######## design 1 ########
==> design_1/met1.png <==
Supply wires on this layer in grey.
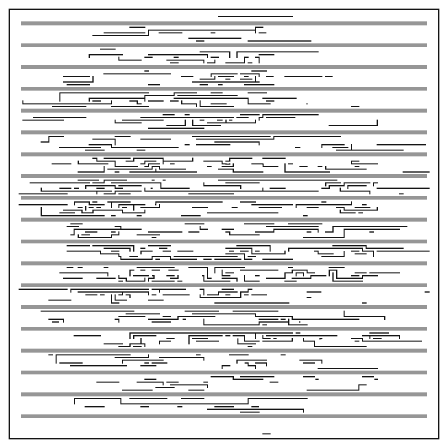

**src/rtl/countdown_timer_pkg.sv**
```systemverilog
// Shared types for the countdown timer.
package countdown_timer_pkg;
    typedef enum logic [1:0] {
        IDLE = 2'd0,
        RUN  = 2'd1,
        DONE = 2'd2
    } timer_state_t;
endpackage

```
**src/rtl/down_counter_load.sv**
```systemverilog
// Loadable down counter with a registered "count equals one" flag.
module down_counter_load #(
    parameter int WIDTH = 16
) (
    input  logic             clk_i,
    input  logic             rst_i,
    input  logic             load_i,
    input  logic [WIDTH-1:0] load_val_i,
    input  logic             dec_i,
    output logic [WIDTH-1:0] cnt_o,
    output logic             is_one_o
);
    logic [WIDTH-1:0] cnt_q, cnt_d;
    logic             is_one_q, is_one_d;

    // Load wins over decrement; the flag tracks the next count value.
    always_comb begin
        cnt_d = cnt_q;
        if (load_i)
            cnt_d = load_val_i;
        else if (dec_i)
            cnt_d = cnt_q - WIDTH'(1);
        is_one_d = (cnt_d == WIDTH'(1));
    end

    // Count and flag registers.
    always_ff @(posedge clk_i) begin
        if (rst_i) begin
            cnt_q    <= '0;
            is_one_q <= 1'b0;
        end else begin
            cnt_q    <= cnt_d;
            is_one_q <= is_one_d;
        end
    end

    assign cnt_o    = cnt_q;
    assign is_one_o = is_one_q;
endmodule

```
**src/rtl/countdown_timer.sv**
```systemverilog
// Loadable countdown timer with start handshake, held expiry event,
// optional periodic reload and sticky overrun flag.
module countdown_timer
    import countdown_timer_pkg::*;
#(
    parameter int   WIDTH       = 16,
    parameter logic AUTO_RELOAD = 1'b0
) (
    input  logic             clk_i,
    input  logic             rst_i,
    input  logic             start_valid_i,
    output logic             start_ready_o,
    input  logic [WIDTH-1:0] start_value_i,
    input  logic             pause_i,
    input  logic             abort_i,
    output logic             evt_valid_o,
    input  logic             evt_ready_i,
    output logic [WIDTH-1:0] count_o,
    output logic             busy_o,
    output logic             overrun_o
);
    timer_state_t     state_q, state_d;
    logic [WIDTH-1:0] reload_q, reload_d;
    logic             evt_q, evt_d;
    logic             ovr_q, ovr_d;
    logic             ld, dec, is_one;
    logic [WIDTH-1:0] ld_val;
    logic             ack;

    down_counter_load #(.WIDTH(WIDTH)) u_cnt (
        .clk_i      (clk_i),
        .rst_i      (rst_i),
        .load_i     (ld),
        .load_val_i (ld_val),
        .dec_i      (dec),
        .cnt_o      (count_o),
        .is_one_o   (is_one)
    );

    assign ack = evt_q && evt_ready_i;

    // Next-state, counter control and event/overrun bookkeeping.
    always_comb begin
        state_d  = state_q;
        reload_d = reload_q;
        evt_d    = evt_q;
        ovr_d    = ovr_q;
        ld       = 1'b0;
        ld_val   = '0;
        dec      = 1'b0;
        if (ack)
            evt_d = 1'b0;
        if (abort_i) begin
            // Cancel drops everything, including any pending event.
            state_d = IDLE;
            ld      = 1'b1;
            evt_d   = 1'b0;
            ovr_d   = 1'b0;
        end else begin
            unique case (state_q)
                IDLE: begin
                    if (start_valid_i) begin
                        if (start_value_i != '0) begin
                            ld       = 1'b1;
                            ld_val   = start_value_i;
                            reload_d = start_value_i;
                            ovr_d    = 1'b0;
                            state_d  = RUN;
                        end else begin
                            // Zero start expires at once, never periodic.
                            evt_d   = 1'b1;
                            state_d = DONE;
                        end
                    end
                end
                RUN: begin
                    if (!pause_i) begin
                        if (is_one) begin
                            // A still-unacked event is overwritten: flag it.
                            if (evt_q && !evt_ready_i)
                                ovr_d = 1'b1;
                            evt_d = 1'b1;
                            ld    = 1'b1;
                            if (AUTO_RELOAD)
                                ld_val = reload_q;
                            else
                                state_d = DONE;
                        end else begin
                            dec = 1'b1;
                        end
                    end
                end
                DONE: begin
                    if (ack)
                        state_d = IDLE;
                end
                default: state_d = IDLE;
            endcase
        end
    end

    // State, reload value, event and overrun registers.
    always_ff @(posedge clk_i) begin
        if (rst_i) begin
            state_q  <= IDLE;
            reload_q <= '0;
            evt_q    <= 1'b0;
            ovr_q    <= 1'b0;
        end else begin
            state_q  <= state_d;
            reload_q <= reload_d;
            evt_q    <= evt_d;
            ovr_q    <= ovr_d;
        end
    end

    assign start_ready_o = (state_q == IDLE);
    assign busy_o        = (state_q == RUN);
    assign evt_valid_o   = evt_q;
    assign overrun_o     = ovr_q;
endmodule

```
**config.mk**
```make
export PLATFORM = sky130hd
export DESIGN_NAME = countdown_timer
export DESIGN_NICKNAME = d
export VERILOG_FILES = /design/src/rtl/countdown_timer_pkg.sv /design/src/rtl/down_counter_load.sv /design/src/rtl/countdown_timer.sv
export SDC_FILE = /design/constraint.sdc
export NUM_CORES = 1
export LEC_CHECK = 0
export CORE_MARGIN = 1
export CORE_UTILIZATION = 49
export DETAILED_ROUTE_END_ITERATION = 10
export GPL_ROUTABILITY_DRIVEN = 0
export GPL_TIMING_DRIVEN = 0
export PLACE_DENSITY = 0.91
export SLEW_MARGIN = 0
export SYNTH_ARGS = -nofsm -noshare
export SYNTH_HDL_FRONTEND = slang
export SYNTH_SLANG_ARGS = --single-unit
```
**constraint.sdc**
```tcl
create_clock -name clk_i -period 5.05 [get_ports clk_i]
set_input_delay 1.2625 -clock clk_i [delete_from_list [all_inputs] [get_ports clk_i]]
set_output_delay 1.2625 -clock clk_i [all_outputs]
set_load 0.05 [all_outputs]
```
######## design 2 ########
<file path="src/rtl/alu_pkg.sv">
// Shared definitions for the ALU arbitration controller.
//   - 4-bit ALU opcode constants (0..9)
//   - controller FSM state encoding
//   - op_supported(): opcodes whose results are returned as valid data
package alu_pkg;

  localparam logic [3:0] OP_AND      = 4'd0;
  localparam logic [3:0] OP_OR       = 4'd1;
  localparam logic [3:0] OP_ADD      = 4'd2;
  localparam logic [3:0] OP_HALF_SUB = 4'd3;
  localparam logic [3:0] OP_ABS_SUB  = 4'd4;
  localparam logic [3:0] OP_SUB      = 4'd5;
  localparam logic [3:0] OP_MUL      = 4'd6;
  localparam logic [3:0] OP_DIV_MUL  = 4'd7;
  localparam logic [3:0] OP_MIN      = 4'd8;
  localparam logic [3:0] OP_MAX      = 4'd9;

  typedef enum logic [1:0] {
    ST_IDLE = 2'd0,
    ST_EXEC = 2'd1,
    ST_RESP = 2'd2
  } state_t;

  // MUL, DIV-MUL and the undefined codes 10-15 are still sequenced
  // through the ALU, but their result is reported as an error.
  function automatic logic op_supported(input logic [3:0] op);
    return (op <= OP_MAX) && (op != OP_MUL) && (op != OP_DIV_MUL);
  endfunction

endpackage

</file>
<file path="src/rtl/rr_arb2.sv">
// Two-requester round-robin arbiter (purely combinational).
//   req  [1:0]  request vector
//   ptr         index of the requester favoured when both request
//   gnt  [1:0]  one-hot grant (all zero when nothing requests)
module rr_arb2 (
  input  logic [1:0] req,
  input  logic       ptr,
  output logic [1:0] gnt
);

  always_comb begin
    gnt = 2'b00;
    if (req == 2'b11) begin
      gnt = ptr ? 2'b10 : 2'b01;
    end else begin
      gnt = req;
    end
  end

endmodule

</file>
<file path="src/rtl/alu_arb_ctrl.sv">
// ALU arbitration controller: accepts operations from two requesters,
// sequences each through an external combinational ALU and returns a
// one-cycle response.
//
// Parameters: CONST_VAL (constant B operand), CNT_W (grant counter width)
// Ports:
//   clk, reset (synchronous, active low)
//   req0_*/req1_*  : valid, ready, op, a, b, use_const per requester
//   alu_*          : operand/opcode/enable outputs, alu_result input
//   rsp_*          : valid strobe, requester id, data, error flag
//   gnt_cnt0/1     : accepted-request counters
//   fsm_state      : current controller state (debug visibility)
// Build option: define ALU_ARB_STATS_EN to implement the saturating grant
// counters; otherwise the counter outputs are tied to zero.
//
// Handshake: an operation is accepted on a rising edge where valid and
// ready are both high. Ready is only raised in IDLE, to at most one
// requester, and depends combinationally on the valids; a requester may
// drop valid at any time before acceptance. Responses are not backpressured.
module alu_arb_ctrl
  import alu_pkg::*;
#(
  parameter logic [7:0] CONST_VAL = 8'd1,
  parameter int         CNT_W     = 16
) (
  input  logic             clk,
  input  logic             reset,
  input  logic             req0_valid,
  output logic             req0_ready,
  input  logic [3:0]       req0_op,
  input  logic [7:0]       req0_a,
  input  logic [7:0]       req0_b,
  input  logic             req0_use_const,
  input  logic             req1_valid,
  output logic             req1_ready,
  input  logic [3:0]       req1_op,
  input  logic [7:0]       req1_a,
  input  logic [7:0]       req1_b,
  input  logic             req1_use_const,
  output logic [7:0]       alu_data_1,
  output logic [7:0]       alu_data_2,
  output logic             alu_input_select,
  output logic [3:0]       alu_selector,
  output logic [7:0]       alu_content,
  output logic             alu_enable,
  input  logic [15:0]      alu_result,
  output logic             rsp_valid,
  output logic             rsp_id,
  output logic [15:0]      rsp_data,
  output logic             rsp_err,
  output logic [CNT_W-1:0] gnt_cnt0,
  output logic [CNT_W-1:0] gnt_cnt1,
  output state_t           fsm_state
);

  state_t      state, state_nxt;
  logic        ptr;
  logic [1:0]  gnt;
  logic        hs;
  logic        hs_id;
  logic [3:0]  op_q;
  logic [7:0]  a_q, b_q;
  logic        const_q;
  logic        id_q;
  logic [15:0] rsp_data_q;
  logic        rsp_err_q;

  rr_arb2 u_arb (
    .req (/* */ {req1_valid, req0_valid}),
    .ptr (ptr),
    .gnt (gnt)
  );

  assign req0_ready = (state == ST_IDLE) && gnt[0];
  assign req1_ready = (state == ST_IDLE) && gnt[1];
  // Grants are one-hot and only given to valid requesters.
  assign hs         = req0_ready || req1_ready;
  assign hs_id      = req1_ready;

  always_comb begin
    state_nxt = state;
    case (state)
      ST_IDLE: if (hs) state_nxt = ST_EXEC;
      ST_EXEC: state_nxt = ST_RESP;
      ST_RESP: state_nxt = ST_IDLE;
      default: state_nxt = ST_IDLE;
    endcase
  end

  always_ff @(posedge clk) begin
    if (!reset) begin
      state      <= ST_IDLE;
      ptr        <= 1'b0;
      op_q       <= 4'd0;
      a_q        <= 8'd0;
      b_q        <= 8'd0;
      const_q    <= 1'b0;
      id_q       <= 1'b0;
      rsp_data_q <= 16'd0;
      rsp_err_q  <= 1'b0;
    end else begin
      state <= state_nxt;
      if (hs) begin
        // Favour the other requester next time both are valid.
        ptr     <= ~hs_id;
        id_q    <= hs_id;
        op_q    <= hs_id ? req1_op        : req0_op;
        a_q     <= hs_id ? req1_a         : req0_a;
        b_q     <= hs_id ? req1_b         : req0_b;
        const_q <= hs_id ? req1_use_const : req0_use_const;
      end
      if (state == ST_EXEC) begin
        if (op_supported(op_q)) begin
          rsp_data_q <= alu_result;
          rsp_err_q  <= 1'b0;
        end else begin
          rsp_data_q <= 16'd0;
          rsp_err_q  <= 1'b1;
        end
      end
    end
  end

  // ALU operands come only from the accepted-operation registers.
  assign alu_data_1       = a_q;
  assign alu_data_2       = b_q;
  assign alu_input_select = const_q;
  assign alu_selector     = op_q;
  assign alu_content      = CONST_VAL;
  assign alu_enable       = (state == ST_EXEC);

  assign rsp_valid = (state == ST_RESP);
  assign rsp_id    = id_q;
  assign rsp_data  = rsp_data_q;
  assign rsp_err   = rsp_err_q;
  assign fsm_state = state;

`ifdef ALU_ARB_STATS_EN
  logic [CNT_W-1:0] cnt0_q, cnt1_q;

  always_ff @(posedge clk) begin
    if (!reset) begin
      cnt0_q <= '0;
      cnt1_q <= '0;
    end else begin
      if (req0_ready && (cnt0_q != '1)) cnt0_q <= cnt0_q + CNT_W'(1);
      if (req1_ready && (cnt1_q != '1)) cnt1_q <= cnt1_q + CNT_W'(1);
    end
  end

  assign gnt_cnt0 = cnt0_q;
  assign gnt_cnt1 = cnt1_q;
`else
  assign gnt_cnt0 = '0;
  assign gnt_cnt1 = '0;
`endif

endmodule

</file>
<file path="config.mk">
export PLATFORM = sky130hd
export DESIGN_NAME = alu_arb_ctrl
export DESIGN_NICKNAME = d
export VERILOG_FILES = /design/src/rtl/alu_pkg.sv /design/src/rtl/rr_arb2.sv /design/src/rtl/alu_arb_ctrl.sv
export SDC_FILE = /design/constraint.sdc
export NUM_CORES = 1
export LEC_CHECK = 0
export ABC_CLOCK_PERIOD_IN_PS = 3800
export CAP_MARGIN = 5
export CORE_ASPECT_RATIO = 1.75
export CORE_MARGIN = 2
export CORE_UTILIZATION = 37
export DETAILED_ROUTE_END_ITERATION = 7
export GPL_TIMING_DRIVEN = 1
export HOLD_SLACK_MARGIN = 0.06
export PLACE_DENSITY = 0.95
export SETUP_SLACK_MARGIN = 0.5
export SLEW_MARGIN = 20
export SYNTH_ARGS = -nofsm -noshare
export SYNTH_HDL_FRONTEND = slang
export SYNTH_HIERARCHICAL = 1
export SYNTH_SLANG_ARGS = --single-unit
</file>
<file path="constraint.sdc">
create_clock -name clk -period 3.8 [get_ports clk]
set_clock_uncertainty 0.15 [all_clocks]
set_input_delay 0.38 -clock clk [delete_from_list [all_inputs] [get_ports clk]]
set_output_delay 0.38 -clock clk [all_outputs]
set_load 0.01 [all_outputs]
</file>
######## design 3 ########
<file path="config.mk">
export PLATFORM = sky130hd
export DESIGN_NAME = reg_history
export DESIGN_NICKNAME = d
export VERILOG_FILES = /design/src/rtl/reg_history.sv
export SDC_FILE = /design/constraint.sdc
export NUM_CORES = 1
export LEC_CHECK = 0
export CELL_PAD_IN_SITES_DETAIL_PLACEMENT = 0
export CELL_PAD_IN_SITES_GLOBAL_PLACEMENT = 1
export CORE_MARGIN = 8
export CORE_UTILIZATION = 31
export CTS_CLUSTER_SIZE = 40
export DETAILED_ROUTE_END_ITERATION = 8
export PLACE_DENSITY_LB_ADDON = 0.05
export SLEW_MARGIN = 15
export SYNTH_ARGS = -nofsm -noshare
export SYNTH_HDL_FRONTEND = slang
export SYNTH_SLANG_ARGS = --single-unit
</file>
<file path="constraint.sdc">
create_clock -name clk -period 2.3 [get_ports clk]
set_clock_uncertainty 0.05 [all_clocks]
set_input_delay 0.575 -clock clk [delete_from_list [all_inputs] [get_ports clk]]
set_output_delay 0.575 -clock clk [all_outputs]
set_load 0.05 [all_outputs]
</file>
<file path="src/rtl/reg_history.sv">
// DEPTH-stage shift history with clear, parallel load and saturating occupancy count.
// Define REG_HISTORY_SUM_EN to add a registered stage0+stage1 sum output.
module reg_history #(
  parameter int WIDTH = 4,
  parameter int DEPTH = 2,
  parameter int CW    = $clog2(DEPTH+1)
) (
  input  logic                   clk,
  input  logic                   reset,
  input  logic                   en,
  input  logic                   clr,
  input  logic                   ld,
  input  logic [WIDTH-1:0]       din,
  input  logic [DEPTH*WIDTH-1:0] ld_bus,
  output logic [DEPTH*WIDTH-1:0] taps,
  output logic [CW-1:0]          count,
  output logic                   full
`ifdef REG_HISTORY_SUM_EN
  , output logic [WIDTH:0]       sum
`endif
);

  localparam logic [CW-1:0] DEPTH_C = CW'(DEPTH);

  logic [DEPTH-1:0][WIDTH-1:0] stage, stage_nxt;
  logic [CW-1:0]               count_nxt;

  // Next-state for all stages, shared by the stage registers and the sum adder.
  always_comb begin
    stage_nxt = stage;
    count_nxt = count;
    if (clr) begin
      stage_nxt = '0;
      count_nxt = '0;
    end else if (ld) begin
      for (int k = 0; k < DEPTH; k++)
        stage_nxt[k] = ld_bus[k*WIDTH +: WIDTH];
      count_nxt = DEPTH_C;
    end else if (en) begin
      stage_nxt[0] = din;
      for (int k = 1; k < DEPTH; k++)
        stage_nxt[k] = stage[k-1];
      if (count < DEPTH_C)
        count_nxt = count + CW'(1);
    end
  end

  always_ff @(posedge clk or negedge reset) begin
    if (!reset) begin
      stage <= '0;
      count <= '0;
    end else begin
      stage <= stage_nxt;
      count <= count_nxt;
    end
  end

`ifdef REG_HISTORY_SUM_EN
  always_ff @(posedge clk or negedge reset) begin
    if (!reset)
      sum <= '0;
    else
      sum <= {1'b0, stage_nxt[0]} + {1'b0, stage_nxt[1]};
  end
`endif

  assign taps = stage;
  assign full = (count == DEPTH_C);

endmodule
</file>
######## design 4 ########
### src/rtl/serial_sub_if.sv
// Start/done handshake and operand/result bus for the bit-serial subtractor.
// master: controlling FSM side; slave: the subtractor.
interface serial_sub_if #(
  parameter int WIDTH = 8
);
  logic             start;
  logic [WIDTH-1:0] a;
  logic [WIDTH-1:0] b;
  logic [WIDTH-1:0] diff;
  logic             borrow;
  logic             busy;
  logic             done;

  modport master (
    output start, a, b,
    input  diff, borrow, busy, done
  );

  modport slave (
    input  start, a, b,
    output diff, borrow, busy, done
  );
endinterface

### src/rtl/serial_sub.sv
// Bit-serial subtractor: diff = (a - b) mod 2^WIDTH, LSB first, one bit per clk.
// Optional build macro SERIAL_SUB_SAT_EN: when defined, a negative result
// (final borrow = 1) is clamped to diff = 0; borrow still reports 1.
//
// state | meaning
// IDLE  | waiting for start; operands captured on the accepting edge
// SHIFT | one bit processed per edge, busy = 1
// DONE  | diff/borrow valid, done = 1 for one cycle
module serial_sub #(
  parameter int WIDTH = 8
) (
  input logic          clk,
  input logic          rst_n,
  serial_sub_if.slave  bus
);

  localparam int CW = (WIDTH > 1) ? $clog2(WIDTH) : 1;
  localparam logic [CW-1:0] LAST_BIT = CW'(WIDTH - 1);

  typedef enum logic [1:0] {
    IDLE  = 2'd0,
    SHIFT = 2'd1,
    DONE  = 2'd2
  } state_t;

  state_t           state;
  logic [WIDTH-1:0] a_sh;
  logic [WIDTH-1:0] b_sh;
  logic [WIDTH-1:0] res;
  logic             bin;
  logic [CW-1:0]    cnt;

  logic [WIDTH-1:0] diff_q;
  logic             borrow_q;
  logic             busy_q;
  logic             done_q;

  logic             d;
  logic             bout;
  logic [WIDTH-1:0] res_next;
  logic [WIDTH-1:0] diff_final;

  // Full-subtractor cell on the current LSBs plus the registered borrow.
  always_comb begin
    d        = a_sh[0] ^ b_sh[0] ^ bin;
    bout     = (~a_sh[0] & b_sh[0]) | (~(a_sh[0] ^ b_sh[0]) & bin);
    res_next = {d, res[WIDTH-1:1]};
`ifdef SERIAL_SUB_SAT_EN
    diff_final = bout ? '0 : res_next;
`else
    diff_final = res_next;
`endif
  end

  // Sequencer; the result register is internal so diff only changes on the final edge.
  always_ff @(posedge clk or negedge rst_n) begin
    if (!rst_n) begin
      state    <= IDLE;
      a_sh     <= '0;
      b_sh     <= '0;
      res      <= '0;
      bin      <= 1'b0;
      cnt      <= '0;
      diff_q   <= '0;
      borrow_q <= 1'b0;
      busy_q   <= 1'b0;
      done_q   <= 1'b0;
    end else begin
      case (state)
        IDLE: begin
          done_q <= 1'b0;
          if (bus.start) begin
            a_sh   <= bus.a;
            b_sh   <= bus.b;
            res    <= '0;
            bin    <= 1'b0;
            cnt    <= '0;
            busy_q <= 1'b1;
            state  <= SHIFT;
          end
        end
        SHIFT: begin
          a_sh <= a_sh >> 1;
          b_sh <= b_sh >> 1;
          bin  <= bout;
          res  <= res_next;
          if (cnt == LAST_BIT) begin
            diff_q   <= diff_final;
            borrow_q <= bout;
            busy_q   <= 1'b0;
            done_q   <= 1'b1;
            state    <= DONE;
          end else begin
            cnt <= cnt + 1'b1;
          end
        end
        DONE: begin
          done_q <= 1'b0;
          state  <= IDLE;
        end
        default: begin
          busy_q <= 1'b0;
          done_q <= 1'b0;
          state  <= IDLE;
        end
      endcase
    end
  end

  assign bus.diff   = diff_q;
  assign bus.borrow = borrow_q;
  assign bus.busy   = busy_q;
  assign bus.done   = done_q;

endmodule
### src/flat_wrapper.sv
// flat-port wrapper written by rule: the top's interface ports become plain ports
module serial_sub_flat 
#(
  parameter int WIDTH = 8
)
  (clk, rst_n, bus_start, bus_a, bus_b, bus_diff, bus_borrow, bus_busy, bus_done);
  serial_sub_if #(.WIDTH(WIDTH)) bus_i ();
  input logic clk;
  input logic rst_n;
  input wire logic [$bits(bus_i.start)-1:0] bus_start;
  input wire logic [$bits(bus_i.a)-1:0] bus_a;
  input wire logic [$bits(bus_i.b)-1:0] bus_b;
  output wire logic [$bits(bus_i.diff)-1:0] bus_diff;
  output wire logic [$bits(bus_i.borrow)-1:0] bus_borrow;
  output wire logic [$bits(bus_i.busy)-1:0] bus_busy;
  output wire logic [$bits(bus_i.done)-1:0] bus_done;
  assign bus_i.start = bus_start;
  assign bus_i.a = bus_a;
  assign bus_i.b = bus_b;
  assign bus_diff = bus_i.diff;
  assign bus_borrow = bus_i.borrow;
  assign bus_busy = bus_i.busy;
  assign bus_done = bus_i.done;
  serial_sub #(.WIDTH(WIDTH)) u_core (.clk(clk), .rst_n(rst_n), .bus(bus_i));
endmodule
### config.mk
export PLATFORM = sky130hd
export DESIGN_NAME = serial_sub_flat
export DESIGN_NICKNAME = d
export VERILOG_FILES = /design/src/rtl/serial_sub_if.sv /design/src/rtl/serial_sub.sv /design/src/flat_wrapper.sv
export SDC_FILE = /design/constraint.sdc
export NUM_CORES = 1
export LEC_CHECK = 0
export CAP_MARGIN = 20
export CORE_MARGIN = 2
export CORE_UTILIZATION = 47
export CTS_BUF_LIST = sky130_fd_sc_hd__clkbuf_2 sky130_fd_sc_hd__clkbuf_4 sky130_fd_sc_hd__clkbuf_8
export DETAILED_ROUTE_END_ITERATION = 10
export HOLD_SLACK_MARGIN = 0.08
export PLACE_DENSITY = 0.77
export REMOVE_ABC_BUFFERS = 1
export SYNTH_ARGS = -nofsm -noshare
export SYNTH_HDL_FRONTEND = slang
export SYNTH_SLANG_ARGS = --single-unit
### constraint.sdc
create_clock -name clk -period 2.6 [get_ports clk]
set_clock_uncertainty 0.05 [all_clocks]
set_input_delay 0.39 -clock clk [delete_from_list [all_inputs] [get_ports clk]]
set_output_delay 0.39 -clock clk [all_outputs]
set_load 0.01 [all_outputs]
######## design 5 ########
==> src/rtl/fetch_pkg.sv <==
// Shared constants and types for the instruction-fetch controller.
package fetch_pkg;

  localparam int unsigned XLEN = 32;

  localparam logic [1:0] SEL_PC4    = 2'b00;
  localparam logic [1:0] SEL_ADDR   = 2'b01;
  localparam logic [1:0] SEL_RS     = 2'b10;
  localparam logic [1:0] SEL_BRANCH = 2'b11;

  typedef enum logic [1:0] {
    BOOT = 2'b00,
    RUN  = 2'b01,
    WAIT = 2'b10,
    HALT = 2'b11
  } state_e;

  // Branch outranks jumps: it belongs to the older instruction in EX.
  function automatic logic [1:0] sel_encode(input logic branch_taken,
                                             input logic jump_reg,
                                             input logic jump);
    if (branch_taken)  return SEL_BRANCH;
    else if (jump_reg) return SEL_RS;
    else if (jump)     return SEL_ADDR;
    else               return SEL_PC4;
  endfunction

endpackage

==> src/rtl/redirect_latch.sv <==
// Holds a redirect target that arrived while the PC could not advance.
module redirect_latch #(
  parameter int unsigned XLEN = 32
) (
  input  logic            clk,
  input  logic            rst_n,
  input  logic            capture,
  input  logic            clear,
  input  logic [XLEN-1:0] target,
  output logic            pend_v,
  output logic [XLEN-1:0] pend_pc
);

  logic            pend_v_q, pend_v_d;
  logic [XLEN-1:0] pend_pc_q, pend_pc_d;

  // A newer redirect overwrites an older pending one.
  always_comb begin
    pend_v_d  = pend_v_q;
    pend_pc_d = pend_pc_q;
    if (clear) begin
      pend_v_d = 1'b0;
    end else if (capture) begin
      pend_v_d  = 1'b1;
      pend_pc_d = target;
    end
  end

  always_ff @(posedge clk or negedge rst_n) begin
    if (!rst_n) begin
      pend_v_q  <= 1'b0;
      pend_pc_q <= '0;
    end else begin
      pend_v_q  <= pend_v_d;
      pend_pc_q <= pend_pc_d;
    end
  end

  assign pend_v  = pend_v_q;
  assign pend_pc = pend_pc_q;

endmodule

==> src/rtl/fetch_controller.sv <==
// IF-stage sequencer: owns the PC, drives the next-PC mux select, handles
// the imem handshake, stalls, redirect flushes and the sticky halt state.
module fetch_controller
  import fetch_pkg::*;
#(
  parameter int unsigned     XLEN     = fetch_pkg::XLEN,
  parameter logic [XLEN-1:0] RESET_PC = '0
) (
  input  logic            clk,
  input  logic            rst_n,
  input  logic            stall_i,
  input  logic            halt_i,
  input  logic            branch_taken_i,
  input  logic            jump_reg_i,
  input  logic            jump_i,
  input  logic [XLEN-1:0] next_pc_i,
  input  logic            imem_ready_i,
  output logic [1:0]      next_instr_sel_o,
  output logic [XLEN-1:0] pc_o,
  output logic            imem_req_o,
  output logic            instr_valid_o,
  output logic            flush_if_o,
  output logic            flush_id_o,
  output logic            halted_o
);

  state_e          state_q, state_d;
  logic [XLEN-1:0] pc_q;
  logic            active;
  logic            redirect;
  logic            advance;
  logic            pend_v;
  logic [XLEN-1:0] pend_pc;

  // Requests are only honoured while fetching; BOOT and HALT mask everything.
  assign active   = (state_q == RUN) || (state_q == WAIT);
  assign redirect = active & (branch_taken_i | jump_reg_i | jump_i);
  assign advance  = active & imem_ready_i & ~stall_i;

  always_comb begin
    next_instr_sel_o = SEL_PC4;
    if (active) begin
      next_instr_sel_o = sel_encode(branch_taken_i, jump_reg_i, jump_i);
    end
  end

  assign flush_if_o = redirect;
  assign flush_id_o = active & branch_taken_i;

  always_comb begin
    imem_req_o = 1'b0;
    unique case (state_q)
      RUN:     imem_req_o = ~stall_i;
      WAIT:    imem_req_o = 1'b1;
      default: imem_req_o = 1'b0;
    endcase
  end

  assign instr_valid_o = imem_req_o & imem_ready_i & ~flush_if_o & ~pend_v;
  assign halted_o      = (state_q == HALT);

  always_comb begin
    state_d = state_q;
    unique case (state_q)
      BOOT: state_d = RUN;
      RUN: begin
        if (advance && halt_i && !branch_taken_i) begin
          state_d = HALT;
        end else if (imem_req_o && !imem_ready_i) begin
          state_d = WAIT;
        end
      end
      WAIT: begin
        if (advance && halt_i && !branch_taken_i) begin
          state_d = HALT;
        end else if (imem_ready_i) begin
          state_d = RUN;
        end
      end
      HALT:    state_d = HALT;
      default: state_d = BOOT;
    endcase
  end

  always_ff @(posedge clk or negedge rst_n) begin
    if (!rst_n) begin
      state_q <= BOOT;
      pc_q    <= RESET_PC;
    end else begin
      state_q <= state_d;
      if (advance) begin
        pc_q <= pend_v ? pend_pc : next_pc_i;
      end
    end
  end

  assign pc_o = pc_q;

  redirect_latch #(
    .XLEN (XLEN)
  ) u_redirect_latch (
    .clk     (clk),
    .rst_n   (rst_n),
    .capture (redirect & ~advance),
    .clear   (advance),
    .target  (next_pc_i),
    .pend_v  (pend_v),
    .pend_pc (pend_pc)
  );

endmodule

==> config.mk <==
export PLATFORM = sky130hd
export DESIGN_NAME = fetch_controller
export DESIGN_NICKNAME = d
export VERILOG_FILES = /design/src/rtl/fetch_pkg.sv /design/src/rtl/redirect_latch.sv /design/src/rtl/fetch_controller.sv
export SDC_FILE = /design/constraint.sdc
export NUM_CORES = 1
export LEC_CHECK = 0
export CORE_ASPECT_RATIO = 0.75
export CORE_UTILIZATION = 52
export DETAILED_ROUTE_END_ITERATION = 10
export PLACE_DENSITY = 0.85
export REMOVE_ABC_BUFFERS = 1
export SETUP_SLACK_MARGIN = 0.4
export SYNTH_ARGS = -nofsm -noshare
export SYNTH_HDL_FRONTEND = slang
export SYNTH_SLANG_ARGS = --single-unit
==> constraint.sdc <==
create_clock -name clk -period 4.85 [get_ports clk]
set_clock_uncertainty 0.05 [all_clocks]
set_input_delay 0.7275 -clock clk [delete_from_list [all_inputs] [get_ports clk]]
set_output_delay 0.7275 -clock clk [all_outputs]
set_load 0.1 [all_outputs]

==> notes/layouts.md <==
Pictures saved along the way, in no particular order.

Signal wires on met3.
Scale bar: 20 um.
picture 1
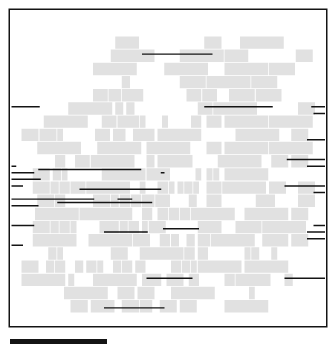
picture 2
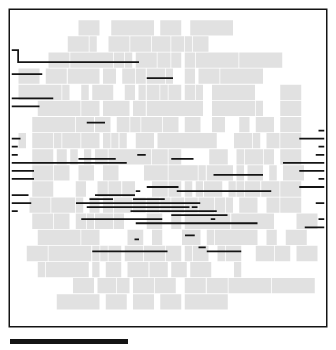
picture 3
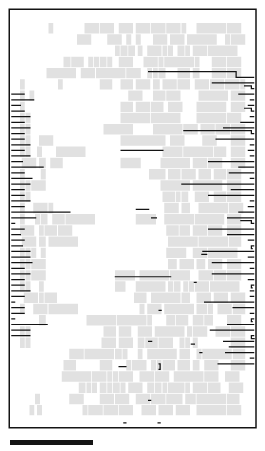
picture 4
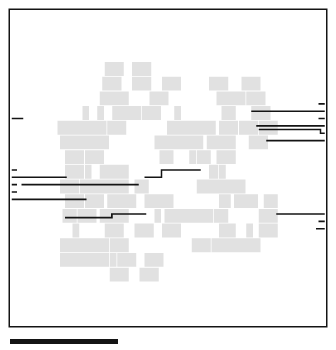
picture 5
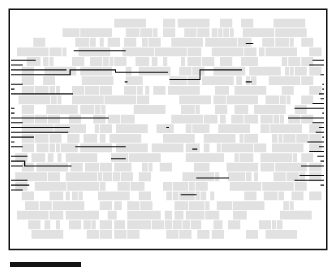
- design 3 = picture 4
- design 5 = picture 5
- design 2 = picture 3
- design 4 = picture 1
- design 1 = picture 2

==> design_4/final_clocks.png <==
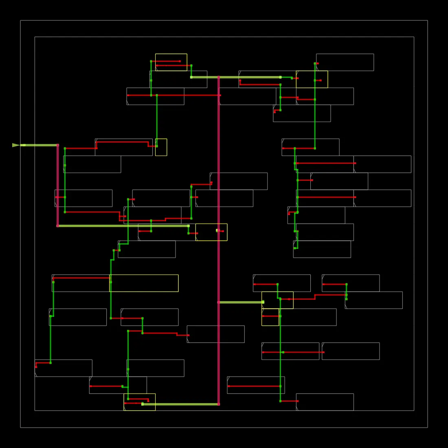
clock sink count: 40
Layout clock buffers: 5
worst-skew pair later-pin latency: 300 ps

==> flow_summary.ini, design 4 <==
; flow metrics
[detailed_routing]
detailedRoute.firstIterationViolations = 105

[flow_run]
warnings = 26

[synth]
syn-instance-count = 144
compound_area_share_pct = 20.40
yosysSeqAreaShare_pct = 56.86
synth_flops = 40

[final_layout]
area_growth_pct = 21.39
drive_above_1_share_pct = 12.87
leading_cell_types_in_the_layout_fill_and_taps_excluded = 40 x sky130_fd_sc_hd__dfrtp_1, 28 x sky130_fd_sc_hd__clkdlybuf4s50_1, 18 x sky130_fd_sc_hd__o22ai_1
postLayoutCoreUtil_pct = 58.82
signal_buffers = 29
logic_area_sq_um = 660.6

[grt]
antenna_found_initial = 0

[cts]
cts_made_buffers = 5

[status]
outcome = completed

[setup_path]
cp_data_required_time_ps = 2160
worst-endpoint-arrival_ps = 1210

[timing]
finalMaxSlewViolations = 0
worst_slew_margin_rel_pct = 42.31
totalNegativeSetupSlack_ps = 0
final.period_utilization_pct = 63.64

[placed_design]
place.detailed.hpwl_um = 2333
routabilityCongestion = 0.7519

[die]
die_w_um = 65.20
## design 4: layer usage
layer / vias to the layer above / track usage (%)
met3: 6 / 5.479
met5: - / 0
met4: 0 / 7.813
met1: 595 / 24.15
met2: 38 / 28.44
li1: 578 / -
## design 4: per-stage QoR
stage	cell area [sq um]	worst slack, ps
after global routing	2137	892.6
after detailed placement	2026	687.4
after floorplan	1680	1078
after global placement	2026	733.6
final	2137	945.4
after CTS	2137	923.4
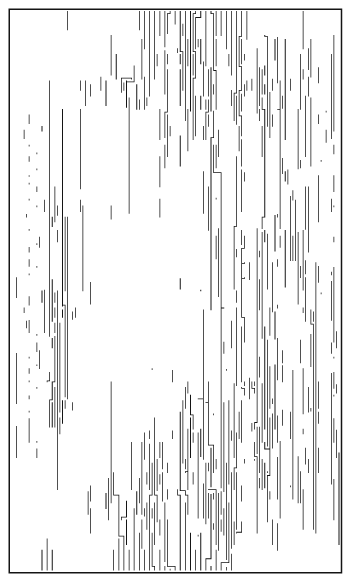
(design_2/met2.png)
- nets with wire on the layer: 341
- wire length on this layer: 2,730 um
- share of all routed wire: 52%
- longest straight run: 56.6 um
- main direction: vertical
routed vias: 1,798
total routed wirelength: 5217 um

==> flow_summary.ini, design 2 <==
; flow metrics
[status]
outcome = completed

[setup_path]
critical_path_depth = 4
cp_data_required_time_ps = 3270

[die]
tapCellCount = 55

[final_layout]
sequential_share_of_cell_area_pct = 27.92
clock_cell_area_share_pct = 3.656
layout.nonclk_buf_share_pct = 35.98

[synth]
synth.avg_cell_area_sq_um = 8.956
total_cell_area_reported_by_yosys_after_synthesis_sq_um = 1988

[worst_hold_path]
timing.hold.worst_endpoint = rsp_data[15]

[timing]
fmaxAchievable_mhz = 384.2
final.period_utilization_pct = 68.50

[detailed_routing]
drt-pass1-iter-count = 4

[cts]
clock_insertion_delay_worst_skew_ps = 290
cts_hold_repair.buffers = 0
==> design 2: cells by family after synthesis <==
family	after synthesis	share of synthesized area (%)
DFF	42	42.29
AOI/OAI and AO/OA	64	24.29
other	2	0.3777
buffers and inverters	57	19.95
and+or+nand+nor	56	12.52
adders and majority gates	1	0.5664
==> design 2: registers in the layout, summed over array words and instances (netlist names) <==
name              count
rsp_id                1
alu_data_2            8
rsp_data             16
fsm_state             2
rsp_err               1
alu_data_1            8
alu_input_select      1
ptr                   1
alu_selector          4
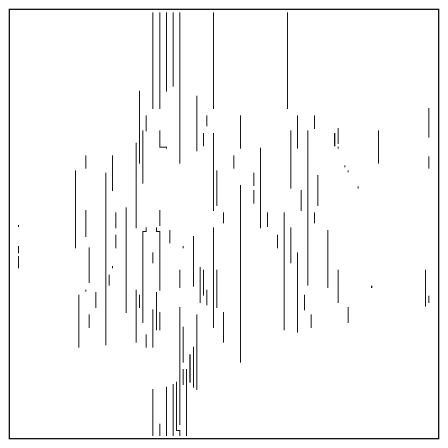
(design_3/met2.png)
- nets with wire on the layer: 78
- longest straight run: 24.1 um
total routed wirelength: 1320 um
fraction of met2 tracks used by global routing: 13.23%

==> flow_summary.ini, design 3 <==
; flow metrics
[status]
outcome = completed

[synth]
top_cells_by_area = sky130_fd_sc_hd__dfrtp_1 45%, sky130_fd_sc_hd__mux2_4 21%, sky130_fd_sc_hd__mux2i_1 14%, sky130_fd_sc_hd__nor2_1 6.0%, sky130_fd_sc_hd__ha_1 2.2%
compound_area_share_pct = 0.8929
synth-simple-area-share_pct = 10.27
yosys.area.top_type = sky130_fd_sc_hd__dfrtp_1

[cts]
cts_hold_repair.buffers = 0
postCtsResizedCells = 0
clk_pin_slew_ps = 60
clock_tree.buffer_depth = 2

[grt]
antenna_found_initial = 0

[die]
number_of_cell_rows = 15
floorplan.initialDensity_pct = 32.82

[final_layout]
design_area_sq_um = 874.6
leading_cell_types_in_the_layout_fill_and_taps_excluded = 26 x sky130_fd_sc_hd__clkdlybuf4s50_1, 10 x sky130_fd_sc_hd__dfrtp_1, 9 x sky130_fd_sc_hd__nor2_1
logic_area_sq_um = 284.0
drive_above_1_share_pct = 20.27
postLayoutCoreUtil_pct = 51.21

[placed_design]
post-place-cells = 96
routabilityCongestion = 0.6369

[setup_path]
cp_data_required_time_ps = 1670
critical_path.reg2reg.endpoint = count[1]
reg2reg_slack_ps = 1210
critical_path.slowest_cell = sky130_fd_sc_hd__clkdlybuf4s50_1

[worst_hold_path]
worstHoldPathCells = 2

[flow_run]
drv_cap = 0

[timing]
final.period_utilization_pct = 91.43
## design 3: metal layers
layer	global-route usage, %	up-vias	share of wire (%)
met5	0	-	0
met4	4.196	0	0.91
met3	6.739	2	10
met2	13.23	19	43
met1	9.182	205	45
li1	-	211	-
## design 3: flip-flops by register name (all words and copies together), names as in the netlist
signal  flops
taps        8
count       2
## design 3: layout make-up
class,instances,share of cell area (%)
clock buffers,3,2.575
inverters,1,0.4292
multi-input cells,31,32.47
flip-flops and latches,10,28.61
well taps,25,3.577
repair buffers,29,32.33
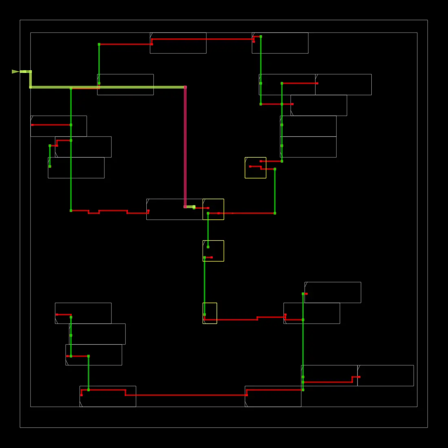
(design_1/final_clocks.png)
clock sink count: 21
Inserted Clock Buffers: 3

About design_1/met1.png:
- nets with wire on the layer: 195
- wire length on this layer: 1,480 um
grt met1 use: 34.25%
routed vias: 1,331
total routed wirelength: 3464 um

==> flow_summary.ini, design 1 <==
; flow metrics
[cts]
clock_tree.root_cell = sky130_fd_sc_hd__clkbuf_4
clock_insertion_delay_worst_skew_ps = 300

[timing]
fmaxAchievable_mhz = 267.2
final.period_utilization_pct = 74.10
totalNegativeSetupSlack_ps = 0

[detailed_routing]
drt-pass1-iter-count = 6
detail_route.wirelength.met1_um = 1480

[final_layout]
biggestCellCategory = logic gates
signal_buffers = 46
logic_gates = 121

[die]
die_w_um = 53.34
chipHeight_um = 53.34
core_region_area_sq_um = 2477

[setup_path]
critical_path.slowest_cell = sky130_fd_sc_hd__clkdlybuf4s50_1
critical_path_depth = 9

[grt]
globalRoute.busiestLayer = met2
grt_pass1_wl_um = 5464

[synth]
yosys_cell_count = 151
synthTopCellsByCount = 22 x sky130_fd_sc_hd__nor2_1, 21 x sky130_fd_sc_hd__dfxtp_1, 11 x sky130_fd_sc_hd__xnor2_1
compound_area_share_pct = 17.93

[status]
outcome = completed
==> design 1: how the worst max path moves through the flow <==
stage,slack [ps],endpoint,from
floorplan,1810,u_cnt.is_one_o,start_value_i[5]
global placement,1110,u_cnt.is_one_o,abort_i
detailed placement,1070,u_cnt.is_one_o,abort_i
CTS,1390,u_cnt.is_one_o,abort_i
global route,1080,u_cnt.is_one_o,abort_i
finish,1310,u_cnt.is_one_o,abort_i
==> design 1: flip-flops by register name (all words and copies together) (netlist names) <==
name and flops:
evt_valid_o 1, overrun_o 1, state_q 2, u_cnt.cnt_o 16, u_cnt.is_one_o 1
==> design_5/final_clocks.png <==
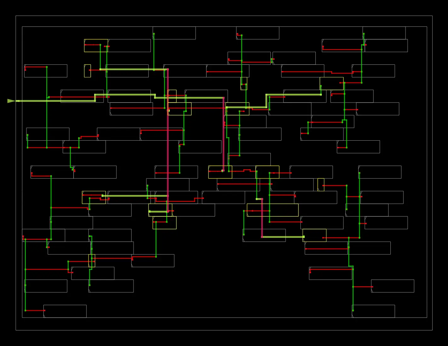
clock sink count: 67
number of sequential cells: 67

==> flow_summary.ini, design 5 <==
; flow metrics
[cts]
tritoncts = yes

[synth]
synthTopCellsByCount = 67 x sky130_fd_sc_hd__dfrtp_1, 32 x sky130_fd_sc_hd__mux2i_1, 32 x sky130_fd_sc_hd__nand2_1, 32 x sky130_fd_sc_hd__o21ai_0, 30 x sky130_fd_sc_hd__mux2_2
synthesis.yosys.warnings = 0

[status]
outcome = completed

[detailed_routing]
routed_wire_length_per_instance_um = 14.74
drt-pass1-iter-count = 4
vias_per_cell = 5.171
drc = 0
dr_wl_met2_um = 2692

[final_layout]
logic_gates = 155
final_cell_count_no_fill = 397

[timing]
report.final.hold_viol_count = 0
layout_setup_ws_ps = 1311
tightestPinTransition_ps = 1019

[setup_path]
reg2reg_slack_ps = 2460
worst_r2r_path_depth = 7
worst_setup_path_category = register to primary output
worstSetupStartpointType = register

[die]
die_w_um = 89.49
chipHeight_um = 67.62
floorplan.initialDensity_pct = 54.89

[placed_design]
place.detailed.hpwl_um = 3944
design 5: registers in the layout, summed over array words and instances (netlist names):
| signal | flops |
|---|---|
| pc_o | 32 |
| u_redirect_latch.pend_pc | 32 |
| state_q | 2 |
| u_redirect_latch.pend_v | 1 |
design 5: cells by family (layout without fill, tap and decap cells):
family | Yosys count | in the layout | synth area share (%)
compound gates | 41 | 41 | 8.549
mux | 65 | 65 | 23.18
fa+ha+maj | 4 | 4 | 1.677
simple gates | 45 | 45 | 7.167
buf+inv | 17 | 100 | 3.269
flops | 67 | 67 | 56.16

######## design 6 ########
**config.mk**
```make
export PLATFORM = sky130hd
export DESIGN_NAME = prach_ditfft2_twiddle_flat
export DESIGN_NICKNAME = d
export VERILOG_FILES = /design/src/rtl/prach_pkg.sv /design/src/rtl/prach_ditfft2_twiddle_if.sv /design/src/rtl/prach_twiddle_rom.sv /design/src/rtl/prach_ditfft2_twiddle.sv /design/src/flat_wrapper.sv
export SDC_FILE = /design/constraint.sdc
export NUM_CORES = 1
export LEC_CHECK = 0
export ABC_AREA = 1
export CAP_MARGIN = 15
export CORE_MARGIN = 8
export CORE_UTILIZATION = 45
export DETAILED_ROUTE_END_ITERATION = 10
export GPL_ROUTABILITY_DRIVEN = 0
export PLACE_DENSITY_LB_ADDON = 0.1
export SETUP_SLACK_MARGIN = 0.15
export SYNTH_ARGS = -nofsm -noshare
export SYNTH_HDL_FRONTEND = slang
export SYNTH_SLANG_ARGS = --single-unit
```
**constraint.sdc**
```tcl
create_clock -name clk -period 15.7 [get_ports clk]
set_input_delay 2.355 -clock clk [delete_from_list [all_inputs] [get_ports clk]]
set_output_delay 2.355 -clock clk [all_outputs]
set_load 0.03 [all_outputs]
```
**src/rtl/prach_pkg.sv**
```systemverilog
// prach_pkg: shared widths, saturation limits and coefficient/rounding helpers
package prach_pkg;
  localparam int DATA_WIDTH = 18;
  localparam int COEF_WIDTH = 18;
  localparam int COEF_FRAC = 16;
  localparam int PROD_WIDTH = DATA_WIDTH + COEF_WIDTH + 1;
  typedef logic signed [DATA_WIDTH-1:0] sample_t;
  typedef logic signed [COEF_WIDTH-1:0] coef_t;
  typedef logic signed [PROD_WIDTH-1:0] prod_t;
  typedef struct packed {
    logic dv;
    logic sync;
    logic dv_ahead;
    logic sync_ahead;
  } flags_t;
  localparam sample_t SAT_MAX = 18'sh1ffff;
  localparam sample_t SAT_MIN = 18'sh20000;
  function automatic coef_t coef(int k, int n, bit sn);
    real a;
    real v;
    a = 6.283185307179586 * k / n;
    v = 65536.0 * (sn ? $sin(a) : $cos(a));
    return coef_t'(v >= 0.0 ? $rtoi(v + 0.5) : -$rtoi(0.5 - v));
  endfunction
  function automatic sample_t sat_rnd(prod_t p);
    prod_t t;
    t = (p + prod_t'(1 << (COEF_FRAC - 1))) >>> COEF_FRAC;
    return t > prod_t'(SAT_MAX) ? SAT_MAX : t < prod_t'(SAT_MIN) ? SAT_MIN : sample_t'(t);
  endfunction
endpackage

```
**src/rtl/prach_ditfft2_twiddle_if.sv**
```systemverilog
// prach_ditfft2_twiddle_if: complex sample stream with valid, sync and early-warning flags
interface prach_ditfft2_twiddle_if;
  import prach_pkg::*;
  sample_t dr;
  sample_t di;
  logic dv;
  logic sync;
  logic dv_ahead;
  logic sync_ahead;
  modport master(output dr, di, dv, sync, dv_ahead, sync_ahead);
  modport slave(input dr, di, dv, sync, dv_ahead, sync_ahead);
endinterface

```
**src/rtl/prach_twiddle_rom.sv**
```systemverilog
// prach_twiddle_rom: registered (cos, sin) table for k = 0..N/2-1, built at elaboration
module prach_twiddle_rom
  import prach_pkg::*;
#(
  parameter int N = 6,
  localparam int AW = $clog2(N / 2)
) (
  input  logic          clk,
  input  logic          rst_n,
  input  logic [AW-1:0] i_addr,
  output coef_t         o_c,
  output coef_t         o_s
);
  coef_t w_c [N/2];
  coef_t w_s [N/2];
  coef_t r_c, r_s;
  for (genvar k = 0; k < N / 2; k++) begin : g_tab
    localparam coef_t C = coef(k, N, 1'b0);
    localparam coef_t S = coef(k, N, 1'b1);
    assign w_c[k] = C;
    assign w_s[k] = S;
  end
  always_ff @(posedge clk or negedge rst_n) begin
    if (!rst_n) begin
      r_c <= '0;
      r_s <= '0;
    end else begin
      r_c <= w_c[i_addr];
      r_s <= w_s[i_addr];
    end
  end
  assign o_c = r_c;
  assign o_s = r_s;
endmodule

```
**src/rtl/prach_ditfft2_twiddle.sv**
```systemverilog
// prach_ditfft2_twiddle: multiplies the upper half of each N-sample frame by W^k, 4-cycle latency
module prach_ditfft2_twiddle
  import prach_pkg::*;
#(
  parameter int NUM_FFT_LENGTH = 6
) (
  input logic clk,
  input logic rst_n,
  prach_ditfft2_twiddle_if.slave  i_din,
  prach_ditfft2_twiddle_if.master o_dout
);
  localparam int N = NUM_FFT_LENGTH;
  localparam int H = N / 2;
  localparam int CW = $clog2(N);
  localparam int AW = $clog2(H);
  logic [CW-1:0] r_cnt, w_idx;
  logic w_mul;
  logic [AW-1:0] w_addr;
  coef_t w_c, w_s;
  sample_t r_xr1, r_xi1, r_xr2, r_xi2, r_yr3, r_yi3, r_yr4, r_yi4;
  logic r_mul1, r_mul2;
  prod_t r_pr2, r_pi2;
  flags_t w_fin;
  flags_t [3:0] r_flg;
  always_comb begin
    w_idx = i_din.sync ? '0 : r_cnt;
    w_mul = w_idx >= CW'(H);
    w_addr = w_mul ? AW'(w_idx - CW'(H)) : '0;
    w_fin = '{dv: i_din.dv, sync: i_din.sync, dv_ahead: i_din.dv_ahead, sync_ahead: i_din.sync_ahead};
  end
  always_ff @(posedge clk or negedge rst_n) begin
    if (!rst_n) r_cnt <= '0;
    else if (i_din.dv) r_cnt <= (w_idx == CW'(N - 1)) ? '0 : w_idx + CW'(1);
  end
  prach_twiddle_rom #(.N(N)) u_rom (
    .clk(clk),
    .rst_n(rst_n),
    .i_addr(w_addr),
    .o_c(w_c),
    .o_s(w_s)
  );
  // stage 1 aligns data with the ROM read; stage 2 multiplies; stage 3 rounds/saturates
  always_ff @(posedge clk or negedge rst_n) begin
    if (!rst_n) begin
      r_xr1 <= '0;
      r_xi1 <= '0;
      r_mul1 <= 1'b0;
      r_xr2 <= '0;
      r_xi2 <= '0;
      r_mul2 <= 1'b0;
      r_pr2 <= '0;
      r_pi2 <= '0;
      r_yr3 <= '0;
      r_yi3 <= '0;
      r_yr4 <= '0;
      r_yi4 <= '0;
      r_flg <= '0;
    end else begin
      r_xr1 <= i_din.dr;
      r_xi1 <= i_din.di;
      r_mul1 <= w_mul;
      r_xr2 <= r_xr1;
      r_xi2 <= r_xi1;
      r_mul2 <= r_mul1;
      r_pr2 <= prod_t'(r_xr1) * prod_t'(w_c) + prod_t'(r_xi1) * prod_t'(w_s);
      r_pi2 <= prod_t'(r_xi1) * prod_t'(w_c) - prod_t'(r_xr1) * prod_t'(w_s);
      r_yr3 <= r_mul2 ? sat_rnd(r_pr2) : r_xr2;
      r_yi3 <= r_mul2 ? sat_rnd(r_pi2) : r_xi2;
      r_yr4 <= r_yr3;
      r_yi4 <= r_yi3;
      r_flg <= {r_flg[2:0], w_fin};
    end
  end
  assign o_dout.dr = r_yr4;
  assign o_dout.di = r_yi4;
  assign o_dout.dv = r_flg[3].dv;
  assign o_dout.sync = r_flg[3].sync;
  assign o_dout.dv_ahead = r_flg[3].dv_ahead;
  assign o_dout.sync_ahead = r_flg[3].sync_ahead;
endmodule

```
**src/flat_wrapper.sv**
```systemverilog
// flat-port wrapper written by rule: the top's interface ports become plain ports
module prach_ditfft2_twiddle_flat import prach_pkg::*;
#(
  parameter int NUM_FFT_LENGTH = 6
)
  (clk, rst_n, i_din_dr, i_din_di, i_din_dv, i_din_sync, i_din_dv_ahead, i_din_sync_ahead, o_dout_dr, o_dout_di, o_dout_dv, o_dout_sync, o_dout_dv_ahead, o_dout_sync_ahead);
  prach_ditfft2_twiddle_if i_din_i ();
  prach_ditfft2_twiddle_if o_dout_i ();
  input logic clk;
  input logic rst_n;
  input wire logic [$bits(i_din_i.dr)-1:0] i_din_dr;
  input wire logic [$bits(i_din_i.di)-1:0] i_din_di;
  input wire logic [$bits(i_din_i.dv)-1:0] i_din_dv;
  input wire logic [$bits(i_din_i.sync)-1:0] i_din_sync;
  input wire logic [$bits(i_din_i.dv_ahead)-1:0] i_din_dv_ahead;
  input wire logic [$bits(i_din_i.sync_ahead)-1:0] i_din_sync_ahead;
  output wire logic [$bits(o_dout_i.dr)-1:0] o_dout_dr;
  output wire logic [$bits(o_dout_i.di)-1:0] o_dout_di;
  output wire logic [$bits(o_dout_i.dv)-1:0] o_dout_dv;
  output wire logic [$bits(o_dout_i.sync)-1:0] o_dout_sync;
  output wire logic [$bits(o_dout_i.dv_ahead)-1:0] o_dout_dv_ahead;
  output wire logic [$bits(o_dout_i.sync_ahead)-1:0] o_dout_sync_ahead;
  assign i_din_i.dr = i_din_dr;
  assign i_din_i.di = i_din_di;
  assign i_din_i.dv = i_din_dv;
  assign i_din_i.sync = i_din_sync;
  assign i_din_i.dv_ahead = i_din_dv_ahead;
  assign i_din_i.sync_ahead = i_din_sync_ahead;
  assign o_dout_dr = o_dout_i.dr;
  assign o_dout_di = o_dout_i.di;
  assign o_dout_dv = o_dout_i.dv;
  assign o_dout_sync = o_dout_i.sync;
  assign o_dout_dv_ahead = o_dout_i.dv_ahead;
  assign o_dout_sync_ahead = o_dout_i.sync_ahead;
  prach_ditfft2_twiddle #(.NUM_FFT_LENGTH(NUM_FFT_LENGTH)) u_core (.clk(clk), .rst_n(rst_n), .i_din(i_din_i), .o_dout(o_dout_i));
endmodule
```
######## design 7 ########
## src/rtl/fifo_read_streamer.sv

```systemverilog
// Read-side consumer of the async FIFO: pops words into a 2-entry buffer and
// presents them on a valid/ready stream, with flush and debug counters.
module fifo_read_streamer #(
  parameter int DATA  = 8,
  parameter int CNT_W = 16
) (
  input  logic             rclk,
  input  logic             rrst,
  input  logic             rempty,
  input  logic [DATA-1:0]  rdata,
  output logic             rinc,
  output logic             m_valid,
  input  logic             m_ready,
  output logic [DATA-1:0]  m_data,
  input  logic             flush,
  output logic             flush_done,
  output logic [CNT_W-1:0] rd_count,
  output logic [CNT_W-1:0] drop_count
);

  typedef enum logic [0:0] {ST_STREAM = 1'b0, ST_FLUSH = 1'b1} state_t;

  state_t           state_r, state_s;
  logic [1:0]       occ_r, occ_s, occ_mid_s;
  logic [DATA-1:0]  head_r, head_s, tail_r, tail_s;
  logic [CNT_W-1:0] rd_count_r, rd_count_s, drop_count_r, drop_count_s;
  logic             m_valid_r, flush_done_r, flush_done_s, hs_s;

  function automatic logic [CNT_W-1:0] sat_add(input logic [CNT_W-1:0] cnt,
                                               input logic [1:0] inc);
    logic [CNT_W:0] sum;
    sum = {1'b0, cnt} + {{(CNT_W-1){1'b0}}, inc};
    if (sum[CNT_W]) sat_add = {CNT_W{1'b1}};
    else            sat_add = sum[CNT_W-1:0];
  endfunction

  // Pop strobe: depends on registered state and rempty only, never on m_ready.
  always_comb begin
    rinc = 1'b0;
    if (rrst || rempty) begin
      rinc = 1'b0;
    end else begin
      case (state_r)
        ST_STREAM: rinc = (occ_r != 2'd2);
        ST_FLUSH:  rinc = 1'b1;
        default:   rinc = 1'b0;
      endcase
    end
  end

  assign hs_s = m_valid_r && m_ready;

  // Next-state, buffer and counter update.
  always_comb begin
    state_s      = state_r;
    occ_s        = occ_r;
    occ_mid_s    = occ_r;
    head_s       = head_r;
    tail_s       = tail_r;
    rd_count_s   = rd_count_r;
    drop_count_s = drop_count_r;
    flush_done_s = 1'b0;
    case (state_r)
      ST_STREAM: begin
        // Retire first so a same-cycle push lands in the freed slot.
        if (hs_s) begin
          head_s     = tail_r;
          occ_mid_s  = occ_r - 2'd1;
          rd_count_s = sat_add(rd_count_r, 2'd1);
        end else begin
          occ_mid_s  = occ_r;
        end
        if (rinc) begin
          if (occ_mid_s == 2'd0) head_s = rdata;
          else                   tail_s = rdata;
          occ_s = occ_mid_s + 2'd1;
        end else begin
          occ_s = occ_mid_s;
        end
        if (flush) begin
          drop_count_s = sat_add(drop_count_r, occ_s);
          occ_s        = 2'd0;
          state_s      = ST_FLUSH;
        end else begin
          state_s      = ST_STREAM;
        end
      end
      ST_FLUSH: begin
        occ_s = 2'd0;
        if (rinc) drop_count_s = sat_add(drop_count_r, 2'd1);
        else      drop_count_s = drop_count_r;
        if (rempty) begin
          state_s      = ST_STREAM;
          flush_done_s = 1'b1;
        end else begin
          state_s      = ST_FLUSH;
        end
      end
      default: begin
        state_s = ST_STREAM;
        occ_s   = 2'd0;
      end
    endcase
  end

  // State and output registers.
  always_ff @(posedge rclk or posedge rrst) begin
    if (rrst) begin
      state_r      <= ST_STREAM;
      occ_r        <= 2'd0;
      head_r       <= {DATA{1'b0}};
      tail_r       <= {DATA{1'b0}};
      rd_count_r   <= {CNT_W{1'b0}};
      drop_count_r <= {CNT_W{1'b0}};
      m_valid_r    <= 1'b0;
      flush_done_r <= 1'b0;
    end else begin
      state_r      <= state_s;
      occ_r        <= occ_s;
      head_r       <= head_s;
      tail_r       <= tail_s;
      rd_count_r   <= rd_count_s;
      drop_count_r <= drop_count_s;
      m_valid_r    <= (occ_s != 2'd0);
      flush_done_r <= flush_done_s;
    end
  end

  assign m_valid    = m_valid_r;
  assign m_data     = head_r;
  assign flush_done = flush_done_r;
  assign rd_count   = rd_count_r;
  assign drop_count = drop_count_r;

endmodule

```

## config.mk

```make
export PLATFORM = sky130hd
export DESIGN_NAME = fifo_read_streamer
export DESIGN_NICKNAME = d
export VERILOG_FILES = /design/src/rtl/fifo_read_streamer.sv
export SDC_FILE = /design/constraint.sdc
export NUM_CORES = 1
export LEC_CHECK = 0
export ABC_AREA = 1
export CAP_MARGIN = 40
export CORE_MARGIN = 2
export CORE_UTILIZATION = 45
export CTS_CLUSTER_SIZE = 24
export DETAILED_ROUTE_END_ITERATION = 10
export PLACE_DENSITY = 0.79
export SLEW_MARGIN = 20
export SYNTH_ARGS = -nofsm -noshare
export SYNTH_HDL_FRONTEND = slang
export SYNTH_SLANG_ARGS = --single-unit
```

## constraint.sdc

```tcl
create_clock -name rclk -period 4 [get_ports rclk]
set_input_delay 0.8 -clock rclk [delete_from_list [all_inputs] [get_ports rclk]]
set_output_delay 0.8 -clock rclk [all_outputs]
set_load 0.01 [all_outputs]
```

==> design_7/final_clocks.png <==
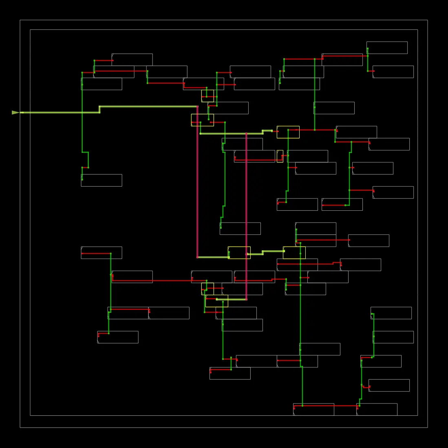
clock sink count: 53
number of sequential cells: 53
Inserted Clock Buffers: 5
worst-case clock skew: 7.951 ps

==> design_7/met3.png <==
Scale bar: 20 um.
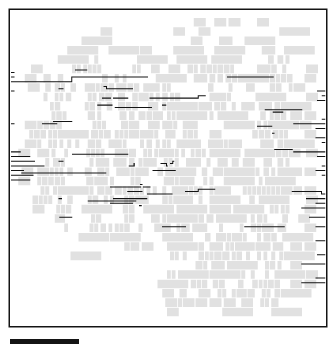
- nets with wire on the layer: 66
- share of all routed wire: 5.1%
- longest straight run: 24.4 um
routed vias: 3,233
met3 demand-to-capacity share in global routing: 3.205%
total routed wirelength: 7977 um

==> flow_summary.ini, design 7 <==
; flow metrics
[synth]
post_synth_num_cell_types = 39
synth-simple-area-share_pct = 38.58
yosys_cell_count = 453

[final_layout]
sh_comb_area_pct = 44.79
logic_gates = 338
postLayoutCoreUtil_pct = 55.08
final_cell_count_no_fill = 611

[setup_path]
worst-endpoint-arrival_ps = 3740
critical_path.max_fanout = 10
r2r-start = occ_r[0]
critical_path.endpoint_type = register

[timing]
final.min_clock_period_ps = 3545
final.period_utilization_pct = 88.64

[grt]
grt_pass1_wl_um = 13930
grt_remaining_overflow = 0

[cts]
clk_pin_slew_ps = 100
postCtsResizedCells = 0

[die]
number_of_top_level_design_ports = 56

[placed_design]
routabilityCongestion = 0.8600

[flow_run]
warnings = 26

[detailed_routing]
routed_wire_length_per_instance_um = 13.06

[status]
outcome = completed

[worst_hold_path]
hold_start = tail_r[0]
## design 7: path summary, 6_finish.rpt
kind | cells after the start | slack [ps] | end
setup reg to reg | 15 | 970 | drop_count[14]
hold / removal | 1 | 520 | tail_r[0]
min in group asynchronous | 2 | 970 | rd_count[6]
hold reg to reg | 1 | 520 | tail_r[0]
max in group asynchronous | 3 | 2310 | rd_count[14]
setup / recovery | 15 | 450 | drop_count[14]
## design 7: registers in the layout, indices dropped and copies added, names as in the netlist
name        cells
flush_done      1
state_r         1
m_data          8
m_valid         1
rd_count       16
tail_r          8
drop_count     16
occ_r           2
==> design_6/final_clocks.png <==
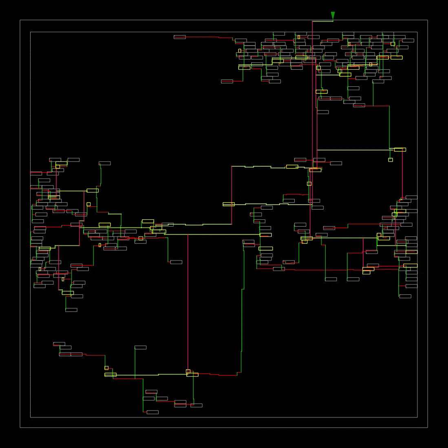
Layout clock buffers: 33
worst-skew pair later-pin latency: 600 ps

==> flow_summary.ini, design 6 <==
; flow metrics
[final_layout]
layout.nonclk_buf_share_pct = 1.818
drive_above_1_share_pct = 1.646

[setup_path]
path_buffers = 5
reg2reg_slack_ps = 7280

[timing]
layout_setup_ws_ps = 7282
worst_slew_margin_rel_pct = 30.07

[cts]
h-tree-depth = 1

[worst_hold_path]
worstHoldPathCells = 0
holdCritPathClass = register to register

[synth]
synth.avg_cell_area_sq_um = 8.372
synth_flops = 212
yosys_cell_count = 5135

[die]
number_of_top_level_design_ports = 82

[status]
outcome = completed
[design 6: state kept, by name (all words and copies together), names as in the netlist, 12 cells and up]
name,cells
u_core.r_yi3,18
u_core.r_pi2,22
u_core.o_dout.di,18
u_core.r_xr1,18
u_core.r_xi2,18
u_core.r_xi1,18
u_core.r_yr3,18
u_core.r_xr2,18
u_core.r_pr2,22
u_core.o_dout.dr,18
u_core.r_flg,12

==> layout pictures side by side <==
Met4 routing.
Supply wires on this layer in grey.
panel A
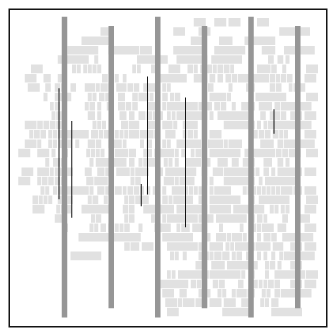
panel B
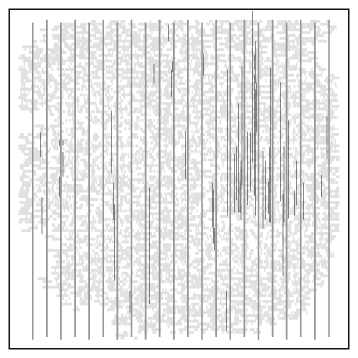
- panel A = design 7
- panel B = design 6


######## design 8 ########
==> design_8/final_clocks.png <==
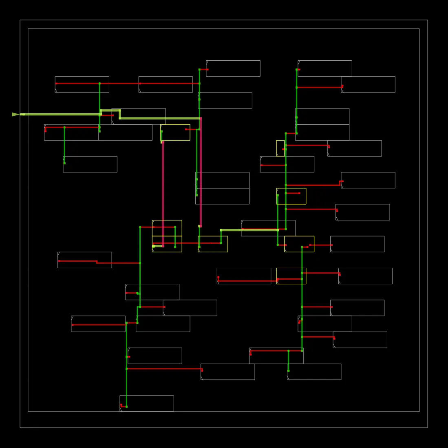

[src/rtl/mem_access_unit.sv]
// LC-3 memory access stage: MAR/MDR registers and the REQ/ack handshake with external memory.
// Optional request timeout abort is compiled in with `define MEM_TIMEOUT_EN.
module mem_access_unit #(
    parameter int DATA_W         = 16,
    parameter int ADDR_W         = 16,
    parameter int TIMEOUT_CYCLES = 255
) (
    input  logic              i_CLK,
    input  logic              i_RST_N,
    input  logic              i_LD_MAR,
    input  logic              i_LD_MDR,
    input  logic              i_MIO_EN,
    input  logic              i_R_W,
    input  logic [DATA_W-1:0] i_Bus,
    output logic [ADDR_W-1:0] o_MAR,
    output logic [DATA_W-1:0] o_MDR,
    output logic              o_R,
    output logic              o_MEM_ERR,
    output logic              o_MEM_REQ,
    output logic              o_MEM_WE,
    output logic [ADDR_W-1:0] o_MEM_ADDR,
    output logic [DATA_W-1:0] o_MEM_WDATA,
    input  logic [DATA_W-1:0] i_MEM_RDATA,
    input  logic              i_MEM_ACK
);

    typedef enum logic [1:0] {IDLE, REQ, DONE} state_t;

    state_t            state_q, state_d;
    logic [ADDR_W-1:0] mar_q;
    logic [DATA_W-1:0] mdr_q;
    logic              we_q;
    logic              err_q, err_d;
    logic              timeout;

`ifdef MEM_TIMEOUT_EN
    localparam int CNT_W = $clog2(TIMEOUT_CYCLES + 1);
    logic [CNT_W-1:0] cnt_q;

    // Fires on the last REQ cycle of the allowed window.
    assign timeout = (cnt_q == CNT_W'(TIMEOUT_CYCLES - 1));

    always_ff @(posedge i_CLK or negedge i_RST_N) begin
        if (!i_RST_N)            cnt_q <= '0;
        else if (state_q == IDLE) cnt_q <= '0;
        else if (state_q == REQ)  cnt_q <= cnt_q + 1'b1;
    end
`else
    logic unused_timeout_cfg;
    assign unused_timeout_cfg = ^TIMEOUT_CYCLES;
    assign timeout = 1'b0;
`endif

    always_ff @(posedge i_CLK or negedge i_RST_N) begin
        if (!i_RST_N) begin
            state_q <= IDLE;
            err_q   <= 1'b0;
        end else begin
            state_q <= state_d;
            err_q   <= err_d;
        end
    end

    always_comb begin
        state_d = state_q;
        err_d   = 1'b0;
        case (state_q)
            IDLE: if (i_MIO_EN) state_d = REQ;
            REQ: begin
                // Ack beats a coincident timeout.
                if (i_MEM_ACK) begin
                    state_d = DONE;
                end else if (timeout) begin
                    state_d = DONE;
                    err_d   = 1'b1;
                end
            end
            DONE:    state_d = IDLE;
            default: state_d = IDLE;
        endcase
    end

    always_ff @(posedge i_CLK or negedge i_RST_N) begin
        if (!i_RST_N) begin
            mar_q <= '0;
            mdr_q <= '0;
            we_q  <= 1'b0;
        end else begin
            if (state_q == IDLE && i_MIO_EN)
                we_q <= i_R_W;
            if (state_q != REQ && i_LD_MAR)
                mar_q <= ADDR_W'(i_Bus);
            // Address and write data stay frozen while the request is outstanding.
            if (state_q == REQ) begin
                if (i_MEM_ACK && !we_q)
                    mdr_q <= i_MEM_RDATA;
            end else if (i_LD_MDR && !i_MIO_EN) begin
                mdr_q <= i_Bus;
            end
        end
    end

    assign o_MAR       = mar_q;
    assign o_MDR       = mdr_q;
    assign o_R         = (state_q == DONE);
    assign o_MEM_ERR   = err_q;
    assign o_MEM_REQ   = (state_q == REQ);
    assign o_MEM_WE    = (state_q == REQ) && we_q;
    assign o_MEM_ADDR  = mar_q;
    assign o_MEM_WDATA = mdr_q;

endmodule

[config.mk]
export PLATFORM = sky130hd
export DESIGN_NAME = mem_access_unit
export DESIGN_NICKNAME = d
export VERILOG_FILES = /design/src/rtl/mem_access_unit.sv
export SDC_FILE = /design/constraint.sdc
export NUM_CORES = 1
export LEC_CHECK = 0
export CORE_MARGIN = 1
export CORE_UTILIZATION = 41
export DETAILED_ROUTE_END_ITERATION = 6
export PLACE_DENSITY = 0.93
export SLEW_MARGIN = 10
export SYNTH_ARGS = -nofsm -noshare
export SYNTH_HDL_FRONTEND = slang
export SYNTH_SLANG_ARGS = --single-unit
[constraint.sdc]
create_clock -name i_CLK -period 2.35 [get_ports i_CLK]
set_input_delay 0.235 -clock i_CLK [delete_from_list [all_inputs] [get_ports i_CLK]]
set_output_delay 0.235 -clock i_CLK [all_outputs]
set_load 0.1 [all_outputs]
######## design 9 ########
`config.mk`:
```
export PLATFORM = sky130hd
export DESIGN_NAME = snow64_bfloat16_vector_add_seq
export DESIGN_NICKNAME = d
export VERILOG_FILES = /design/src/rtl/snow64_bfloat16_vector_add_seq_pkg.sv /design/src/rtl/snow64_vector_lane_mux.sv /design/src/rtl/snow64_bfloat16_vector_add_seq.sv
export SDC_FILE = /design/constraint.sdc
export NUM_CORES = 2
export LEC_CHECK = 0
export CORE_AREA = 2 2 329 331
export DETAILED_ROUTE_END_ITERATION = 16
export DIE_AREA = 0 0 331 333
export GPL_TIMING_DRIVEN = 1
export PLACE_DENSITY = 0.49
export SETUP_SLACK_MARGIN = 0.4
export SLEW_MARGIN = 20
export SYNTH_ARGS = -nofsm -noshare
export SYNTH_HDL_FRONTEND = slang
export SYNTH_SLANG_ARGS = --single-unit
```
`constraint.sdc`:
```
create_clock -name clk -period 3.8 [get_ports clk]
set_clock_uncertainty 0.1 [all_clocks]
set_input_delay 0.76 -clock clk [delete_from_list [all_inputs] [get_ports clk]]
set_output_delay 0.76 -clock clk [all_outputs]
set_load 0.03 [all_outputs]
```
`src/rtl/snow64_bfloat16_vector_add_seq_pkg.sv`:
```
// snow64_bfloat16_vector_add_seq_pkg: shared sizes and sequencer state type for the BFloat16 vector add path
package snow64_bfloat16_vector_add_seq_pkg;
    localparam int WIDTH__VECTOR_DATA = 256;
    localparam int NUM_BFLOAT16_LANES = 16;
    typedef enum logic [1:0] {
        StVecSeqIdle,
        StVecSeqIssue,
        StVecSeqWait,
        StVecSeqDone
    } StateVecAddSeq;
endpackage

```
`src/rtl/snow64_vector_lane_mux.sv`:
```
// snow64_vector_lane_mux: reads lane idx of both operand vectors and rewrites lane idx of the result vector
module snow64_vector_lane_mux #(
    parameter int NUM_LANES = 16
) (
    input  logic [NUM_LANES*16-1:0]      a,
    input  logic [NUM_LANES*16-1:0]      b,
    input  logic [NUM_LANES*16-1:0]      res,
    input  logic [$clog2(NUM_LANES)-1:0] idx,
    input  logic [15:0]                  wdata,
    output logic [15:0]                  a_lane,
    output logic [15:0]                  b_lane,
    output logic [NUM_LANES*16-1:0]      res_next
);
    always_comb begin
        a_lane = a[{idx, 4'b0} +: 16];
        b_lane = b[{idx, 4'b0} +: 16];
        res_next = res;
        res_next[{idx, 4'b0} +: 16] = wdata;
    end
endmodule

```
`src/rtl/snow64_bfloat16_vector_add_seq.sv`:
```
// snow64_bfloat16_vector_add_seq: feeds vector lanes one at a time to the scalar BFloat16 adder;
// defining SNOW64_BFLOAT16_VECTOR_SUB_EN adds A-B support via in_op_sub.
module snow64_bfloat16_vector_add_seq
    import snow64_bfloat16_vector_add_seq_pkg::*;
#(
    parameter int NUM_LANES = NUM_BFLOAT16_LANES
) (
    input  logic                    clk,
    input  logic                    rst_n,
    input  logic                    in_start,
    input  logic [NUM_LANES*16-1:0] in_a,
    input  logic [NUM_LANES*16-1:0] in_b,
    input  logic [NUM_LANES-1:0]    in_lane_mask,
    input  logic                    in_op_sub,
    output logic                    out_busy,
    output logic                    out_data_valid,
    output logic [NUM_LANES*16-1:0] out_data,
    output logic                    out_add_start,
    output logic [15:0]             out_add_a,
    output logic [15:0]             out_add_b,
    input  logic                    in_add_data_valid,
    input  logic                    in_add_can_accept_cmd,
    input  logic [15:0]             in_add_data
);
    localparam int VW = NUM_LANES * 16;
    localparam int IW = $clog2(NUM_LANES);
    StateVecAddSeq state, next_state;
    logic [IW-1:0] lane;
    logic [VW-1:0] cap_a, cap_b, res_next;
    logic [NUM_LANES-1:0] cap_mask;
    logic [15:0] a_lane, b_lane, wdata;
    logic lane_en, last, advance;
    snow64_vector_lane_mux #(.NUM_LANES(NUM_LANES)) u_lane_mux (
        .a(cap_a),
        .b(cap_b),
        .res(out_data),
        .idx(lane),
        .wdata(wdata),
        .a_lane(a_lane),
        .b_lane(b_lane),
        .res_next(res_next)
    );
`ifdef SNOW64_BFLOAT16_VECTOR_SUB_EN
    logic cap_sub;
    assign out_add_b = {b_lane[15] ^ cap_sub, b_lane[14:0]};
`else
    logic unused_op_sub;
    assign unused_op_sub = in_op_sub;
    assign out_add_b = b_lane;
`endif
    assign out_add_a = a_lane;
    assign out_busy = state != StVecSeqIdle;
    assign out_data_valid = state == StVecSeqDone;
    always_comb begin
        lane_en = cap_mask[lane];
        last = lane == IW'(NUM_LANES - 1);
        wdata = lane_en ? in_add_data : a_lane;
        out_add_start = state == StVecSeqIssue && lane_en && in_add_can_accept_cmd;
        advance = (state == StVecSeqIssue && !lane_en) || (state == StVecSeqWait && in_add_data_valid);
        next_state = advance ? (last ? StVecSeqDone : StVecSeqIssue)
            : out_add_start ? StVecSeqWait
            : (state == StVecSeqIdle && in_start) ? StVecSeqIssue
            : state == StVecSeqDone ? StVecSeqIdle
            : state;
    end
    always_ff @(posedge clk) begin
        if (!rst_n) begin
            state <= StVecSeqIdle;
            lane <= '0;
            cap_a <= '0;
            cap_b <= '0;
            cap_mask <= '0;
            out_data <= '0;
`ifdef SNOW64_BFLOAT16_VECTOR_SUB_EN
            cap_sub <= 1'b0;
`endif
        end else begin
            state <= next_state;
            if (state == StVecSeqIdle && in_start) begin
                cap_a <= in_a;
                cap_b <= in_b;
                cap_mask <= in_lane_mask;
                lane <= '0;
`ifdef SNOW64_BFLOAT16_VECTOR_SUB_EN
                cap_sub <= in_op_sub;
`endif
            end
            if (advance) begin
                out_data <= res_next;
                if (!last) lane <= lane + IW'(1);
            end
        end
    end
endmodule
```
######## design 10 ########
**config.mk**
```make
export PLATFORM = sky130hd
export DESIGN_NAME = button_conditioner
export DESIGN_NICKNAME = d
export VERILOG_FILES = /design/src/rtl/button_conditioner.sv
export SDC_FILE = /design/constraint.sdc
export NUM_CORES = 1
export LEC_CHECK = 0
export ABC_AREA = 1
export CAP_MARGIN = 20
export CELL_PAD_IN_SITES_DETAIL_PLACEMENT = 0
export CELL_PAD_IN_SITES_GLOBAL_PLACEMENT = 1
export CORE_UTILIZATION = 30
export CTS_BUF_LIST = sky130_fd_sc_hd__clkbuf_4
export DETAILED_ROUTE_END_ITERATION = 8
export GPL_TIMING_DRIVEN = 0
export MAX_ROUTING_LAYER = met4
export PLACE_DENSITY_LB_ADDON = 0.1
export SKIP_CTS_REPAIR_TIMING = 1
export SLEW_MARGIN = 20
export SYNTH_ARGS = -nofsm -noshare
export SYNTH_HDL_FRONTEND = slang
export SYNTH_SLANG_ARGS = --single-unit
export TNS_END_PERCENT = 50
```
**constraint.sdc**
```tcl
create_clock -name clk -period 4.4 [get_ports clk]
set_input_delay 0.88 -clock clk [delete_from_list [all_inputs] [get_ports clk]]
set_output_delay 0.88 -clock clk [all_outputs]
set_load 0.005 [all_outputs]
```
**src/rtl/button_conditioner.sv**
```systemverilog
// -----------------------------------------------------------------------------
// button_conditioner
//
// Conditions four asynchronous push-button inputs for the control logic. Each
// raw level passes through a two-flop synchroniser. The whole synchronised
// vector is then debounced as a unit. A small event FSM turns each debounced
// single-button press into one press_valid/press_ack handshake. Presses that
// involve more than one button raise a one-cycle multi_err pulse and produce
// no handshake.
//
// Ports
//   clk          in   system clock (100 MHz); the only clock in the block
//   reset        in   asynchronous reset, active low
//   btn_raw      in   [3:0] raw button levels, active high, asynchronous to clk
//   press_ack    in   consumer accepts the pending press
//   btn_clean    out  [3:0] synchronised, debounced button levels
//   press_valid  out  a one-hot press is pending
//   press_val    out  [1:0] index of the pending button; stable while press_valid
//   multi_err    out  one-cycle pulse when more than one button is accepted at once
//   press_count  out  [7:0] count of press_valid rising edges, wraps at 255
//                     (present only when BTN_COND_PRESS_CNT_EN is defined)
//
// Optional feature macro: BTN_COND_PRESS_CNT_EN
//
// Parameter
//   DEBOUNCE_CYCLES  number of consecutive stable cycles needed to accept a
//                    change; the legal range is 1 .. 2^20-1
//
// Event FSM
//   state    | meaning
//   ---------+--------------------------------------------------------------
//   IDLE     | no buttons accepted; waiting for btn_clean to go non-zero
//   HOLD     | one-hot press latched; press_valid high until press_ack
//   WAIT_REL | press consumed or rejected; waiting for all buttons released
// -----------------------------------------------------------------------------
module button_conditioner #(
    parameter int DEBOUNCE_CYCLES = 1000000
) (
    input  logic       clk,
    input  logic       reset,
    input  logic [3:0] btn_raw,
    input  logic       press_ack,
    output logic [3:0] btn_clean,
    output logic       press_valid,
    output logic [1:0] press_val,
    output logic       multi_err
`ifdef BTN_COND_PRESS_CNT_EN
    ,
    output logic [7:0] press_count
`endif
);

    localparam int         CNT_W    = 20;
    localparam logic [CNT_W-1:0] DEB_LOAD = CNT_W'(DEBOUNCE_CYCLES);

    typedef enum logic [1:0] {
        IDLE     = 2'd0,
        HOLD     = 2'd1,
        WAIT_REL = 2'd2
    } state_t;

    // ---------------------------------------------------------------------
    // Synchroniser and debounce
    // ---------------------------------------------------------------------
    logic [3:0]       sync1_q, sync1_d;
    logic [3:0]       sync2_q, sync2_d;
    logic [3:0]       last_q, last_d;
    logic [CNT_W-1:0] cnt_q, cnt_d;
    logic [3:0]       clean_q, clean_d;
    logic             vec_changed;

    // The stability timer counts down. Any change of the synchronised vector
    // reloads it to DEBOUNCE_CYCLES. When it reaches zero the vector is
    // accepted. It then stays at zero, so a stable vector is re-sampled every
    // cycle without changing btn_clean.
    always_comb begin
        sync1_d     = btn_raw;
        sync2_d     = sync1_q;
        last_d      = sync2_q;
        vec_changed = (sync2_q != last_q);
        cnt_d       = cnt_q;
        if (vec_changed) begin
            cnt_d = DEB_LOAD;
        end else if (cnt_q != '0) begin
            cnt_d = cnt_q - CNT_W'(1);
        end
        clean_d = clean_q;
        if (cnt_d == '0) begin
            clean_d = sync2_q;
        end
    end

    always_ff @(posedge clk or negedge reset) begin
        if (!reset) begin
            sync1_q <= '0;
            sync2_q <= '0;
            last_q  <= '0;
            cnt_q   <= '0;
            clean_q <= '0;
        end else begin
            sync1_q <= sync1_d;
            sync2_q <= sync2_d;
            last_q  <= last_d;
            cnt_q   <= cnt_d;
            clean_q <= clean_d;
        end
    end

    // ---------------------------------------------------------------------
    // Event FSM
    // ---------------------------------------------------------------------
    logic       clean_onehot;
    logic [1:0] clean_idx;

    always_comb begin
        clean_onehot = 1'b1;
        clean_idx    = 2'd0;
        case (clean_q)
            4'b0001: clean_idx = 2'd0;
            4'b0010: clean_idx = 2'd1;
            4'b0100: clean_idx = 2'd2;
            4'b1000: clean_idx = 2'd3;
            default: clean_onehot = 1'b0;
        endcase
    end

    state_t     state_q, state_d;
    logic       press_valid_q, press_valid_d;
    logic [1:0] press_val_q, press_val_d;
    logic       multi_err_q, multi_err_d;

    always_comb begin
        state_d       = state_q;
        press_valid_d = press_valid_q;
        press_val_d   = press_val_q;
        multi_err_d   = 1'b0;
        case (state_q)
            IDLE: begin
                if (clean_onehot) begin
                    press_val_d   = clean_idx;
                    press_valid_d = 1'b1;
                    state_d       = HOLD;
                end else if (clean_q != 4'b0000) begin
                    multi_err_d = 1'b1;
                    state_d     = WAIT_REL;
                end
            end
            HOLD: begin
                // Releases and extra buttons are ignored here. Only the
                // consumer's ack ends the handshake.
                if (press_ack) begin
                    press_valid_d = 1'b0;
                    state_d       = WAIT_REL;
                end
            end
            WAIT_REL: begin
                if (clean_q == 4'b0000) begin
                    state_d = IDLE;
                end
            end
            default: begin
                press_valid_d = 1'b0;
                state_d       = IDLE;
            end
        endcase
    end

    always_ff @(posedge clk or negedge reset) begin
        if (!reset) begin
            state_q       <= IDLE;
            press_valid_q <= 1'b0;
            press_val_q   <= 2'd0;
            multi_err_q   <= 1'b0;
        end else begin
            state_q       <= state_d;
            press_valid_q <= press_valid_d;
            press_val_q   <= press_val_d;
            multi_err_q   <= multi_err_d;
        end
    end

`ifdef BTN_COND_PRESS_CNT_EN
    // ---------------------------------------------------------------------
    // Press counter
    // ---------------------------------------------------------------------
    logic [7:0] press_count_q, press_count_d;

    // The count advances on the same edge that press_valid rises. The 8-bit
    // width makes it wrap from 255 to 0.
    always_comb begin
        press_count_d = press_count_q;
        if (press_valid_d && !press_valid_q) begin
            press_count_d = press_count_q + 8'd1;
        end
    end

    always_ff @(posedge clk or negedge reset) begin
        if (!reset) begin
            press_count_q <= 8'd0;
        end else begin
            press_count_q <= press_count_d;
        end
    end

    assign press_count = press_count_q;
`endif

    assign btn_clean   = clean_q;
    assign press_valid = press_valid_q;
    assign press_val   = press_val_q;
    assign multi_err   = multi_err_q;

endmodule

```

==> gallery <==
M1 wires.
Supply wires on this layer in grey.
shot_01.png
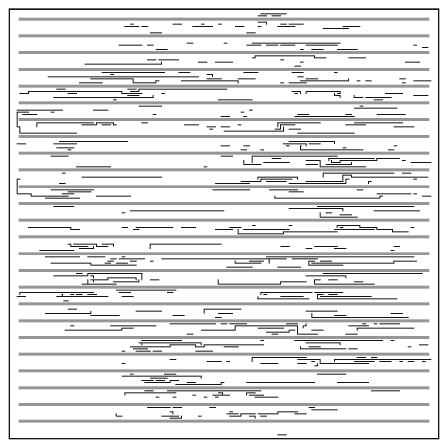
shot_02.png
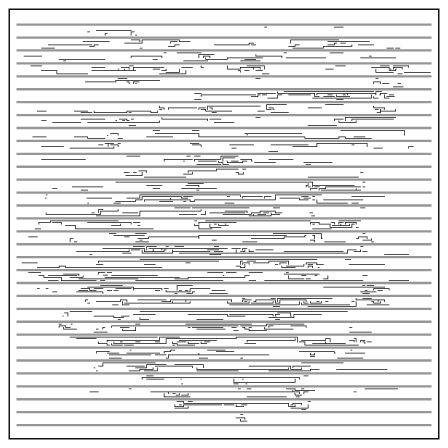
shot_03.png
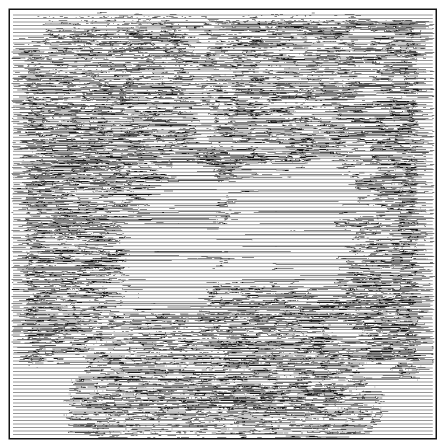
shot_02.png: design 10
shot_01.png: design 8
shot_03.png: design 9

Key to shot_02.png:
- nets with wire on the layer: 320
- share of all routed wire: 52%
- longest straight run: 43.7 um

==> design_10/gate_families.png <==
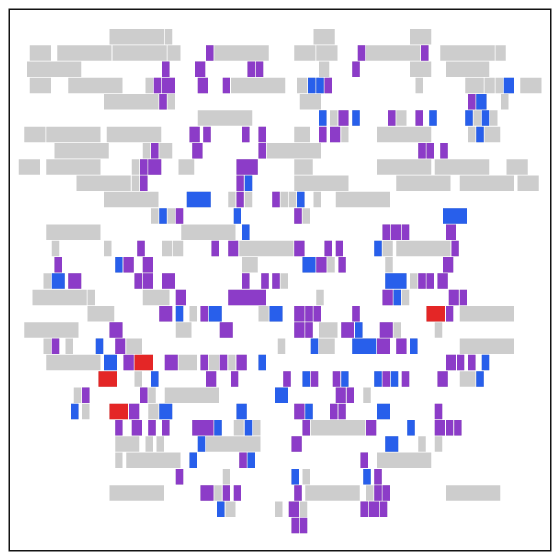
- NOR gates: blue (cells 56; most used nor2_1)
- XOR/XNOR gates: red (cells 4; most used xor2_1)
- NAND gates: purple (cells 140; most used nand2_1)
most frequently placed logic cell in the final layout: sky130_fd_sc_hd__nand2_1
final cell count without fillers: 441
combinational fraction of the cell area: 39.19%

==> flow_summary.ini, design 10 <==
; flow metrics
[status]
outcome = completed

[synth]
synthTopCellsByCount = 88 x sky130_fd_sc_hd__nand2_1, 56 x sky130_fd_sc_hd__inv_1, 42 x sky130_fd_sc_hd__dfrtp_1
synth_top_area_share_pct = 45.11
async_flop_share_pct = 100.0
synth_xor_xnor_area_share_pct = 1.504

[grt]
met2_usage_pct = 23.66

[detailed_routing]
vias_per_cell = 4.340
met3WireLength_um = 115

[final_layout]
drive_above_1_share_pct = 11.40
fillers = 794

[cts]
clock_tree.root_cell = sky130_fd_sc_hd__clkbuf_4

[setup_path]
critical_path.endpoint_type = register
worst_setup_path_category = register to register

[timing]
worst_slew_margin_rel_pct = 69.80
report.final.hold_viol_count = 0

[die]
floorplan.initialDensity_pct = 31.61
==> design 10: area by class of cell <==
class	instances	area share (%)
sequential	42	39.33
clock buffer	5	1.404
inverter	56	7.865
buffer	3	0.7959
tap	99	4.635
timing repair buffer	15	5.805
clock inverter	3	0.9831
multi-input combinational	218	39.19
==> design_8/gate_families.png <==
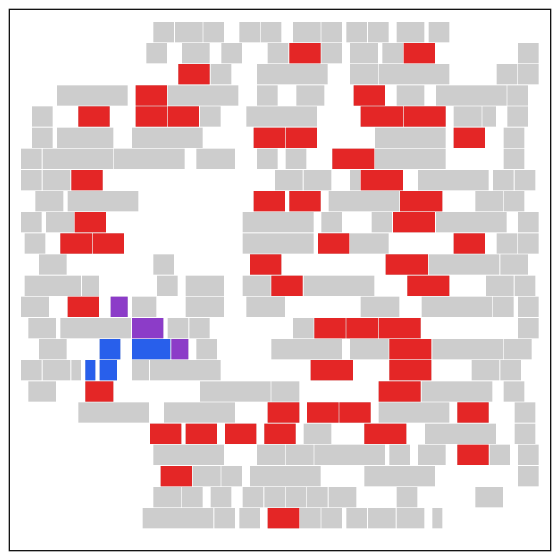
- NAND gates: purple (cells 3; most used nand2b_1)
- multiplexers: red (cells 50; most used mux2_1)
- NOR gates: blue (cells 4)
final cell count without fillers: 268
combinational fraction of the cell area: 25.84%
most frequently placed logic cell in the final layout: sky130_fd_sc_hd__buf_4

Notes on design_8/final_clocks.png above:
Layout clock buffers: 8

==> flow_summary.ini, design 8 <==
; flow metrics
[die]
number_of_top_level_design_ports = 107
core_region_area_sq_um = 4354
chipHeight_um = 69.48

[placed_design]
numPortBuffers = 105
place.detailed.hpwl_um = 3060
dp_area_sq_um = 2587

[final_layout]
area_growth_pct = 43.97
regArea_sq_um = 875.8
postLayoutCoreUtil_pct = 61.72
logic_area_sq_um = 694.4

[cts]
cts_made_buffers = 5
clock_tree.buffer_depth = 2
cts_hold_repair.buffers = 0

[setup_path]
worstSetupStartpointType = register
critical_path.endpoint_type = primary output
critPathLaunch = state_q[0]

[grt]
grt_use_met3_pct = 4.360
met1_usage_pct = 20.38

[detailed_routing]
vias_per_cell = 4.657
met3WireLength_um = 251

[timing]
layout_setup_ws_ps = 548.5
fmaxAchievable_mhz = 555.1

[synth]
yosysSeqAreaShare_pct = 46.92
nets_in_the_synthesized_netlist = 174

[status]
outcome = completed

[flow_run]
drv_cap = 0
-- design 8: state kept, by name, indices dropped and copies added (netlist names) --
name	cells
o_MAR	16
o_MDR	16
state_q	2
we_q	1
-- design 8: kinds of logic (layout without fill, tap and decap cells) --
kind of cell	Yosys count	in the layout	share of synthesized area, %
compound gates	1	1	0.4693
buf+inv	39	120	15.88
flops	35	35	46.92
mux	50	50	32.91
other cells	1	1	0.2009
simple gates	9	9	3.619
==> design_9/met4.png <==
Supply wires on this layer in grey.
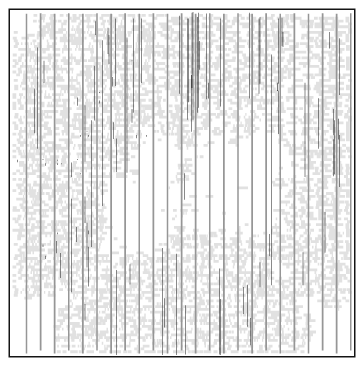
- longest straight run: 222 um
- main direction: vertical
- nets with wire on the layer: 64
total routed wirelength: 135,100 um
routed vias: 28,480

==> flow_summary.ini, design 9 <==
; flow metrics
[status]
outcome = completed

[cts]
clk_pin_slew_ps = 60
tritoncts = yes

[worst_hold_path]
holdCritPathClass = register to register
worstHoldPathCells = 2

[synth]
nets_in_the_synthesized_netlist = 3984
yosys.area.top_type = sky130_fd_sc_hd__dfxtp_1
ff_type = sky130_fd_sc_hd__dfxtp_1

[timing]
tightestPinTransition_ps = 1060
totalNegativeSetupSlack_ps = 0
fmaxAchievable_mhz = 275.9

[die]
chipHeight_um = 333

[setup_path]
critPathLaunch = lane[0]
critical_path_depth = 7
worst_r2r_path_depth = 9
crit_top_cell = sky130_fd_sc_hd__buf_4

[detailed_routing]
detail_route.wirelength.met1_um = 57760
drt-pass1-iter-count = 7

[final_layout]
biggestRegsByFlops = cap_a: 256 flops, cap_b: 256 flops, out_data: 256 flops
fillers = 10710
final_cell_count_no_fill = 5709

[grt]
vias_in_the_first_global_route = 27320
-- design 9: cell type report --
cell class	instances	area share, %
multi-input combinational	2330	32.20
antenna	14	0.07640
clock inverter	21	0.5866
timing repair buffer	1004	22.69
sequential	790	34.51
inverter	7	0.07640
clock buffer	140	6.033
tap	1403	3.828
-- design 9: repair_timing --
| action | CTS | global route |
|---|---|---|
| resized | 63 | 51 |
| endpoints found under the setup margin | 55 | 33 |
| cloned | 2 | 5 |
| pin swaps | 14 | 26 |
| endpoints found under the hold margin | 0 | 0 |
| buffers inserted | 16 | 39 |

######## design 11 ########
==> design_11/final_clocks.png <==
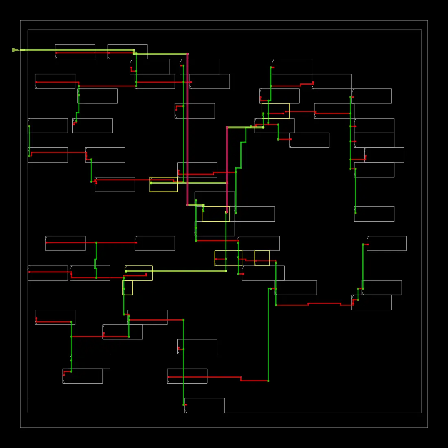

--- src/rtl/tile_plotter_if.sv ---
// Host/ROM-side bus of the tile plotter: start handshake, base coordinate,
// sprite ROM address/data and the pixel plot stream to the VGA adapter.
interface tile_plotter_if #(
  parameter int ADDR_W  = 8,
  parameter int COLOR_W = 6
);
  logic               start;
  logic [7:0]         x_in;
  logic [6:0]         y_in;
  logic [1:0]         sel_in;
  logic [ADDR_W-1:0]  rom_addr;
  logic [1:0]         rom_sel;
  logic [COLOR_W-1:0] rom_data;
  logic               busy;
  logic               done;
  logic               plot;
  logic [7:0]         x_out;
  logic [6:0]         y_out;
  logic [COLOR_W-1:0] color;

  modport master (
    output start, x_in, y_in, sel_in, rom_data,
    input  rom_addr, rom_sel, busy, done, plot, x_out, y_out, color
  );

  modport slave (
    input  start, x_in, y_in, sel_in, rom_data,
    output rom_addr, rom_sel, busy, done, plot, x_out, y_out, color
  );
endinterface

--- src/rtl/tile_plotter.sv ---
// Tile blitter: walks a TILE_W x TILE_H tile row-major, addresses the sprite
// ROM and emits one plot strobe per pixel aligned to the ROM read latency.
module tile_plotter #(
  parameter int                 TILE_W     = 12,
  parameter int                 TILE_H     = 12,
  parameter int                 ADDR_W     = 8,
  parameter int                 COLOR_W    = 6,
  parameter int                 ROM_LAT    = 1,
  parameter int                 TRANSP_EN  = 0,
  parameter logic [COLOR_W-1:0] TRANSP_KEY = '0
) (
  input  logic         clock,
  input  logic         resetn,
  tile_plotter_if.slave bus
);

  localparam logic [1:0] S_IDLE  = 2'd0;
  localparam logic [1:0] S_RUN   = 2'd1;
  localparam logic [1:0] S_DRAIN = 2'd2;
  localparam logic [1:0] S_DONE  = 2'd3;

  logic [1:0] state_q, state_d;
  logic [4:0] col_q, col_d;
  logic [4:0] row_q, row_d;
  logic [2:0] drain_q, drain_d;
  logic [7:0] xb_q;
  logic [6:0] yb_q;
  logic [1:0] sel_q;

  logic       vld_q [ROM_LAT];
  logic [7:0] px_q  [ROM_LAT];
  logic [6:0] py_q  [ROM_LAT];

  logic              accept;
  logic              issue;
  logic              col_last;
  logic              last_px;
  logic [ADDR_W-1:0] addr;
  logic [7:0]        px_new;
  logic [6:0]        py_new;

  assign accept   = (state_q == S_IDLE) && bus.start;
  assign issue    = (state_q == S_RUN);
  assign col_last = (col_q == 5'(TILE_W - 1));
  assign last_px  = col_last && (row_q == 5'(TILE_H - 1));
  assign addr     = ADDR_W'(row_q) * ADDR_W'(TILE_W) + ADDR_W'(col_q);
  assign px_new   = xb_q + 8'(col_q);
  assign py_new   = yb_q + 7'(row_q);

  always_comb begin
    state_d = state_q;
    col_d   = col_q;
    row_d   = row_q;
    drain_d = drain_q;
    case (state_q)
      S_IDLE: begin
        if (bus.start) begin
          state_d = S_RUN;
          col_d   = '0;
          row_d   = '0;
        end
      end
      S_RUN: begin
        if (col_last) begin
          col_d = '0;
          row_d = row_q + 5'd1;
        end else begin
          col_d = col_q + 5'd1;
        end
        if (last_px) begin
          state_d = S_DRAIN;
          row_d   = '0;
          drain_d = 3'(ROM_LAT);
        end
      end
      S_DRAIN: begin
        drain_d = drain_q - 3'd1;
        if (drain_q == 3'd1) state_d = S_DONE;
      end
      default: state_d = S_IDLE;
    endcase
  end

  // The coordinate pipeline shifts every cycle; only the valid bit marks real pixels.
  always_ff @(posedge clock) begin
    if (!resetn) begin
      state_q <= S_IDLE;
      col_q   <= '0;
      row_q   <= '0;
      drain_q <= '0;
      xb_q    <= '0;
      yb_q    <= '0;
      sel_q   <= '0;
      for (int unsigned i = 0; i < unsigned'(ROM_LAT); i++) begin
        vld_q[i] <= 1'b0;
        px_q[i]  <= '0;
        py_q[i]  <= '0;
      end
    end else begin
      state_q <= state_d;
      col_q   <= col_d;
      row_q   <= row_d;
      drain_q <= drain_d;
      if (accept) begin
        xb_q  <= bus.x_in;
        yb_q  <= bus.y_in;
        sel_q <= bus.sel_in;
      end
      vld_q[0] <= issue;
      px_q[0]  <= px_new;
      py_q[0]  <= py_new;
      for (int unsigned i = 1; i < unsigned'(ROM_LAT); i++) begin
        vld_q[i] <= vld_q[i-1];
        px_q[i]  <= px_q[i-1];
        py_q[i]  <= py_q[i-1];
      end
    end
  end

  assign bus.rom_addr = issue ? addr : '0;
  assign bus.rom_sel  = sel_q;
  assign bus.busy     = (state_q == S_RUN) || (state_q == S_DRAIN);
  assign bus.done     = (state_q == S_DONE);
  assign bus.plot     = vld_q[ROM_LAT-1] &&
                        !((TRANSP_EN != 0) && (bus.rom_data == TRANSP_KEY));
  assign bus.x_out    = px_q[ROM_LAT-1];
  assign bus.y_out    = py_q[ROM_LAT-1];
  assign bus.color    = bus.rom_data;

endmodule

--- src/flat_wrapper.sv ---
// flat-port wrapper written by rule: the top's interface ports become plain ports
module tile_plotter_flat 
#(
  parameter int                 TILE_W     = 12,
  parameter int                 TILE_H     = 12,
  parameter int                 ADDR_W     = 8,
  parameter int                 COLOR_W    = 6,
  parameter int                 ROM_LAT    = 1,
  parameter int                 TRANSP_EN  = 0,
  parameter logic [COLOR_W-1:0] TRANSP_KEY = '0
)
  (clock, resetn, bus_start, bus_x_in, bus_y_in, bus_sel_in, bus_rom_data, bus_rom_addr, bus_rom_sel, bus_busy, bus_done, bus_plot, bus_x_out, bus_y_out, bus_color);
  tile_plotter_if #(.ADDR_W(ADDR_W), .COLOR_W(COLOR_W)) bus_i ();
  input  logic clock;
  input  logic resetn;
  input wire logic [$bits(bus_i.start)-1:0] bus_start;
  input wire logic [$bits(bus_i.x_in)-1:0] bus_x_in;
  input wire logic [$bits(bus_i.y_in)-1:0] bus_y_in;
  input wire logic [$bits(bus_i.sel_in)-1:0] bus_sel_in;
  input wire logic [$bits(bus_i.rom_data)-1:0] bus_rom_data;
  output wire logic [$bits(bus_i.rom_addr)-1:0] bus_rom_addr;
  output wire logic [$bits(bus_i.rom_sel)-1:0] bus_rom_sel;
  output wire logic [$bits(bus_i.busy)-1:0] bus_busy;
  output wire logic [$bits(bus_i.done)-1:0] bus_done;
  output wire logic [$bits(bus_i.plot)-1:0] bus_plot;
  output wire logic [$bits(bus_i.x_out)-1:0] bus_x_out;
  output wire logic [$bits(bus_i.y_out)-1:0] bus_y_out;
  output wire logic [$bits(bus_i.color)-1:0] bus_color;
  assign bus_i.start = bus_start;
  assign bus_i.x_in = bus_x_in;
  assign bus_i.y_in = bus_y_in;
  assign bus_i.sel_in = bus_sel_in;
  assign bus_i.rom_data = bus_rom_data;
  assign bus_rom_addr = bus_i.rom_addr;
  assign bus_rom_sel = bus_i.rom_sel;
  assign bus_busy = bus_i.busy;
  assign bus_done = bus_i.done;
  assign bus_plot = bus_i.plot;
  assign bus_x_out = bus_i.x_out;
  assign bus_y_out = bus_i.y_out;
  assign bus_color = bus_i.color;
  tile_plotter #(.TILE_W(TILE_W), .TILE_H(TILE_H), .ADDR_W(ADDR_W), .COLOR_W(COLOR_W), .ROM_LAT(ROM_LAT), .TRANSP_EN(TRANSP_EN), .TRANSP_KEY(TRANSP_KEY)) u_core (.clock(clock), .resetn(resetn), .bus(bus_i));
endmodule
--- config.mk ---
export PLATFORM = sky130hd
export DESIGN_NAME = tile_plotter_flat
export DESIGN_NICKNAME = d
export VERILOG_FILES = /design/src/rtl/tile_plotter_if.sv /design/src/rtl/tile_plotter.sv /design/src/flat_wrapper.sv
export SDC_FILE = /design/constraint.sdc
export NUM_CORES = 1
export LEC_CHECK = 0
export CAP_MARGIN = 20
export CORE_UTILIZATION = 50
export CTS_CLUSTER_DIAMETER = 30
export DETAILED_ROUTE_END_ITERATION = 10
export HOLD_SLACK_MARGIN = 0.03
export PLACE_DENSITY_LB_ADDON = 0.1
export SLEW_MARGIN = 0
export SYNTH_ARGS = -nofsm -noshare
export SYNTH_HDL_FRONTEND = slang
export SYNTH_SLANG_ARGS = --single-unit
export TNS_END_PERCENT = 10
--- constraint.sdc ---
create_clock -name clock -period 2.6 [get_ports clock]
set_input_delay 0.39 -clock clock [delete_from_list [all_inputs] [get_ports clock]]
set_output_delay 0.39 -clock clock [all_outputs]
set_load 0.005 [all_outputs]
######## design 12 ########
<file path="src/rtl/iter_ctrl_pkg.sv">
// Shared types and helpers for the iteration run controller.
package iter_ctrl_pkg;

    typedef enum logic [1:0] {
        IDLE = 2'd0,
        RUN  = 2'd1,
        DONE = 2'd2
    } state_t;

    // Watchdog trip point: one full sweep plus two cycles of wrap-pulse latency slack.
    function automatic int unsigned wdog_limit(input int unsigned width);
        return (32'd1 << width) + 32'd2;
    endfunction

endpackage

</file>
<file path="src/rtl/iter_ctrl_wdog.sv">
// Wrap watchdog for iter_ctrl; only compiled when ITER_CTRL_WDOG_EN is defined.
// Counts RUN cycles since the last wrap (or run entry) and flags a missing wrap.
`ifdef ITER_CTRL_WDOG_EN
module iter_ctrl_wdog
    import iter_ctrl_pkg::*;
#(
    parameter int WIDTH = 8
) (
    input  logic clk,
    input  logic rst_n,
    input  logic run_i,
    input  logic clr_i,
    output logic hit_o
);

    localparam int          CW  = WIDTH + 2;
    localparam int unsigned LIM = wdog_limit(WIDTH);

    logic [CW-1:0] cnt_q;
    logic [CW-1:0] cnt_d;

    always_comb begin
        cnt_d = cnt_q;
        if (clr_i)
            cnt_d = '0;
        else if (run_i)
            cnt_d = cnt_q + 1'b1;
    end

    // Trips on the edge where the count would reach the limit; a same-cycle wrap takes precedence.
    assign hit_o = run_i && !clr_i && (cnt_q == CW'(LIM - 1));

    always_ff @(posedge clk or negedge rst_n) begin
        if (!rst_n)
            cnt_q <= '0;
        else
            cnt_q <= cnt_d;
    end

endmodule
`endif

</file>
<file path="src/rtl/iter_ctrl.sv">
// Run controller beside the inner counter: runs num_iter sweeps per start, then pulses done.
// Optional wrap watchdog is enabled by defining ITER_CTRL_WDOG_EN.
module iter_ctrl
    import iter_ctrl_pkg::*;
#(
    parameter int WIDTH  = 8,
    parameter int ITER_W = 16
) (
    input  logic              clk,
    input  logic              rst_n,
    input  logic              start,
    input  logic [ITER_W-1:0] num_iter,
    input  logic              abort,
    output logic              cnt_en,
    input  logic              cnt_wrap,
    output logic              busy,
    output logic              done,
    output logic              aborted,
    output logic [ITER_W-1:0] iter_idx,
    output logic              wdog_err,
    output logic [1:0]        state_o
);

    // Handshake: start is a request sampled only in IDLE (no queueing); each accepted start
    // produces exactly one terminating pulse -- done, aborted, or (watchdog build) wdog_err set.
    state_t            state_q;
    logic [ITER_W-1:0] num_iter_q;
    logic [ITER_W-1:0] iter_idx_q;
    logic [ITER_W-1:0] iter_idx_d;
    logic              cnt_en_q;
    logic              busy_q;
    logic              done_q;
    logic              aborted_q;
    logic              start_ok;
    logic              last_wrap;
    logic              wdog_hit;

    assign start_ok   = (state_q == IDLE) && start && !abort;
    assign iter_idx_d = iter_idx_q + 1'b1;
    assign last_wrap  = cnt_wrap && (iter_idx_d == num_iter_q);

`ifdef ITER_CTRL_WDOG_EN
    logic wdog_err_q;

    iter_ctrl_wdog #(
        .WIDTH (WIDTH)
    ) u_wdog (
        .clk   (clk),
        .rst_n (rst_n),
        .run_i (state_q == RUN),
        .clr_i (start_ok || ((state_q == RUN) && cnt_wrap)),
        .hit_o (wdog_hit)
    );

    always_ff @(posedge clk or negedge rst_n) begin
        if (!rst_n)
            wdog_err_q <= 1'b0;
        else if (start_ok)
            wdog_err_q <= 1'b0;
        else if ((state_q == RUN) && !abort && !last_wrap && wdog_hit)
            wdog_err_q <= 1'b1;
    end

    assign wdog_err = wdog_err_q;
`else
    assign wdog_hit = 1'b0;
    assign wdog_err = 1'b0;
`endif

    always_ff @(posedge clk or negedge rst_n) begin
        if (!rst_n) begin
            state_q    <= IDLE;
            num_iter_q <= '0;
            iter_idx_q <= '0;
            cnt_en_q   <= 1'b0;
            busy_q     <= 1'b0;
            done_q     <= 1'b0;
            aborted_q  <= 1'b0;
        end else begin
            done_q    <= 1'b0;
            aborted_q <= 1'b0;
            case (state_q)
                IDLE: begin
                    if (start_ok) begin
                        num_iter_q <= num_iter;
                        iter_idx_q <= '0;
                        if (num_iter != '0) begin
                            cnt_en_q <= 1'b1;
                            busy_q   <= 1'b1;
                            state_q  <= RUN;
                        end else begin
                            done_q  <= 1'b1;
                            state_q <= DONE;
                        end
                    end
                end
                RUN: begin
                    // The wrap is counted even when abort wins the same edge.
                    if (cnt_wrap)
                        iter_idx_q <= iter_idx_d;
                    if (abort) begin
                        cnt_en_q  <= 1'b0;
                        busy_q    <= 1'b0;
                        aborted_q <= 1'b1;
                        state_q   <= IDLE;
                    end else if (last_wrap) begin
                        cnt_en_q <= 1'b0;
                        busy_q   <= 1'b0;
                        done_q   <= 1'b1;
                        state_q  <= DONE;
                    end else if (wdog_hit) begin
                        cnt_en_q <= 1'b0;
                        busy_q   <= 1'b0;
                        state_q  <= IDLE;
                    end
                end
                DONE: begin
                    state_q <= IDLE;
                end
                default: begin
                    cnt_en_q <= 1'b0;
                    busy_q   <= 1'b0;
                    state_q  <= IDLE;
                end
            endcase
        end
    end

    assign cnt_en   = cnt_en_q;
    assign busy     = busy_q;
    assign done     = done_q;
    assign aborted  = aborted_q;
    assign iter_idx = iter_idx_q;
    assign state_o  = state_q;

endmodule

</file>
<file path="config.mk">
export PLATFORM = sky130hd
export DESIGN_NAME = iter_ctrl
export DESIGN_NICKNAME = d
export VERILOG_FILES = /design/src/rtl/iter_ctrl_pkg.sv /design/src/rtl/iter_ctrl_wdog.sv /design/src/rtl/iter_ctrl.sv
export SDC_FILE = /design/constraint.sdc
export NUM_CORES = 1
export LEC_CHECK = 0
export ABC_AREA = 1
export CAP_MARGIN = 25
export CORE_ASPECT_RATIO = 2
export CORE_UTILIZATION = 52
export DETAILED_ROUTE_END_ITERATION = 12
export PLACE_DENSITY = 0.8
export SLEW_MARGIN = 20
export SYNTH_ARGS = -nofsm -noshare
export SYNTH_HDL_FRONTEND = slang
export SYNTH_HIERARCHICAL = 1
export SYNTH_SLANG_ARGS = --single-unit
</file>
<file path="constraint.sdc">
create_clock -name clk -period 2.2 [get_ports clk]
set_input_delay 0.44 -clock clk [delete_from_list [all_inputs] [get_ports clk]]
set_output_delay 0.44 -clock clk [all_outputs]
set_load 0.01 [all_outputs]
</file>
######## design 13 ########
File: src/rtl/sysid_pkg.sv
// rtl/sysid_pkg.sv - register map, CAPS layout and limits for sysid_regs
package sysid_pkg;

    localparam int ADDR_ID        = 0;
    localparam int ADDR_TIMESTAMP = 1;
    localparam int ADDR_CAPS      = 2;
    localparam int ADDR_UPTIME_LO = 3;
    localparam int ADDR_UPTIME_HI = 4;
    localparam int ADDR_SECONDS   = 5;
    localparam int ADDR_SCRATCH0  = 6;

    localparam int CAPS_NSCRATCH_LSB = 0;
    localparam int CAPS_RLAT_LSB     = 8;
    localparam int CAPS_UPTIME_BIT   = 12;
    localparam int CAPS_ADDRW_LSB    = 16;

    localparam int READ_LATENCY_MIN = 1;
    localparam int READ_LATENCY_MAX = 4;
    localparam int NUM_SCRATCH_MAX  = 8;
    localparam int ADDR_W_MIN       = 4;

    typedef struct packed {
        logic        valid;
        logic [31:0] data;
    } rd_resp_t;

    function automatic logic [31:0] caps_word(input int num_scratch, input int read_latency,
                                              input int addr_w, input logic uptime_en);
        logic [31:0] w;
        w = '0;
        w[CAPS_NSCRATCH_LSB +: 8] = 8'(num_scratch);
        w[CAPS_RLAT_LSB +: 4]     = 4'(read_latency);
        w[CAPS_UPTIME_BIT]        = uptime_en;
        w[CAPS_ADDRW_LSB +: 16]   = 16'(addr_w);
        return w;
    endfunction

endpackage

File: src/rtl/sysid_read_pipe.sv
// rtl/sysid_read_pipe.sv - fixed-depth valid/data delay line for read responses
module sysid_read_pipe
    import sysid_pkg::*;
#(
    parameter int DEPTH = 1
) (
    input  logic        clock,
    input  logic        reset_n,
    input  logic        in_valid,
    input  logic [31:0] in_data,
    output logic        out_valid,
    output logic [31:0] out_data
);

    rd_resp_t stage [DEPTH];

    // Data is zeroed at entry when not valid, so the output bus is 0 whenever valid is low.
    always_ff @(posedge clock or negedge reset_n) begin
        if (!reset_n) begin
            for (int i = 0; i < DEPTH; i++) stage[i] <= '0;
        end else begin
            stage[0] <= in_valid ? rd_resp_t'({1'b1, in_data}) : rd_resp_t'('0);
            for (int i = 1; i < DEPTH; i++) stage[i] <= stage[i-1];
        end
    end

    assign out_valid = stage[DEPTH-1].valid;
    assign out_data  = stage[DEPTH-1].data;

endmodule

File: src/rtl/sysid_regs.sv
// rtl/sysid_regs.sv - system-ID register slave; SYSID_UPTIME_EN adds uptime/seconds counters
module sysid_regs
    import sysid_pkg::*;
#(
    parameter logic [31:0] ID           = 32'h0000_0000,
    parameter logic [31:0] TIMESTAMP    = 32'h0000_0000,
    parameter int          ADDR_W       = 4,
    parameter int          READ_LATENCY = 1,
    parameter int          NUM_SCRATCH  = 2,
    parameter int          CLK_HZ       = 50_000_000
) (
    input  logic              clock,
    input  logic              reset_n,
    input  logic [ADDR_W-1:0] address,
    input  logic              read,
    input  logic              write,
    input  logic [31:0]       writedata,
    output logic [31:0]       readdata,
    output logic              readdatavalid
);

    localparam int SCR_N = (NUM_SCRATCH > 0) ? NUM_SCRATCH : 1;
`ifdef SYSID_UPTIME_EN
    localparam logic UPTIME_PRESENT = 1'b1;
`else
    localparam logic UPTIME_PRESENT = 1'b0;
`endif
    localparam logic [31:0] CAPS = caps_word(NUM_SCRATCH, READ_LATENCY, ADDR_W, UPTIME_PRESENT);

    logic [31:0] addr;
    logic        wr_en;
    logic [31:0] rd_data;
    logic [31:0] scratch [SCR_N];

    assign addr  = 32'(address);
    // A read in the same cycle as a write takes priority; the write is dropped.
    assign wr_en = write & ~read;

    always_ff @(posedge clock or negedge reset_n) begin
        if (!reset_n) begin
            for (int i = 0; i < SCR_N; i++) scratch[i] <= '0;
        end else if (wr_en) begin
            for (int i = 0; i < NUM_SCRATCH; i++) begin
                if (addr == 32'(ADDR_SCRATCH0 + i)) scratch[i] <= writedata;
            end
        end
    end

`ifdef SYSID_UPTIME_EN
    logic [63:0] uptime;
    logic [31:0] snapshot;
    logic [31:0] prescaler;
    logic [31:0] seconds;

    // Reading the low word freezes the high word so software sees a coherent 64-bit value.
    always_ff @(posedge clock or negedge reset_n) begin
        if (!reset_n) begin
            uptime    <= '0;
            snapshot  <= '0;
            prescaler <= '0;
            seconds   <= '0;
        end else begin
            if (wr_en && addr == 32'(ADDR_UPTIME_LO)) begin
                uptime   <= '0;
                snapshot <= '0;
            end else begin
                uptime <= uptime + 64'd1;
                if (read && addr == 32'(ADDR_UPTIME_LO)) snapshot <= uptime[63:32];
            end

            if (wr_en && addr == 32'(ADDR_SECONDS)) begin
                seconds   <= writedata;
                prescaler <= '0;
            end else if (prescaler == 32'(CLK_HZ - 1)) begin
                prescaler <= '0;
                seconds   <= seconds + 32'd1;
            end else begin
                prescaler <= prescaler + 32'd1;
            end
        end
    end
`endif

    always_comb begin
        rd_data = '0;
        case (addr)
            32'(ADDR_ID):        rd_data = ID;
            32'(ADDR_TIMESTAMP): rd_data = TIMESTAMP;
            32'(ADDR_CAPS):      rd_data = CAPS;
`ifdef SYSID_UPTIME_EN
            32'(ADDR_UPTIME_LO): rd_data = uptime[31:0];
            32'(ADDR_UPTIME_HI): rd_data = snapshot;
            32'(ADDR_SECONDS):   rd_data = seconds;
`endif
            default: begin
                for (int i = 0; i < NUM_SCRATCH; i++) begin
                    if (addr == 32'(ADDR_SCRATCH0 + i)) rd_data = scratch[i];
                end
            end
        endcase
    end

    sysid_read_pipe #(
        .DEPTH(READ_LATENCY)
    ) u_read_pipe (
        .clock    (clock),
        .reset_n  (reset_n),
        .in_valid (read),
        .in_data  (rd_data),
        .out_valid(readdatavalid),
        .out_data (readdata)
    );

endmodule

File: config.mk
export PLATFORM = sky130hd
export DESIGN_NAME = sysid_regs
export DESIGN_NICKNAME = d
export VERILOG_FILES = /design/src/rtl/sysid_pkg.sv /design/src/rtl/sysid_read_pipe.sv /design/src/rtl/sysid_regs.sv
export SDC_FILE = /design/constraint.sdc
export NUM_CORES = 1
export LEC_CHECK = 0
export ABC_AREA = 1
export CORE_ASPECT_RATIO = 1.1
export CORE_MARGIN = 8
export CORE_UTILIZATION = 43
export CTS_CLUSTER_DIAMETER = 100
export DETAILED_ROUTE_END_ITERATION = 10
export GPL_TIMING_DRIVEN = 0
export PLACE_DENSITY = 0.67
export SYNTH_ARGS = -nofsm -noshare
export SYNTH_HDL_FRONTEND = slang
export SYNTH_HIERARCHICAL = 1
export SYNTH_SLANG_ARGS = --single-unit
File: constraint.sdc
create_clock -name clock -period 1.25 [get_ports clock]
set_clock_uncertainty 0.1 [all_clocks]
set_input_delay 0.375 -clock clock [delete_from_list [all_inputs] [get_ports clock]]
set_output_delay 0.375 -clock clock [all_outputs]
set_load 0.05 [all_outputs]
######## design 14 ########
`src/rtl/cpu_pkg.sv`:
```
// Shared types for the 16-bit pipeline's memory-side blocks.
package cpu_pkg;

  localparam int WORD_W = 16;

  // Who owns the read data returning from memory next cycle.
  typedef enum logic [1:0] {
    RESP_NONE = 2'd0,
    RESP_IF   = 2'd1,
    RESP_DM   = 2'd2
  } resp_owner_t;

  // Which requester wins a simultaneous request.
  typedef enum logic {
    PRI_DM = 1'b0,
    PRI_IF = 1'b1
  } arb_state_t;

endpackage

```
`src/rtl/mem_port_arbiter.sv`:
```
// Shares one single-port synchronous memory between fetch (IF) and the
// memory stage (DM). One grant per cycle, read data routed back to its
// owner two edges later, and a starvation guard so fetch always progresses.
module mem_port_arbiter
  import cpu_pkg::*;
#(
  parameter int ADDR_W   = 16,
  parameter int DATA_W   = WORD_W,
  parameter int MAX_WAIT = 3
) (
  input  logic              clk,
  input  logic              reset,
  input  logic              if_req,
  input  logic [ADDR_W-1:0] if_addr,
  output logic              if_gnt,
  output logic              if_rvalid,
  output logic [DATA_W-1:0] if_rdata,
  input  logic              dm_req,
  input  logic              dm_we,
  input  logic [ADDR_W-1:0] dm_addr,
  input  logic [DATA_W-1:0] dm_wdata,
  output logic              dm_gnt,
  output logic              dm_rvalid,
  output logic [DATA_W-1:0] dm_rdata,
  output logic              mem_en,
  output logic              mem_we,
  output logic [ADDR_W-1:0] mem_addr,
  output logic [DATA_W-1:0] mem_wdata,
  input  logic [DATA_W-1:0] mem_rdata
);

  localparam logic [3:0] MaxWait = 4'(MAX_WAIT);

  arb_state_t  state;
  resp_owner_t respOwner;
  logic [3:0]  starveCnt;
  logic [3:0]  starveNext;
  logic        ifReq;
  logic        dmReq;

  // Requests are masked while reset is held so the memory stays idle.
  assign ifReq = if_req & reset;
  assign dmReq = dm_req & reset;

  // IF wins when alone or when it holds priority; DM takes everything else.
  assign if_gnt = ifReq & (~dmReq | (state == PRI_IF));
  assign dm_gnt = dmReq & ~if_gnt;

  // Denied-cycle count for fetch, saturating rather than wrapping.
  always_comb begin
    starveNext = 4'd0;
    if (ifReq && !if_gnt)
      starveNext = (starveCnt == 4'hF) ? 4'hF : starveCnt + 4'd1;
  end

  // Memory port is driven by the winner; all zeros when idle.
  always_comb begin
    mem_en    = 1'b0;
    mem_we    = 1'b0;
    mem_addr  = '0;
    mem_wdata = '0;
    if (if_gnt) begin
      mem_en   = 1'b1;
      mem_addr = if_addr;
    end else if (dm_gnt) begin
      mem_en    = 1'b1;
      mem_we    = dm_we;
      mem_addr  = dm_addr;
      mem_wdata = dm_wdata;
    end
  end

  // Priority FSM and starvation counter.
  always_ff @(posedge clk or negedge reset) begin
    if (!reset) begin
      state     <= PRI_DM;
      starveCnt <= 4'd0;
    end else begin
      starveCnt <= starveNext;
      case (state)
        PRI_DM: if (starveNext >= MaxWait) state <= PRI_IF;
        PRI_IF: if (if_gnt) state <= PRI_DM;
        default: state <= PRI_DM;
      endcase
    end
  end

  // Remember who issued the read so its data can be steered next cycle.
  always_ff @(posedge clk or negedge reset) begin
    if (!reset)               respOwner <= RESP_NONE;
    else if (if_gnt)          respOwner <= RESP_IF;
    else if (dm_gnt && !dm_we) respOwner <= RESP_DM;
    else                      respOwner <= RESP_NONE;
  end

  // Capture returning data into the owner's register; rvalid is a one-cycle pulse.
  always_ff @(posedge clk or negedge reset) begin
    if (!reset) begin
      if_rvalid <= 1'b0;
      dm_rvalid <= 1'b0;
      if_rdata  <= '0;
      dm_rdata  <= '0;
    end else begin
      if_rvalid <= (respOwner == RESP_IF);
      dm_rvalid <= (respOwner == RESP_DM);
      if (respOwner == RESP_IF) if_rdata <= mem_rdata;
      if (respOwner == RESP_DM) dm_rdata <= mem_rdata;
    end
  end

endmodule

```
`config.mk`:
```
export PLATFORM = sky130hd
export DESIGN_NAME = mem_port_arbiter
export DESIGN_NICKNAME = d
export VERILOG_FILES = /design/src/rtl/cpu_pkg.sv /design/src/rtl/mem_port_arbiter.sv
export SDC_FILE = /design/constraint.sdc
export NUM_CORES = 1
export LEC_CHECK = 0
export ABC_CLOCK_PERIOD_IN_PS = 1550
export CAP_MARGIN = 20
export CORE_MARGIN = 2
export CORE_UTILIZATION = 36
export CTS_BUF_LIST = sky130_fd_sc_hd__clkbuf_2 sky130_fd_sc_hd__clkbuf_4 sky130_fd_sc_hd__clkbuf_8
export DETAILED_ROUTE_END_ITERATION = 8
export GPL_ROUTABILITY_DRIVEN = 0
export MAX_ROUTING_LAYER = met4
export PLACE_DENSITY = 0.82
export SLEW_MARGIN = 10
export SYNTH_ARGS = -nofsm -noshare
export SYNTH_HDL_FRONTEND = slang
export SYNTH_SLANG_ARGS = --single-unit
```
`constraint.sdc`:
```
create_clock -name clk -period 1.55 [get_ports clk]
set_clock_uncertainty 0.05 [all_clocks]
set_input_delay 0.3875 -clock clk [delete_from_list [all_inputs] [get_ports clk]]
set_output_delay 0.3875 -clock clk [all_outputs]
set_load 0.01 [all_outputs]
```

==> notes/layouts.md <==
Pictures saved along the way, in no particular order.

Signal wires on met3.
Plate I
Scale bar: 20 um.
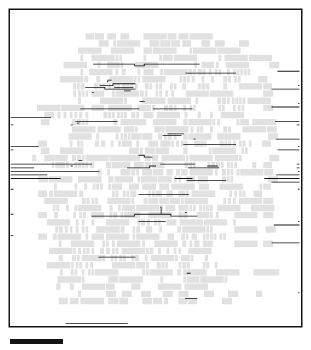
Plate II
Scale bar: 20 um.
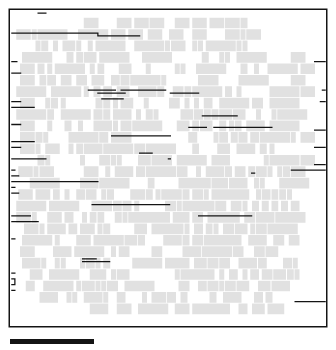
Plate III
Scale bar: 10 um.
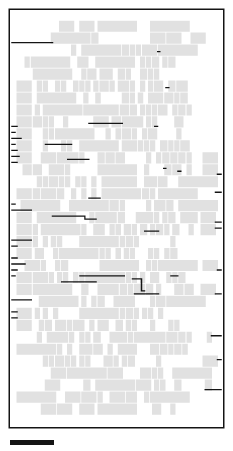
Plate IV
Scale bar: 20 um.
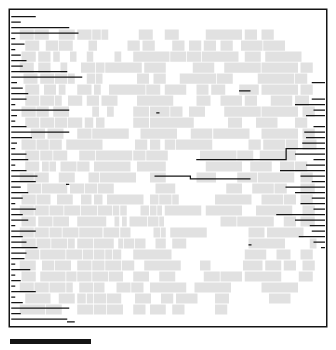
design 14: Plate IV
design 12: Plate III
design 13: Plate I
design 11: Plate II

Key to Plate II:
- nets with wire on the layer: 39
- wire length on this layer: 249 um
- share of all routed wire: 4.3%
- main direction: horizontal
- longest straight run: 20.5 um

==> design_11/met1.png <==
Supply wires on this layer in grey.
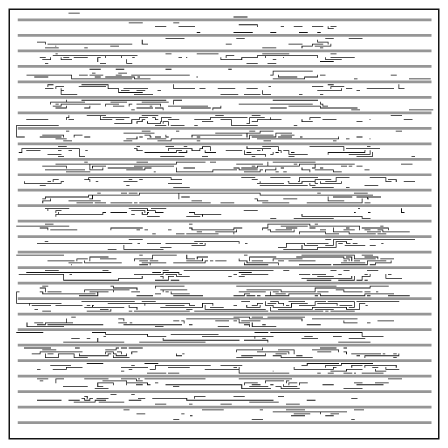
- main direction: horizontal
- longest straight run: 21.2 um
routed vias: 2,329
total routed wirelength: 5756 um
grt met1 use: 28.76%

==> design_11/gate_families.png <==
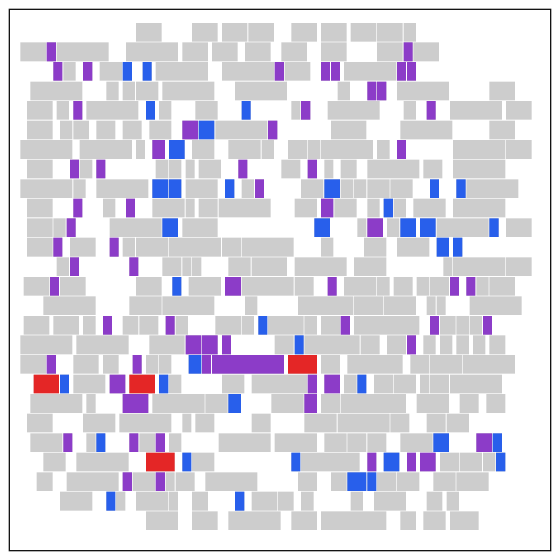
- NOR gates: blue (cells 39; most used nor2_1)
- multiplexers: red (cells 4)
- NAND gates: purple (cells 64; most used nand2_1; where spread over the die)
final cell count without fillers: 447
combinational fraction of the cell area: 46.90%

Notes on design_11/final_clocks.png above:
worst-skew pair later-pin latency: 300 ps
worst-case clock skew: 3.309 ps
clock sink count: 48
Layout clock buffers: 5
clock network power: 0.433 mW

==> flow_summary.ini, design 11 <==
; flow metrics
[status]
outcome = finished, violations left
failed_checks = setup timing

[power_and_ir_drop]
pnr_total_power_mw = 2.164
comb_cell_power_mw = 0.813
p_leak_nw = 1.422
switching_share_pct = 35.18

[timing]
setup_viol_count_final = 2
finalMaxSlewViolations = 0
unrepaired_setup_endpoints_after_global_routing = true
layout_setup_ws_ps = -87.24
finalHoldWorstSlack_ps = 461.3

[synth]
syn_area_sq_um = 2678
async_flop_share_pct = 0
yosys_cell_count = 316
synth_flops = 48

[setup_path]
critical_path.endpoint_type = primary output
worst_r2r_path_depth = 6
reg2reg_slack_ps = 610
critical_path.slowest_cell = sky130_fd_sc_hd__or4_4
cp_data_required_time_ps = 2210
slowest_delay_ps = 490

[final_layout]
postLayoutCoreUtil_pct = 67.21

[cts]
cts_setup_buffers = 1

[die]
floorplan.initialDensity_pct = 52.09

[detailed_routing]
dr_wl_met2_um = 2800
drc = 0

[grt]
globalRoute.busiestLayer = met2
met2_usage_pct = 38.04
==> design 11: area by class of cell <==
cell class	instances	area, sq um
tap	70	87.58
timing repair buffer	70	633.1
multi-input combinational	234	1620
fill	481	1685
inverter	18	67.56
clock inverter	2	12.51
sequential	48	964.7
clock buffer	5	68.82
==> design 11: kinds of logic after synthesis <==
group / count (synthesis) / synth area share (%)
buffers and inverters: 34 / 5.654
XOR/XNOR: 13 / 4.252
AND-OR/OR-AND: 67 / 15.23
multiplexers: 4 / 1.589
adder cells (fa/ha/maj): 30 / 15.14
flip-flops: 48 / 35.89
AND/OR/NAND/NOR: 120 / 22.24
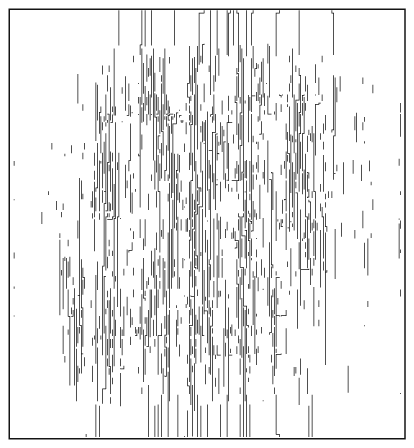
(design_13/met2.png)
- main direction: vertical
- wire length on this layer: 5,390 um
- nets with wire on the layer: 488
- share of all routed wire: 49%
- longest straight run: 41.3 um
routed vias: 3,534
fraction of met2 tracks used by global routing: 27.22%
total routed wirelength: 10,990 um

==> design_13/met1.png <==
Supply wires on this layer in grey.
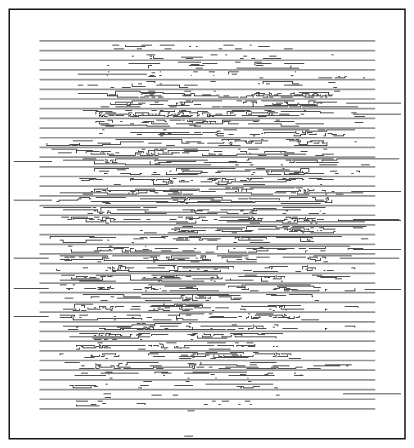
- wire length on this layer: 4,770 um
- main direction: horizontal
- nets with wire on the layer: 562
grt met1 use: 21.10%

==> flow_summary.ini, design 13 <==
; flow metrics
[power_and_ir_drop]
pnr_total_power_mw = 6.464

[final_layout]
finish.net_count = 633
drive_above_1_share_pct = 18.49
design_area_sq_um = 5604
biggestCellCategory = registers
clock_buffer_count = 12
signal_buffers = 116
postLayoutCoreUtil_pct = 57.50

[timing]
report.final.hold_viol_count = 39
setup_viol_count_final = 33
layout_setup_ws_ps = -126.2
finalHoldWorstSlack_ps = -94.68
fmaxAchievable_mhz = 726.6

[setup_path]
worstSetupEndpoint = readdata[30]
critical_path.max_fanout = 1

[die]
floorplan.initialDensity_pct = 43.54
tapCellCount = 120

[synth]
fa_ha_area_share_pct = 0
synth.most_common_cell = sky130_fd_sc_hd__nand2_1

[status]
failed_checks = hold timing, setup timing
outcome = finished, violations left
[design 13: sequential cells by signal, indices dropped and copies added (netlist names)]
signal and flops:
u_read_pipe/out_data 32, scratch 64, u_read_pipe/out_valid 1
[design 13: layer usage]
metal	track usage [%]	up-vias	wire [um]
met1	21.10	1713	4774
met2	27.22	99	5392
met5	0	-	0
met3	4.160	16	620
met4	7.439	0	203
li1	-	1706	-
[design 13: report_power, final]
group / switching (mW) / internal, mW
clock: 0.974 / 0.745
sequential: 0.211 / 3.54
combinational: 0.563 / 0.432
total: 1.75 / 4.72
==> design_14/final_clocks.png <==
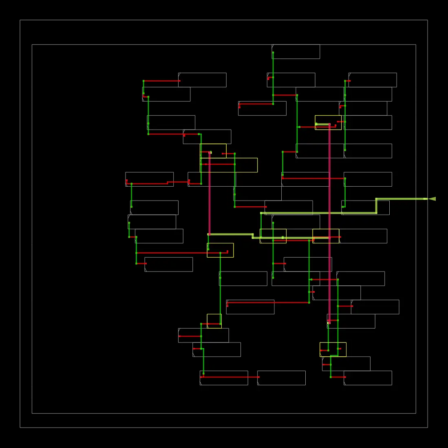
Inserted Clock Buffers: 5
worst-skew pair later-pin latency: 290 ps

==> design_14/met2.png <==
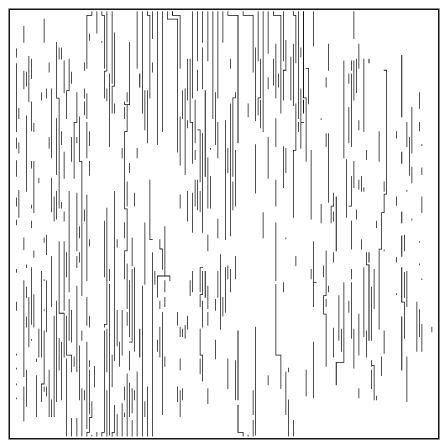
- share of all routed wire: 52%
- longest straight run: 33.5 um
fraction of met2 tracks used by global routing: 34.40%
total routed wirelength: 5566 um
routed vias: 1,749

==> flow_summary.ini, design 14 <==
; flow metrics
[timing]
final.period_utilization_pct = 123.1
unrepaired_setup_endpoints_after_global_routing = true
tightestPinTransition_ps = 504.7
report.final.hold_viol_count = 0
setup_viol_count_final = 35
layout_setup_ws_ps = -358.1

[synth]
total_cell_area_reported_by_yosys_after_synthesis_sq_um = 1979
yosys.area.top_type = sky130_fd_sc_hd__dfrtp_1
syn_area_sq_um = 1979

[placed_design]
place.detailed.hpwl_um = 4257

[cts]
clock_tree.root_cell = sky130_fd_sc_hd__clkbuf_8
cts_sinks = 41

[final_layout]
sh_comb_area_pct = 25.31
clock_cell_area_share_pct = 3.266
leading_cell_types_in_the_layout_fill_and_taps_excluded = 65 x sky130_fd_sc_hd__clkdlybuf4s50_1, 40 x sky130_fd_sc_hd__dfrtp_1, 34 x sky130_fd_sc_hd__dlygate4sd2_1
sequential_share_of_cell_area_pct = 27.93

[power_and_ir_drop]
pwr-share-comb_pct = 31.9
pnr_total_power_mw = 3.289
comb_cell_power_mw = 1.05
cellPowerDensity_nw_per_um2 = 894.4

[die]
tapCellCount = 70
die_w_um = 78.15
die_area_sq_um = 6107

[status]
failed_checks = setup timing
outcome = finished, violations left

[detailed_routing]
maxUsedRoutingLayer = met4
antenna_left = 0

[worst_hold_path]
holdCritPathClass = input port to asynchronous set/reset pin

[grt]
grtUsageTotal_pct = 19.07

[setup_path]
r2r-start = respOwner[0]
[design 14: registers in the layout, indices dropped and copies added (netlist names)]
signal / cells
dm_rdata: 16
if_rdata: 16
starveCnt: 4
respOwner: 2
dm_rvalid: 1
if_rvalid: 1
state: 1
[design 14: timing repair]
item,CTS,global route
buffers inserted,8,3
cloned,1,0
resized,215,16
pin swaps,19,7
setup endpoints to repair,70,35
hold buffers,0,0
[design 14: worst max-delay path, delay by kind of cell, from the launching register on]
| kind | cells | cell delay (ps) |
|---|---|---|
| DFF | 1 | 450 |
| buffers and inverters | 3 | 400 |
| AOI/OAI and AO/OA | 2 | 330 |
==> design_12/gate_families.png <==
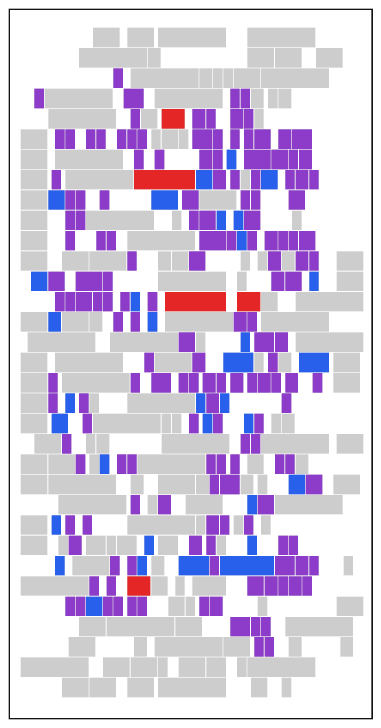
- XOR/XNOR gates: red (cells 5; most used xor2_1)
- NAND gates: purple (cells 162; most used nand2_1)
- NOR gates: blue (cells 33; most used nor2_1)
final cell count without fillers: 404
combinational fraction of the cell area: 41.30%
most frequently placed logic cell in the final layout: sky130_fd_sc_hd__nand2_1

==> flow_summary.ini, design 12 <==
; flow metrics
[status]
outcome = completed

[synth]
top_cells_by_area = sky130_fd_sc_hd__dfrtp_1 41%, sky130_fd_sc_hd__nand2_1 18%, sky130_fd_sc_hd__nand3_1 6.0%, sky130_fd_sc_hd__inv_1 4.9%, sky130_fd_sc_hd__nor2_1 3.4%
async_flop_share_pct = 100.0
post_synth_tally_of_flip_flops_with_integrated_enable = 0
nets_in_the_synthesized_netlist = 327
syn_area_sq_um = 2240

[cts]
clock_tree.root_cell = sky130_fd_sc_hd__clkbuf_8

[power_and_ir_drop]
pnr_total_power_mw = 1.896
p_leak_nw = 1.320

[timing]
tightestPinTransition_ps = 829.0
final.min_clock_period_ps = 1944

[final_layout]
drive_above_1_share_pct = 8.807
leading_cell_types_in_the_layout_fill_and_taps_excluded = 109 x sky130_fd_sc_hd__nand2_1, 41 x sky130_fd_sc_hd__clkdlybuf4s50_1, 37 x sky130_fd_sc_hd__dfrtp_1
postLayoutCoreUtil_pct = 67.94

[grt]
grt_start_max_net_pins = 38
met2_usage_pct = 50.23
[design 12: path summary, 6_finish.rpt]
kind	startpoint	endpoint	cells after the start
min in group clk	num_iter_q[9]	num_iter_q[9]	2
max in group asynchronous	rst_n	num_iter_q[10]	1
worst max register to register	iter_idx[1]	busy	14
worst max-delay path	iter_idx[1]	busy	14
worst min-delay path	rst_n	iter_idx[4]	1
worst min register to register	num_iter_q[9]	num_iter_q[9]	2
[design 12: worst reg2reg max path, delay by kind of cell, from the launching register on]
kind / cells / cell delay [ps]
simple gates: 13 / 1230
flops: 1 / 390
fa+ha+maj: 1 / 220

######## design 15 ########
==> design_15/met2.png <==
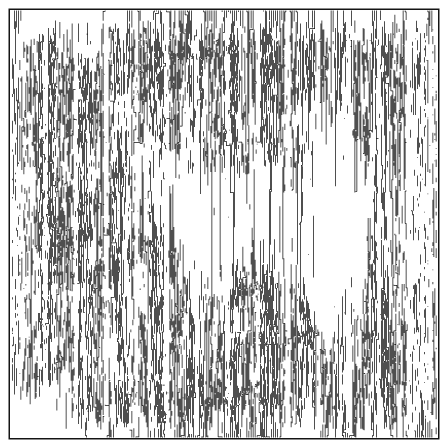

<file path="src/rtl/calc_port_scheduler.sv">
// rtl/calc_port_scheduler.sv - four-port command scheduler in front of a shared ALU
//
// Ports:
//   c_clk, reset                       clock, asynchronous active-low reset
//   reqN_cmd_in / reqN_data_in         per-port command and operand stream (N=1..4)
//   out_respN / out_dataN              per-port one-cycle response pulse and result
//   alu_valid/alu_ready, alu_cmd/op1/op2/tag   issue channel to the shared ALU
//   alu_rsp_valid/rsp/rsp_data/rsp_tag          completion channel from the ALU
//   sched_err                          one-cycle pulse on a dropped ALU response
module calc_port_scheduler #(
    parameter int FIXED_PRIO = 0
) (
    input  logic        c_clk,
    input  logic        reset,
    input  logic [3:0]  req1_cmd_in,
    input  logic [3:0]  req2_cmd_in,
    input  logic [3:0]  req3_cmd_in,
    input  logic [3:0]  req4_cmd_in,
    input  logic [31:0] req1_data_in,
    input  logic [31:0] req2_data_in,
    input  logic [31:0] req3_data_in,
    input  logic [31:0] req4_data_in,
    output logic [1:0]  out_resp1,
    output logic [1:0]  out_resp2,
    output logic [1:0]  out_resp3,
    output logic [1:0]  out_resp4,
    output logic [31:0] out_data1,
    output logic [31:0] out_data2,
    output logic [31:0] out_data3,
    output logic [31:0] out_data4,
    output logic        alu_valid,
    input  logic        alu_ready,
    output logic [3:0]  alu_cmd,
    output logic [31:0] alu_op1,
    output logic [31:0] alu_op2,
    output logic [1:0]  alu_tag,
    input  logic        alu_rsp_valid,
    input  logic [1:0]  alu_rsp,
    input  logic [31:0] alu_rsp_data,
    input  logic [1:0]  alu_rsp_tag,
    output logic        sched_err
);

    localparam logic [1:0] S_IDLE = 2'd0;
    localparam logic [1:0] S_OP2  = 2'd1;
    localparam logic [1:0] S_PEND = 2'd2;
    localparam logic [1:0] S_WAIT = 2'd3;

    logic [1:0]  r_state [4];
    logic [3:0]  r_cmd   [4];
    logic [31:0] r_op1   [4];
    logic [31:0] r_op2   [4];
    logic [1:0]  r_resp  [4];
    logic [31:0] r_data  [4];
    logic [1:0]  r_last;
    logic        r_stall;
    logic [1:0]  r_stall_idx;
    logic        r_err;

    logic [3:0]  w_cmd_in  [4];
    logic [31:0] w_data_in [4];
    logic [3:0]  w_pend;
    logic        w_any;
    logic        w_found;
    logic [1:0]  w_gnt;
    logic [1:0]  w_idx;
    logic        w_fire;
    logic        w_rsp_ok;
    logic        w_rsp_bad;

    function automatic logic cmd_is_valid(input logic [3:0] cmd);
        return (cmd == 4'd1) || (cmd == 4'd2) || (cmd == 4'd5) || (cmd == 4'd6);
    endfunction

    assign w_cmd_in[0]  = req1_cmd_in;
    assign w_cmd_in[1]  = req2_cmd_in;
    assign w_cmd_in[2]  = req3_cmd_in;
    assign w_cmd_in[3]  = req4_cmd_in;
    assign w_data_in[0] = req1_data_in;
    assign w_data_in[1] = req2_data_in;
    assign w_data_in[2] = req3_data_in;
    assign w_data_in[3] = req4_data_in;

    always_comb begin
        for (int i = 0; i < 4; i++) begin
            w_pend[i] = (r_state[i] == S_PEND);
        end
    end

    assign w_any = |w_pend;

    // A stalled offer keeps its grant: newly pending ports must not steal the
    // slot while the payload is being held for the ALU.
    always_comb begin
        w_gnt   = 2'd0;
        w_found = 1'b0;
        w_idx   = 2'd0;
        if (r_stall) begin
            w_gnt = r_stall_idx;
        end else if (FIXED_PRIO != 0) begin
            for (int i = 0; i < 4; i++) begin
                if (!w_found && w_pend[i]) begin
                    w_gnt   = 2'(i);
                    w_found = 1'b1;
                end
            end
        end else begin
            for (int k = 0; k < 4; k++) begin
                w_idx = r_last + 2'(k + 1);
                if (!w_found && w_pend[w_idx]) begin
                    w_gnt   = w_idx;
                    w_found = 1'b1;
                end
            end
        end
    end

    assign alu_valid = w_any;
    assign alu_cmd   = w_any ? r_cmd[w_gnt] : 4'd0;
    assign alu_op1   = w_any ? r_op1[w_gnt] : 32'd0;
    assign alu_op2   = w_any ? r_op2[w_gnt] : 32'd0;
    assign alu_tag   = w_any ? w_gnt : 2'd0;
    assign w_fire    = w_any & alu_ready;

    // Only a port waiting on its result may accept a response; a 00 code is
    // never a legal completion.
    assign w_rsp_ok  = alu_rsp_valid && (r_state[alu_rsp_tag] == S_WAIT) && (alu_rsp != 2'b00);
    assign w_rsp_bad = alu_rsp_valid && !w_rsp_ok;

    always_ff @(posedge c_clk or negedge reset) begin
        if (!reset) begin
            for (int i = 0; i < 4; i++) begin
                r_state[i] <= S_IDLE;
                r_cmd[i]   <= 4'd0;
                r_op1[i]   <= 32'd0;
                r_op2[i]   <= 32'd0;
                r_resp[i]  <= 2'b00;
                r_data[i]  <= 32'd0;
            end
            r_last      <= 2'd3;
            r_stall     <= 1'b0;
            r_stall_idx <= 2'd0;
            r_err       <= 1'b0;
        end else begin
            r_err       <= w_rsp_bad;
            r_stall     <= w_any & ~alu_ready;
            r_stall_idx <= w_gnt;
            if (w_fire) begin
                r_last <= w_gnt;
            end
            for (int i = 0; i < 4; i++) begin
                r_resp[i] <= 2'b00;
                r_data[i] <= 32'd0;
                case (r_state[i])
                    S_IDLE: begin
                        if (w_cmd_in[i] != 4'd0) begin
                            r_state[i] <= S_OP2;
                            r_cmd[i]   <= w_cmd_in[i];
                            r_op1[i]   <= w_data_in[i];
                        end
                    end
                    S_OP2: begin
                        r_op2[i] <= w_data_in[i];
                        if (cmd_is_valid(r_cmd[i])) begin
                            r_state[i] <= S_PEND;
                        end else begin
                            r_state[i] <= S_IDLE;
                            r_resp[i]  <= 2'b11;
                        end
                    end
                    S_PEND: begin
                        if (w_fire && (w_gnt == 2'(i))) begin
                            r_state[i] <= S_WAIT;
                        end
                    end
                    default: begin
                        if (w_rsp_ok && (alu_rsp_tag == 2'(i))) begin
                            r_state[i] <= S_IDLE;
                            r_resp[i]  <= alu_rsp;
                            r_data[i]  <= alu_rsp_data;
                        end
                    end
                endcase
            end
        end
    end

    assign out_resp1 = r_resp[0];
    assign out_resp2 = r_resp[1];
    assign out_resp3 = r_resp[2];
    assign out_resp4 = r_resp[3];
    assign out_data1 = r_data[0];
    assign out_data2 = r_data[1];
    assign out_data3 = r_data[2];
    assign out_data4 = r_data[3];
    assign sched_err = r_err;

endmodule
</file>
<file path="config.mk">
export PLATFORM = sky130hd
export DESIGN_NAME = calc_port_scheduler
export DESIGN_NICKNAME = d
export VERILOG_FILES = /design/src/rtl/calc_port_scheduler.sv
export SDC_FILE = /design/constraint.sdc
export NUM_CORES = 1
export LEC_CHECK = 0
export ABC_AREA = 0
export CAP_MARGIN = 15
export CORE_MARGIN = 2
export CORE_UTILIZATION = 50
export CTS_CLUSTER_SIZE = 12
export DETAILED_ROUTE_END_ITERATION = 7
export PLACE_DENSITY = 0.85
export SYNTH_ARGS = -nofsm -noshare
export SYNTH_HDL_FRONTEND = slang
export SYNTH_SLANG_ARGS = --single-unit
</file>
<file path="constraint.sdc">
create_clock -name c_clk -period 3.4 [get_ports c_clk]
set_clock_uncertainty 0.2 [all_clocks]
set_input_delay 0.68 -clock c_clk [delete_from_list [all_inputs] [get_ports c_clk]]
set_output_delay 0.68 -clock c_clk [all_outputs]
set_load 0.02 [all_outputs]
</file>
######## design 16 ########
$ cat src/rtl/elem_array_packer.sv
// Packs a serial stream of {flag, payload} tuples into a registered 4-element array.
// Optional partial-group flush (ports flush, out_cnt) is enabled by defining PACKER_FLUSH_EN.
module elem_array_packer #(
  parameter int DATA_W = 2
) (
  input  logic              clk,
  input  logic              arst,
  input  logic              in_valid,
  output logic              in_ready,
  input  logic              in__0,
  input  logic [DATA_W-1:0] in__1,
  output logic              out_valid,
  input  logic              out_ready,
`ifdef PACKER_FLUSH_EN
  input  logic              flush,
  output logic [2:0]        out_cnt,
`endif
  output logic              out_0__0,
  output logic [DATA_W-1:0] out_0__1,
  output logic              out_1__0,
  output logic [DATA_W-1:0] out_1__1,
  output logic              out_2__0,
  output logic [DATA_W-1:0] out_2__1,
  output logic              out_3__0,
  output logic [DATA_W-1:0] out_3__1
);

  logic [2:0]        cnt_q, cnt_d;
  logic [3:0]        fill_flag_q, fill_flag_d;
  logic [DATA_W-1:0] fill_pay_q [4];
  logic [DATA_W-1:0] fill_pay_d [4];
  logic [3:0]        out_flag_q, out_flag_d;
  logic [DATA_W-1:0] out_pay_q [4];
  logic [DATA_W-1:0] out_pay_d [4];
  logic              out_valid_q, out_valid_d;

  logic              accept;
  logic              out_free;
  logic              flush_req;
  logic              fire;
  logic [2:0]        eff_cnt;
  logic [3:0]        stage_flag;
  logic [DATA_W-1:0] stage_pay [4];

`ifdef PACKER_FLUSH_EN
  logic       flush_pend_q, flush_pend_d;
  logic [2:0] out_cnt_q, out_cnt_d;

  assign flush_req = flush || flush_pend_q;
  assign in_ready  = !arst && (cnt_q != 3'd4) && !flush_pend_q;
  assign out_cnt   = out_cnt_q;
`else
  assign flush_req = 1'b0;
  assign in_ready  = !arst && (cnt_q != 3'd4);
`endif

  always_comb begin
    accept   = in_valid && in_ready;
    out_free = !out_valid_q || out_ready;
    eff_cnt  = cnt_q + {2'b00, accept};

    // Fill buffer as it would look with this cycle's tuple included; the output
    // loads from here so the 4th tuple can bypass straight into the array.
    for (int i = 0; i < 4; i++) begin
      stage_flag[i] = fill_flag_q[i];
      stage_pay[i]  = fill_pay_q[i];
      if (accept && (cnt_q == 3'(i))) begin
        stage_flag[i] = in__0;
        stage_pay[i]  = in__1;
      end
    end

    fire        = (eff_cnt == 3'd4) || (flush_req && (eff_cnt != 3'd0));
    cnt_d       = eff_cnt;
    fill_flag_d = stage_flag;
    fill_pay_d  = stage_pay;
    out_flag_d  = out_flag_q;
    out_pay_d   = out_pay_q;
    out_valid_d = out_valid_q && !out_ready;
`ifdef PACKER_FLUSH_EN
    out_cnt_d    = out_cnt_q;
    flush_pend_d = flush_req && (eff_cnt != 3'd0);
`endif

    if (fire && out_free) begin
      cnt_d       = 3'd0;
      out_valid_d = 1'b1;
      for (int i = 0; i < 4; i++) begin
        out_flag_d[i] = (3'(i) < eff_cnt) ? stage_flag[i] : 1'b0;
        out_pay_d[i]  = (3'(i) < eff_cnt) ? stage_pay[i] : '0;
      end
`ifdef PACKER_FLUSH_EN
      out_cnt_d    = eff_cnt;
      flush_pend_d = 1'b0;
`endif
    end
  end

  always_ff @(posedge clk or posedge arst) begin
    if (arst) begin
      cnt_q       <= 3'd0;
      fill_flag_q <= '0;
      out_flag_q  <= '0;
      out_valid_q <= 1'b0;
      for (int i = 0; i < 4; i++) begin
        fill_pay_q[i] <= '0;
        out_pay_q[i]  <= '0;
      end
`ifdef PACKER_FLUSH_EN
      flush_pend_q <= 1'b0;
      out_cnt_q    <= 3'd0;
`endif
    end else begin
      cnt_q       <= cnt_d;
      fill_flag_q <= fill_flag_d;
      out_flag_q  <= out_flag_d;
      out_valid_q <= out_valid_d;
      for (int i = 0; i < 4; i++) begin
        fill_pay_q[i] <= fill_pay_d[i];
        out_pay_q[i]  <= out_pay_d[i];
      end
`ifdef PACKER_FLUSH_EN
      flush_pend_q <= flush_pend_d;
      out_cnt_q    <= out_cnt_d;
`endif
    end
  end

  assign out_valid = out_valid_q;
  assign out_0__0  = out_flag_q[0];
  assign out_0__1  = out_pay_q[0];
  assign out_1__0  = out_flag_q[1];
  assign out_1__1  = out_pay_q[1];
  assign out_2__0  = out_flag_q[2];
  assign out_2__1  = out_pay_q[2];
  assign out_3__0  = out_flag_q[3];
  assign out_3__1  = out_pay_q[3];

endmodule

$ cat config.mk
export PLATFORM = sky130hd
export DESIGN_NAME = elem_array_packer
export DESIGN_NICKNAME = d
export VERILOG_FILES = /design/src/rtl/elem_array_packer.sv
export SDC_FILE = /design/constraint.sdc
export NUM_CORES = 1
export LEC_CHECK = 0
export CORE_UTILIZATION = 25
export DETAILED_ROUTE_END_ITERATION = 7
export PLACE_DENSITY = 0.46
export SETUP_SLACK_MARGIN = 0.02
export SKIP_LAST_GASP = 1
export SYNTH_ARGS = -nofsm -noshare
export SYNTH_HDL_FRONTEND = slang
export SYNTH_SLANG_ARGS = --single-unit
$ cat constraint.sdc
create_clock -name clk -period 5.5 [get_ports clk]
set_clock_uncertainty 0.15 [all_clocks]
set_input_delay 0.825 -clock clk [delete_from_list [all_inputs] [get_ports clk]]
set_output_delay 0.825 -clock clk [all_outputs]
set_load 0.05 [all_outputs]

## Gallery

Clock routing.
image #1
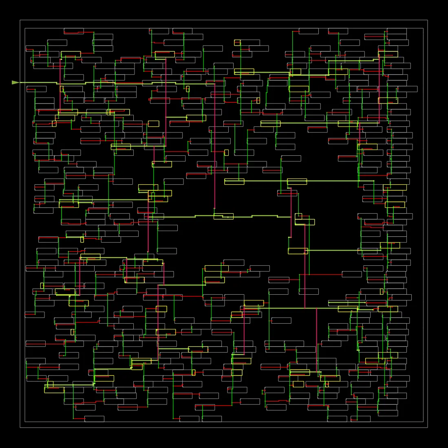
image #2
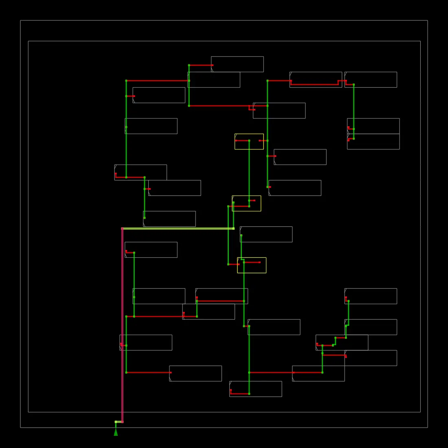
image #2: design 16
image #1: design 15
Of these, most clock buffers: image #1
Of these, most sequential cells: image #1

==> design_16/met3.png <==
Scale bar: 20 um.
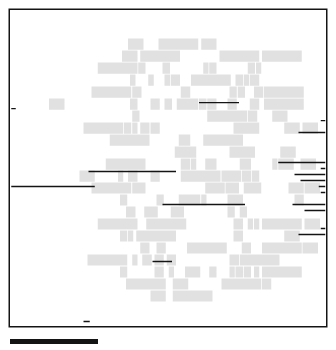
- nets with wire on the layer: 18
- share of all routed wire: 4.0%
- main direction: horizontal
- longest straight run: 19.5 um
met3 demand-to-capacity share in global routing: 1.688%
total routed wirelength: 3008 um

==> flow_summary.ini, design 16 <==
; flow metrics
[status]
outcome = completed

[cts]
cts_setup_buffers = 0
cts_hold_repair.buffers = 0
clock_insertion_delay_worst_skew_ps = 270
clock_tree.root_cell = sky130_fd_sc_hd__clkbuf_8

[timing]
report.final.hold_viol_count = 0
fmaxAchievable_mhz = 296.1
finalMaxSlewViolations = 0

[synth]
synthesis.yosys.warnings = 0
yosys_cell_count = 115
syn-instance-count = 115
synth.avg_cell_area_sq_um = 10.54
main_logic_family = AND-OR/OR-AND gates
synth-simple-area-share_pct = 17.03

[flow_run]
drv_cap = 0

[final_layout]
fillers = 462
flop-count = 28
clock_buffer_count = 3

[die]
floorplan.initialDensity_pct = 26.92
number_of_cell_rows = 24

[setup_path]
critical_path.max_fanout = 15
crit_top_cell = sky130_fd_sc_hd__ha_1
worst_r2r_path_depth = 8

[detailed_routing]
num_vias = 963
met3WireLength_um = 120

[worst_hold_path]
hold_start = fill_flag_q[1]

[power_and_ir_drop]
switching_power_mw = 0.4689
## design 16: worst max-delay path, delay by kind of cell
family / cells / cell delay (ps)
xor+xnor: 1 / 560
compound gates: 2 / 240
fa+ha+maj: 2 / 390
simple gates: 2 / 780
buf+inv: 1 / 550
## design 16: flip-flops by register name, summed over array words and instances, names as in the netlist
name,flops
out_3__1,2
out_1__1,2
out_flag_q,4
fill_flag_q,4
out_valid,1
cnt_q,3
fill_pay_q,8
out_2__1,2
out_0__1,2
==> design_15/met1.png <==
Supply wires on this layer in grey.
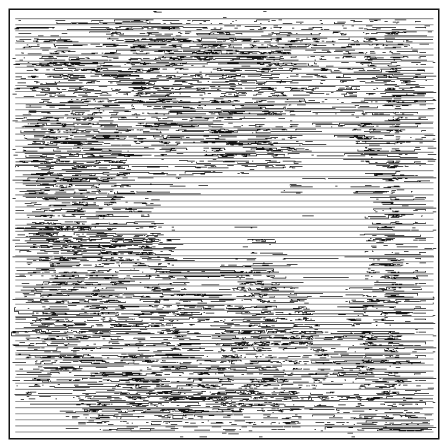
- wire length on this layer: 20.4 mm
- longest straight run: 64.4 um
- main direction: horizontal
- share of all routed wire: 39%
- nets with wire on the layer: 1,724
total routed wirelength: 51,860 um
routed vias: 12,630

Notes on design_15/met2.png above:
- main direction: vertical
- nets with wire on the layer: 1,805
- share of all routed wire: 51%
- longest straight run: 83.6 um
- wire length on this layer: 26.2 mm
fraction of met2 tracks used by global routing: 47.88%

==> flow_summary.ini, design 15 <==
; flow metrics
[status]
outcome = finished, violations left
failed_checks = setup timing

[synth]
post_synth_tally_of_flip_flops_with_integrated_enable = 0
async_flop_share_pct = 100.0
synth.avg_cell_area_sq_um = 13.58
synth_top_area_share_pct = 59.76
syn-instance-count = 1295
total_cell_area_reported_by_yosys_after_synthesis_sq_um = 17590

[grt]
globalRoute.busiestLayer = met2

[placed_design]
post-place-cells = 2136
numPortBuffers = 391
routabilityCongestion = 0.8504

[power_and_ir_drop]
maxPowerGroup = combinational logic
comb_cell_power_mw = 16.2
sequentialPower_mw = 8.04

[setup_path]
worstSetupEndpoint = alu_op2[13]
r2r-start = r_last[1]
worstSetupStartpointType = register

[detailed_routing]
drt-pass1-iter-count = 5

[worst_hold_path]
timing.hold.worst_endpoint = r_cmd[10]

[timing]
fmaxAchievable_mhz = 262.3
totalNegativeSetupSlack_ps = -20660
layout_setup_ws_ps = -412.4
final.period_utilization_pct = 112.1
setup_viol_count_final = 68

[cts]
clock_tree.root_cell = sky130_fd_sc_hd__clkbuf_16
clock_tree.buffer_depth = 3
clk_pin_slew_ps = 60

[final_layout]
drive_above_1_share_pct = 36.58

[die]
core_region_area_sq_um = 34630
design 15: state kept, by name, summed over array words and instances, names as in the netlist, 8 cells and up:
signal,cells
r_op1,128
r_op2,128
out_data1,32
out_data2,32
out_data3,32
out_data4,32
r_cmd,16
r_state,8
design 15: repair_timing:
| item | 4_1_cts | 5_1_grt |
|---|---|---|
| hold endpoints to repair | 54 | 0 |
| pin swaps | 33 | 56 |
| endpoints found under the setup margin | 71 | 70 |
| cloned | 2 | 5 |
| resized | 416 | 136 |
| buffers inserted | 13 | 9 |
| hold buffers | 1 | 0 |

######## design 17 ########
==> design_17/met2.png <==
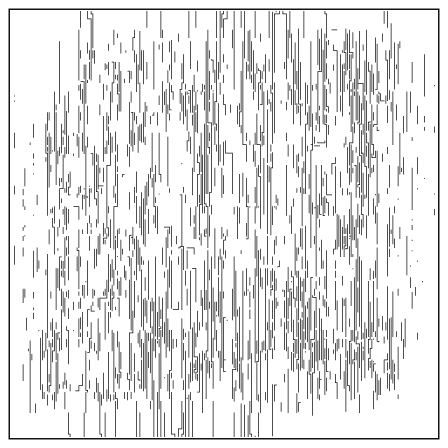

### src/rtl/sd_cmd_pad_ctrl_if.sv
// Interface for sd_cmd_pad_ctrl. It carries the command handshake, the pad controls
// and the response. The master is the upstream command engine and pad model; the slave is the controller.
interface sd_cmd_pad_ctrl_if #(
  parameter int CMD_WIDTH  = 48,
  parameter int RESP_WIDTH = 48
);
  logic                  start;
  logic [CMD_WIDTH-1:0]  cmd_in;
  logic                  resp_expected;
  logic                  pad_data_out;
  logic                  output_input;
  logic                  enable;
  logic                  data_in;
  logic                  busy;
  logic                  done;
  logic                  timeout;
  logic [RESP_WIDTH-1:0] response;
  logic                  crc_error;

  modport master (
    output start, cmd_in, resp_expected, pad_data_out,
    input  output_input, enable, data_in, busy, done, timeout, response, crc_error
  );

  modport slave (
    input  start, cmd_in, resp_expected, pad_data_out,
    output output_input, enable, data_in, busy, done, timeout, response, crc_error
  );
endinterface

### src/rtl/sd_cmd_pad_ctrl.sv
// SD CMD-line pad sequencer: it sends a command, turns the line around, hunts for the start bit and
// receives the response. Defining CMD_CRC7_EN inserts a CRC7 into the command and checks the response CRC.
module sd_cmd_pad_ctrl #(
  parameter int CMD_WIDTH   = 48,
  parameter int RESP_WIDTH  = 48,
  parameter int TURN_CYCLES = 2,
  parameter int TIMEOUT     = 64
) (
  input logic              sd_clock,
  input logic              reset,
  sd_cmd_pad_ctrl_if.slave bus
);

  localparam logic [2:0] S_IDLE = 3'd0;
  localparam logic [2:0] S_SEND = 3'd1;
  localparam logic [2:0] S_TURN = 3'd2;
  localparam logic [2:0] S_WAIT = 3'd3;
  localparam logic [2:0] S_RECV = 3'd4;
  localparam logic [2:0] S_DONE = 3'd5;
  localparam int CW = 16;

  logic [2:0]            state_q, state_d;
  logic [CW-1:0]         cnt_q, cnt_d;
  logic [CMD_WIDTH-1:0]  cmd_q, cmd_d;
  logic [RESP_WIDTH-2:0] shift_q, shift_d;
  logic [RESP_WIDTH-1:0] resp_q, resp_d, frame;
  logic                  resp_exp_q, resp_exp_d;
  logic                  oi_q, oi_d, en_q, din_q, din_d;
  logic                  busy_q, done_q, done_d, tmo_q, tmo_d;

  // The start bit is the zero left in shift_q when the hunt ends, so it lands in the frame MSB.
  assign frame = {shift_q, bus.pad_data_out};

`ifdef CMD_CRC7_EN
  logic [6:0] crc_q, crc_d;
  logic       crc_bad_q, crc_bad_d, crc_err_q, crc_err_d;

  function automatic logic [6:0] crc7_step(input logic [6:0] crc, input logic bit_i);
    logic fb;
    fb = bit_i ^ crc[6];
    return {crc[5:0], 1'b0} ^ (fb ? 7'h09 : 7'h00);
  endfunction
`endif

  always_comb begin
    state_d    = state_q;
    cnt_d      = cnt_q;
    cmd_d      = cmd_q;
    shift_d    = shift_q;
    resp_d     = resp_q;
    resp_exp_d = resp_exp_q;
    oi_d       = 1'b1;
    din_d      = 1'b1;
    done_d     = 1'b0;
    tmo_d      = 1'b0;
`ifdef CMD_CRC7_EN
    crc_d      = crc_q;
    crc_bad_d  = crc_bad_q;
    crc_err_d  = crc_err_q;
`endif
    case (state_q)
      S_IDLE: begin
        if (bus.start) begin
          cmd_d      = bus.cmd_in;
          resp_exp_d = bus.resp_expected;
          cnt_d      = '0;
          state_d    = S_SEND;
`ifdef CMD_CRC7_EN
          crc_d      = '0;
          crc_bad_d  = 1'b0;
          crc_err_d  = 1'b0;
`endif
        end
      end
      S_SEND: begin
        din_d = cmd_q[CMD_WIDTH-1];
`ifdef CMD_CRC7_EN
        // The CRC register is built over the payload and then shifted out in place of bits [7:1].
        if (cnt_q < CW'(CMD_WIDTH-8)) begin
          crc_d = crc7_step(crc_q, cmd_q[CMD_WIDTH-1]);
        end else if (cnt_q < CW'(CMD_WIDTH-1)) begin
          din_d = crc_q[6];
          crc_d = {crc_q[5:0], 1'b0};
        end
`endif
        cmd_d = {cmd_q[CMD_WIDTH-2:0], 1'b0};
        if (cnt_q == CW'(CMD_WIDTH-1)) begin
          cnt_d   = '0;
          state_d = resp_exp_q ? S_TURN : S_DONE;
        end else begin
          cnt_d = cnt_q + CW'(1);
        end
      end
      S_TURN: begin
        oi_d = 1'b0;
        if (cnt_q == CW'(TURN_CYCLES-1)) begin
          cnt_d   = '0;
          state_d = S_WAIT;
        end else begin
          cnt_d = cnt_q + CW'(1);
        end
      end
      S_WAIT: begin
        oi_d = 1'b0;
        if (!bus.pad_data_out) begin
          shift_d = '0;
          cnt_d   = '0;
          state_d = S_RECV;
`ifdef CMD_CRC7_EN
          crc_d   = '0;
`endif
        end else if (cnt_q == CW'(TIMEOUT-1)) begin
          tmo_d   = 1'b1;
          oi_d    = 1'b1;
          cnt_d   = '0;
          state_d = S_IDLE;
        end else begin
          cnt_d = cnt_q + CW'(1);
        end
      end
      S_RECV: begin
        oi_d    = 1'b0;
        shift_d = frame[RESP_WIDTH-2:0];
`ifdef CMD_CRC7_EN
        if (cnt_q < CW'(RESP_WIDTH-9)) crc_d = crc7_step(crc_q, bus.pad_data_out);
`endif
        if (cnt_q == CW'(RESP_WIDTH-2)) begin
          resp_d  = frame;
          cnt_d   = '0;
          state_d = S_DONE;
`ifdef CMD_CRC7_EN
          crc_bad_d = (crc_q != frame[7:1]);
`endif
        end else begin
          cnt_d = cnt_q + CW'(1);
        end
      end
      S_DONE: begin
        done_d  = 1'b1;
        state_d = S_IDLE;
`ifdef CMD_CRC7_EN
        crc_err_d = crc_bad_q;
`endif
      end
      default: state_d = S_IDLE;
    endcase
  end

  always_ff @(posedge sd_clock) begin
    if (reset) begin
      state_q    <= S_IDLE;
      cnt_q      <= '0;
      cmd_q      <= '0;
      shift_q    <= '0;
      resp_q     <= '0;
      resp_exp_q <= 1'b0;
      oi_q       <= 1'b1;
      en_q       <= 1'b0;
      din_q      <= 1'b1;
      busy_q     <= 1'b0;
      done_q     <= 1'b0;
      tmo_q      <= 1'b0;
    end else begin
      state_q    <= state_d;
      cnt_q      <= cnt_d;
      cmd_q      <= cmd_d;
      shift_q    <= shift_d;
      resp_q     <= resp_d;
      resp_exp_q <= resp_exp_d;
      oi_q       <= oi_d;
      en_q       <= 1'b1;
      din_q      <= din_d;
      busy_q     <= (state_d != S_IDLE);
      done_q     <= done_d;
      tmo_q      <= tmo_d;
    end
  end

`ifdef CMD_CRC7_EN
  always_ff @(posedge sd_clock) begin
    if (reset) begin
      crc_q     <= '0;
      crc_bad_q <= 1'b0;
      crc_err_q <= 1'b0;
    end else begin
      crc_q     <= crc_d;
      crc_bad_q <= crc_bad_d;
      crc_err_q <= crc_err_d;
    end
  end
  assign bus.crc_error = crc_err_q;
`else
  assign bus.crc_error = 1'b0;
`endif

  assign bus.output_input = oi_q;
  assign bus.enable       = en_q;
  assign bus.data_in      = din_q;
  assign bus.busy         = busy_q;
  assign bus.done         = done_q;
  assign bus.timeout      = tmo_q;
  assign bus.response     = resp_q;

endmodule

### src/flat_wrapper.sv
// flat-port wrapper written by rule: the top's interface ports become plain ports
module sd_cmd_pad_ctrl_flat 
#(
  parameter int CMD_WIDTH   = 48,
  parameter int RESP_WIDTH  = 48,
  parameter int TURN_CYCLES = 2,
  parameter int TIMEOUT     = 64
)
  (sd_clock, reset, bus_start, bus_cmd_in, bus_resp_expected, bus_pad_data_out, bus_output_input, bus_enable, bus_data_in, bus_busy, bus_done, bus_timeout, bus_response, bus_crc_error);
  sd_cmd_pad_ctrl_if #(.CMD_WIDTH(CMD_WIDTH), .RESP_WIDTH(RESP_WIDTH)) bus_i ();
  input logic sd_clock;
  input logic reset;
  input wire logic [$bits(bus_i.start)-1:0] bus_start;
  input wire logic [$bits(bus_i.cmd_in)-1:0] bus_cmd_in;
  input wire logic [$bits(bus_i.resp_expected)-1:0] bus_resp_expected;
  input wire logic [$bits(bus_i.pad_data_out)-1:0] bus_pad_data_out;
  output wire logic [$bits(bus_i.output_input)-1:0] bus_output_input;
  output wire logic [$bits(bus_i.enable)-1:0] bus_enable;
  output wire logic [$bits(bus_i.data_in)-1:0] bus_data_in;
  output wire logic [$bits(bus_i.busy)-1:0] bus_busy;
  output wire logic [$bits(bus_i.done)-1:0] bus_done;
  output wire logic [$bits(bus_i.timeout)-1:0] bus_timeout;
  output wire logic [$bits(bus_i.response)-1:0] bus_response;
  output wire logic [$bits(bus_i.crc_error)-1:0] bus_crc_error;
  assign bus_i.start = bus_start;
  assign bus_i.cmd_in = bus_cmd_in;
  assign bus_i.resp_expected = bus_resp_expected;
  assign bus_i.pad_data_out = bus_pad_data_out;
  assign bus_output_input = bus_i.output_input;
  assign bus_enable = bus_i.enable;
  assign bus_data_in = bus_i.data_in;
  assign bus_busy = bus_i.busy;
  assign bus_done = bus_i.done;
  assign bus_timeout = bus_i.timeout;
  assign bus_response = bus_i.response;
  assign bus_crc_error = bus_i.crc_error;
  sd_cmd_pad_ctrl #(.CMD_WIDTH(CMD_WIDTH), .RESP_WIDTH(RESP_WIDTH), .TURN_CYCLES(TURN_CYCLES), .TIMEOUT(TIMEOUT)) u_core (.sd_clock(sd_clock), .reset(reset), .bus(bus_i));
endmodule
### config.mk
export PLATFORM = sky130hd
export DESIGN_NAME = sd_cmd_pad_ctrl_flat
export DESIGN_NICKNAME = d
export VERILOG_FILES = /design/src/rtl/sd_cmd_pad_ctrl_if.sv /design/src/rtl/sd_cmd_pad_ctrl.sv /design/src/flat_wrapper.sv
export SDC_FILE = /design/constraint.sdc
export NUM_CORES = 1
export LEC_CHECK = 0
export ABC_CLOCK_PERIOD_IN_PS = 5900
export CORE_MARGIN = 3
export CORE_UTILIZATION = 57
export DETAILED_ROUTE_END_ITERATION = 16
export PLACE_DENSITY_LB_ADDON = 0.08
export SETUP_SLACK_MARGIN = 0.5
export SYNTH_ARGS = -nofsm -noshare
export SYNTH_HDL_FRONTEND = slang
export SYNTH_SLANG_ARGS = --single-unit
### constraint.sdc
create_clock -name sd_clock -period 5.9 [get_ports sd_clock]
set_input_delay 0.885 -clock sd_clock [delete_from_list [all_inputs] [get_ports sd_clock]]
set_output_delay 0.885 -clock sd_clock [all_outputs]
set_load 0.01 [all_outputs]
######## design 18 ########
==> src/rtl/keypad_matrix_scanner_if.sv <==
// keypad_matrix_scanner_if: keypad pins and debounced key bundle.
// master = scanner (drives rows, key outputs); slave = board/consumer side.
interface keypad_matrix_scanner_if;
  logic [3:0]  col_in;
  logic [3:0]  row_out;
  logic [15:0] key;
  logic        key_any;
  logic        key_event;

  modport master (
    input  col_in,
    output row_out,
    output key,
    output key_any,
    output key_event
  );

  modport slave (
    output col_in,
    input  row_out,
    input  key,
    input  key_any,
    input  key_event
  );
endinterface

==> src/rtl/keypad_matrix_scanner.sv <==
// keypad_matrix_scanner: 4x4 active-low keypad scan with frame debounce.
// Ports: clk1k, rst_n (sync, active-low), kp (col_in in; row_out, key[15:0],
// key_any, key_event out). Optional KEYPAD_GHOST_REJECT_EN drops frames
// with three or more keys down (possible matrix ghosting).
module keypad_matrix_scanner #(
  parameter int SCAN_TICKS = 4,
  parameter int DEB_FRAMES = 2
) (
  input logic                     clk1k,
  input logic                     rst_n,
  keypad_matrix_scanner_if.master kp
);

  localparam logic [3:0] T_LAST = 4'(SCAN_TICKS - 1);
  localparam logic [3:0] DEB_L  = 4'(DEB_FRAMES);

  logic [1:0]  r_q, r_d;
  logic [3:0]  t_q, t_d;
  logic [3:0]  sync1_q, sync1_d;
  logic [3:0]  sync2_q, sync2_d;
  logic [11:0] raw_q, raw_d;
  logic [15:0] last_cand_q, last_cand_d;
  logic [3:0]  stable_cnt_q, stable_cnt_d;
  logic [15:0] key_q, key_d;
  logic        key_any_q, key_any_d;
  logic        key_event_q, key_event_d;

  logic [3:0]  colsync;
  logic [15:0] cand;
  logic [3:0]  cnt_inc;
  logic [3:0]  new_cnt;
  logic        sample;
  logic        frame_end;
  logic        ghost;

  always_comb begin
    sync1_d      = kp.col_in;
    sync2_d      = sync1_q;
    r_d          = r_q;
    t_d          = t_q;
    raw_d        = raw_q;
    last_cand_d  = last_cand_q;
    stable_cnt_d = stable_cnt_q;
    key_d        = key_q;
    key_any_d    = key_any_q;
    key_event_d  = 1'b0;

    colsync   = ~sync2_q;
    sample    = (t_q == T_LAST);
    frame_end = sample && (r_q == 2'd3);
    // Row 3 columns go straight into cand, never via raw.
    cand      = {colsync, raw_q};
    cnt_inc   = (stable_cnt_q == 4'hF) ?
                4'hF : stable_cnt_q + 4'd1;
    new_cnt   = (cand == last_cand_q) ? cnt_inc : 4'd1;

`ifdef KEYPAD_GHOST_REJECT_EN
    ghost = ($countones(cand) >= 3);
`else
    ghost = 1'b0;
`endif

    if (sample) begin
      t_d = 4'd0;
      r_d = r_q + 2'd1;
      unique case (r_q)
        2'd0:    raw_d[3:0]  = colsync;
        2'd1:    raw_d[7:4]  = colsync;
        2'd2:    raw_d[11:8] = colsync;
        default: raw_d       = raw_q;
      endcase
    end else begin
      t_d = t_q + 4'd1;
    end

    if (frame_end) begin
      if (ghost) begin
        stable_cnt_d = 4'd0;
      end else begin
        last_cand_d  = cand;
        stable_cnt_d = new_cnt;
        if (new_cnt >= DEB_L && cand != key_q) begin
          key_d       = cand;
          key_any_d   = |cand;
          key_event_d = 1'b1;
        end
      end
    end
  end

  always_ff @(posedge clk1k) begin
    if (!rst_n) begin
      r_q          <= 2'd0;
      t_q          <= 4'd0;
      sync1_q      <= 4'hF;
      sync2_q      <= 4'hF;
      raw_q        <= '0;
      last_cand_q  <= '0;
      stable_cnt_q <= 4'd0;
      key_q        <= '0;
      key_any_q    <= 1'b0;
      key_event_q  <= 1'b0;
    end else begin
      r_q          <= r_d;
      t_q          <= t_d;
      sync1_q      <= sync1_d;
      sync2_q      <= sync2_d;
      raw_q        <= raw_d;
      last_cand_q  <= last_cand_d;
      stable_cnt_q <= stable_cnt_d;
      key_q        <= key_d;
      key_any_q    <= key_any_d;
      key_event_q  <= key_event_d;
    end
  end

  assign kp.row_out   = ~(4'b0001 << r_q);
  assign kp.key       = key_q;
  assign kp.key_any   = key_any_q;
  assign kp.key_event = key_event_q;

endmodule

==> src/flat_wrapper.sv <==
// flat-port wrapper written by rule: the top's interface ports become plain ports
module keypad_matrix_scanner_flat 
#(
  parameter int SCAN_TICKS = 4,
  parameter int DEB_FRAMES = 2
)
  (clk1k, rst_n, kp_col_in, kp_row_out, kp_key, kp_key_any, kp_key_event);
  keypad_matrix_scanner_if kp_i ();
  input logic clk1k;
  input logic rst_n;
  input wire logic [$bits(kp_i.col_in)-1:0] kp_col_in;
  output wire logic [$bits(kp_i.row_out)-1:0] kp_row_out;
  output wire logic [$bits(kp_i.key)-1:0] kp_key;
  output wire logic [$bits(kp_i.key_any)-1:0] kp_key_any;
  output wire logic [$bits(kp_i.key_event)-1:0] kp_key_event;
  assign kp_i.col_in = kp_col_in;
  assign kp_row_out = kp_i.row_out;
  assign kp_key = kp_i.key;
  assign kp_key_any = kp_i.key_any;
  assign kp_key_event = kp_i.key_event;
  keypad_matrix_scanner #(.SCAN_TICKS(SCAN_TICKS), .DEB_FRAMES(DEB_FRAMES)) u_core (.clk1k(clk1k), .rst_n(rst_n), .kp(kp_i));
endmodule
==> config.mk <==
export PLATFORM = sky130hd
export DESIGN_NAME = keypad_matrix_scanner_flat
export DESIGN_NICKNAME = d
export VERILOG_FILES = /design/src/rtl/keypad_matrix_scanner_if.sv /design/src/rtl/keypad_matrix_scanner.sv /design/src/flat_wrapper.sv
export SDC_FILE = /design/constraint.sdc
export NUM_CORES = 1
export LEC_CHECK = 0
export CAP_MARGIN = 10
export CORE_ASPECT_RATIO = 1.1
export CORE_MARGIN = 2
export CORE_UTILIZATION = 57
export DETAILED_ROUTE_END_ITERATION = 8
export PLACE_DENSITY = 0.79
export SLEW_MARGIN = 20
export SYNTH_ARGS = -nofsm -noshare
export SYNTH_HDL_FRONTEND = slang
export SYNTH_SLANG_ARGS = --single-unit
==> constraint.sdc <==
create_clock -name clk1k -period 2.07 [get_ports clk1k]
set_clock_uncertainty 0.05 [all_clocks]
set_input_delay 0.414 -clock clk1k [delete_from_list [all_inputs] [get_ports clk1k]]
set_output_delay 0.414 -clock clk1k [all_outputs]
set_load 0.01 [all_outputs]
######## design 19 ########
File: src/rtl/pressure_avg_monitor.sv
// Sliding-window moving average of 8-bit pressure samples with a debounced,
// hysteretic over-pressure alarm driven from each full-window average.
module pressure_avg_monitor #(
   parameter int unsigned LOG2_N    = 3,
   parameter int unsigned HI_THRESH = 200,
   parameter int unsigned LO_THRESH = 180,
   parameter int unsigned DEBOUNCE  = 4
) (
   input  logic       clk,
   input  logic       reset,
   input  logic [7:0] sample_in,
   input  logic       sample_valid,
   output logic [7:0] avg_out,
   output logic       avg_valid,
   output logic       window_full,
   output logic       over_pressure
);

   localparam int unsigned N    = 1 << LOG2_N;
   localparam int unsigned SumW = 8 + LOG2_N;

   localparam logic [LOG2_N:0] FillMax = (LOG2_N + 1)'(N);
   localparam logic [7:0]      HiTh    = 8'(HI_THRESH);
   localparam logic [7:0]      LoTh    = 8'(LO_THRESH);
   localparam logic [3:0]      DebCnt  = 4'(DEBOUNCE);

   typedef enum logic [1:0] {StNormal, StRisePend, StAlarm, StFallPend} state_e;

   logic [7:0]        buf_q [N];
   logic [LOG2_N-1:0] wr_ptr_q;
   logic [LOG2_N:0]   fill_q, fill_d;
   logic [SumW-1:0]   sum_q, sum_d;
   logic [7:0]        avg_q, avg_d, avg_next;
   logic              avg_valid_q, avg_valid_d;
   logic              full_q, full_d;
   logic              op_q, op_d;
   logic              publish;
   state_e            state_q, state_d;
   logic [3:0]        dcnt_q, dcnt_d;

   // Unfilled entries are zero, so subtracting the oldest entry keeps the sum exact while filling.
   always_comb begin
      sum_d  = sum_q;
      fill_d = fill_q;
      if (sample_valid) begin
         sum_d = sum_q + SumW'(sample_in) - SumW'(buf_q[wr_ptr_q]);
         if (fill_q != FillMax) begin
            fill_d = fill_q + 1'b1;
         end
      end
      avg_next    = 8'(sum_d >> LOG2_N);
      publish     = sample_valid && (fill_d == FillMax);
      avg_d       = publish ? avg_next : avg_q;
      avg_valid_d = publish;
      full_d      = full_q | publish;
   end

   always_comb begin
      state_d = state_q;
      dcnt_d  = dcnt_q;
      if (publish) begin
         unique case (state_q)
            StNormal: begin
               if (avg_next >= HiTh) begin
                  dcnt_d  = 4'd1;
                  state_d = (DebCnt == 4'd1) ? StAlarm : StRisePend;
               end
            end
            StRisePend: begin
               if (avg_next >= HiTh) begin
                  dcnt_d = dcnt_q + 4'd1;
                  if (dcnt_d == DebCnt) begin
                     state_d = StAlarm;
                  end
               end else begin
                  dcnt_d  = 4'd0;
                  state_d = StNormal;
               end
            end
            StAlarm: begin
               if (avg_next <= LoTh) begin
                  dcnt_d  = 4'd1;
                  state_d = (DebCnt == 4'd1) ? StNormal : StFallPend;
               end
            end
            StFallPend: begin
               if (avg_next <= LoTh) begin
                  dcnt_d = dcnt_q + 4'd1;
                  if (dcnt_d == DebCnt) begin
                     state_d = StNormal;
                  end
               end else begin
                  dcnt_d  = 4'd0;
                  state_d = StAlarm;
               end
            end
            default: state_d = StNormal;
         endcase
      end
      op_d = (state_d == StAlarm) || (state_d == StFallPend);
   end

   always_ff @(posedge clk) begin
      if (reset) begin
         for (int unsigned i = 0; i < N; i++) begin
            buf_q[i] <= '0;
         end
         wr_ptr_q    <= '0;
         fill_q      <= '0;
         sum_q       <= '0;
         avg_q       <= '0;
         avg_valid_q <= 1'b0;
         full_q      <= 1'b0;
         op_q        <= 1'b0;
         state_q     <= StNormal;
         dcnt_q      <= '0;
      end else begin
         if (sample_valid) begin
            buf_q[wr_ptr_q] <= sample_in;
            wr_ptr_q        <= wr_ptr_q + 1'b1;
         end
         fill_q      <= fill_d;
         sum_q       <= sum_d;
         avg_q       <= avg_d;
         avg_valid_q <= avg_valid_d;
         full_q      <= full_d;
         op_q        <= op_d;
         state_q     <= state_d;
         dcnt_q      <= dcnt_d;
      end
   end

   assign avg_out       = avg_q;
   assign avg_valid     = avg_valid_q;
   assign window_full   = full_q;
   assign over_pressure = op_q;

endmodule

File: config.mk
export PLATFORM = sky130hd
export DESIGN_NAME = pressure_avg_monitor
export DESIGN_NICKNAME = d
export VERILOG_FILES = /design/src/rtl/pressure_avg_monitor.sv
export SDC_FILE = /design/constraint.sdc
export NUM_CORES = 1
export LEC_CHECK = 0
export ABC_AREA = 0
export CAP_MARGIN = 20
export CORE_MARGIN = 4
export CORE_UTILIZATION = 40
export CTS_CLUSTER_DIAMETER = 150
export DETAILED_ROUTE_END_ITERATION = 10
export SYNTH_ARGS = -nofsm -noshare
export SYNTH_HDL_FRONTEND = slang
export SYNTH_SLANG_ARGS = --single-unit
File: constraint.sdc
create_clock -name clk -period 11.5 [get_ports clk]
set_input_delay 1.725 -clock clk [delete_from_list [all_inputs] [get_ports clk]]
set_output_delay 1.725 -clock clk [all_outputs]
set_load 0.01 [all_outputs]
######## design 20 ########
$ cat src/rtl/dsp_pkg.sv
// Shared definitions for the dsp_mac_ctrl sequencer. Holds the slice OPMODE
// words, the FSM state encoding, the per-cycle tag carried alongside the slice
// pipeline, and helpers for latency and OPMODE selection.
package dsp_pkg;

    localparam int unsigned OPM_W = 8;

    // OPMODE words; the upper nibble is always zero
    localparam logic [OPM_W-1:0] OPM_FIRST = 8'h01;   // X=M, Z=0: start a new sum
    localparam logic [OPM_W-1:0] OPM_ACC   = 8'h09;   // X=M, Z=P: accumulate
    localparam logic [OPM_W-1:0] OPM_HOLD  = 8'h08;   // X=0, Z=P: hold P

    typedef enum logic [1:0] {
        S_IDLE  = 2'd0,
        S_ACCUM = 2'd1,
        S_DRAIN = 2'd2,
        S_DONE  = 2'd3
    } state_t;

    // One tag per cycle. v marks an accepted sample and first marks the first
    // accepted sample of a job.
    typedef struct packed {
        logic v;
        logic first;
    } tag_t;

    // Cycles from the accept edge until the product is held in the M register
    function automatic int unsigned lat_m(input int unsigned a0reg,
                                          input int unsigned a1reg,
                                          input int unsigned mreg);
        return a0reg + a1reg + mreg;
    endfunction

    // OPMODE applied to the slice for a given tag
    function automatic logic [OPM_W-1:0] opmode_of(input tag_t t);
        logic [OPM_W-1:0] opm;
        opm = OPM_HOLD;
        if (t.first) begin
            opm = OPM_FIRST;
        end else if (t.v) begin
            opm = OPM_ACC;
        end
        return opm;
    endfunction

endpackage

$ cat src/rtl/dsp_tag_pipe.sv
// Shift register of per-cycle tags that runs alongside the slice pipeline.
// A tap at depth d presents the tag that was pushed d clock edges earlier;
// depth 0 presents the current push directly.
// Ports:
//   clk, rst_n : clock, asynchronous active-low reset
//   push       : tag entering the pipe this cycle
//   tap_op     : full tag at depth TAP_OP (drives OPMODE selection)
//   tap_p_v    : valid bit at depth TAP_P (aligned with the slice P output)
module dsp_tag_pipe
    import dsp_pkg::*;
#(
    parameter int unsigned DEPTH  = 3,
    parameter int unsigned TAP_OP = 1,
    parameter int unsigned TAP_P  = 3
) (
    input  logic clk,
    input  logic rst_n,
    input  tag_t push,
    output tag_t tap_op,
    output logic tap_p_v
);

    // stage_q[i] holds the tag pushed i+1 edges ago
    tag_t stage_q [DEPTH];

    // Shift stage
    always_ff @(posedge clk or negedge rst_n) begin
        if (!rst_n) begin
            for (int i = 0; i < DEPTH; i++) begin
                stage_q[i] <= '0;
            end
        end else begin
            stage_q[0] <= push;
            for (int i = 1; i < DEPTH; i++) begin
                stage_q[i] <= stage_q[i-1];
            end
        end
    end

    // OPMODE tap
    if (TAP_OP == 0) begin : g_op_direct
        assign tap_op = push;
    end else begin : g_op_reg
        assign tap_op = stage_q[TAP_OP-1];
    end

    // P tap
    if (TAP_P == 0) begin : g_p_direct
        assign tap_p_v = push.v;
    end else begin : g_p_reg
        assign tap_p_v = stage_q[TAP_P-1].v;
    end

endmodule

$ cat src/rtl/dsp_mac_ctrl.sv
// Sequencer that drives one DSP slice as an N-term unsigned multiply-
// accumulate engine. A job (START+LEN) streams LEN (a,b) pairs through the
// slice; after the slice pipeline drains, P is captured and returned as one
// result with valid/ready.
// Configuration macro: DSP_MAC_CTRL_SAT_EN -- when defined, a job that saw a
// carry-out returns all ones instead of the wrapped sum.
// Ports:
//   CLK, RSTN            : clock, asynchronous active-low reset
//   START, LEN, BUSY     : job request / term count / engine busy
//   S_VALID, S_READY     : sample handshake
//   S_A, S_B             : sample operands
//   DSP_A, DSP_B         : slice operands (pass-through of S_A/S_B)
//   DSP_OPMODE, DSP_CE   : slice OPMODE and clock enables
//   DSP_RSTP             : slice P/M synchronous reset
//   DSP_P, DSP_CARRYOUT  : slice result and carry-out
//   R_VALID, R_READY     : result handshake
//   R_DATA, R_OVF        : accumulated sum and sticky overflow
module dsp_mac_ctrl
    import dsp_pkg::*;
#(
    parameter int unsigned ABD_WIDTH = 18,
    parameter int unsigned CP_WIDTH  = 48,
    parameter int unsigned CNT_W     = 16,
    parameter int unsigned A0REG     = 0,
    parameter int unsigned A1REG     = 1,
    parameter int unsigned MREG      = 1,
    parameter int unsigned OPMODEREG = 1,
    parameter int unsigned PREG      = 1
) (
    input  logic                 CLK,
    input  logic                 RSTN,
    input  logic                 START,
    input  logic [CNT_W-1:0]     LEN,
    output logic                 BUSY,
    input  logic                 S_VALID,
    output logic                 S_READY,
    input  logic [ABD_WIDTH-1:0] S_A,
    input  logic [ABD_WIDTH-1:0] S_B,
    output logic [ABD_WIDTH-1:0] DSP_A,
    output logic [ABD_WIDTH-1:0] DSP_B,
    output logic [OPM_W-1:0]     DSP_OPMODE,
    output logic                 DSP_CE,
    output logic                 DSP_RSTP,
    input  logic [CP_WIDTH-1:0]  DSP_P,
    input  logic                 DSP_CARRYOUT,
    output logic                 R_VALID,
    input  logic                 R_READY,
    output logic [CP_WIDTH-1:0]  R_DATA,
    output logic                 R_OVF
);

    localparam int unsigned LAT_M   = lat_m(A0REG, A1REG, MREG);
    localparam int unsigned OPM_TAP = LAT_M - OPMODEREG;
    localparam int unsigned P_TAP   = LAT_M + PREG;
    localparam int unsigned DRAIN_W = (P_TAP > 1) ? $clog2(P_TAP) : 1;

    state_t               state;
    state_t               state_nx;
    logic [CNT_W-1:0]     cnt;
    logic [CNT_W-1:0]     len_q;
    logic [DRAIN_W-1:0]   dcnt;
    logic                 accept;
    logic                 last_accept;
    logic                 drain_done;
    logic                 job_start;
    logic                 ovf_nx;
    tag_t                 push;
    tag_t                 tap_op;
    logic                 tap_p_v;
    logic [CP_WIDTH-1:0]  r_data_q;
    logic                 r_ovf_q;
    logic                 rstp_q;
    logic                 ce_q;

    // Operands go straight to the slice; its A/B registers do the sampling
    assign DSP_A = S_A;
    assign DSP_B = S_B;

    assign accept      = S_VALID && S_READY;
    assign last_accept = accept && ((cnt + CNT_W'(1)) == len_q);
    assign drain_done  = (state == S_DRAIN) && (dcnt == DRAIN_W'(P_TAP - 1));
    assign job_start   = (state == S_IDLE) && START;

    // Carry-out only counts on cycles where P holds a sample's contribution
    assign ovf_nx = r_ovf_q | (tap_p_v & DSP_CARRYOUT);

    // State register
    always_ff @(posedge CLK or negedge RSTN) begin
        if (!RSTN) begin
            state <= S_IDLE;
        end else begin
            state <= state_nx;
        end
    end

    // Next-state logic
    always_comb begin
        state_nx = state;
        case (state)
            S_IDLE: begin
                if (START) begin
                    state_nx = (LEN == '0) ? S_DONE : S_ACCUM;
                end
            end
            S_ACCUM: begin
                if (last_accept) begin
                    state_nx = S_DRAIN;
                end
            end
            S_DRAIN: begin
                if (drain_done) begin
                    state_nx = S_DONE;
                end
            end
            S_DONE: begin
                if (R_READY) begin
                    state_nx = S_IDLE;
                end
            end
            default: state_nx = S_IDLE;
        endcase
    end

    // State-decoded outputs
    always_comb begin
        BUSY    = 1'b0;
        S_READY = 1'b0;
        R_VALID = 1'b0;
        case (state)
            S_IDLE: begin
            end
            S_ACCUM: begin
                BUSY    = 1'b1;
                S_READY = (cnt < len_q);
            end
            S_DRAIN: begin
                BUSY = 1'b1;
            end
            S_DONE: begin
                BUSY    = 1'b1;
                R_VALID = 1'b1;
            end
            default: begin
            end
        endcase
    end

    // Sample/drain counters and result capture
    always_ff @(posedge CLK or negedge RSTN) begin
        if (!RSTN) begin
            cnt      <= '0;
            len_q    <= '0;
            dcnt     <= '0;
            r_data_q <= '0;
            r_ovf_q  <= 1'b0;
        end else if (job_start) begin
            cnt      <= '0;
            len_q    <= LEN;
            dcnt     <= '0;
            r_data_q <= '0;
            r_ovf_q  <= 1'b0;
        end else begin
            if (accept) begin
                cnt <= cnt + CNT_W'(1);
            end
            if (state == S_DRAIN) begin
                dcnt <= dcnt + DRAIN_W'(1);
            end
            r_ovf_q <= ovf_nx;
            if (drain_done) begin
`ifdef DSP_MAC_CTRL_SAT_EN
                r_data_q <= ovf_nx ? {CP_WIDTH{1'b1}} : DSP_P;
`else
                r_data_q <= DSP_P;
`endif
            end
        end
    end

    assign R_DATA = r_data_q;
    assign R_OVF  = r_ovf_q;

    // Slice control: CE held high out of reset; RSTP tracks the IDLE state
    always_ff @(posedge CLK or negedge RSTN) begin
        if (!RSTN) begin
            ce_q   <= 1'b0;
            rstp_q <= 1'b0;
        end else begin
            ce_q   <= 1'b1;
            rstp_q <= (state_nx == S_IDLE);
        end
    end

    assign DSP_CE   = ce_q;
    assign DSP_RSTP = rstp_q;

    // Tag pipe aligns OPMODE and carry-out sampling with the slice latency
    assign push.v     = accept;
    assign push.first = accept && (cnt == '0);

    dsp_tag_pipe #(
        .DEPTH  (P_TAP),
        .TAP_OP (OPM_TAP),
        .TAP_P  (P_TAP)
    ) u_tag_pipe (
        .clk     (CLK),
        .rst_n   (RSTN),
        .push    (push),
        .tap_op  (tap_op),
        .tap_p_v (tap_p_v)
    );

    // A bubble pushes v=0, which maps to HOLD so the sum is untouched
    assign DSP_OPMODE = opmode_of(tap_op);

endmodule

$ cat config.mk
export PLATFORM = sky130hd
export DESIGN_NAME = dsp_mac_ctrl
export DESIGN_NICKNAME = d
export VERILOG_FILES = /design/src/rtl/dsp_pkg.sv /design/src/rtl/dsp_tag_pipe.sv /design/src/rtl/dsp_mac_ctrl.sv
export SDC_FILE = /design/constraint.sdc
export NUM_CORES = 1
export LEC_CHECK = 0
export CAP_MARGIN = 10
export CORE_ASPECT_RATIO = 2
export CORE_MARGIN = 1
export CORE_UTILIZATION = 44
export DETAILED_ROUTE_END_ITERATION = 8
export PLACE_DENSITY_LB_ADDON = 0.1
export REMOVE_ABC_BUFFERS = 1
export SYNTH_ARGS = -nofsm -noshare
export SYNTH_HDL_FRONTEND = slang
export SYNTH_SLANG_ARGS = --single-unit
$ cat constraint.sdc
create_clock -name CLK -period 6.1 [get_ports CLK]
set_clock_uncertainty 0.1 [all_clocks]
set_input_delay 1.22 -clock CLK [delete_from_list [all_inputs] [get_ports CLK]]
set_output_delay 1.22 -clock CLK [all_outputs]
set_load 0.05 [all_outputs]

==> layout pictures side by side <==
The metal 2 layer.
(a)
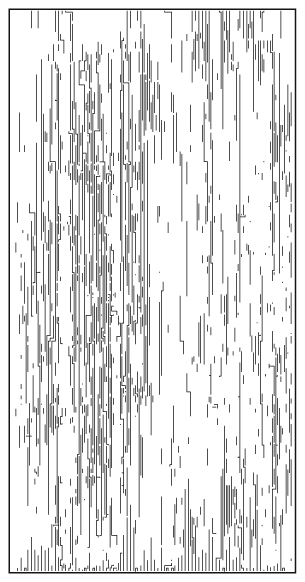
(b)
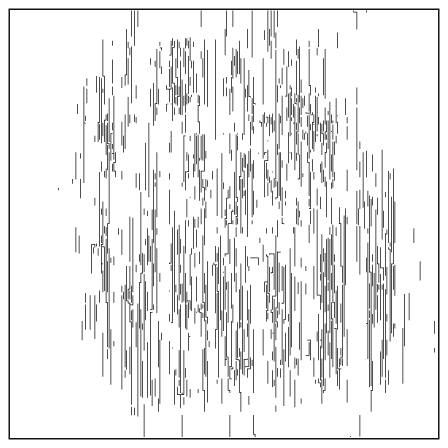
(c)
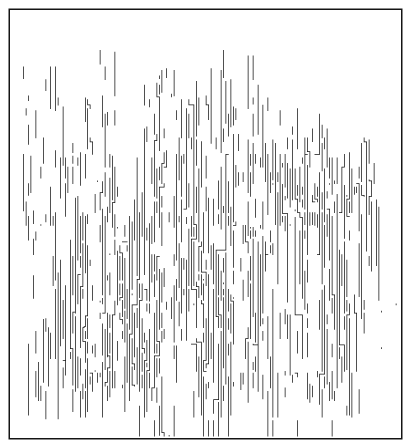
(b) is design 19.
(c) is design 18.
(a) is design 20.

==> design_19/met1.png <==
Supply wires on this layer in grey.
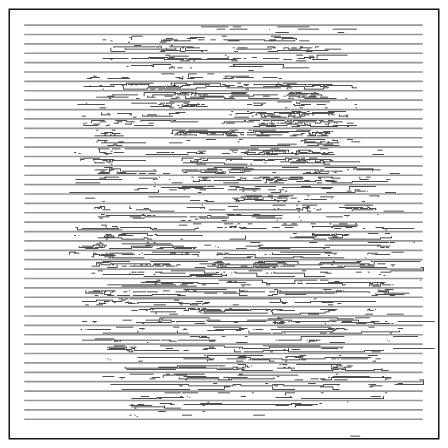
- longest straight run: 43.7 um
- main direction: horizontal
total routed wirelength: 11,810 um
grt met1 use: 22.87%
routed vias: 3,674

==> design_19/gate_families.png <==
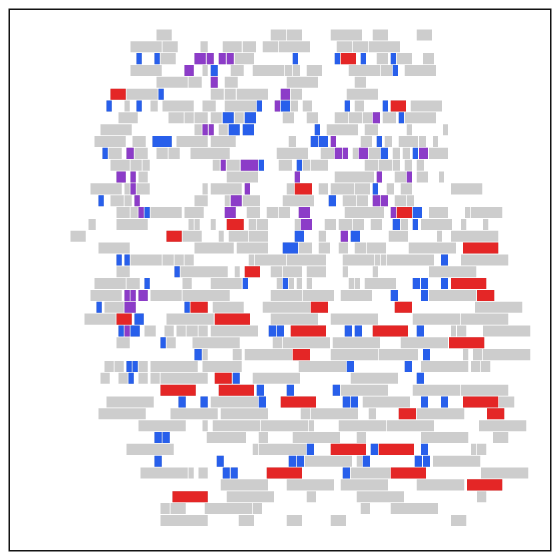
- NOR gates: blue (cells 97; most used nor3_1)
- multiplexers: red (cells 33; most used mux4_2)
- NAND gates: purple (cells 41; most used nand2_1)
combinational fraction of the cell area: 40.77%
final cell count without fillers: 675

==> flow_summary.ini, design 19 <==
; flow metrics
[status]
outcome = completed

[setup_path]
critPathTopFamily = AND-OR/OR-AND gates
critical_path.slowest_cell = sky130_fd_sc_hd__or4_1
slowest_delay_ps = 610
worst-endpoint-arrival_ps = 5900
crit_top_cell = sky130_fd_sc_hd__fa_1

[detailed_routing]
vias_per_cell = 5.443
drt-pass1-iter-count = 4

[die]
core_region_area_sq_um = 13190
chipHeight_um = 124.1

[synth]
synthesis.yosys.warnings = 0
synth-simple-area-share_pct = 17.67
yosys.area.top_type = sky130_fd_sc_hd__edfxtp_1
synth.most_common_cell = sky130_fd_sc_hd__edfxtp_1

[final_layout]
clock_buffer_count = 9
non_clock_inverter_count = 38
clock_cell_area_share_pct = 4.537

[grt]
vias_in_the_first_global_route = 3621
grt_use_met3_pct = 2.407

[timing]
fmaxAchievable_mhz = 176.8
layout_setup_ws_ps = 5845
tightestPinTransition_ps = 973.3

[worst_hold_path]
holdCritPathClass = register to register

[cts]
cts_sinks = 102
clock_tree.buffer_depth = 2
cts_hold_repair.buffers = 0

[power_and_ir_drop]
switching_share_pct = 34.38

[placed_design]
place.detailed.hpwl_um = 8025
## design 19: power groups by stage
stage	Sequential [mW]	Clock (mW)	Combinational [mW]
after floorplan	0.432	0	0.292
after global placement	0.438	0	0.362
after detailed placement	0.439	0	0.366
after CTS	0.431	0.292	0.369
after global routing	0.434	0.309	0.413
final	0.431	0.287	0.368
## design 19: state kept, by name, indices dropped and copies added, names as in the netlist, named ones only
register       flops
avg_out            8
buf_q             64
sum_q             11
avg_valid          1
fill_q             4
over_pressure      1
wr_ptr_q           3
dcnt_q             4
state_q            2
window_full        1
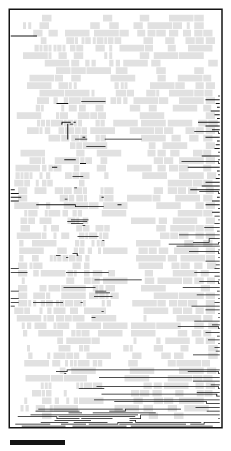
(design_20/met3.png)
Scale bar: 20 um.
- nets with wire on the layer: 139
- wire length on this layer: 1,300 um
- longest straight run: 55.2 um
- share of all routed wire: 9.6%
- main direction: horizontal
met3 demand-to-capacity share in global routing: 9.759%
routed vias: 3,873
total routed wirelength: 13,470 um

==> flow_summary.ini, design 20 <==
; flow metrics
[synth]
synthesis.yosys.warnings = 0
syn-instance-count = 476
synth_flops = 91
synth.avg_cell_area_sq_um = 10.29
post_synth_num_cell_types = 52

[power_and_ir_drop]
clkPwrFrac_pct = 36.1
pwr-share-comb_pct = 18.4
ir_worst_vdd_uv = 146.8

[flow_run]
drv_cap = 0

[timing]
layout_setup_ws_ps = 1975
worst_slew_margin_rel_pct = 28.01

[detailed_routing]
detailedRoute.firstIterationViolations = 180
dr_wl_met2_um = 6669

[setup_path]
cp_data_required_time_ps = 4780
worstSetupEndpoint = S_READY
reg2reg_slack_ps = 3140

[cts]
tritoncts = yes
cts_sinks = 91

[die]
die_area_sq_um = 11580
core_region_area_sq_um = 10880

[final_layout]
sequential_share_of_cell_area_pct = 36.60

[placed_design]
dp_slack_ps = 2359

[status]
outcome = completed
## design 20: cell usage after synthesis (11+ instances only)
cell type                   n
sky130_fd_sc_hd__a22o_1    50
sky130_fd_sc_hd__buf_4     44
sky130_fd_sc_hd__clkbuf_1  19
sky130_fd_sc_hd__dfrtp_1   91
sky130_fd_sc_hd__ha_1      19
sky130_fd_sc_hd__inv_1     23
sky130_fd_sc_hd__mux2i_1   13
sky130_fd_sc_hd__nand2_1   37
sky130_fd_sc_hd__nand3_1   14
sky130_fd_sc_hd__nor2_1    13
sky130_fd_sc_hd__o21ai_0   28
sky130_fd_sc_hd__xnor2_1   11
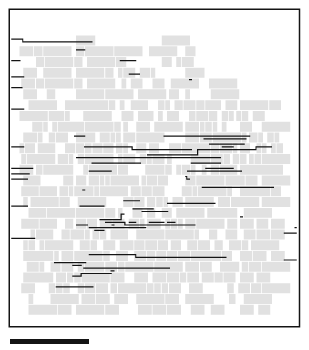
(design_18/met3.png)
Scale bar: 20 um.
- wire length on this layer: 459 um
- share of all routed wire: 6.7%
- nets with wire on the layer: 39
met3 demand-to-capacity share in global routing: 4.672%
total routed wirelength: 6816 um
routed vias: 2,441

==> flow_summary.ini, design 18 <==
; flow metrics
[setup_path]
worst-endpoint-arrival_ps = 2190
critical_path.max_fanout = 5

[placed_design]
dp_slack_ps = -76.41

[grt]
globalRoute.busiestLayer = met2
met2_usage_pct = 40.00
antenna_found_initial = 0

[cts]
clk_pin_slew_ps = 80
h-tree-depth = 3
clock_tree.buffer_depth = 2
tritoncts = yes

[detailed_routing]
vias_per_cell = 5.812
detail_route.wirelength.met1_um = 2836

[synth]
synthTopCellsByCount = 64 x sky130_fd_sc_hd__dfxtp_1, 27 x sky130_fd_sc_hd__nand2_1, 25 x sky130_fd_sc_hd__nor2_1
main_logic_family = simple AND/OR/NAND/NOR gates
yosys_cell_count = 323
post_synth_tally_of_flip_flops_with_integrated_enable = 0
synth-simple-area-share_pct = 19.64
syn-instance-count = 323

[worst_hold_path]
worstHoldPathCells = 1

[die]
number_of_cell_rows = 27

[timing]
finalHoldWorstSlack_ps = 356.6
fmaxAchievable_mhz = 496.0

[final_layout]
layout.nonclk_buf_share_pct = 15.23
area_growth_pct = 22.04

[power_and_ir_drop]
pwr-share-comb_pct = 6.0

[status]
outcome = completed
-- design 18: critical path: stages (launching register included) --
cell	delay [ps]
sky130_fd_sc_hd__dfxtp_1	510
sky130_fd_sc_hd__xnor2_1	200
sky130_fd_sc_hd__nand4_1	160
sky130_fd_sc_hd__nor3_2	250
sky130_fd_sc_hd__nand3_2	110
sky130_fd_sc_hd__buf_4	170
sky130_fd_sc_hd__nor3_1	350
sky130_fd_sc_hd__nor3_1	90
-- design 18: repair_timing --
item,CTS,global route
pin swaps,0,2
gates resized,2,8
setup buffers,0,8
endpoints found under the setup margin,19,17
hold buffers,0,0
==> design_17/met1.png <==
Supply wires on this layer in grey.
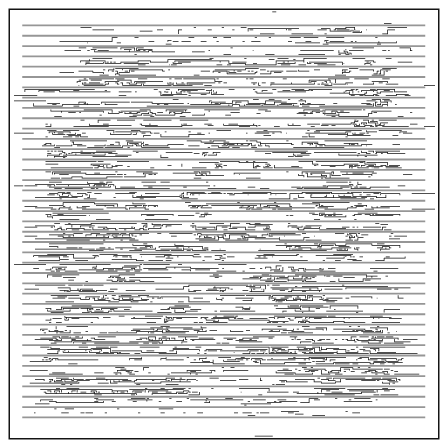
- longest straight run: 26.2 um
- nets with wire on the layer: 814
- main direction: horizontal
- wire length on this layer: 6,440 um
- share of all routed wire: 44%
grt met1 use: 30.12%
routed vias: 5,684

About design_17/met2.png:
- longest straight run: 40.1 um
- wire length on this layer: 7,150 um
- share of all routed wire: 49%
- main direction: vertical
- nets with wire on the layer: 757
fraction of met2 tracks used by global routing: 38.70%
total routed wirelength: 14,550 um

==> flow_summary.ini, design 17 <==
; flow metrics
[final_layout]
layout_top_cell = sky130_fd_sc_hd__nand2_1
design_area_sq_um = 8157
regArea_sq_um = 3383
clock_cell_area_share_pct = 7.716

[status]
outcome = completed

[synth]
synth_xor_xnor_area_share_pct = 2.018
syn-instance-count = 785
synth_flops = 169

[timing]
setup_viol_count_final = 0
unrepaired_setup_endpoints_after_global_routing = false
worst_slew_margin_rel_pct = 24.06

[setup_path]
critical_path.slowest_cell = sky130_fd_sc_hd__and3_2

[cts]
cts_sinks = 169

[grt]
grt_remaining_overflow = 0

[placed_design]
post-place-cells = 970
[design 17: critical path, delay by kind of cell, from the launching register on]
kind,cells,cell delay (ps)
simple gates,4,2090
flops,1,410
compound gates,1,190
[design 17: flip-flops by register name (all words and copies together) (netlist names)]
name / count
u_core.bus.done: 1
u_core.state_q: 3
u_core.bus.enable: 1
u_core.shift_q: 47
u_core.bus.busy: 1
u_core.bus.response: 48
u_core.resp_exp_q: 1
u_core.bus.data_in: 1
u_core.bus.timeout: 1
u_core.cnt_q: 16
u_core.bus.output_input: 1
u_core.cmd_q: 48

######## design 21 ########
==> design_21/gate_families.png <==
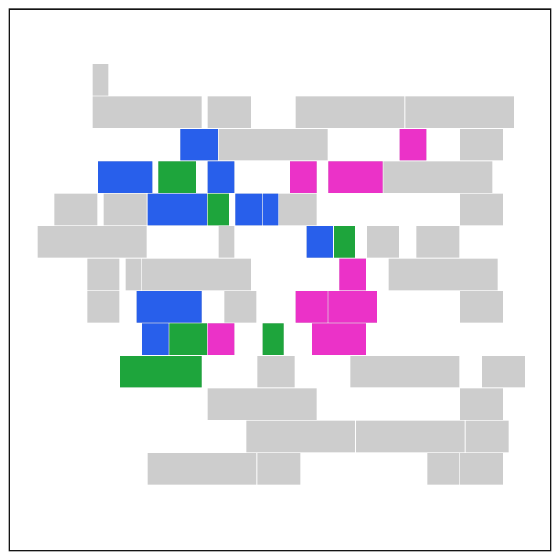

--- src/rtl/mlp_pkg.sv ---
// Shared types and sizing helpers for the MLP layer sequencer slice.
// Holds the state encoding, width helpers and the weight-row layout (N weights + 1 bias).
package mlp_pkg;

  localparam int WORD_SIZE = 16;
  // Each neuron's row holds its N weights followed by one bias word.
  localparam int ROW_EXTRA = 1;

  typedef enum logic [2:0] {
    IDLE,
    CLEAR,
    MAC,
    BIAS,
    ACT,
    WRITE,
    DONE
  } seq_state_t;

  function automatic int clog2_min1(input int v);
    return (v <= 1) ? 1 : $clog2(v);
  endfunction

  function automatic int row_len(input int n);
    return n + ROW_EXTRA;
  endfunction

endpackage

--- src/rtl/mlp_layer_sequencer_if.sv ---
// Control bundle between the layer sequencer (master) and the ROM/MAC/activation datapath (slave).
// Widths derive from the layer shape N x M.
interface mlp_layer_sequencer_if #(
  parameter int N = 1,
  parameter int M = 1
);
  localparam int IDX_W  = mlp_pkg::clog2_min1(N);
  localparam int NEU_W  = mlp_pkg::clog2_min1(M);
  localparam int ADDR_W = mlp_pkg::clog2_min1(M * mlp_pkg::row_len(N));

  logic              init;
  logic [ADDR_W-1:0] w_addr;
  logic [IDX_W-1:0]  in_sel;
  logic              acc_clr;
  logic              acc_en;
  logic              bias_en;
  logic              act_en;
  logic              out_we;
  logic [NEU_W-1:0]  out_idx;
  logic              busy;
  logic              ready;

  modport master (
    input  init,
    output w_addr, in_sel, acc_clr, acc_en, bias_en, act_en, out_we, out_idx, busy, ready
  );

  modport slave (
    output init,
    input  w_addr, in_sel, acc_clr, acc_en, bias_en, act_en, out_we, out_idx, busy, ready
  );

endinterface

--- src/rtl/mlp_idx_counter.sv ---
// Bounded up-counter (0..MAX-1) that saturates at MAX-1; clr has priority over inc.
// One-cycle update latency; last is a pure decode of the registered count.
module mlp_idx_counter #(
  parameter int MAX = 1,
  parameter int W   = 1
) (
  input  logic         clk,
  input  logic         n_rst,
  input  logic         clr,
  input  logic         inc,
  output logic [W-1:0] q,
  output logic         last
);

  assign last = (q == W'(MAX - 1));

  always_ff @(posedge clk or negedge n_rst) begin
    if (!n_rst) begin
      q <= '0;
    end else if (clr) begin
      q <= '0;
    end else if (inc && !last) begin
      q <= q + 1'b1;
    end
  end

endmodule

--- src/rtl/mlp_layer_sequencer.sv ---
// Sequences one fully-connected layer (M neurons x N inputs) on a shared MAC: clear, N MACs, bias, act, write.
// N+4 cycles per neuron, all outputs registered; init is a level request, dropping it aborts any busy state.
module mlp_layer_sequencer import mlp_pkg::*; #(
  parameter int N = 1,
  parameter int M = 1
) (
  input logic                   clk,
  input logic                   n_rst,
  mlp_layer_sequencer_if.master sq
);

  localparam int IDX_W  = clog2_min1(N);
  localparam int NEU_W  = clog2_min1(M);
  localparam int ADDR_W = clog2_min1(M * row_len(N));
  localparam logic [ADDR_W-1:0] ROW_A  = ADDR_W'(row_len(N));
  localparam logic [ADDR_W-1:0] BIAS_A = ADDR_W'(N);

  seq_state_t        state;
  logic [ADDR_W-1:0] base;
  logic [IDX_W-1:0]  i_q;
  logic [NEU_W-1:0]  j_q;
  logic              i_last, j_last;
  logic              i_clr, i_inc, j_clr, j_inc;
  logic              in_run;

  assign in_run = (state inside {CLEAR, MAC, BIAS, ACT, WRITE});

  // i walks the MAC steps of the current neuron and restarts for every neuron.
  assign i_inc = (state == MAC);
  assign i_clr = (state != MAC) || !sq.init || i_last;
  // j survives across neurons; only idle/done or an abort zeroes it.
  assign j_inc = (state == WRITE);
  assign j_clr = !in_run || !sq.init;

  mlp_idx_counter #(.MAX(N), .W(IDX_W)) u_i_cnt (
    .clk   (clk),
    .n_rst (n_rst),
    .clr   (i_clr),
    .inc   (i_inc),
    .q     (i_q),
    .last  (i_last)
  );

  mlp_idx_counter #(.MAX(M), .W(NEU_W)) u_j_cnt (
    .clk   (clk),
    .n_rst (n_rst),
    .clr   (j_clr),
    .inc   (j_inc),
    .q     (j_q),
    .last  (j_last)
  );

  always_ff @(posedge clk or negedge n_rst) begin
    if (!n_rst) begin
      state      <= IDLE;
      base       <= '0;
      sq.w_addr  <= '0;
      sq.in_sel  <= '0;
      sq.out_idx <= '0;
      sq.acc_clr <= 1'b0;
      sq.acc_en  <= 1'b0;
      sq.bias_en <= 1'b0;
      sq.act_en  <= 1'b0;
      sq.out_we  <= 1'b0;
      sq.busy    <= 1'b0;
      sq.ready   <= 1'b0;
    end else begin
      sq.w_addr  <= '0;
      sq.in_sel  <= '0;
      sq.out_idx <= '0;
      sq.acc_clr <= 1'b0;
      sq.acc_en  <= 1'b0;
      sq.bias_en <= 1'b0;
      sq.act_en  <= 1'b0;
      sq.out_we  <= 1'b0;
      sq.busy    <= 1'b0;
      sq.ready   <= 1'b0;
      if (in_run && !sq.init) begin
        state <= IDLE;
        base  <= '0;
      end else begin
        case (state)
          IDLE: begin
            base <= '0;
            if (sq.init) begin
              state      <= CLEAR;
              sq.acc_clr <= 1'b1;
              sq.busy    <= 1'b1;
            end
          end
          CLEAR: begin
            state     <= MAC;
            sq.acc_en <= 1'b1;
            sq.w_addr <= base;
            sq.busy   <= 1'b1;
          end
          MAC: begin
            sq.busy <= 1'b1;
            if (i_last) begin
              state      <= BIAS;
              sq.bias_en <= 1'b1;
              sq.w_addr  <= base + BIAS_A;
            end else begin
              sq.acc_en <= 1'b1;
              sq.in_sel <= i_q + 1'b1;
              sq.w_addr <= base + ADDR_W'(i_q) + ADDR_W'(1);
            end
          end
          BIAS: begin
            state     <= ACT;
            sq.act_en <= 1'b1;
            sq.busy   <= 1'b1;
          end
          ACT: begin
            state      <= WRITE;
            sq.out_we  <= 1'b1;
            sq.out_idx <= j_q;
            sq.busy    <= 1'b1;
          end
          WRITE: begin
            if (j_last) begin
              state    <= DONE;
              sq.ready <= 1'b1;
            end else begin
              // Advance to the next weight row; the CLEAR cycle already prefetches its first word.
              state      <= CLEAR;
              base       <= base + ROW_A;
              sq.w_addr  <= base + ROW_A;
              sq.acc_clr <= 1'b1;
              sq.busy    <= 1'b1;
            end
          end
          DONE: begin
            if (sq.init) begin
              sq.ready <= 1'b1;
            end else begin
              state <= IDLE;
            end
          end
          default: state <= IDLE;
        endcase
      end
    end
  end

  a_strobe_onehot0: assert property (@(posedge clk) disable iff (!n_rst)
    $onehot0({sq.acc_clr, sq.acc_en, sq.bias_en, sq.act_en, sq.out_we}));
  a_busy_ready_excl: assert property (@(posedge clk) disable iff (!n_rst)
    !(sq.busy && sq.ready));

endmodule

--- src/flat_wrapper.sv ---
// flat-port wrapper written by rule: the top's interface ports become plain ports
module mlp_layer_sequencer_flat import mlp_pkg::*;
#(
  parameter int N = 1,
  parameter int M = 1
)
  (clk, n_rst, sq_init, sq_w_addr, sq_in_sel, sq_acc_clr, sq_acc_en, sq_bias_en, sq_act_en, sq_out_we, sq_out_idx, sq_busy, sq_ready);
  mlp_layer_sequencer_if #(.N(N), .M(M)) sq_i ();
  input logic clk;
  input logic n_rst;
  input wire logic [$bits(sq_i.init)-1:0] sq_init;
  output wire logic [$bits(sq_i.w_addr)-1:0] sq_w_addr;
  output wire logic [$bits(sq_i.in_sel)-1:0] sq_in_sel;
  output wire logic [$bits(sq_i.acc_clr)-1:0] sq_acc_clr;
  output wire logic [$bits(sq_i.acc_en)-1:0] sq_acc_en;
  output wire logic [$bits(sq_i.bias_en)-1:0] sq_bias_en;
  output wire logic [$bits(sq_i.act_en)-1:0] sq_act_en;
  output wire logic [$bits(sq_i.out_we)-1:0] sq_out_we;
  output wire logic [$bits(sq_i.out_idx)-1:0] sq_out_idx;
  output wire logic [$bits(sq_i.busy)-1:0] sq_busy;
  output wire logic [$bits(sq_i.ready)-1:0] sq_ready;
  assign sq_i.init = sq_init;
  assign sq_w_addr = sq_i.w_addr;
  assign sq_in_sel = sq_i.in_sel;
  assign sq_acc_clr = sq_i.acc_clr;
  assign sq_acc_en = sq_i.acc_en;
  assign sq_bias_en = sq_i.bias_en;
  assign sq_act_en = sq_i.act_en;
  assign sq_out_we = sq_i.out_we;
  assign sq_out_idx = sq_i.out_idx;
  assign sq_busy = sq_i.busy;
  assign sq_ready = sq_i.ready;
  mlp_layer_sequencer #(.N(N), .M(M)) u_core (.clk(clk), .n_rst(n_rst), .sq(sq_i));
endmodule
--- config.mk ---
export PLATFORM = sky130hd
export DESIGN_NAME = mlp_layer_sequencer_flat
export DESIGN_NICKNAME = d
export VERILOG_FILES = /design/src/rtl/mlp_pkg.sv /design/src/rtl/mlp_layer_sequencer_if.sv /design/src/rtl/mlp_idx_counter.sv /design/src/rtl/mlp_layer_sequencer.sv /design/src/flat_wrapper.sv
export SDC_FILE = /design/constraint.sdc
export NUM_CORES = 1
export LEC_CHECK = 0
export CAP_MARGIN = 20
export CORE_MARGIN = 2
export CORE_UTILIZATION = 35
export CTS_BUF_LIST = sky130_fd_sc_hd__clkbuf_4
export CTS_CLUSTER_SIZE = 20
export DETAILED_ROUTE_END_ITERATION = 10
export HOLD_SLACK_MARGIN = 0.08
export SKIP_CTS_REPAIR_TIMING = 1
export SLEW_MARGIN = 20
export SYNTH_ARGS = -nofsm -noshare
export SYNTH_HDL_FRONTEND = slang
export SYNTH_SLANG_ARGS = --single-unit
--- constraint.sdc ---
create_clock -name clk -period 1.8 [get_ports clk]
set_clock_uncertainty 0.05 [all_clocks]
set_input_delay 0.36 -clock clk [delete_from_list [all_inputs] [get_ports clk]]
set_output_delay 0.36 -clock clk [all_outputs]
set_load 0.03 [all_outputs]
######## design 22 ########
### config.mk
export PLATFORM = sky130hd
export DESIGN_NAME = cmd_stream_arb
export DESIGN_NICKNAME = d
export VERILOG_FILES = /design/src/rtl/cmd_icd_pkg.sv /design/src/rtl/cmd_stream_arb_rr_pick.sv /design/src/rtl/cmd_stream_arb.sv
export SDC_FILE = /design/constraint.sdc
export NUM_CORES = 1
export LEC_CHECK = 0
export ABC_AREA = 1
export CAP_MARGIN = 15
export CORE_ASPECT_RATIO = 0.5
export CORE_MARGIN = 2
export CORE_UTILIZATION = 46
export DETAILED_ROUTE_END_ITERATION = 16
export PLACE_DENSITY = 0.82
export SLEW_MARGIN = 10
export SYNTH_ARGS = -nofsm -noshare
export SYNTH_HDL_FRONTEND = slang
export SYNTH_HIERARCHICAL = 1
export SYNTH_SLANG_ARGS = --single-unit
export TNS_END_PERCENT = 10
### constraint.sdc
create_clock -name clk -period 2.4 [get_ports clk]
set_clock_uncertainty 0.15 [all_clocks]
set_input_delay 0.48 -clock clk [delete_from_list [all_inputs] [get_ports clk]]
set_output_delay 0.48 -clock clk [all_outputs]
set_load 0.01 [all_outputs]
### src/rtl/cmd_icd_pkg.sv
// Shared command-interface definitions for the outbound command stream arbiter
// and the task handlers that feed it.
package cmd_icd_pkg;

  typedef enum logic {
    IDLE  = 1'b0,
    GRANT = 1'b1
  } arb_state_t;

  // Default stall budget for a granted requester. Task handlers size their own
  // timeouts above this so the arbiter watchdog always fires first.
  localparam int unsigned CMD_ARB_MAX_IDLE = 32'd100000;

  // Next index after idx, wrapping explicitly so non-power-of-two counts work.
  function automatic int rr_next(input int idx, input int n);
    return (idx + 1 >= n) ? 0 : idx + 1;
  endfunction

endpackage

### src/rtl/cmd_stream_arb_rr_pick.sv
// Combinational round-robin picker: returns the first set request found when
// searching ptr, ptr+1, ... modulo N.
module rr_pick #(
  parameter int N = 4
) (
  input  logic [N-1:0]         req_i,
  input  logic [$clog2(N)-1:0] ptr_i,
  output logic                 any_o,
  output logic [$clog2(N)-1:0] idx_o
);

  localparam int IW = $clog2(N);

  int            pos;
  logic [IW-1:0] pos_idx;

  // Walk from the farthest candidate back to ptr so the nearest hit wins.
  always_comb begin
    any_o   = 1'b0;
    idx_o   = '0;
    pos     = 0;
    pos_idx = '0;
    for (int k = N - 1; k >= 0; k--) begin
      pos = int'(ptr_i) + k;
      if (pos >= N) pos = pos - N;
      pos_idx = IW'(pos);
      if (req_i[pos_idx]) begin
        any_o = 1'b1;
        idx_o = pos_idx;
      end
    end
  end

endmodule

### src/rtl/cmd_stream_arb.sv
// Packet-granular round-robin arbiter sharing one outbound command stream among
// N_REQ requesters, with a mid-packet stall watchdog and a registered output
// slice that isolates downstream timing from requester logic.
//
//   state | meaning
//   IDLE  | no owner; pick the next requester starting at rr_ptr
//   GRANT | grant_id owns the stream until its last word or watchdog expiry
module cmd_stream_arb
  import cmd_icd_pkg::*;
#(
  parameter int          N_REQ    = 4,
  parameter int          DATA_W   = 32,
  parameter int unsigned MAX_IDLE = CMD_ARB_MAX_IDLE
) (
  input  logic                       clk,
  input  logic                       rst,
  input  logic [N_REQ-1:0]           req_valid,
  input  logic [N_REQ*DATA_W-1:0]    req_data,
  input  logic [N_REQ-1:0]           req_last,
  output logic [N_REQ-1:0]           req_ready,
  input  logic                       aso_cmd_ready,
  output logic                       aso_cmd_valid,
  output logic [DATA_W-1:0]          aso_cmd_data,
  output logic [$clog2(N_REQ)-1:0]   grant_id,
  output logic                       busy,
  output logic                       abort_pulse,
  output logic [$clog2(N_REQ)-1:0]   abort_id
);

  localparam int IW = $clog2(N_REQ);

  arb_state_t        state_q;
  logic [IW-1:0]     grant_q;
  logic [IW-1:0]     rr_ptr_q;
  logic [31:0]       idle_cnt_q;
  logic              abort_q;
  logic [IW-1:0]     abort_id_q;
  logic              out_valid_q;
  logic [DATA_W-1:0] out_data_q;

  logic              pick_any;
  logic [IW-1:0]     pick_idx;
  logic              sel_valid;
  logic              sel_last;
  logic [DATA_W-1:0] sel_data;
  logic              slice_open;
  logic              xfer;
  logic [IW-1:0]     next_ptr;

  rr_pick #(.N(N_REQ)) u_rr_pick (
    .req_i (req_valid),
    .ptr_i (rr_ptr_q),
    .any_o (pick_any),
    .idx_o (pick_idx)
  );

  // Route the current owner's lane onto the shared select signals.
  always_comb begin
    sel_valid = 1'b0;
    sel_last  = 1'b0;
    sel_data  = '0;
    for (int i = 0; i < N_REQ; i++) begin
      if (grant_q == IW'(i)) begin
        sel_valid = req_valid[i];
        sel_last  = req_last[i];
        sel_data  = req_data[i*DATA_W +: DATA_W];
      end
    end
  end

  // The slice can take a word when empty or when its word drains this cycle.
  assign slice_open = !out_valid_q || aso_cmd_ready;
  assign xfer       = (state_q == GRANT) && sel_valid && slice_open;
  assign next_ptr   = IW'(rr_next(int'(grant_q), N_REQ));

  // Only the owner sees ready, and only while the slice can accept.
  always_comb begin
    req_ready = '0;
    if (state_q == GRANT && slice_open) req_ready[grant_q] = 1'b1;
  end

  // Arbitration FSM with watchdog; a last-word transfer beats watchdog expiry.
  always_ff @(posedge clk) begin
    if (rst) begin
      state_q    <= IDLE;
      grant_q    <= '0;
      rr_ptr_q   <= '0;
      idle_cnt_q <= '0;
      abort_q    <= 1'b0;
      abort_id_q <= '0;
    end else begin
      abort_q <= 1'b0;
      case (state_q)
        IDLE: begin
          if (pick_any) begin
            grant_q    <= pick_idx;
            idle_cnt_q <= '0;
            state_q    <= GRANT;
          end
        end
        GRANT: begin
          if (xfer) begin
            idle_cnt_q <= '0;
            if (sel_last) begin
              state_q  <= IDLE;
              rr_ptr_q <= next_ptr;
            end
          end else if (idle_cnt_q == MAX_IDLE) begin
            state_q    <= IDLE;
            abort_q    <= 1'b1;
            abort_id_q <= grant_q;
            rr_ptr_q   <= next_ptr;
            idle_cnt_q <= '0;
          end else begin
            idle_cnt_q <= idle_cnt_q + 32'd1;
          end
        end
        default: state_q <= IDLE;
      endcase
    end
  end

  // Single-entry output slice; a held word keeps draining after the grant ends.
  always_ff @(posedge clk) begin
    if (rst) begin
      out_valid_q <= 1'b0;
      out_data_q  <= '0;
    end else if (xfer) begin
      out_valid_q <= 1'b1;
      out_data_q  <= sel_data;
    end else if (aso_cmd_ready) begin
      out_valid_q <= 1'b0;
    end
  end

  assign aso_cmd_valid = out_valid_q;
  assign aso_cmd_data  = out_data_q;
  assign grant_id      = grant_q;
  assign busy          = (state_q == GRANT);
  assign abort_pulse   = abort_q;
  assign abort_id      = abort_id_q;

endmodule

######## design 23 ########
--- config.mk ---
export PLATFORM = sky130hd
export DESIGN_NAME = clk_period_meter_flat
export DESIGN_NICKNAME = d
export VERILOG_FILES = /design/src/rtl/clk_period_meter_if.sv /design/src/rtl/clk_period_meter.sv /design/src/flat_wrapper.sv
export SDC_FILE = /design/constraint.sdc
export NUM_CORES = 1
export LEC_CHECK = 0
export ABC_AREA = 1
export CAP_MARGIN = 5
export CORE_MARGIN = 2
export CORE_UTILIZATION = 51
export CTS_CLUSTER_DIAMETER = 60
export CTS_CLUSTER_SIZE = 28
export DETAILED_ROUTE_END_ITERATION = 12
export PLACE_DENSITY_LB_ADDON = 0.05
export SLEW_MARGIN = 25
export SYNTH_ARGS = -nofsm -noshare
export SYNTH_HDL_FRONTEND = slang
export SYNTH_SLANG_ARGS = --single-unit
--- constraint.sdc ---
create_clock -name clk -period 1.66 [get_ports clk]
set_clock_uncertainty 0.1 [all_clocks]
set_input_delay 0.332 -clock clk [delete_from_list [all_inputs] [get_ports clk]]
set_output_delay 0.332 -clock clk [all_outputs]
set_load 0.005 [all_outputs]
--- src/rtl/clk_period_meter_if.sv ---
// clk_period_meter_if
//   Signal bundle between a clk_period_meter and its user.
//   master : drives the measured signal and the mode select, receives results.
//   slave  : the meter itself.
// Signals:
//   sig_in      slow asynchronous signal to be measured
//   full_mode   0 = any edge to any edge, 1 = rising edge to rising edge
//   cnt_out     last completed measurement in clk cycles (W bits)
//   meas_valid  one-cycle pulse when cnt_out is updated
//   locked      last LOCK_N measurements of the current run were identical
//   timeout     sticky flag, set when a measurement is abandoned
interface clk_period_meter_if #(
  parameter int W = 23
);
  logic         sig_in;
  logic         full_mode;
  logic [W-1:0] cnt_out;
  logic         meas_valid;
  logic         locked;
  logic         timeout;

  modport master (
    output sig_in, full_mode,
    input  cnt_out, meas_valid, locked, timeout
  );

  modport slave (
    input  sig_in, full_mode,
    output cnt_out, meas_valid, locked, timeout
  );
endinterface

--- src/rtl/clk_period_meter.sv ---
// clk_period_meter
//   Measures the period of a slow square wave in clk cycles. It recovers the
//   divide count of a divided clock: a generator toggling every CNT cycles
//   reads back as CNT in half-period mode and 2*CNT in full-period mode.
// Parameters:
//   W        width of the run counter and of cnt_out
//   TIMEOUT  run count at which a measurement is abandoned (<= 2^W-1)
//   LOCK_N   consecutive identical measurements needed for locked (2..15)
// Ports:
//   clk    system clock
//   reset  synchronous, active-low reset
//   bus    clk_period_meter_if slave modport (sig_in, full_mode in;
//          cnt_out, meas_valid, locked, timeout out)
module clk_period_meter #(
  parameter int W       = 23,
  parameter int TIMEOUT = 8388607,
  parameter int LOCK_N  = 4
) (
  input  logic                    clk,
  input  logic                    reset,
  clk_period_meter_if.slave       bus
);

  typedef enum logic {IDLE, MEAS} state_t;

  localparam logic [W-1:0] TIMEOUT_CNT = W'(TIMEOUT);
  localparam logic [3:0]   MATCH_MAX   = 4'(LOCK_N - 1);

  // Input conditioning: two synchronizer flops plus one delay flop.
  logic s0_reg, s1_reg, s1_d_reg;
  logic full_mode_reg;

  state_t       state_reg, state_next;
  logic [W-1:0] run_reg, run_next;
  logic [W-1:0] cnt_out_reg, cnt_out_next;
  logic         meas_valid_reg, meas_valid_next;
  logic         locked_reg, locked_next;
  logic         timeout_reg, timeout_next;
  logic [3:0]   match_reg, match_next;
  // Set once the current MEAS run has produced an update, so the first
  // measurement after IDLE can never count as a match.
  logic         have_prev_reg, have_prev_next;

  logic rise, fall, qual, mode_chg;

  assign rise     = s1_reg & ~s1_d_reg;
  assign fall     = ~s1_reg & s1_d_reg;
  assign qual     = full_mode_reg ? rise : (rise | fall);
  assign mode_chg = bus.full_mode != full_mode_reg;

  always_ff @(posedge clk) begin
    if (!reset) begin
      s0_reg         <= 1'b0;
      s1_reg         <= 1'b0;
      s1_d_reg       <= 1'b0;
      full_mode_reg  <= 1'b0;
      state_reg      <= IDLE;
      run_reg        <= '0;
      cnt_out_reg    <= '0;
      meas_valid_reg <= 1'b0;
      locked_reg     <= 1'b0;
      timeout_reg    <= 1'b0;
      match_reg      <= '0;
      have_prev_reg  <= 1'b0;
    end else begin
      s0_reg         <= bus.sig_in;
      s1_reg         <= s0_reg;
      s1_d_reg       <= s1_reg;
      full_mode_reg  <= bus.full_mode;
      state_reg      <= state_next;
      run_reg        <= run_next;
      cnt_out_reg    <= cnt_out_next;
      meas_valid_reg <= meas_valid_next;
      locked_reg     <= locked_next;
      timeout_reg    <= timeout_next;
      match_reg      <= match_next;
      have_prev_reg  <= have_prev_next;
    end
  end

  always_comb begin
    state_next      = state_reg;
    run_next        = run_reg;
    cnt_out_next    = cnt_out_reg;
    meas_valid_next = 1'b0;
    locked_next     = locked_reg;
    timeout_next    = timeout_reg;
    match_next      = match_reg;
    have_prev_next  = have_prev_reg;

    if (mode_chg) begin
      // A mode switch invalidates the run in progress; results are held.
      state_next     = IDLE;
      run_next       = '0;
      locked_next    = 1'b0;
      match_next     = '0;
      have_prev_next = 1'b0;
    end else begin
      case (state_reg)
        IDLE: begin
          if (qual) begin
            state_next     = MEAS;
            run_next       = W'(1);
            have_prev_next = 1'b0;
          end
        end
        MEAS: begin
          // The edge is checked first so it wins over a simultaneous timeout.
          if (qual) begin
            cnt_out_next    = run_reg;
            meas_valid_next = 1'b1;
            run_next        = W'(1);
            timeout_next    = 1'b0;
            have_prev_next  = 1'b1;
            if (have_prev_reg && (run_reg == cnt_out_reg)) begin
              if (match_reg != MATCH_MAX) begin
                match_next = match_reg + 4'd1;
              end
            end else begin
              match_next = '0;
            end
            locked_next = (match_next == MATCH_MAX);
          end else if (run_reg == TIMEOUT_CNT) begin
            state_next     = IDLE;
            run_next       = '0;
            timeout_next   = 1'b1;
            locked_next    = 1'b0;
            match_next     = '0;
            have_prev_next = 1'b0;
          end else begin
            run_next = run_reg + W'(1);
          end
        end
        default: state_next = IDLE;
      endcase
    end
  end

  assign bus.cnt_out    = cnt_out_reg;
  assign bus.meas_valid = meas_valid_reg;
  assign bus.locked     = locked_reg;
  assign bus.timeout    = timeout_reg;

endmodule

--- src/flat_wrapper.sv ---
// flat-port wrapper written by rule: the top's interface ports become plain ports
module clk_period_meter_flat 
#(
  parameter int W       = 23,
  parameter int TIMEOUT = 8388607,
  parameter int LOCK_N  = 4
)
  (clk, reset, bus_sig_in, bus_full_mode, bus_cnt_out, bus_meas_valid, bus_locked, bus_timeout);
  clk_period_meter_if #(.W(W)) bus_i ();
  input  logic clk;
  input  logic reset;
  input wire logic [$bits(bus_i.sig_in)-1:0] bus_sig_in;
  input wire logic [$bits(bus_i.full_mode)-1:0] bus_full_mode;
  output wire logic [$bits(bus_i.cnt_out)-1:0] bus_cnt_out;
  output wire logic [$bits(bus_i.meas_valid)-1:0] bus_meas_valid;
  output wire logic [$bits(bus_i.locked)-1:0] bus_locked;
  output wire logic [$bits(bus_i.timeout)-1:0] bus_timeout;
  assign bus_i.sig_in = bus_sig_in;
  assign bus_i.full_mode = bus_full_mode;
  assign bus_cnt_out = bus_i.cnt_out;
  assign bus_meas_valid = bus_i.meas_valid;
  assign bus_locked = bus_i.locked;
  assign bus_timeout = bus_i.timeout;
  clk_period_meter #(.W(W), .TIMEOUT(TIMEOUT), .LOCK_N(LOCK_N)) u_core (.clk(clk), .reset(reset), .bus(bus_i));
endmodule
==> design_23/met3.png <==
Scale bar: 20 um.
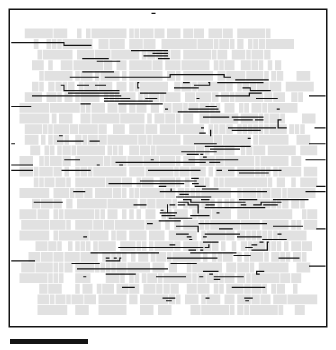
- nets with wire on the layer: 105
- wire length on this layer: 948 um
- longest straight run: 27.1 um
- main direction: horizontal
routed vias: 3,712
total routed wirelength: 11,490 um

==> flow_summary.ini, design 23 <==
; flow metrics
[synth]
synth.mux.area_fraction_pct = 0
synth-simple-area-share_pct = 32.81
synth.most_common_cell = sky130_fd_sc_hd__nand2_1
synthesis.yosys.warnings = 0

[die]
chipHeight_um = 80.77
floorplan.initialDensity_pct = 53.59

[timing]
setup_viol_count_final = 37
layout_setup_ws_ps = -154.7
worst_slew_margin_rel_pct = 76.86
tightestPinTransition_ps = 344.5
finalMaxSlewViolations = 0

[grt]
grt_pass1_wl_um = 15290

[status]
failed_checks = setup timing
outcome = finished, violations left

[setup_path]
critPathLaunch = u_core.s1_d_reg
critical_path.endpoint_type = register
path_buffers = 2
worst_r2r_path_depth = 8

[cts]
cts_sinks = 59

[power_and_ir_drop]
share_seq_of_total_power_pct = 44.6
clkPwrFrac_pct = 48.2

[worst_hold_path]
hold_start = u_core.s0_reg
holdCritPathClass = register to register

[placed_design]
numPortBuffers = 29
post-place-cells = 609

[final_layout]
area_growth_pct = 59.87
design 23: cell type report:
| class | instances | area [sq um] | area share, % |
|---|---|---|---|
| sequential | 59 | 1221 | 25.42 |
| multi-input combinational | 313 | 1892 | 39.37 |
| tap | 72 | 90.09 | 1.875 |
| clock buffer | 12 | 155.1 | 3.229 |
| inverter | 69 | 261.5 | 5.443 |
| clock inverter | 4 | 72.57 | 1.510 |
| timing repair buffer | 120 | 1112 | 23.15 |
design 23: routing by layer:
layer	routed length, um	up-vias
met5	0	-
li1	-	1662
met4	747	0
met2	5496	256
met3	947	78
met1	4297	1716
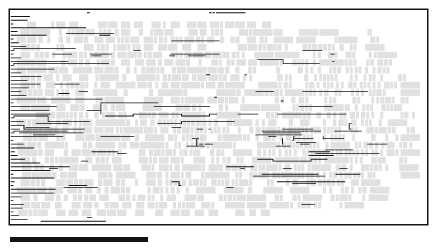
(design_22/met3.png)
Scale bar: 50 um.
- main direction: horizontal
- longest straight run: 34.3 um
- wire length on this layer: 1,320 um
- nets with wire on the layer: 112
- share of all routed wire: 7.7%
total routed wirelength: 17,060 um
routed vias: 6,029
met3 demand-to-capacity share in global routing: 9.294%

==> flow_summary.ini, design 22 <==
; flow metrics
[synth]
total_cell_area_reported_by_yosys_after_synthesis_sq_um = 4969
synth-simple-area-share_pct = 36.99
yosys_cell_count = 839
synthesis.yosys.warnings = 6
synth_flops = 73
synth_top_area_share_pct = 29.41

[detailed_routing]
drt-pass1-iter-count = 6
maxUsedRoutingLayer = met4
dr_wl_met2_um = 8231

[die]
core_region_area_sq_um = 10340
floorplan.initialDensity_pct = 48.03

[timing]
setup_viol_count_final = 0
finalHoldWorstSlack_ps = 312.8
worst_slew_margin_rel_pct = 68.42
final.period_utilization_pct = 93.69

[status]
outcome = completed

[cts]
cts_made_buffers = 9
tritoncts = yes
postCtsResizedCells = 9

[flow_run]
drv_cap = 0

[power_and_ir_drop]
sequentialPower_mw = 1.48
comb_cell_power_mw = 2.15

[grt]
grtUsageTotal_pct = 29.23
vias_in_the_first_global_route = 5746

[worst_hold_path]
timing.hold.worst_endpoint = aso_cmd_data[16]
design 22: sequential cells by signal (all words and copies together), names as in the netlist:
register / cells
idle_cnt_q: 32
aso_cmd_data: 32
aso_cmd_valid: 1
abort_pulse: 1
rr_ptr_q: 2
busy: 1
grant_id: 2
abort_id: 2
design 22: cell type report:
cell class / count / area (sq um)
clock buffers: 11 / 232.7
clock inverters: 3 / 43.79
fillers: 909 / 3146
inverters: 58 / 219.0
multi-input cells: 658 / 3074
flip-flops and latches: 73 / 1463
well taps: 140 / 175.2
repair buffers: 199 / 1992
==> design_21/met2.png <==
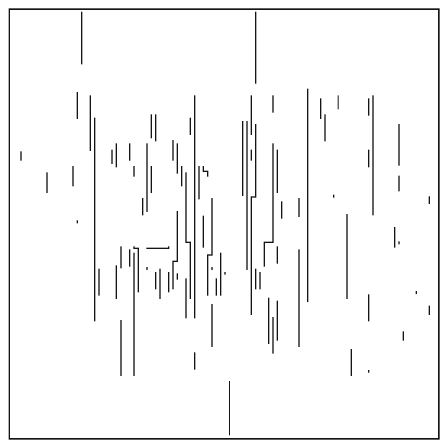
- longest straight run: 23.5 um
- main direction: vertical
- wire length on this layer: 381 um
- share of all routed wire: 42%
- nets with wire on the layer: 49
routed vias: 376
total routed wirelength: 900 um
fraction of met2 tracks used by global routing: 14.86%

==> design_21/met1.png <==
Supply wires on this layer in grey.
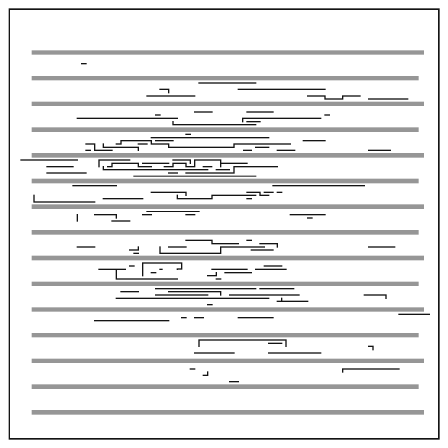
- main direction: horizontal
- longest straight run: 16.1 um
- wire length on this layer: 422 um
- share of all routed wire: 47%
grt met1 use: 13.64%

Notes on design_21/gate_families.png above:
- NOR gates: blue (cells 9; most used nor2b_1)
- AND and OR gates: magenta (cells 8; most used and2_1)
- inverting AOI/OAI gates: green (cells 6; most used o21ai_0)
final cell count without fillers: 74
combinational fraction of the cell area: 32.53%
most frequently placed logic cell in the final layout: sky130_fd_sc_hd__dfrtp_1

==> flow_summary.ini, design 21 <==
; flow metrics
[setup_path]
slowest_delay_ps = 660

[final_layout]
finish.net_count = 62
num_antenna_cells = 0
drive_above_1_share_pct = 22.41
signal_buffers = 12
largest_register = u_core.state

[timing]
final.period_utilization_pct = 93.50

[grt]
grt_pass1_wl_um = 1518
grtUsageTotal_pct = 10.91

[cts]
h-tree-depth = 1

[status]
outcome = completed

[synth]
synth_flops = 13
compound_area_share_pct = 11.74
fa_ha_area_share_pct = 0
main_logic_family = simple AND/OR/NAND/NOR gates
synth_top_area_share_pct = 54.51

[flow_run]
drv_cap = 0

[power_and_ir_drop]
pnr_total_power_mw = 0.6315

[die]
chipHeight_um = 45.30
==> design 21: worst max path at each step <==
stage / endpoint / cells after the start / slack (ps) / startpoint
5_1_grt: sq_w_addr / 1 / 50 / u_core.sq.w_addr
3_5_place_dp: u_core.sq.out_idx / 3 / 280 / sq_init
2_1_floorplan: u_core.state[2] / 3 / 680 / u_core.state[1]
3_3_place_gp: u_core.sq.out_idx / 3 / 300 / sq_init
4_1_cts: sq_w_addr / 1 / 100 / u_core.sq.w_addr
6_report: sq_w_addr / 1 / 120 / u_core.sq.w_addr

######## design 24 ########
<file path="config.mk">
export PLATFORM = sky130hd
export DESIGN_NAME = lcg_roll_gen
export DESIGN_NICKNAME = d
export VERILOG_FILES = /design/src/rtl/lcg_roll_pkg.sv /design/src/rtl/lcg_minstd_step.sv /design/src/rtl/lcg_roll_gen.sv
export SDC_FILE = /design/constraint.sdc
export NUM_CORES = 1
export LEC_CHECK = 0
export ABC_CLOCK_PERIOD_IN_PS = 14490
export CAP_MARGIN = 5
export CORE_MARGIN = 1
export CORE_UTILIZATION = 33
export CTS_BUF_LIST = sky130_fd_sc_hd__clkbuf_4
export CTS_CLUSTER_DIAMETER = 30
export CTS_CLUSTER_SIZE = 14
export DETAILED_ROUTE_END_ITERATION = 10
export GPL_ROUTABILITY_DRIVEN = 0
export PLACE_DENSITY = 0.56
export SYNTH_ARGS = -nofsm -noshare
export SYNTH_HDL_FRONTEND = slang
export SYNTH_SLANG_ARGS = --single-unit
</file>
<file path="constraint.sdc">
create_clock -name i_clk -period 14.49 [get_ports i_clk]
set_clock_uncertainty 0.15 [all_clocks]
set_input_delay 2.898 -clock i_clk [delete_from_list [all_inputs] [get_ports i_clk]]
set_output_delay 2.898 -clock i_clk [all_outputs]
set_load 0.01 [all_outputs]
</file>
<file path="src/rtl/lcg_roll_pkg.sv">
// lcg_roll_pkg
// Shared types and constants for the MINSTD dice-roll generator.
//   state_e       : roll controller states
//   MINSTD_A/M    : Park-Miller multiplier and modulus (2^31-1)
//   sanitise_seed : maps an arbitrary seed onto a legal non-zero LCG state
package lcg_roll_pkg;

    typedef enum logic [1:0] {
        S_IDLE = 2'd0,
        S_HOLD = 2'd1,
        S_ADV  = 2'd2
    } state_e;

    localparam logic [14:0] MINSTD_A = 15'd16807;
    localparam logic [30:0] MINSTD_M = 31'h7FFF_FFFF;

    // Zero is a fixed point of the LCG and values >= M are outside the
    // field, so both collapse to 1.
    function automatic logic [30:0] sanitise_seed(input longint unsigned seed);
        if (seed == 64'd0 || seed >= 64'h7FFF_FFFF) begin
            return 31'd1;
        end
        return seed[30:0];
    endfunction

endpackage

</file>
<file path="src/rtl/lcg_minstd_step.sv">
// lcg_minstd_step
// One combinational MINSTD step: o_x = 16807 * i_x mod (2^31-1).
//   i_x : current state, 1 .. 2^31-2
//   o_x : next state, never 0 for a legal input
module lcg_minstd_step
    import lcg_roll_pkg::*;
(
    input  logic [30:0] i_x,
    output logic [30:0] o_x
);

    logic [45:0] prod;
    logic [31:0] fold;

    // 2^31 == 1 (mod 2^31-1): the high part folds back onto the low part.
    // The folded sum is below 2*M, so one conditional subtract finishes it.
    always_comb begin
        prod = {15'd0, i_x} * {31'd0, MINSTD_A};
        fold = {1'b0, prod[30:0]} + {17'd0, prod[45:31]};
        if (fold >= {1'b0, MINSTD_M}) begin
            o_x = 31'(fold - {1'b0, MINSTD_M});
        end else begin
            o_x = fold[30:0];
        end
    end

endmodule

</file>
<file path="src/rtl/lcg_roll_gen.sv">
// lcg_roll_gen
// Dice-roll generator: a start pulse shows a sequence of MINSTD values that
// slows down over STAGES stages and settles on a final value, which is pushed
// into a small result history.
//   i_clk, i_rst_n : clock, async active-low reset
//   i_start        : start / restart pulse (wins over i_stop)
//   i_stop         : settle early on the current value (ignored when idle)
//   i_hist_sel     : history index, 0 = newest
//   o_random       : displayed value
//   o_busy         : roll in progress
//   o_done         : one-cycle pulse at settle
//   o_hist         : selected history entry (0 if index out of range)
//   o_hist_cnt     : number of valid history entries, saturating
//
// state  | meaning
// S_IDLE | no roll running, o_random holds the last shown value
// S_HOLD | holding a value; hold counter counts down to zero
// S_ADV  | advance bookkeeping, folded into the S_HOLD expiry cycle
module lcg_roll_gen
    import lcg_roll_pkg::*;
#(
    parameter int unsigned     OUT_W      = 4,
    parameter int unsigned     PERIOD0    = 32'd8388608,
    parameter int unsigned     STAGES     = 4,
    parameter int unsigned     FIRST_REPS = 9,
    parameter int unsigned     HIST_DEPTH = 4,
    parameter longint unsigned SEED       = 1,
    localparam int HS_W  = (HIST_DEPTH > 1) ? $clog2(HIST_DEPTH) : 1,
    localparam int CNT_W = $clog2(HIST_DEPTH + 1)
) (
    input  logic             i_clk,
    input  logic             i_rst_n,
    input  logic             i_start,
    input  logic             i_stop,
    input  logic [HS_W-1:0]  i_hist_sel,
    output logic [OUT_W-1:0] o_random,
    output logic             o_busy,
    output logic             o_done,
    output logic [OUT_W-1:0] o_hist,
    output logic [CNT_W-1:0] o_hist_cnt
);

    localparam longint unsigned PMAX   = 64'(PERIOD0) << (STAGES - 1);
    localparam int              HOLD_W = $clog2(PMAX) + 1;
    localparam int              STG_W  = (STAGES > 1) ? $clog2(STAGES) : 1;
    localparam int              REP_W  = (FIRST_REPS > 1) ? $clog2(FIRST_REPS + 1) : 1;
    localparam logic [30:0]     SEED_X = sanitise_seed(SEED);

    // Down-counter load value: a value is visible for load+1 cycles.
    function automatic logic [HOLD_W-1:0] hold_load(input logic [STG_W-1:0] s);
        return HOLD_W'((64'(PERIOD0) << s) - 64'd1);
    endfunction

    function automatic logic [REP_W-1:0] reps_of(input logic [STG_W-1:0] s);
        int unsigned r;
        r = FIRST_REPS >> s;
        return (r < 1) ? REP_W'(1) : REP_W'(r);
    endfunction

    state_e             state_q, state_d;
    logic [30:0]        x_q, x_d, x_step;
    logic [OUT_W-1:0]   rnd_q, rnd_d;
    logic               busy_q, busy_d;
    logic               done_q, done_d;
    logic [STG_W-1:0]   stage_q, stage_d, stage_nx;
    logic [REP_W-1:0]   rep_q, rep_d;
    logic [HOLD_W-1:0]  hold_q, hold_d;
    logic               adv, push;

    logic [OUT_W-1:0]   hist_q [HIST_DEPTH];
    logic [CNT_W-1:0]   hist_cnt_q;

    lcg_minstd_step u_step (
        .i_x (x_q),
        .o_x (x_step)
    );

    assign stage_nx = stage_q + STG_W'(1);

    always_comb begin
        state_d = state_q;
        x_d     = x_q;
        rnd_d   = rnd_q;
        busy_d  = busy_q;
        done_d  = 1'b0;
        stage_d = stage_q;
        rep_d   = rep_q;
        hold_d  = hold_q;
        adv     = 1'b0;
        push    = 1'b0;

        case (state_q)
            S_HOLD: begin
                if (i_stop || (hold_q == '0 && rep_q >= reps_of(stage_q)
                               && stage_q >= STG_W'(STAGES - 1))) begin
                    busy_d  = 1'b0;
                    done_d  = 1'b1;
                    push    = 1'b1;
                    state_d = S_IDLE;
                end else if (hold_q != '0) begin
                    hold_d = hold_q - HOLD_W'(1);
                end else if (rep_q < reps_of(stage_q)) begin
                    adv    = 1'b1;
                    rep_d  = rep_q + REP_W'(1);
                    hold_d = hold_load(stage_q);
                end else begin
                    adv     = 1'b1;
                    stage_d = stage_nx;
                    rep_d   = REP_W'(1);
                    hold_d  = hold_load(stage_nx);
                end
            end
            default: state_d = S_IDLE;
        endcase

        // Restart abandons whatever the roll was doing, including a settle.
        if (i_start) begin
            adv     = 1'b1;
            push    = 1'b0;
            busy_d  = 1'b1;
            done_d  = 1'b0;
            stage_d = '0;
            rep_d   = REP_W'(1);
            hold_d  = hold_load('0);
            state_d = S_HOLD;
        end

        if (adv) begin
            x_d   = x_step;
            rnd_d = x_step[OUT_W-1:0];
        end
    end

    always_ff @(posedge i_clk or negedge i_rst_n) begin
        if (!i_rst_n) begin
            state_q <= S_IDLE;
            x_q     <= SEED_X;
            rnd_q   <= '0;
            busy_q  <= 1'b0;
            done_q  <= 1'b0;
            stage_q <= '0;
            rep_q   <= '0;
            hold_q  <= '0;
        end else begin
            state_q <= state_d;
            x_q     <= x_d;
            rnd_q   <= rnd_d;
            busy_q  <= busy_d;
            done_q  <= done_d;
            stage_q <= stage_d;
            rep_q   <= rep_d;
            hold_q  <= hold_d;
        end
    end

    // Settle never advances X, so the pushed value is the one on display.
    always_ff @(posedge i_clk or negedge i_rst_n) begin
        if (!i_rst_n) begin
            for (int i = 0; i < HIST_DEPTH; i++) begin
                hist_q[i] <= '0;
            end
            hist_cnt_q <= '0;
        end else if (push) begin
            for (int i = HIST_DEPTH - 1; i > 0; i--) begin
                hist_q[i] <= hist_q[i-1];
            end
            hist_q[0] <= rnd_q;
            if (hist_cnt_q != CNT_W'(HIST_DEPTH)) begin
                hist_cnt_q <= hist_cnt_q + CNT_W'(1);
            end
        end
    end

    always_comb begin
        o_hist = '0;
        if (32'(i_hist_sel) < HIST_DEPTH) begin
            o_hist = hist_q[i_hist_sel];
        end
    end

    assign o_random   = rnd_q;
    assign o_busy     = busy_q;
    assign o_done     = done_q;
    assign o_hist_cnt = hist_cnt_q;

endmodule

</file>
######## design 25 ########
===== src/rtl/uart_pkg.sv =====
// Shared UART definitions: receiver state encodings, frame width and the
// default clocks-per-bit constant used by both uart_tx and uart_rx.
package uart_pkg;

  // 16 MHz / 1666 clocks per bit is roughly 9600 baud.
  localparam int unsigned BAUD_MULT_DEFAULT = 1666;

  // 8N1 framing: eight data bits, LSB first.
  localparam int unsigned DATA_BITS = 8;
  localparam int unsigned BIT_IDX_W = $clog2(DATA_BITS);

  typedef enum logic [2:0] {
    IDLE      = 3'd0,
    START     = 3'd1,
    DATA      = 3'd2,
    STOP      = 3'd3,
    WAIT_HIGH = 3'd4
  } rx_state_e;

endpackage


===== src/rtl/uart_rx_sync.sv =====
// Two-flop synchroniser for a single asynchronous input, with a
// configurable reset value so an idle-high line does not look like activity.
module sync_2ff #(
  parameter logic RESET_VAL = 1'b1
) (
  input  logic clk,
  input  logic rst_n,
  input  logic d,
  output logic q
);

  logic meta_q;
  logic sync_q;

  // Shift the asynchronous input through two flops to settle metastability.
  always_ff @(posedge clk or negedge rst_n) begin
    if (!rst_n) begin
      meta_q <= RESET_VAL;
      sync_q <= RESET_VAL;
    end else begin
      meta_q <= d;
      sync_q <= meta_q;
    end
  end

  assign q = sync_q;

endmodule


===== src/rtl/uart_rx.sv =====
// 8N1 UART receiver. Synchronises the serial line, finds the start bit,
// samples every bit at its midpoint with a down-counter, and reports the
// received byte (or a framing error) with single-cycle strobes.
module uart_rx
  import uart_pkg::*;
#(
  parameter int unsigned BAUD_MULT = BAUD_MULT_DEFAULT
) (
  input  logic       i_uart_clk,
  input  logic       i_uart_rst_n,
  input  logic       i_rx_data,
  output logic [7:0] o_byte,
  output logic       o_data_valid,
  output logic       o_rx_active,
  output logic       o_framing_error
);

  localparam int unsigned CNT_W = $clog2(BAUD_MULT);
  // Reload values: first wait lands on the start-bit midpoint, later waits
  // step a whole bit period from one midpoint to the next.
  localparam logic [CNT_W-1:0]     CNT_HALF = CNT_W'(BAUD_MULT / 2 - 1);
  localparam logic [CNT_W-1:0]     CNT_FULL = CNT_W'(BAUD_MULT - 1);
  localparam logic [BIT_IDX_W-1:0] LAST_BIT = BIT_IDX_W'(DATA_BITS - 1);

  logic                 rx_s;
  logic                 sample_pt;

  rx_state_e            state_q,   state_d;
  logic [CNT_W-1:0]     cnt_q,     cnt_d;
  logic [BIT_IDX_W-1:0] bit_idx_q, bit_idx_d;
  logic [DATA_BITS-1:0] shift_q,   shift_d;
  logic [DATA_BITS-1:0] byte_q,    byte_d;
  logic                 valid_q,   valid_d;
  logic                 ferr_q,    ferr_d;

  sync_2ff #(
    .RESET_VAL (1'b1)
  ) u_sync (
    .clk   (i_uart_clk),
    .rst_n (i_uart_rst_n),
    .d     (i_rx_data),
    .q     (rx_s)
  );

  assign sample_pt = (cnt_q == '0);

  // Register FSM state, bit timing and output strobes.
  always_ff @(posedge i_uart_clk or negedge i_uart_rst_n) begin
    if (!i_uart_rst_n) begin
      state_q   <= IDLE;
      cnt_q     <= '0;
      bit_idx_q <= '0;
      shift_q   <= '0;
      byte_q    <= '0;
      valid_q   <= 1'b0;
      ferr_q    <= 1'b0;
    end else begin
      state_q   <= state_d;
      cnt_q     <= cnt_d;
      bit_idx_q <= bit_idx_d;
      shift_q   <= shift_d;
      byte_q    <= byte_d;
      valid_q   <= valid_d;
      ferr_q    <= ferr_d;
    end
  end

  // Next-state, bit-period counter, shift register and strobe generation.
  always_comb begin
    state_d   = state_q;
    cnt_d     = cnt_q;
    bit_idx_d = bit_idx_q;
    shift_d   = shift_q;
    byte_d    = byte_q;
    valid_d   = 1'b0;
    ferr_d    = 1'b0;

    case (state_q)
      IDLE: begin
        if (!rx_s) begin
          state_d = START;
          cnt_d   = CNT_HALF;
        end
      end

      START: begin
        if (sample_pt) begin
          if (rx_s) begin
            // Line went back high before mid-start: treat as a glitch.
            state_d = IDLE;
          end else begin
            state_d   = DATA;
            bit_idx_d = '0;
            cnt_d     = CNT_FULL;
          end
        end else begin
          cnt_d = cnt_q - CNT_W'(1);
        end
      end

      DATA: begin
        if (sample_pt) begin
          shift_d = {rx_s, shift_q[DATA_BITS-1:1]};
          cnt_d   = CNT_FULL;
          if (bit_idx_q == LAST_BIT) begin
            state_d = STOP;
          end else begin
            bit_idx_d = bit_idx_q + BIT_IDX_W'(1);
          end
        end else begin
          cnt_d = cnt_q - CNT_W'(1);
        end
      end

      STOP: begin
        if (sample_pt) begin
          // Leave at the stop midpoint so a start bit right after a
          // one-bit stop is still caught.
          if (rx_s) begin
            byte_d  = shift_q;
            valid_d = 1'b1;
            state_d = IDLE;
          end else begin
            ferr_d  = 1'b1;
            state_d = WAIT_HIGH;
          end
        end else begin
          cnt_d = cnt_q - CNT_W'(1);
        end
      end

      WAIT_HIGH: begin
        // Hold off until a break ends so it yields only one error pulse.
        if (rx_s) begin
          state_d = IDLE;
        end
      end

      default: begin
        state_d = IDLE;
      end
    endcase
  end

  assign o_byte          = byte_q;
  assign o_data_valid    = valid_q;
  assign o_framing_error = ferr_q;
  assign o_rx_active     = (state_q != IDLE);

endmodule


===== config.mk =====
export PLATFORM = sky130hd
export DESIGN_NAME = uart_rx
export DESIGN_NICKNAME = d
export VERILOG_FILES = /design/src/rtl/uart_pkg.sv /design/src/rtl/uart_rx_sync.sv /design/src/rtl/uart_rx.sv
export SDC_FILE = /design/constraint.sdc
export NUM_CORES = 1
export LEC_CHECK = 0
export ABC_AREA = 1
export ABC_CLOCK_PERIOD_IN_PS = 4800
export CAP_MARGIN = 15
export CORE_ASPECT_RATIO = 1.2
export CORE_MARGIN = 2
export CORE_UTILIZATION = 34
export CTS_BUF_LIST = sky130_fd_sc_hd__clkbuf_8
export DETAILED_ROUTE_END_ITERATION = 8
export GPL_ROUTABILITY_DRIVEN = 0
export GPL_TIMING_DRIVEN = 0
export PLACE_DENSITY_LB_ADDON = 0.25
export SLEW_MARGIN = 20
export SYNTH_ARGS = -nofsm -noshare
export SYNTH_HDL_FRONTEND = slang
export SYNTH_SLANG_ARGS = --single-unit

===== constraint.sdc =====
create_clock -name i_uart_clk -period 4.8 [get_ports i_uart_clk]
set_input_delay 0.72 -clock i_uart_clk [delete_from_list [all_inputs] [get_ports i_uart_clk]]
set_output_delay 0.72 -clock i_uart_clk [all_outputs]
set_load 0.1 [all_outputs]

==> design_25/met1.png <==
Supply wires on this layer in grey.
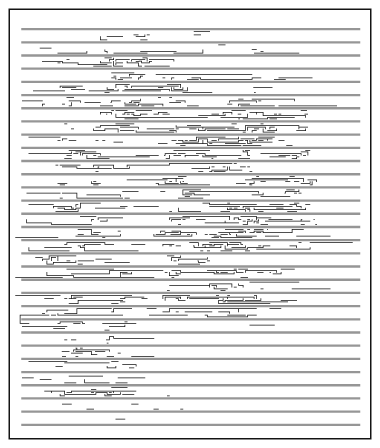
- main direction: horizontal
- longest straight run: 19.8 um
- share of all routed wire: 48%
- wire length on this layer: 1,950 um
- nets with wire on the layer: 265
grt met1 use: 19.68%
routed vias: 1,632
total routed wirelength: 4094 um

==> design_25/gate_families.png <==
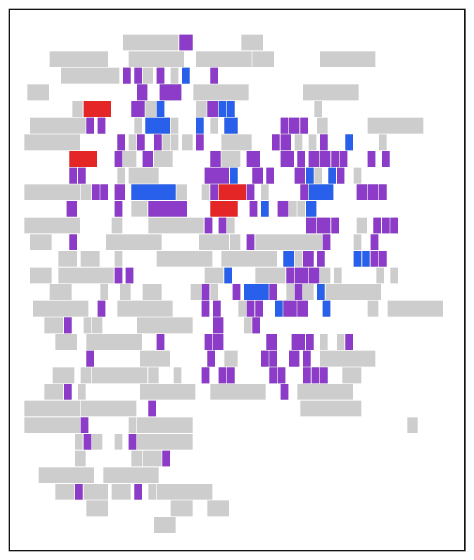
- NOR gates: blue (cells 23; most used nor2_1)
- NAND gates: purple (cells 119; most used nand2_1)
- adder and majority cells: red (cells 4; most used ha_1)
final cell count without fillers: 360
most frequently placed logic cell in the final layout: sky130_fd_sc_hd__nand2_1

==> flow_summary.ini, design 25 <==
; flow metrics
[status]
outcome = completed

[setup_path]
worst-endpoint-arrival_ps = 2090
worstSetupEndpoint = o_rx_active
cp_data_required_time_ps = 4080
r2r-start = cnt_q[0]

[final_layout]
clock_cell_area_share_pct = 4.687
area_growth_pct = 18.10
logic_gates = 179

[die]
core_region_area_sq_um = 5705
floorplan.initialDensity_pct = 35.26

[detailed_routing]
dr_wl_met2_um = 1987
drt-pass1-iter-count = 4

[cts]
clock_tree.buffer_depth = 2

[placed_design]
place.detailed.hpwl_um = 3110

[timing]
final.min_clock_period_ps = 2805
-- design 25: per-stage QoR --
stage	utilization, %	std cells	worst slack (ps)
floorplan	-	258	2756
global placement	39.30	351	2029
detailed placement	39.69	352	2312
CTS	41.64	360	1984
global route	41.64	360	1906
finish	41.64	360	1995
-- design 25: cell families after synthesis --
logic type | Yosys count | synth area share, %
simple gates | 143 | 32.77
buf+inv | 42 | 8.582
flops | 37 | 46.14
compound gates | 30 | 9.142
fa+ha+maj | 4 | 2.488
xor+xnor | 2 | 0.8708
==> design_24/met2.png <==
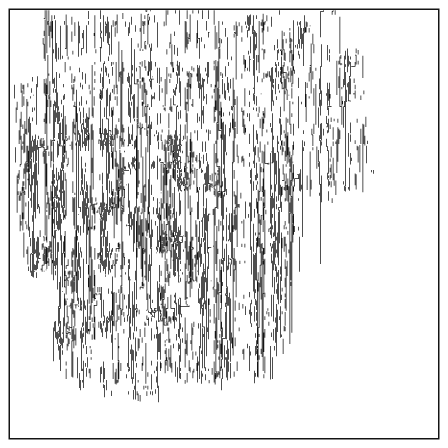
- share of all routed wire: 47%
- main direction: vertical
- longest straight run: 65.3 um
routed vias: 10,220
fraction of met2 tracks used by global routing: 27.23%
total routed wirelength: 32,780 um

==> flow_summary.ini, design 24 <==
; flow metrics
[setup_path]
worst_r2r_path_depth = 35

[placed_design]
post-place-cells = 2011

[final_layout]
flop-count = 87
clock_buffer_count = 9
finish.net_count = 1845
non_clock_inverter_count = 297

[cts]
cts_made_buffers = 9
postCtsResizedCells = 0

[synth]
main_logic_family = adder cells
synthTopCellsByCount = 297 x sky130_fd_sc_hd__inv_1, 215 x sky130_fd_sc_hd__ha_1, 134 x sky130_fd_sc_hd__fa_1
nets_in_the_synthesized_netlist = 1848

[status]
outcome = finished, violations left
failed_checks = DRC

[detailed_routing]
drc = 2
routed_wire_length_per_instance_um = 16.16
detailedRoute.firstIterationViolations = 607

[grt]
grt_remaining_overflow = 0
globalRoute.busiestLayer = met2
met1_usage_pct = 23.06
design 24: through the flow:
step	worst slack, ps	util [%]	hold slack, ps	instance area (sq um)
final	3381	35.47	365.4	14450
after global placement	3591	35.10	326.3	14300
after global routing	2776	35.47	403.9	14450
after floorplan	5177	-	325.3	13600
after CTS	3456	35.46	378.1	14450
after detailed placement	3546	35.10	343.9	14300

==> screenshots <==
Signal wires on met3.
panel A
Scale bar: 50 um.
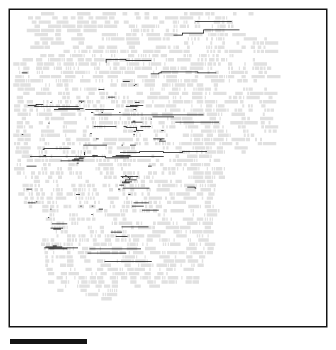
panel B
Scale bar: 20 um.
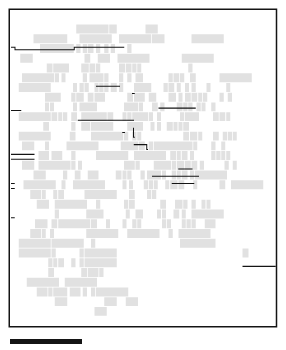
- design 24 = panel A
- design 25 = panel B
- largest die: panel A

Key to panel A:
- longest straight run: 70.4 um
- main direction: horizontal
- share of all routed wire: 3.0%


######## design 26 ########
[config.mk]
export PLATFORM = sky130hd
export DESIGN_NAME = uart_tx_arb
export DESIGN_NICKNAME = d
export VERILOG_FILES = /design/src/rtl/uart_tx_arb_pkg.sv /design/src/rtl/uart_rr_pick.sv /design/src/rtl/uart_tx_arb.sv
export SDC_FILE = /design/constraint.sdc
export NUM_CORES = 1
export LEC_CHECK = 0
export CAP_MARGIN = 20
export CELL_PAD_IN_SITES_DETAIL_PLACEMENT = 1
export CELL_PAD_IN_SITES_GLOBAL_PLACEMENT = 2
export CORE_UTILIZATION = 27
export DETAILED_ROUTE_END_ITERATION = 8
export PLACE_DENSITY = 0.74
export SLEW_MARGIN = 20
export SYNTH_ARGS = -nofsm -noshare
export SYNTH_HDL_FRONTEND = slang
export SYNTH_SLANG_ARGS = --single-unit
[constraint.sdc]
create_clock -name clk_i -period 3.3 [get_ports clk_i]
set_clock_uncertainty 0.05 [all_clocks]
set_input_delay 0.495 -clock clk_i [delete_from_list [all_inputs] [get_ports clk_i]]
set_output_delay 0.495 -clock clk_i [all_outputs]
set_load 0.05 [all_outputs]
[src/rtl/uart_tx_arb_pkg.sv]
// Shared types and constants for the UART transmit arbiter.
// State encoding, pointer width and byte width.
package uart_tx_arb_pkg;

  localparam int UART_DATA_LENGTH = 8;
  localparam int UART_ARB_PTR_W   = 3;

  typedef enum logic [2:0] {
    UART_ARB_IDLE      = 3'd0,
    UART_ARB_ISSUE     = 3'd1,
    UART_ARB_WAIT_BUSY = 3'd2,
    UART_ARB_WAIT_DONE = 3'd3,
    UART_ARB_GAP       = 3'd4
  } arb_state_e;

  function automatic logic [UART_ARB_PTR_W-1:0] ptr_inc(
    input logic [UART_ARB_PTR_W-1:0] p,
    input int                        n
  );
    return (int'(p) == n - 1) ? '0 : p + 1'b1;
  endfunction

endpackage

[src/rtl/uart_rr_pick.sv]
// Combinational round-robin picker: scans upward from ptr,
// or offers only the owner while a packet holds the lock.
module uart_rr_pick
  import uart_tx_arb_pkg::*;
#(
  parameter int N_REQ = 4
) (
  input  logic [N_REQ-1:0]          req,
  input  logic [UART_ARB_PTR_W-1:0] ptr,
  input  logic                      lock,
  input  logic [UART_ARB_PTR_W-1:0] owner,
  output logic                      found,
  output logic [UART_ARB_PTR_W-1:0] winner
);

  localparam int PW = UART_ARB_PTR_W;

  logic [7:0] req_ext;

  assign req_ext = 8'(req);

  always_comb begin
    int            tmp;
    logic [PW-1:0] idx;
    found  = 1'b0;
    winner = '0;
    tmp    = 0;
    idx    = '0;
    if (lock) begin
      found  = req_ext[owner];
      winner = owner;
    end else begin
      for (int i = 0; i < N_REQ; i++) begin
        tmp = int'(ptr) + i;
        if (tmp >= N_REQ) tmp = tmp - N_REQ;
        idx = PW'(tmp);
        if (!found && req_ext[idx]) begin
          found  = 1'b1;
          winner = idx;
        end
      end
    end
  end

endmodule

[src/rtl/uart_tx_arb.sv]
// Round-robin sequencer sharing one uart_tx byte port among
// N_REQ requesters, one byte per frame, packets never interleave.
module uart_tx_arb
  import uart_tx_arb_pkg::*;
#(
  parameter int N_REQ        = 4,
  parameter int GAP_CYCLES   = 2,
  parameter int BUSY_TIMEOUT = 16
) (
  input  logic                                clk_i,
  input  logic                                rst_i,
  input  logic [N_REQ*UART_DATA_LENGTH-1:0]   req_data_i,
  input  logic [N_REQ-1:0]                    req_last_i,
  input  logic [N_REQ-1:0]                    req_v_i,
  output logic [N_REQ-1:0]                    req_ack_o,
  output logic [UART_DATA_LENGTH-1:0]         tx_data_o,
  output logic                                tx_v_o,
  input  logic                                uart_busy_i,
  output logic [N_REQ-1:0]                    grant_o,
  output logic                                busy_o,
  output logic                                err_timeout_o,
  input  logic                                clr_err_i
);

  localparam int PW    = UART_ARB_PTR_W;
  localparam int CNT_W = 16;

  arb_state_e      state;
  logic [PW-1:0]   ptr;
  logic [PW-1:0]   owner;
  logic [PW-1:0]   winner;
  logic            lock;
  logic            found;
  logic [CNT_W-1:0] cnt;
  logic [CNT_W-1:0] cnt_nxt;
  logic            hit_to;
  logic [7:0]      last_ext;
  logic [63:0]     data_ext;
  logic [N_REQ-1:0] win_oh;
  logic [N_REQ-1:0] own_oh;
  logic [N_REQ-1:0] idle_grant;

  uart_rr_pick #(
    .N_REQ (N_REQ)
  ) u_pick (
    .req    (req_v_i),
    .ptr    (ptr),
    .lock   (lock),
    .owner  (owner),
    .found  (found),
    .winner (winner)
  );

  assign last_ext   = 8'(req_last_i);
  assign data_ext   = 64'(req_data_i);
  assign win_oh     = N_REQ'(1) << winner;
  assign own_oh     = N_REQ'(1) << owner;
  assign idle_grant = lock ? own_oh : '0;
  assign cnt_nxt    = cnt + 1'b1;
  assign busy_o     = (state != UART_ARB_IDLE);

  assign hit_to = (state == UART_ARB_WAIT_BUSY) && !uart_busy_i &&
                  (cnt_nxt == CNT_W'(BUSY_TIMEOUT));

  always_ff @(posedge clk_i) begin
    if (rst_i) begin
      state         <= UART_ARB_IDLE;
      ptr           <= '0;
      owner         <= '0;
      lock          <= 1'b0;
      cnt           <= '0;
      tx_data_o     <= '0;
      tx_v_o        <= 1'b0;
      req_ack_o     <= '0;
      grant_o       <= '0;
      err_timeout_o <= 1'b0;
    end else begin
      tx_v_o    <= 1'b0;
      req_ack_o <= '0;
      // a timeout in the same cycle as a clear keeps the flag set
      if (hit_to) err_timeout_o <= 1'b1;
      else if (clr_err_i) err_timeout_o <= 1'b0;
      unique case (state)
        UART_ARB_IDLE: begin
          if (found) begin
            tx_data_o <= data_ext[{winner, 3'b000} +: 8];
            tx_v_o    <= 1'b1;
            req_ack_o <= win_oh;
            grant_o   <= win_oh;
            owner     <= winner;
            lock      <= !last_ext[winner];
            ptr       <= ptr_inc(winner, N_REQ);
            state     <= UART_ARB_ISSUE;
          end
        end
        UART_ARB_ISSUE: begin
          cnt   <= '0;
          state <= UART_ARB_WAIT_BUSY;
        end
        UART_ARB_WAIT_BUSY: begin
          if (uart_busy_i) begin
            state <= UART_ARB_WAIT_DONE;
          end else if (hit_to) begin
            lock    <= 1'b0;
            grant_o <= '0;
            state   <= UART_ARB_IDLE;
          end else begin
            cnt <= cnt_nxt;
          end
        end
        UART_ARB_WAIT_DONE: begin
          if (!uart_busy_i) begin
            cnt <= '0;
            if (GAP_CYCLES == 0) begin
              grant_o <= idle_grant;
              state   <= UART_ARB_IDLE;
            end else begin
              state <= UART_ARB_GAP;
            end
          end
        end
        UART_ARB_GAP: begin
          if (cnt_nxt == CNT_W'(GAP_CYCLES)) begin
            grant_o <= idle_grant;
            state   <= UART_ARB_IDLE;
          end else begin
            cnt <= cnt_nxt;
          end
        end
        default: state <= UART_ARB_IDLE;
      endcase
    end
  end

endmodule

==> design_26/met1.png <==
Supply wires on this layer in grey.
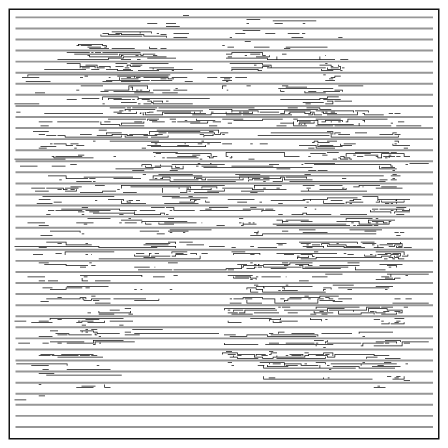
- nets with wire on the layer: 418
- share of all routed wire: 46%
- longest straight run: 35.4 um
- wire length on this layer: 4,220 um
routed vias: 2,968
total routed wirelength: 9238 um
grt met1 use: 21.13%

==> flow_summary.ini <==
; flow metrics
[final_layout]
signal_buffers = 89
flop-count = 44
postLayoutCoreUtil_pct = 37.22
regArea_sq_um = 880.8

[placed_design]
dp_area_sq_um = 3740
numPortBuffers = 62

[grt]
grtUsageTotal_pct = 17.19
globalRoute.busiestLayer = met2

[cts]
clock_tree.root_cell = sky130_fd_sc_hd__clkbuf_8
cts_hold_repair.buffers = 0
tritoncts = yes

[power_and_ir_drop]
sequentialPower_mw = 0.730
p_leak_nw = 1.478

[status]
outcome = completed

[die]
number_of_cell_rows = 37
tapCellCount = 136
die_area_sq_um = 11060

[synth]
post_synth_tally_of_flip_flops_with_integrated_enable = 0
yosysSeqAreaShare_pct = 30.65
syn-instance-count = 355

[timing]
fmaxAchievable_mhz = 330.4
==> design_26/met2.png <==
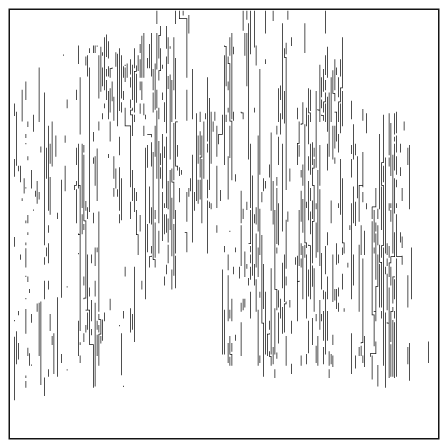
- longest straight run: 37.4 um
- main direction: vertical
- wire length on this layer: 4,390 um
- share of all routed wire: 48%
- nets with wire on the layer: 406
fraction of met2 tracks used by global routing: 29.90%

-- cells by family after synthesis --
| kind of cell | after synthesis | share of synthesized area [%] |
|---|---|---|
| compound gates | 103 | 26.12 |
| xor+xnor | 5 | 1.524 |
| fa+ha+maj | 6 | 2.612 |
| buf+inv | 43 | 6.791 |
| flops | 44 | 30.65 |
| mux | 27 | 10.45 |
| simple gates | 127 | 21.85 |
-- metal layers --
layer	routed length, um	share of wire, %
met5	0	0
met4	58	0.63
met3	571	6.2
met2	4388	47
met1	4220	46


==> notes/layouts.md <==
Pictures saved along the way, in no particular order.

Selected gate families.
image #1
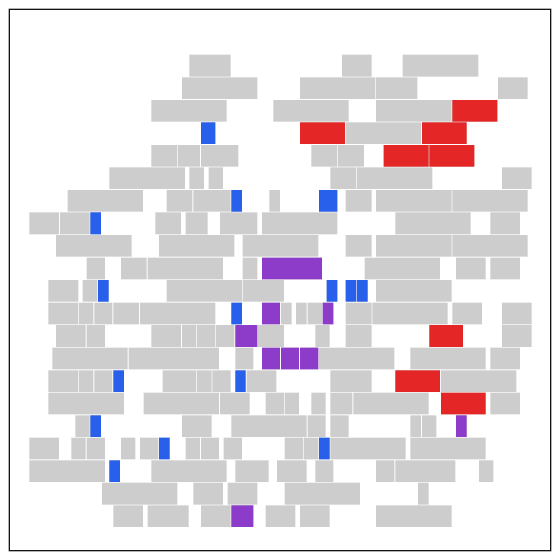
image #2
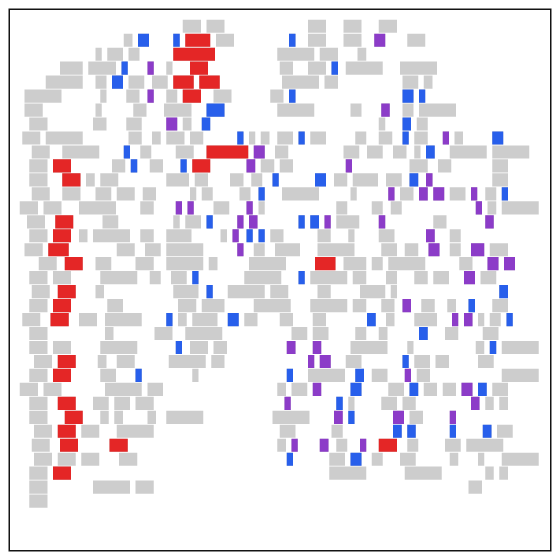
image #3
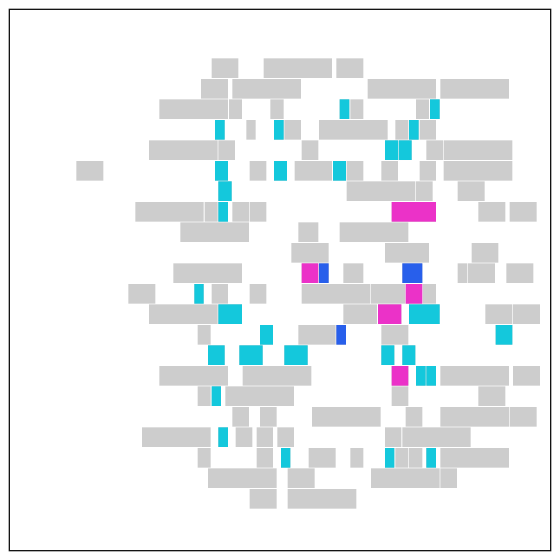
image #4
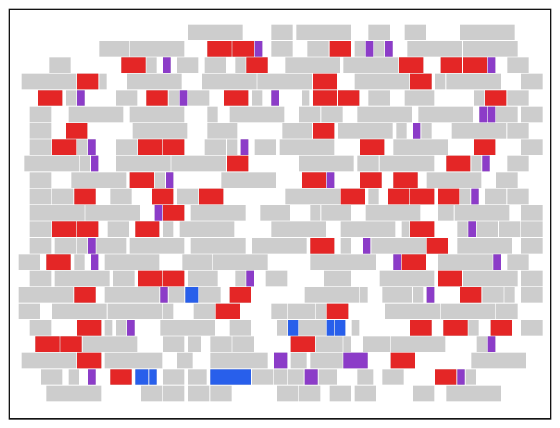
image #5
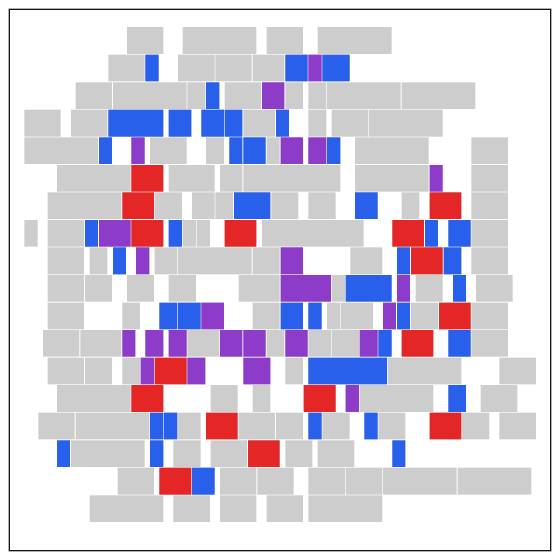
image #6
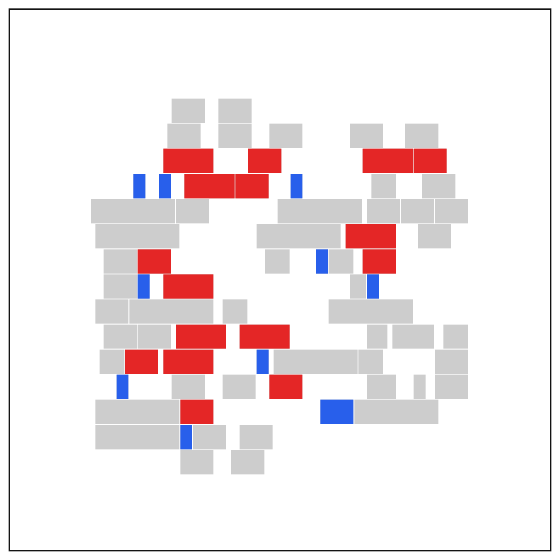
design 16: image #3
design 5: image #4
design 1: image #5
design 4: image #1
design 3: image #6
design 26: image #2
- fewest cells: image #6
- most cells: image #2


==> gallery <==
Signal wires on met3.
picture 1
Scale bar: 10 um.
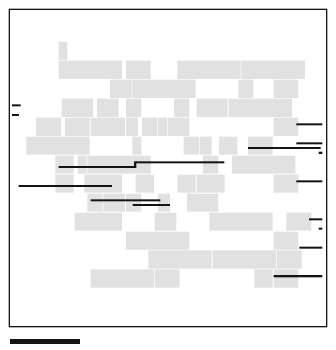
picture 2
Scale bar: 100 um.
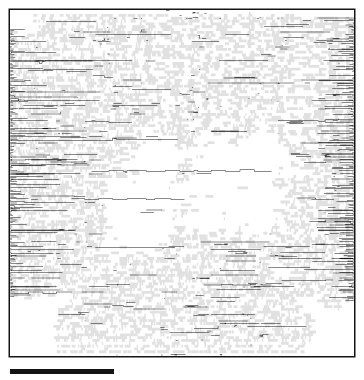
picture 3
Scale bar: 20 um.
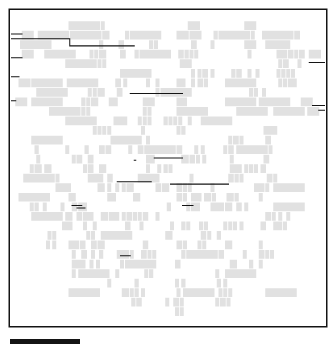
picture 4
Scale bar: 20 um.
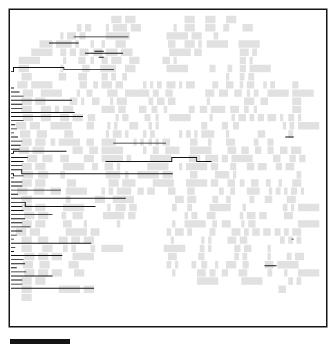
picture 5
Scale bar: 100 um.
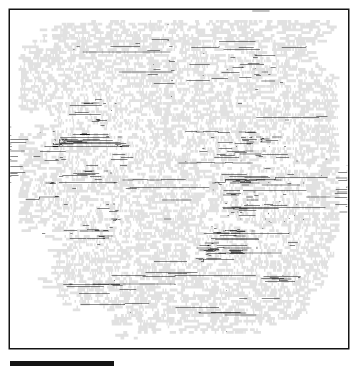
picture 6
Scale bar: 20 um.
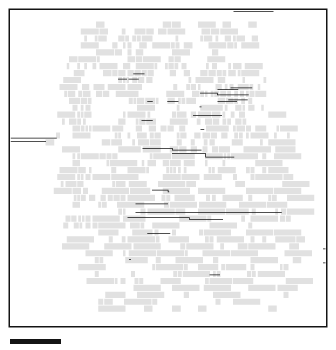
design 26: picture 4
design 9: picture 2
design 19: picture 6
design 21: picture 1
design 10: picture 3
design 6: picture 5

Key to picture 3:
- longest straight run: 18.4 um
- wire length on this layer: 116 um
- nets with wire on the layer: 13
- share of all routed wire: 2.1%

Power and IR drop assume default switching activity.
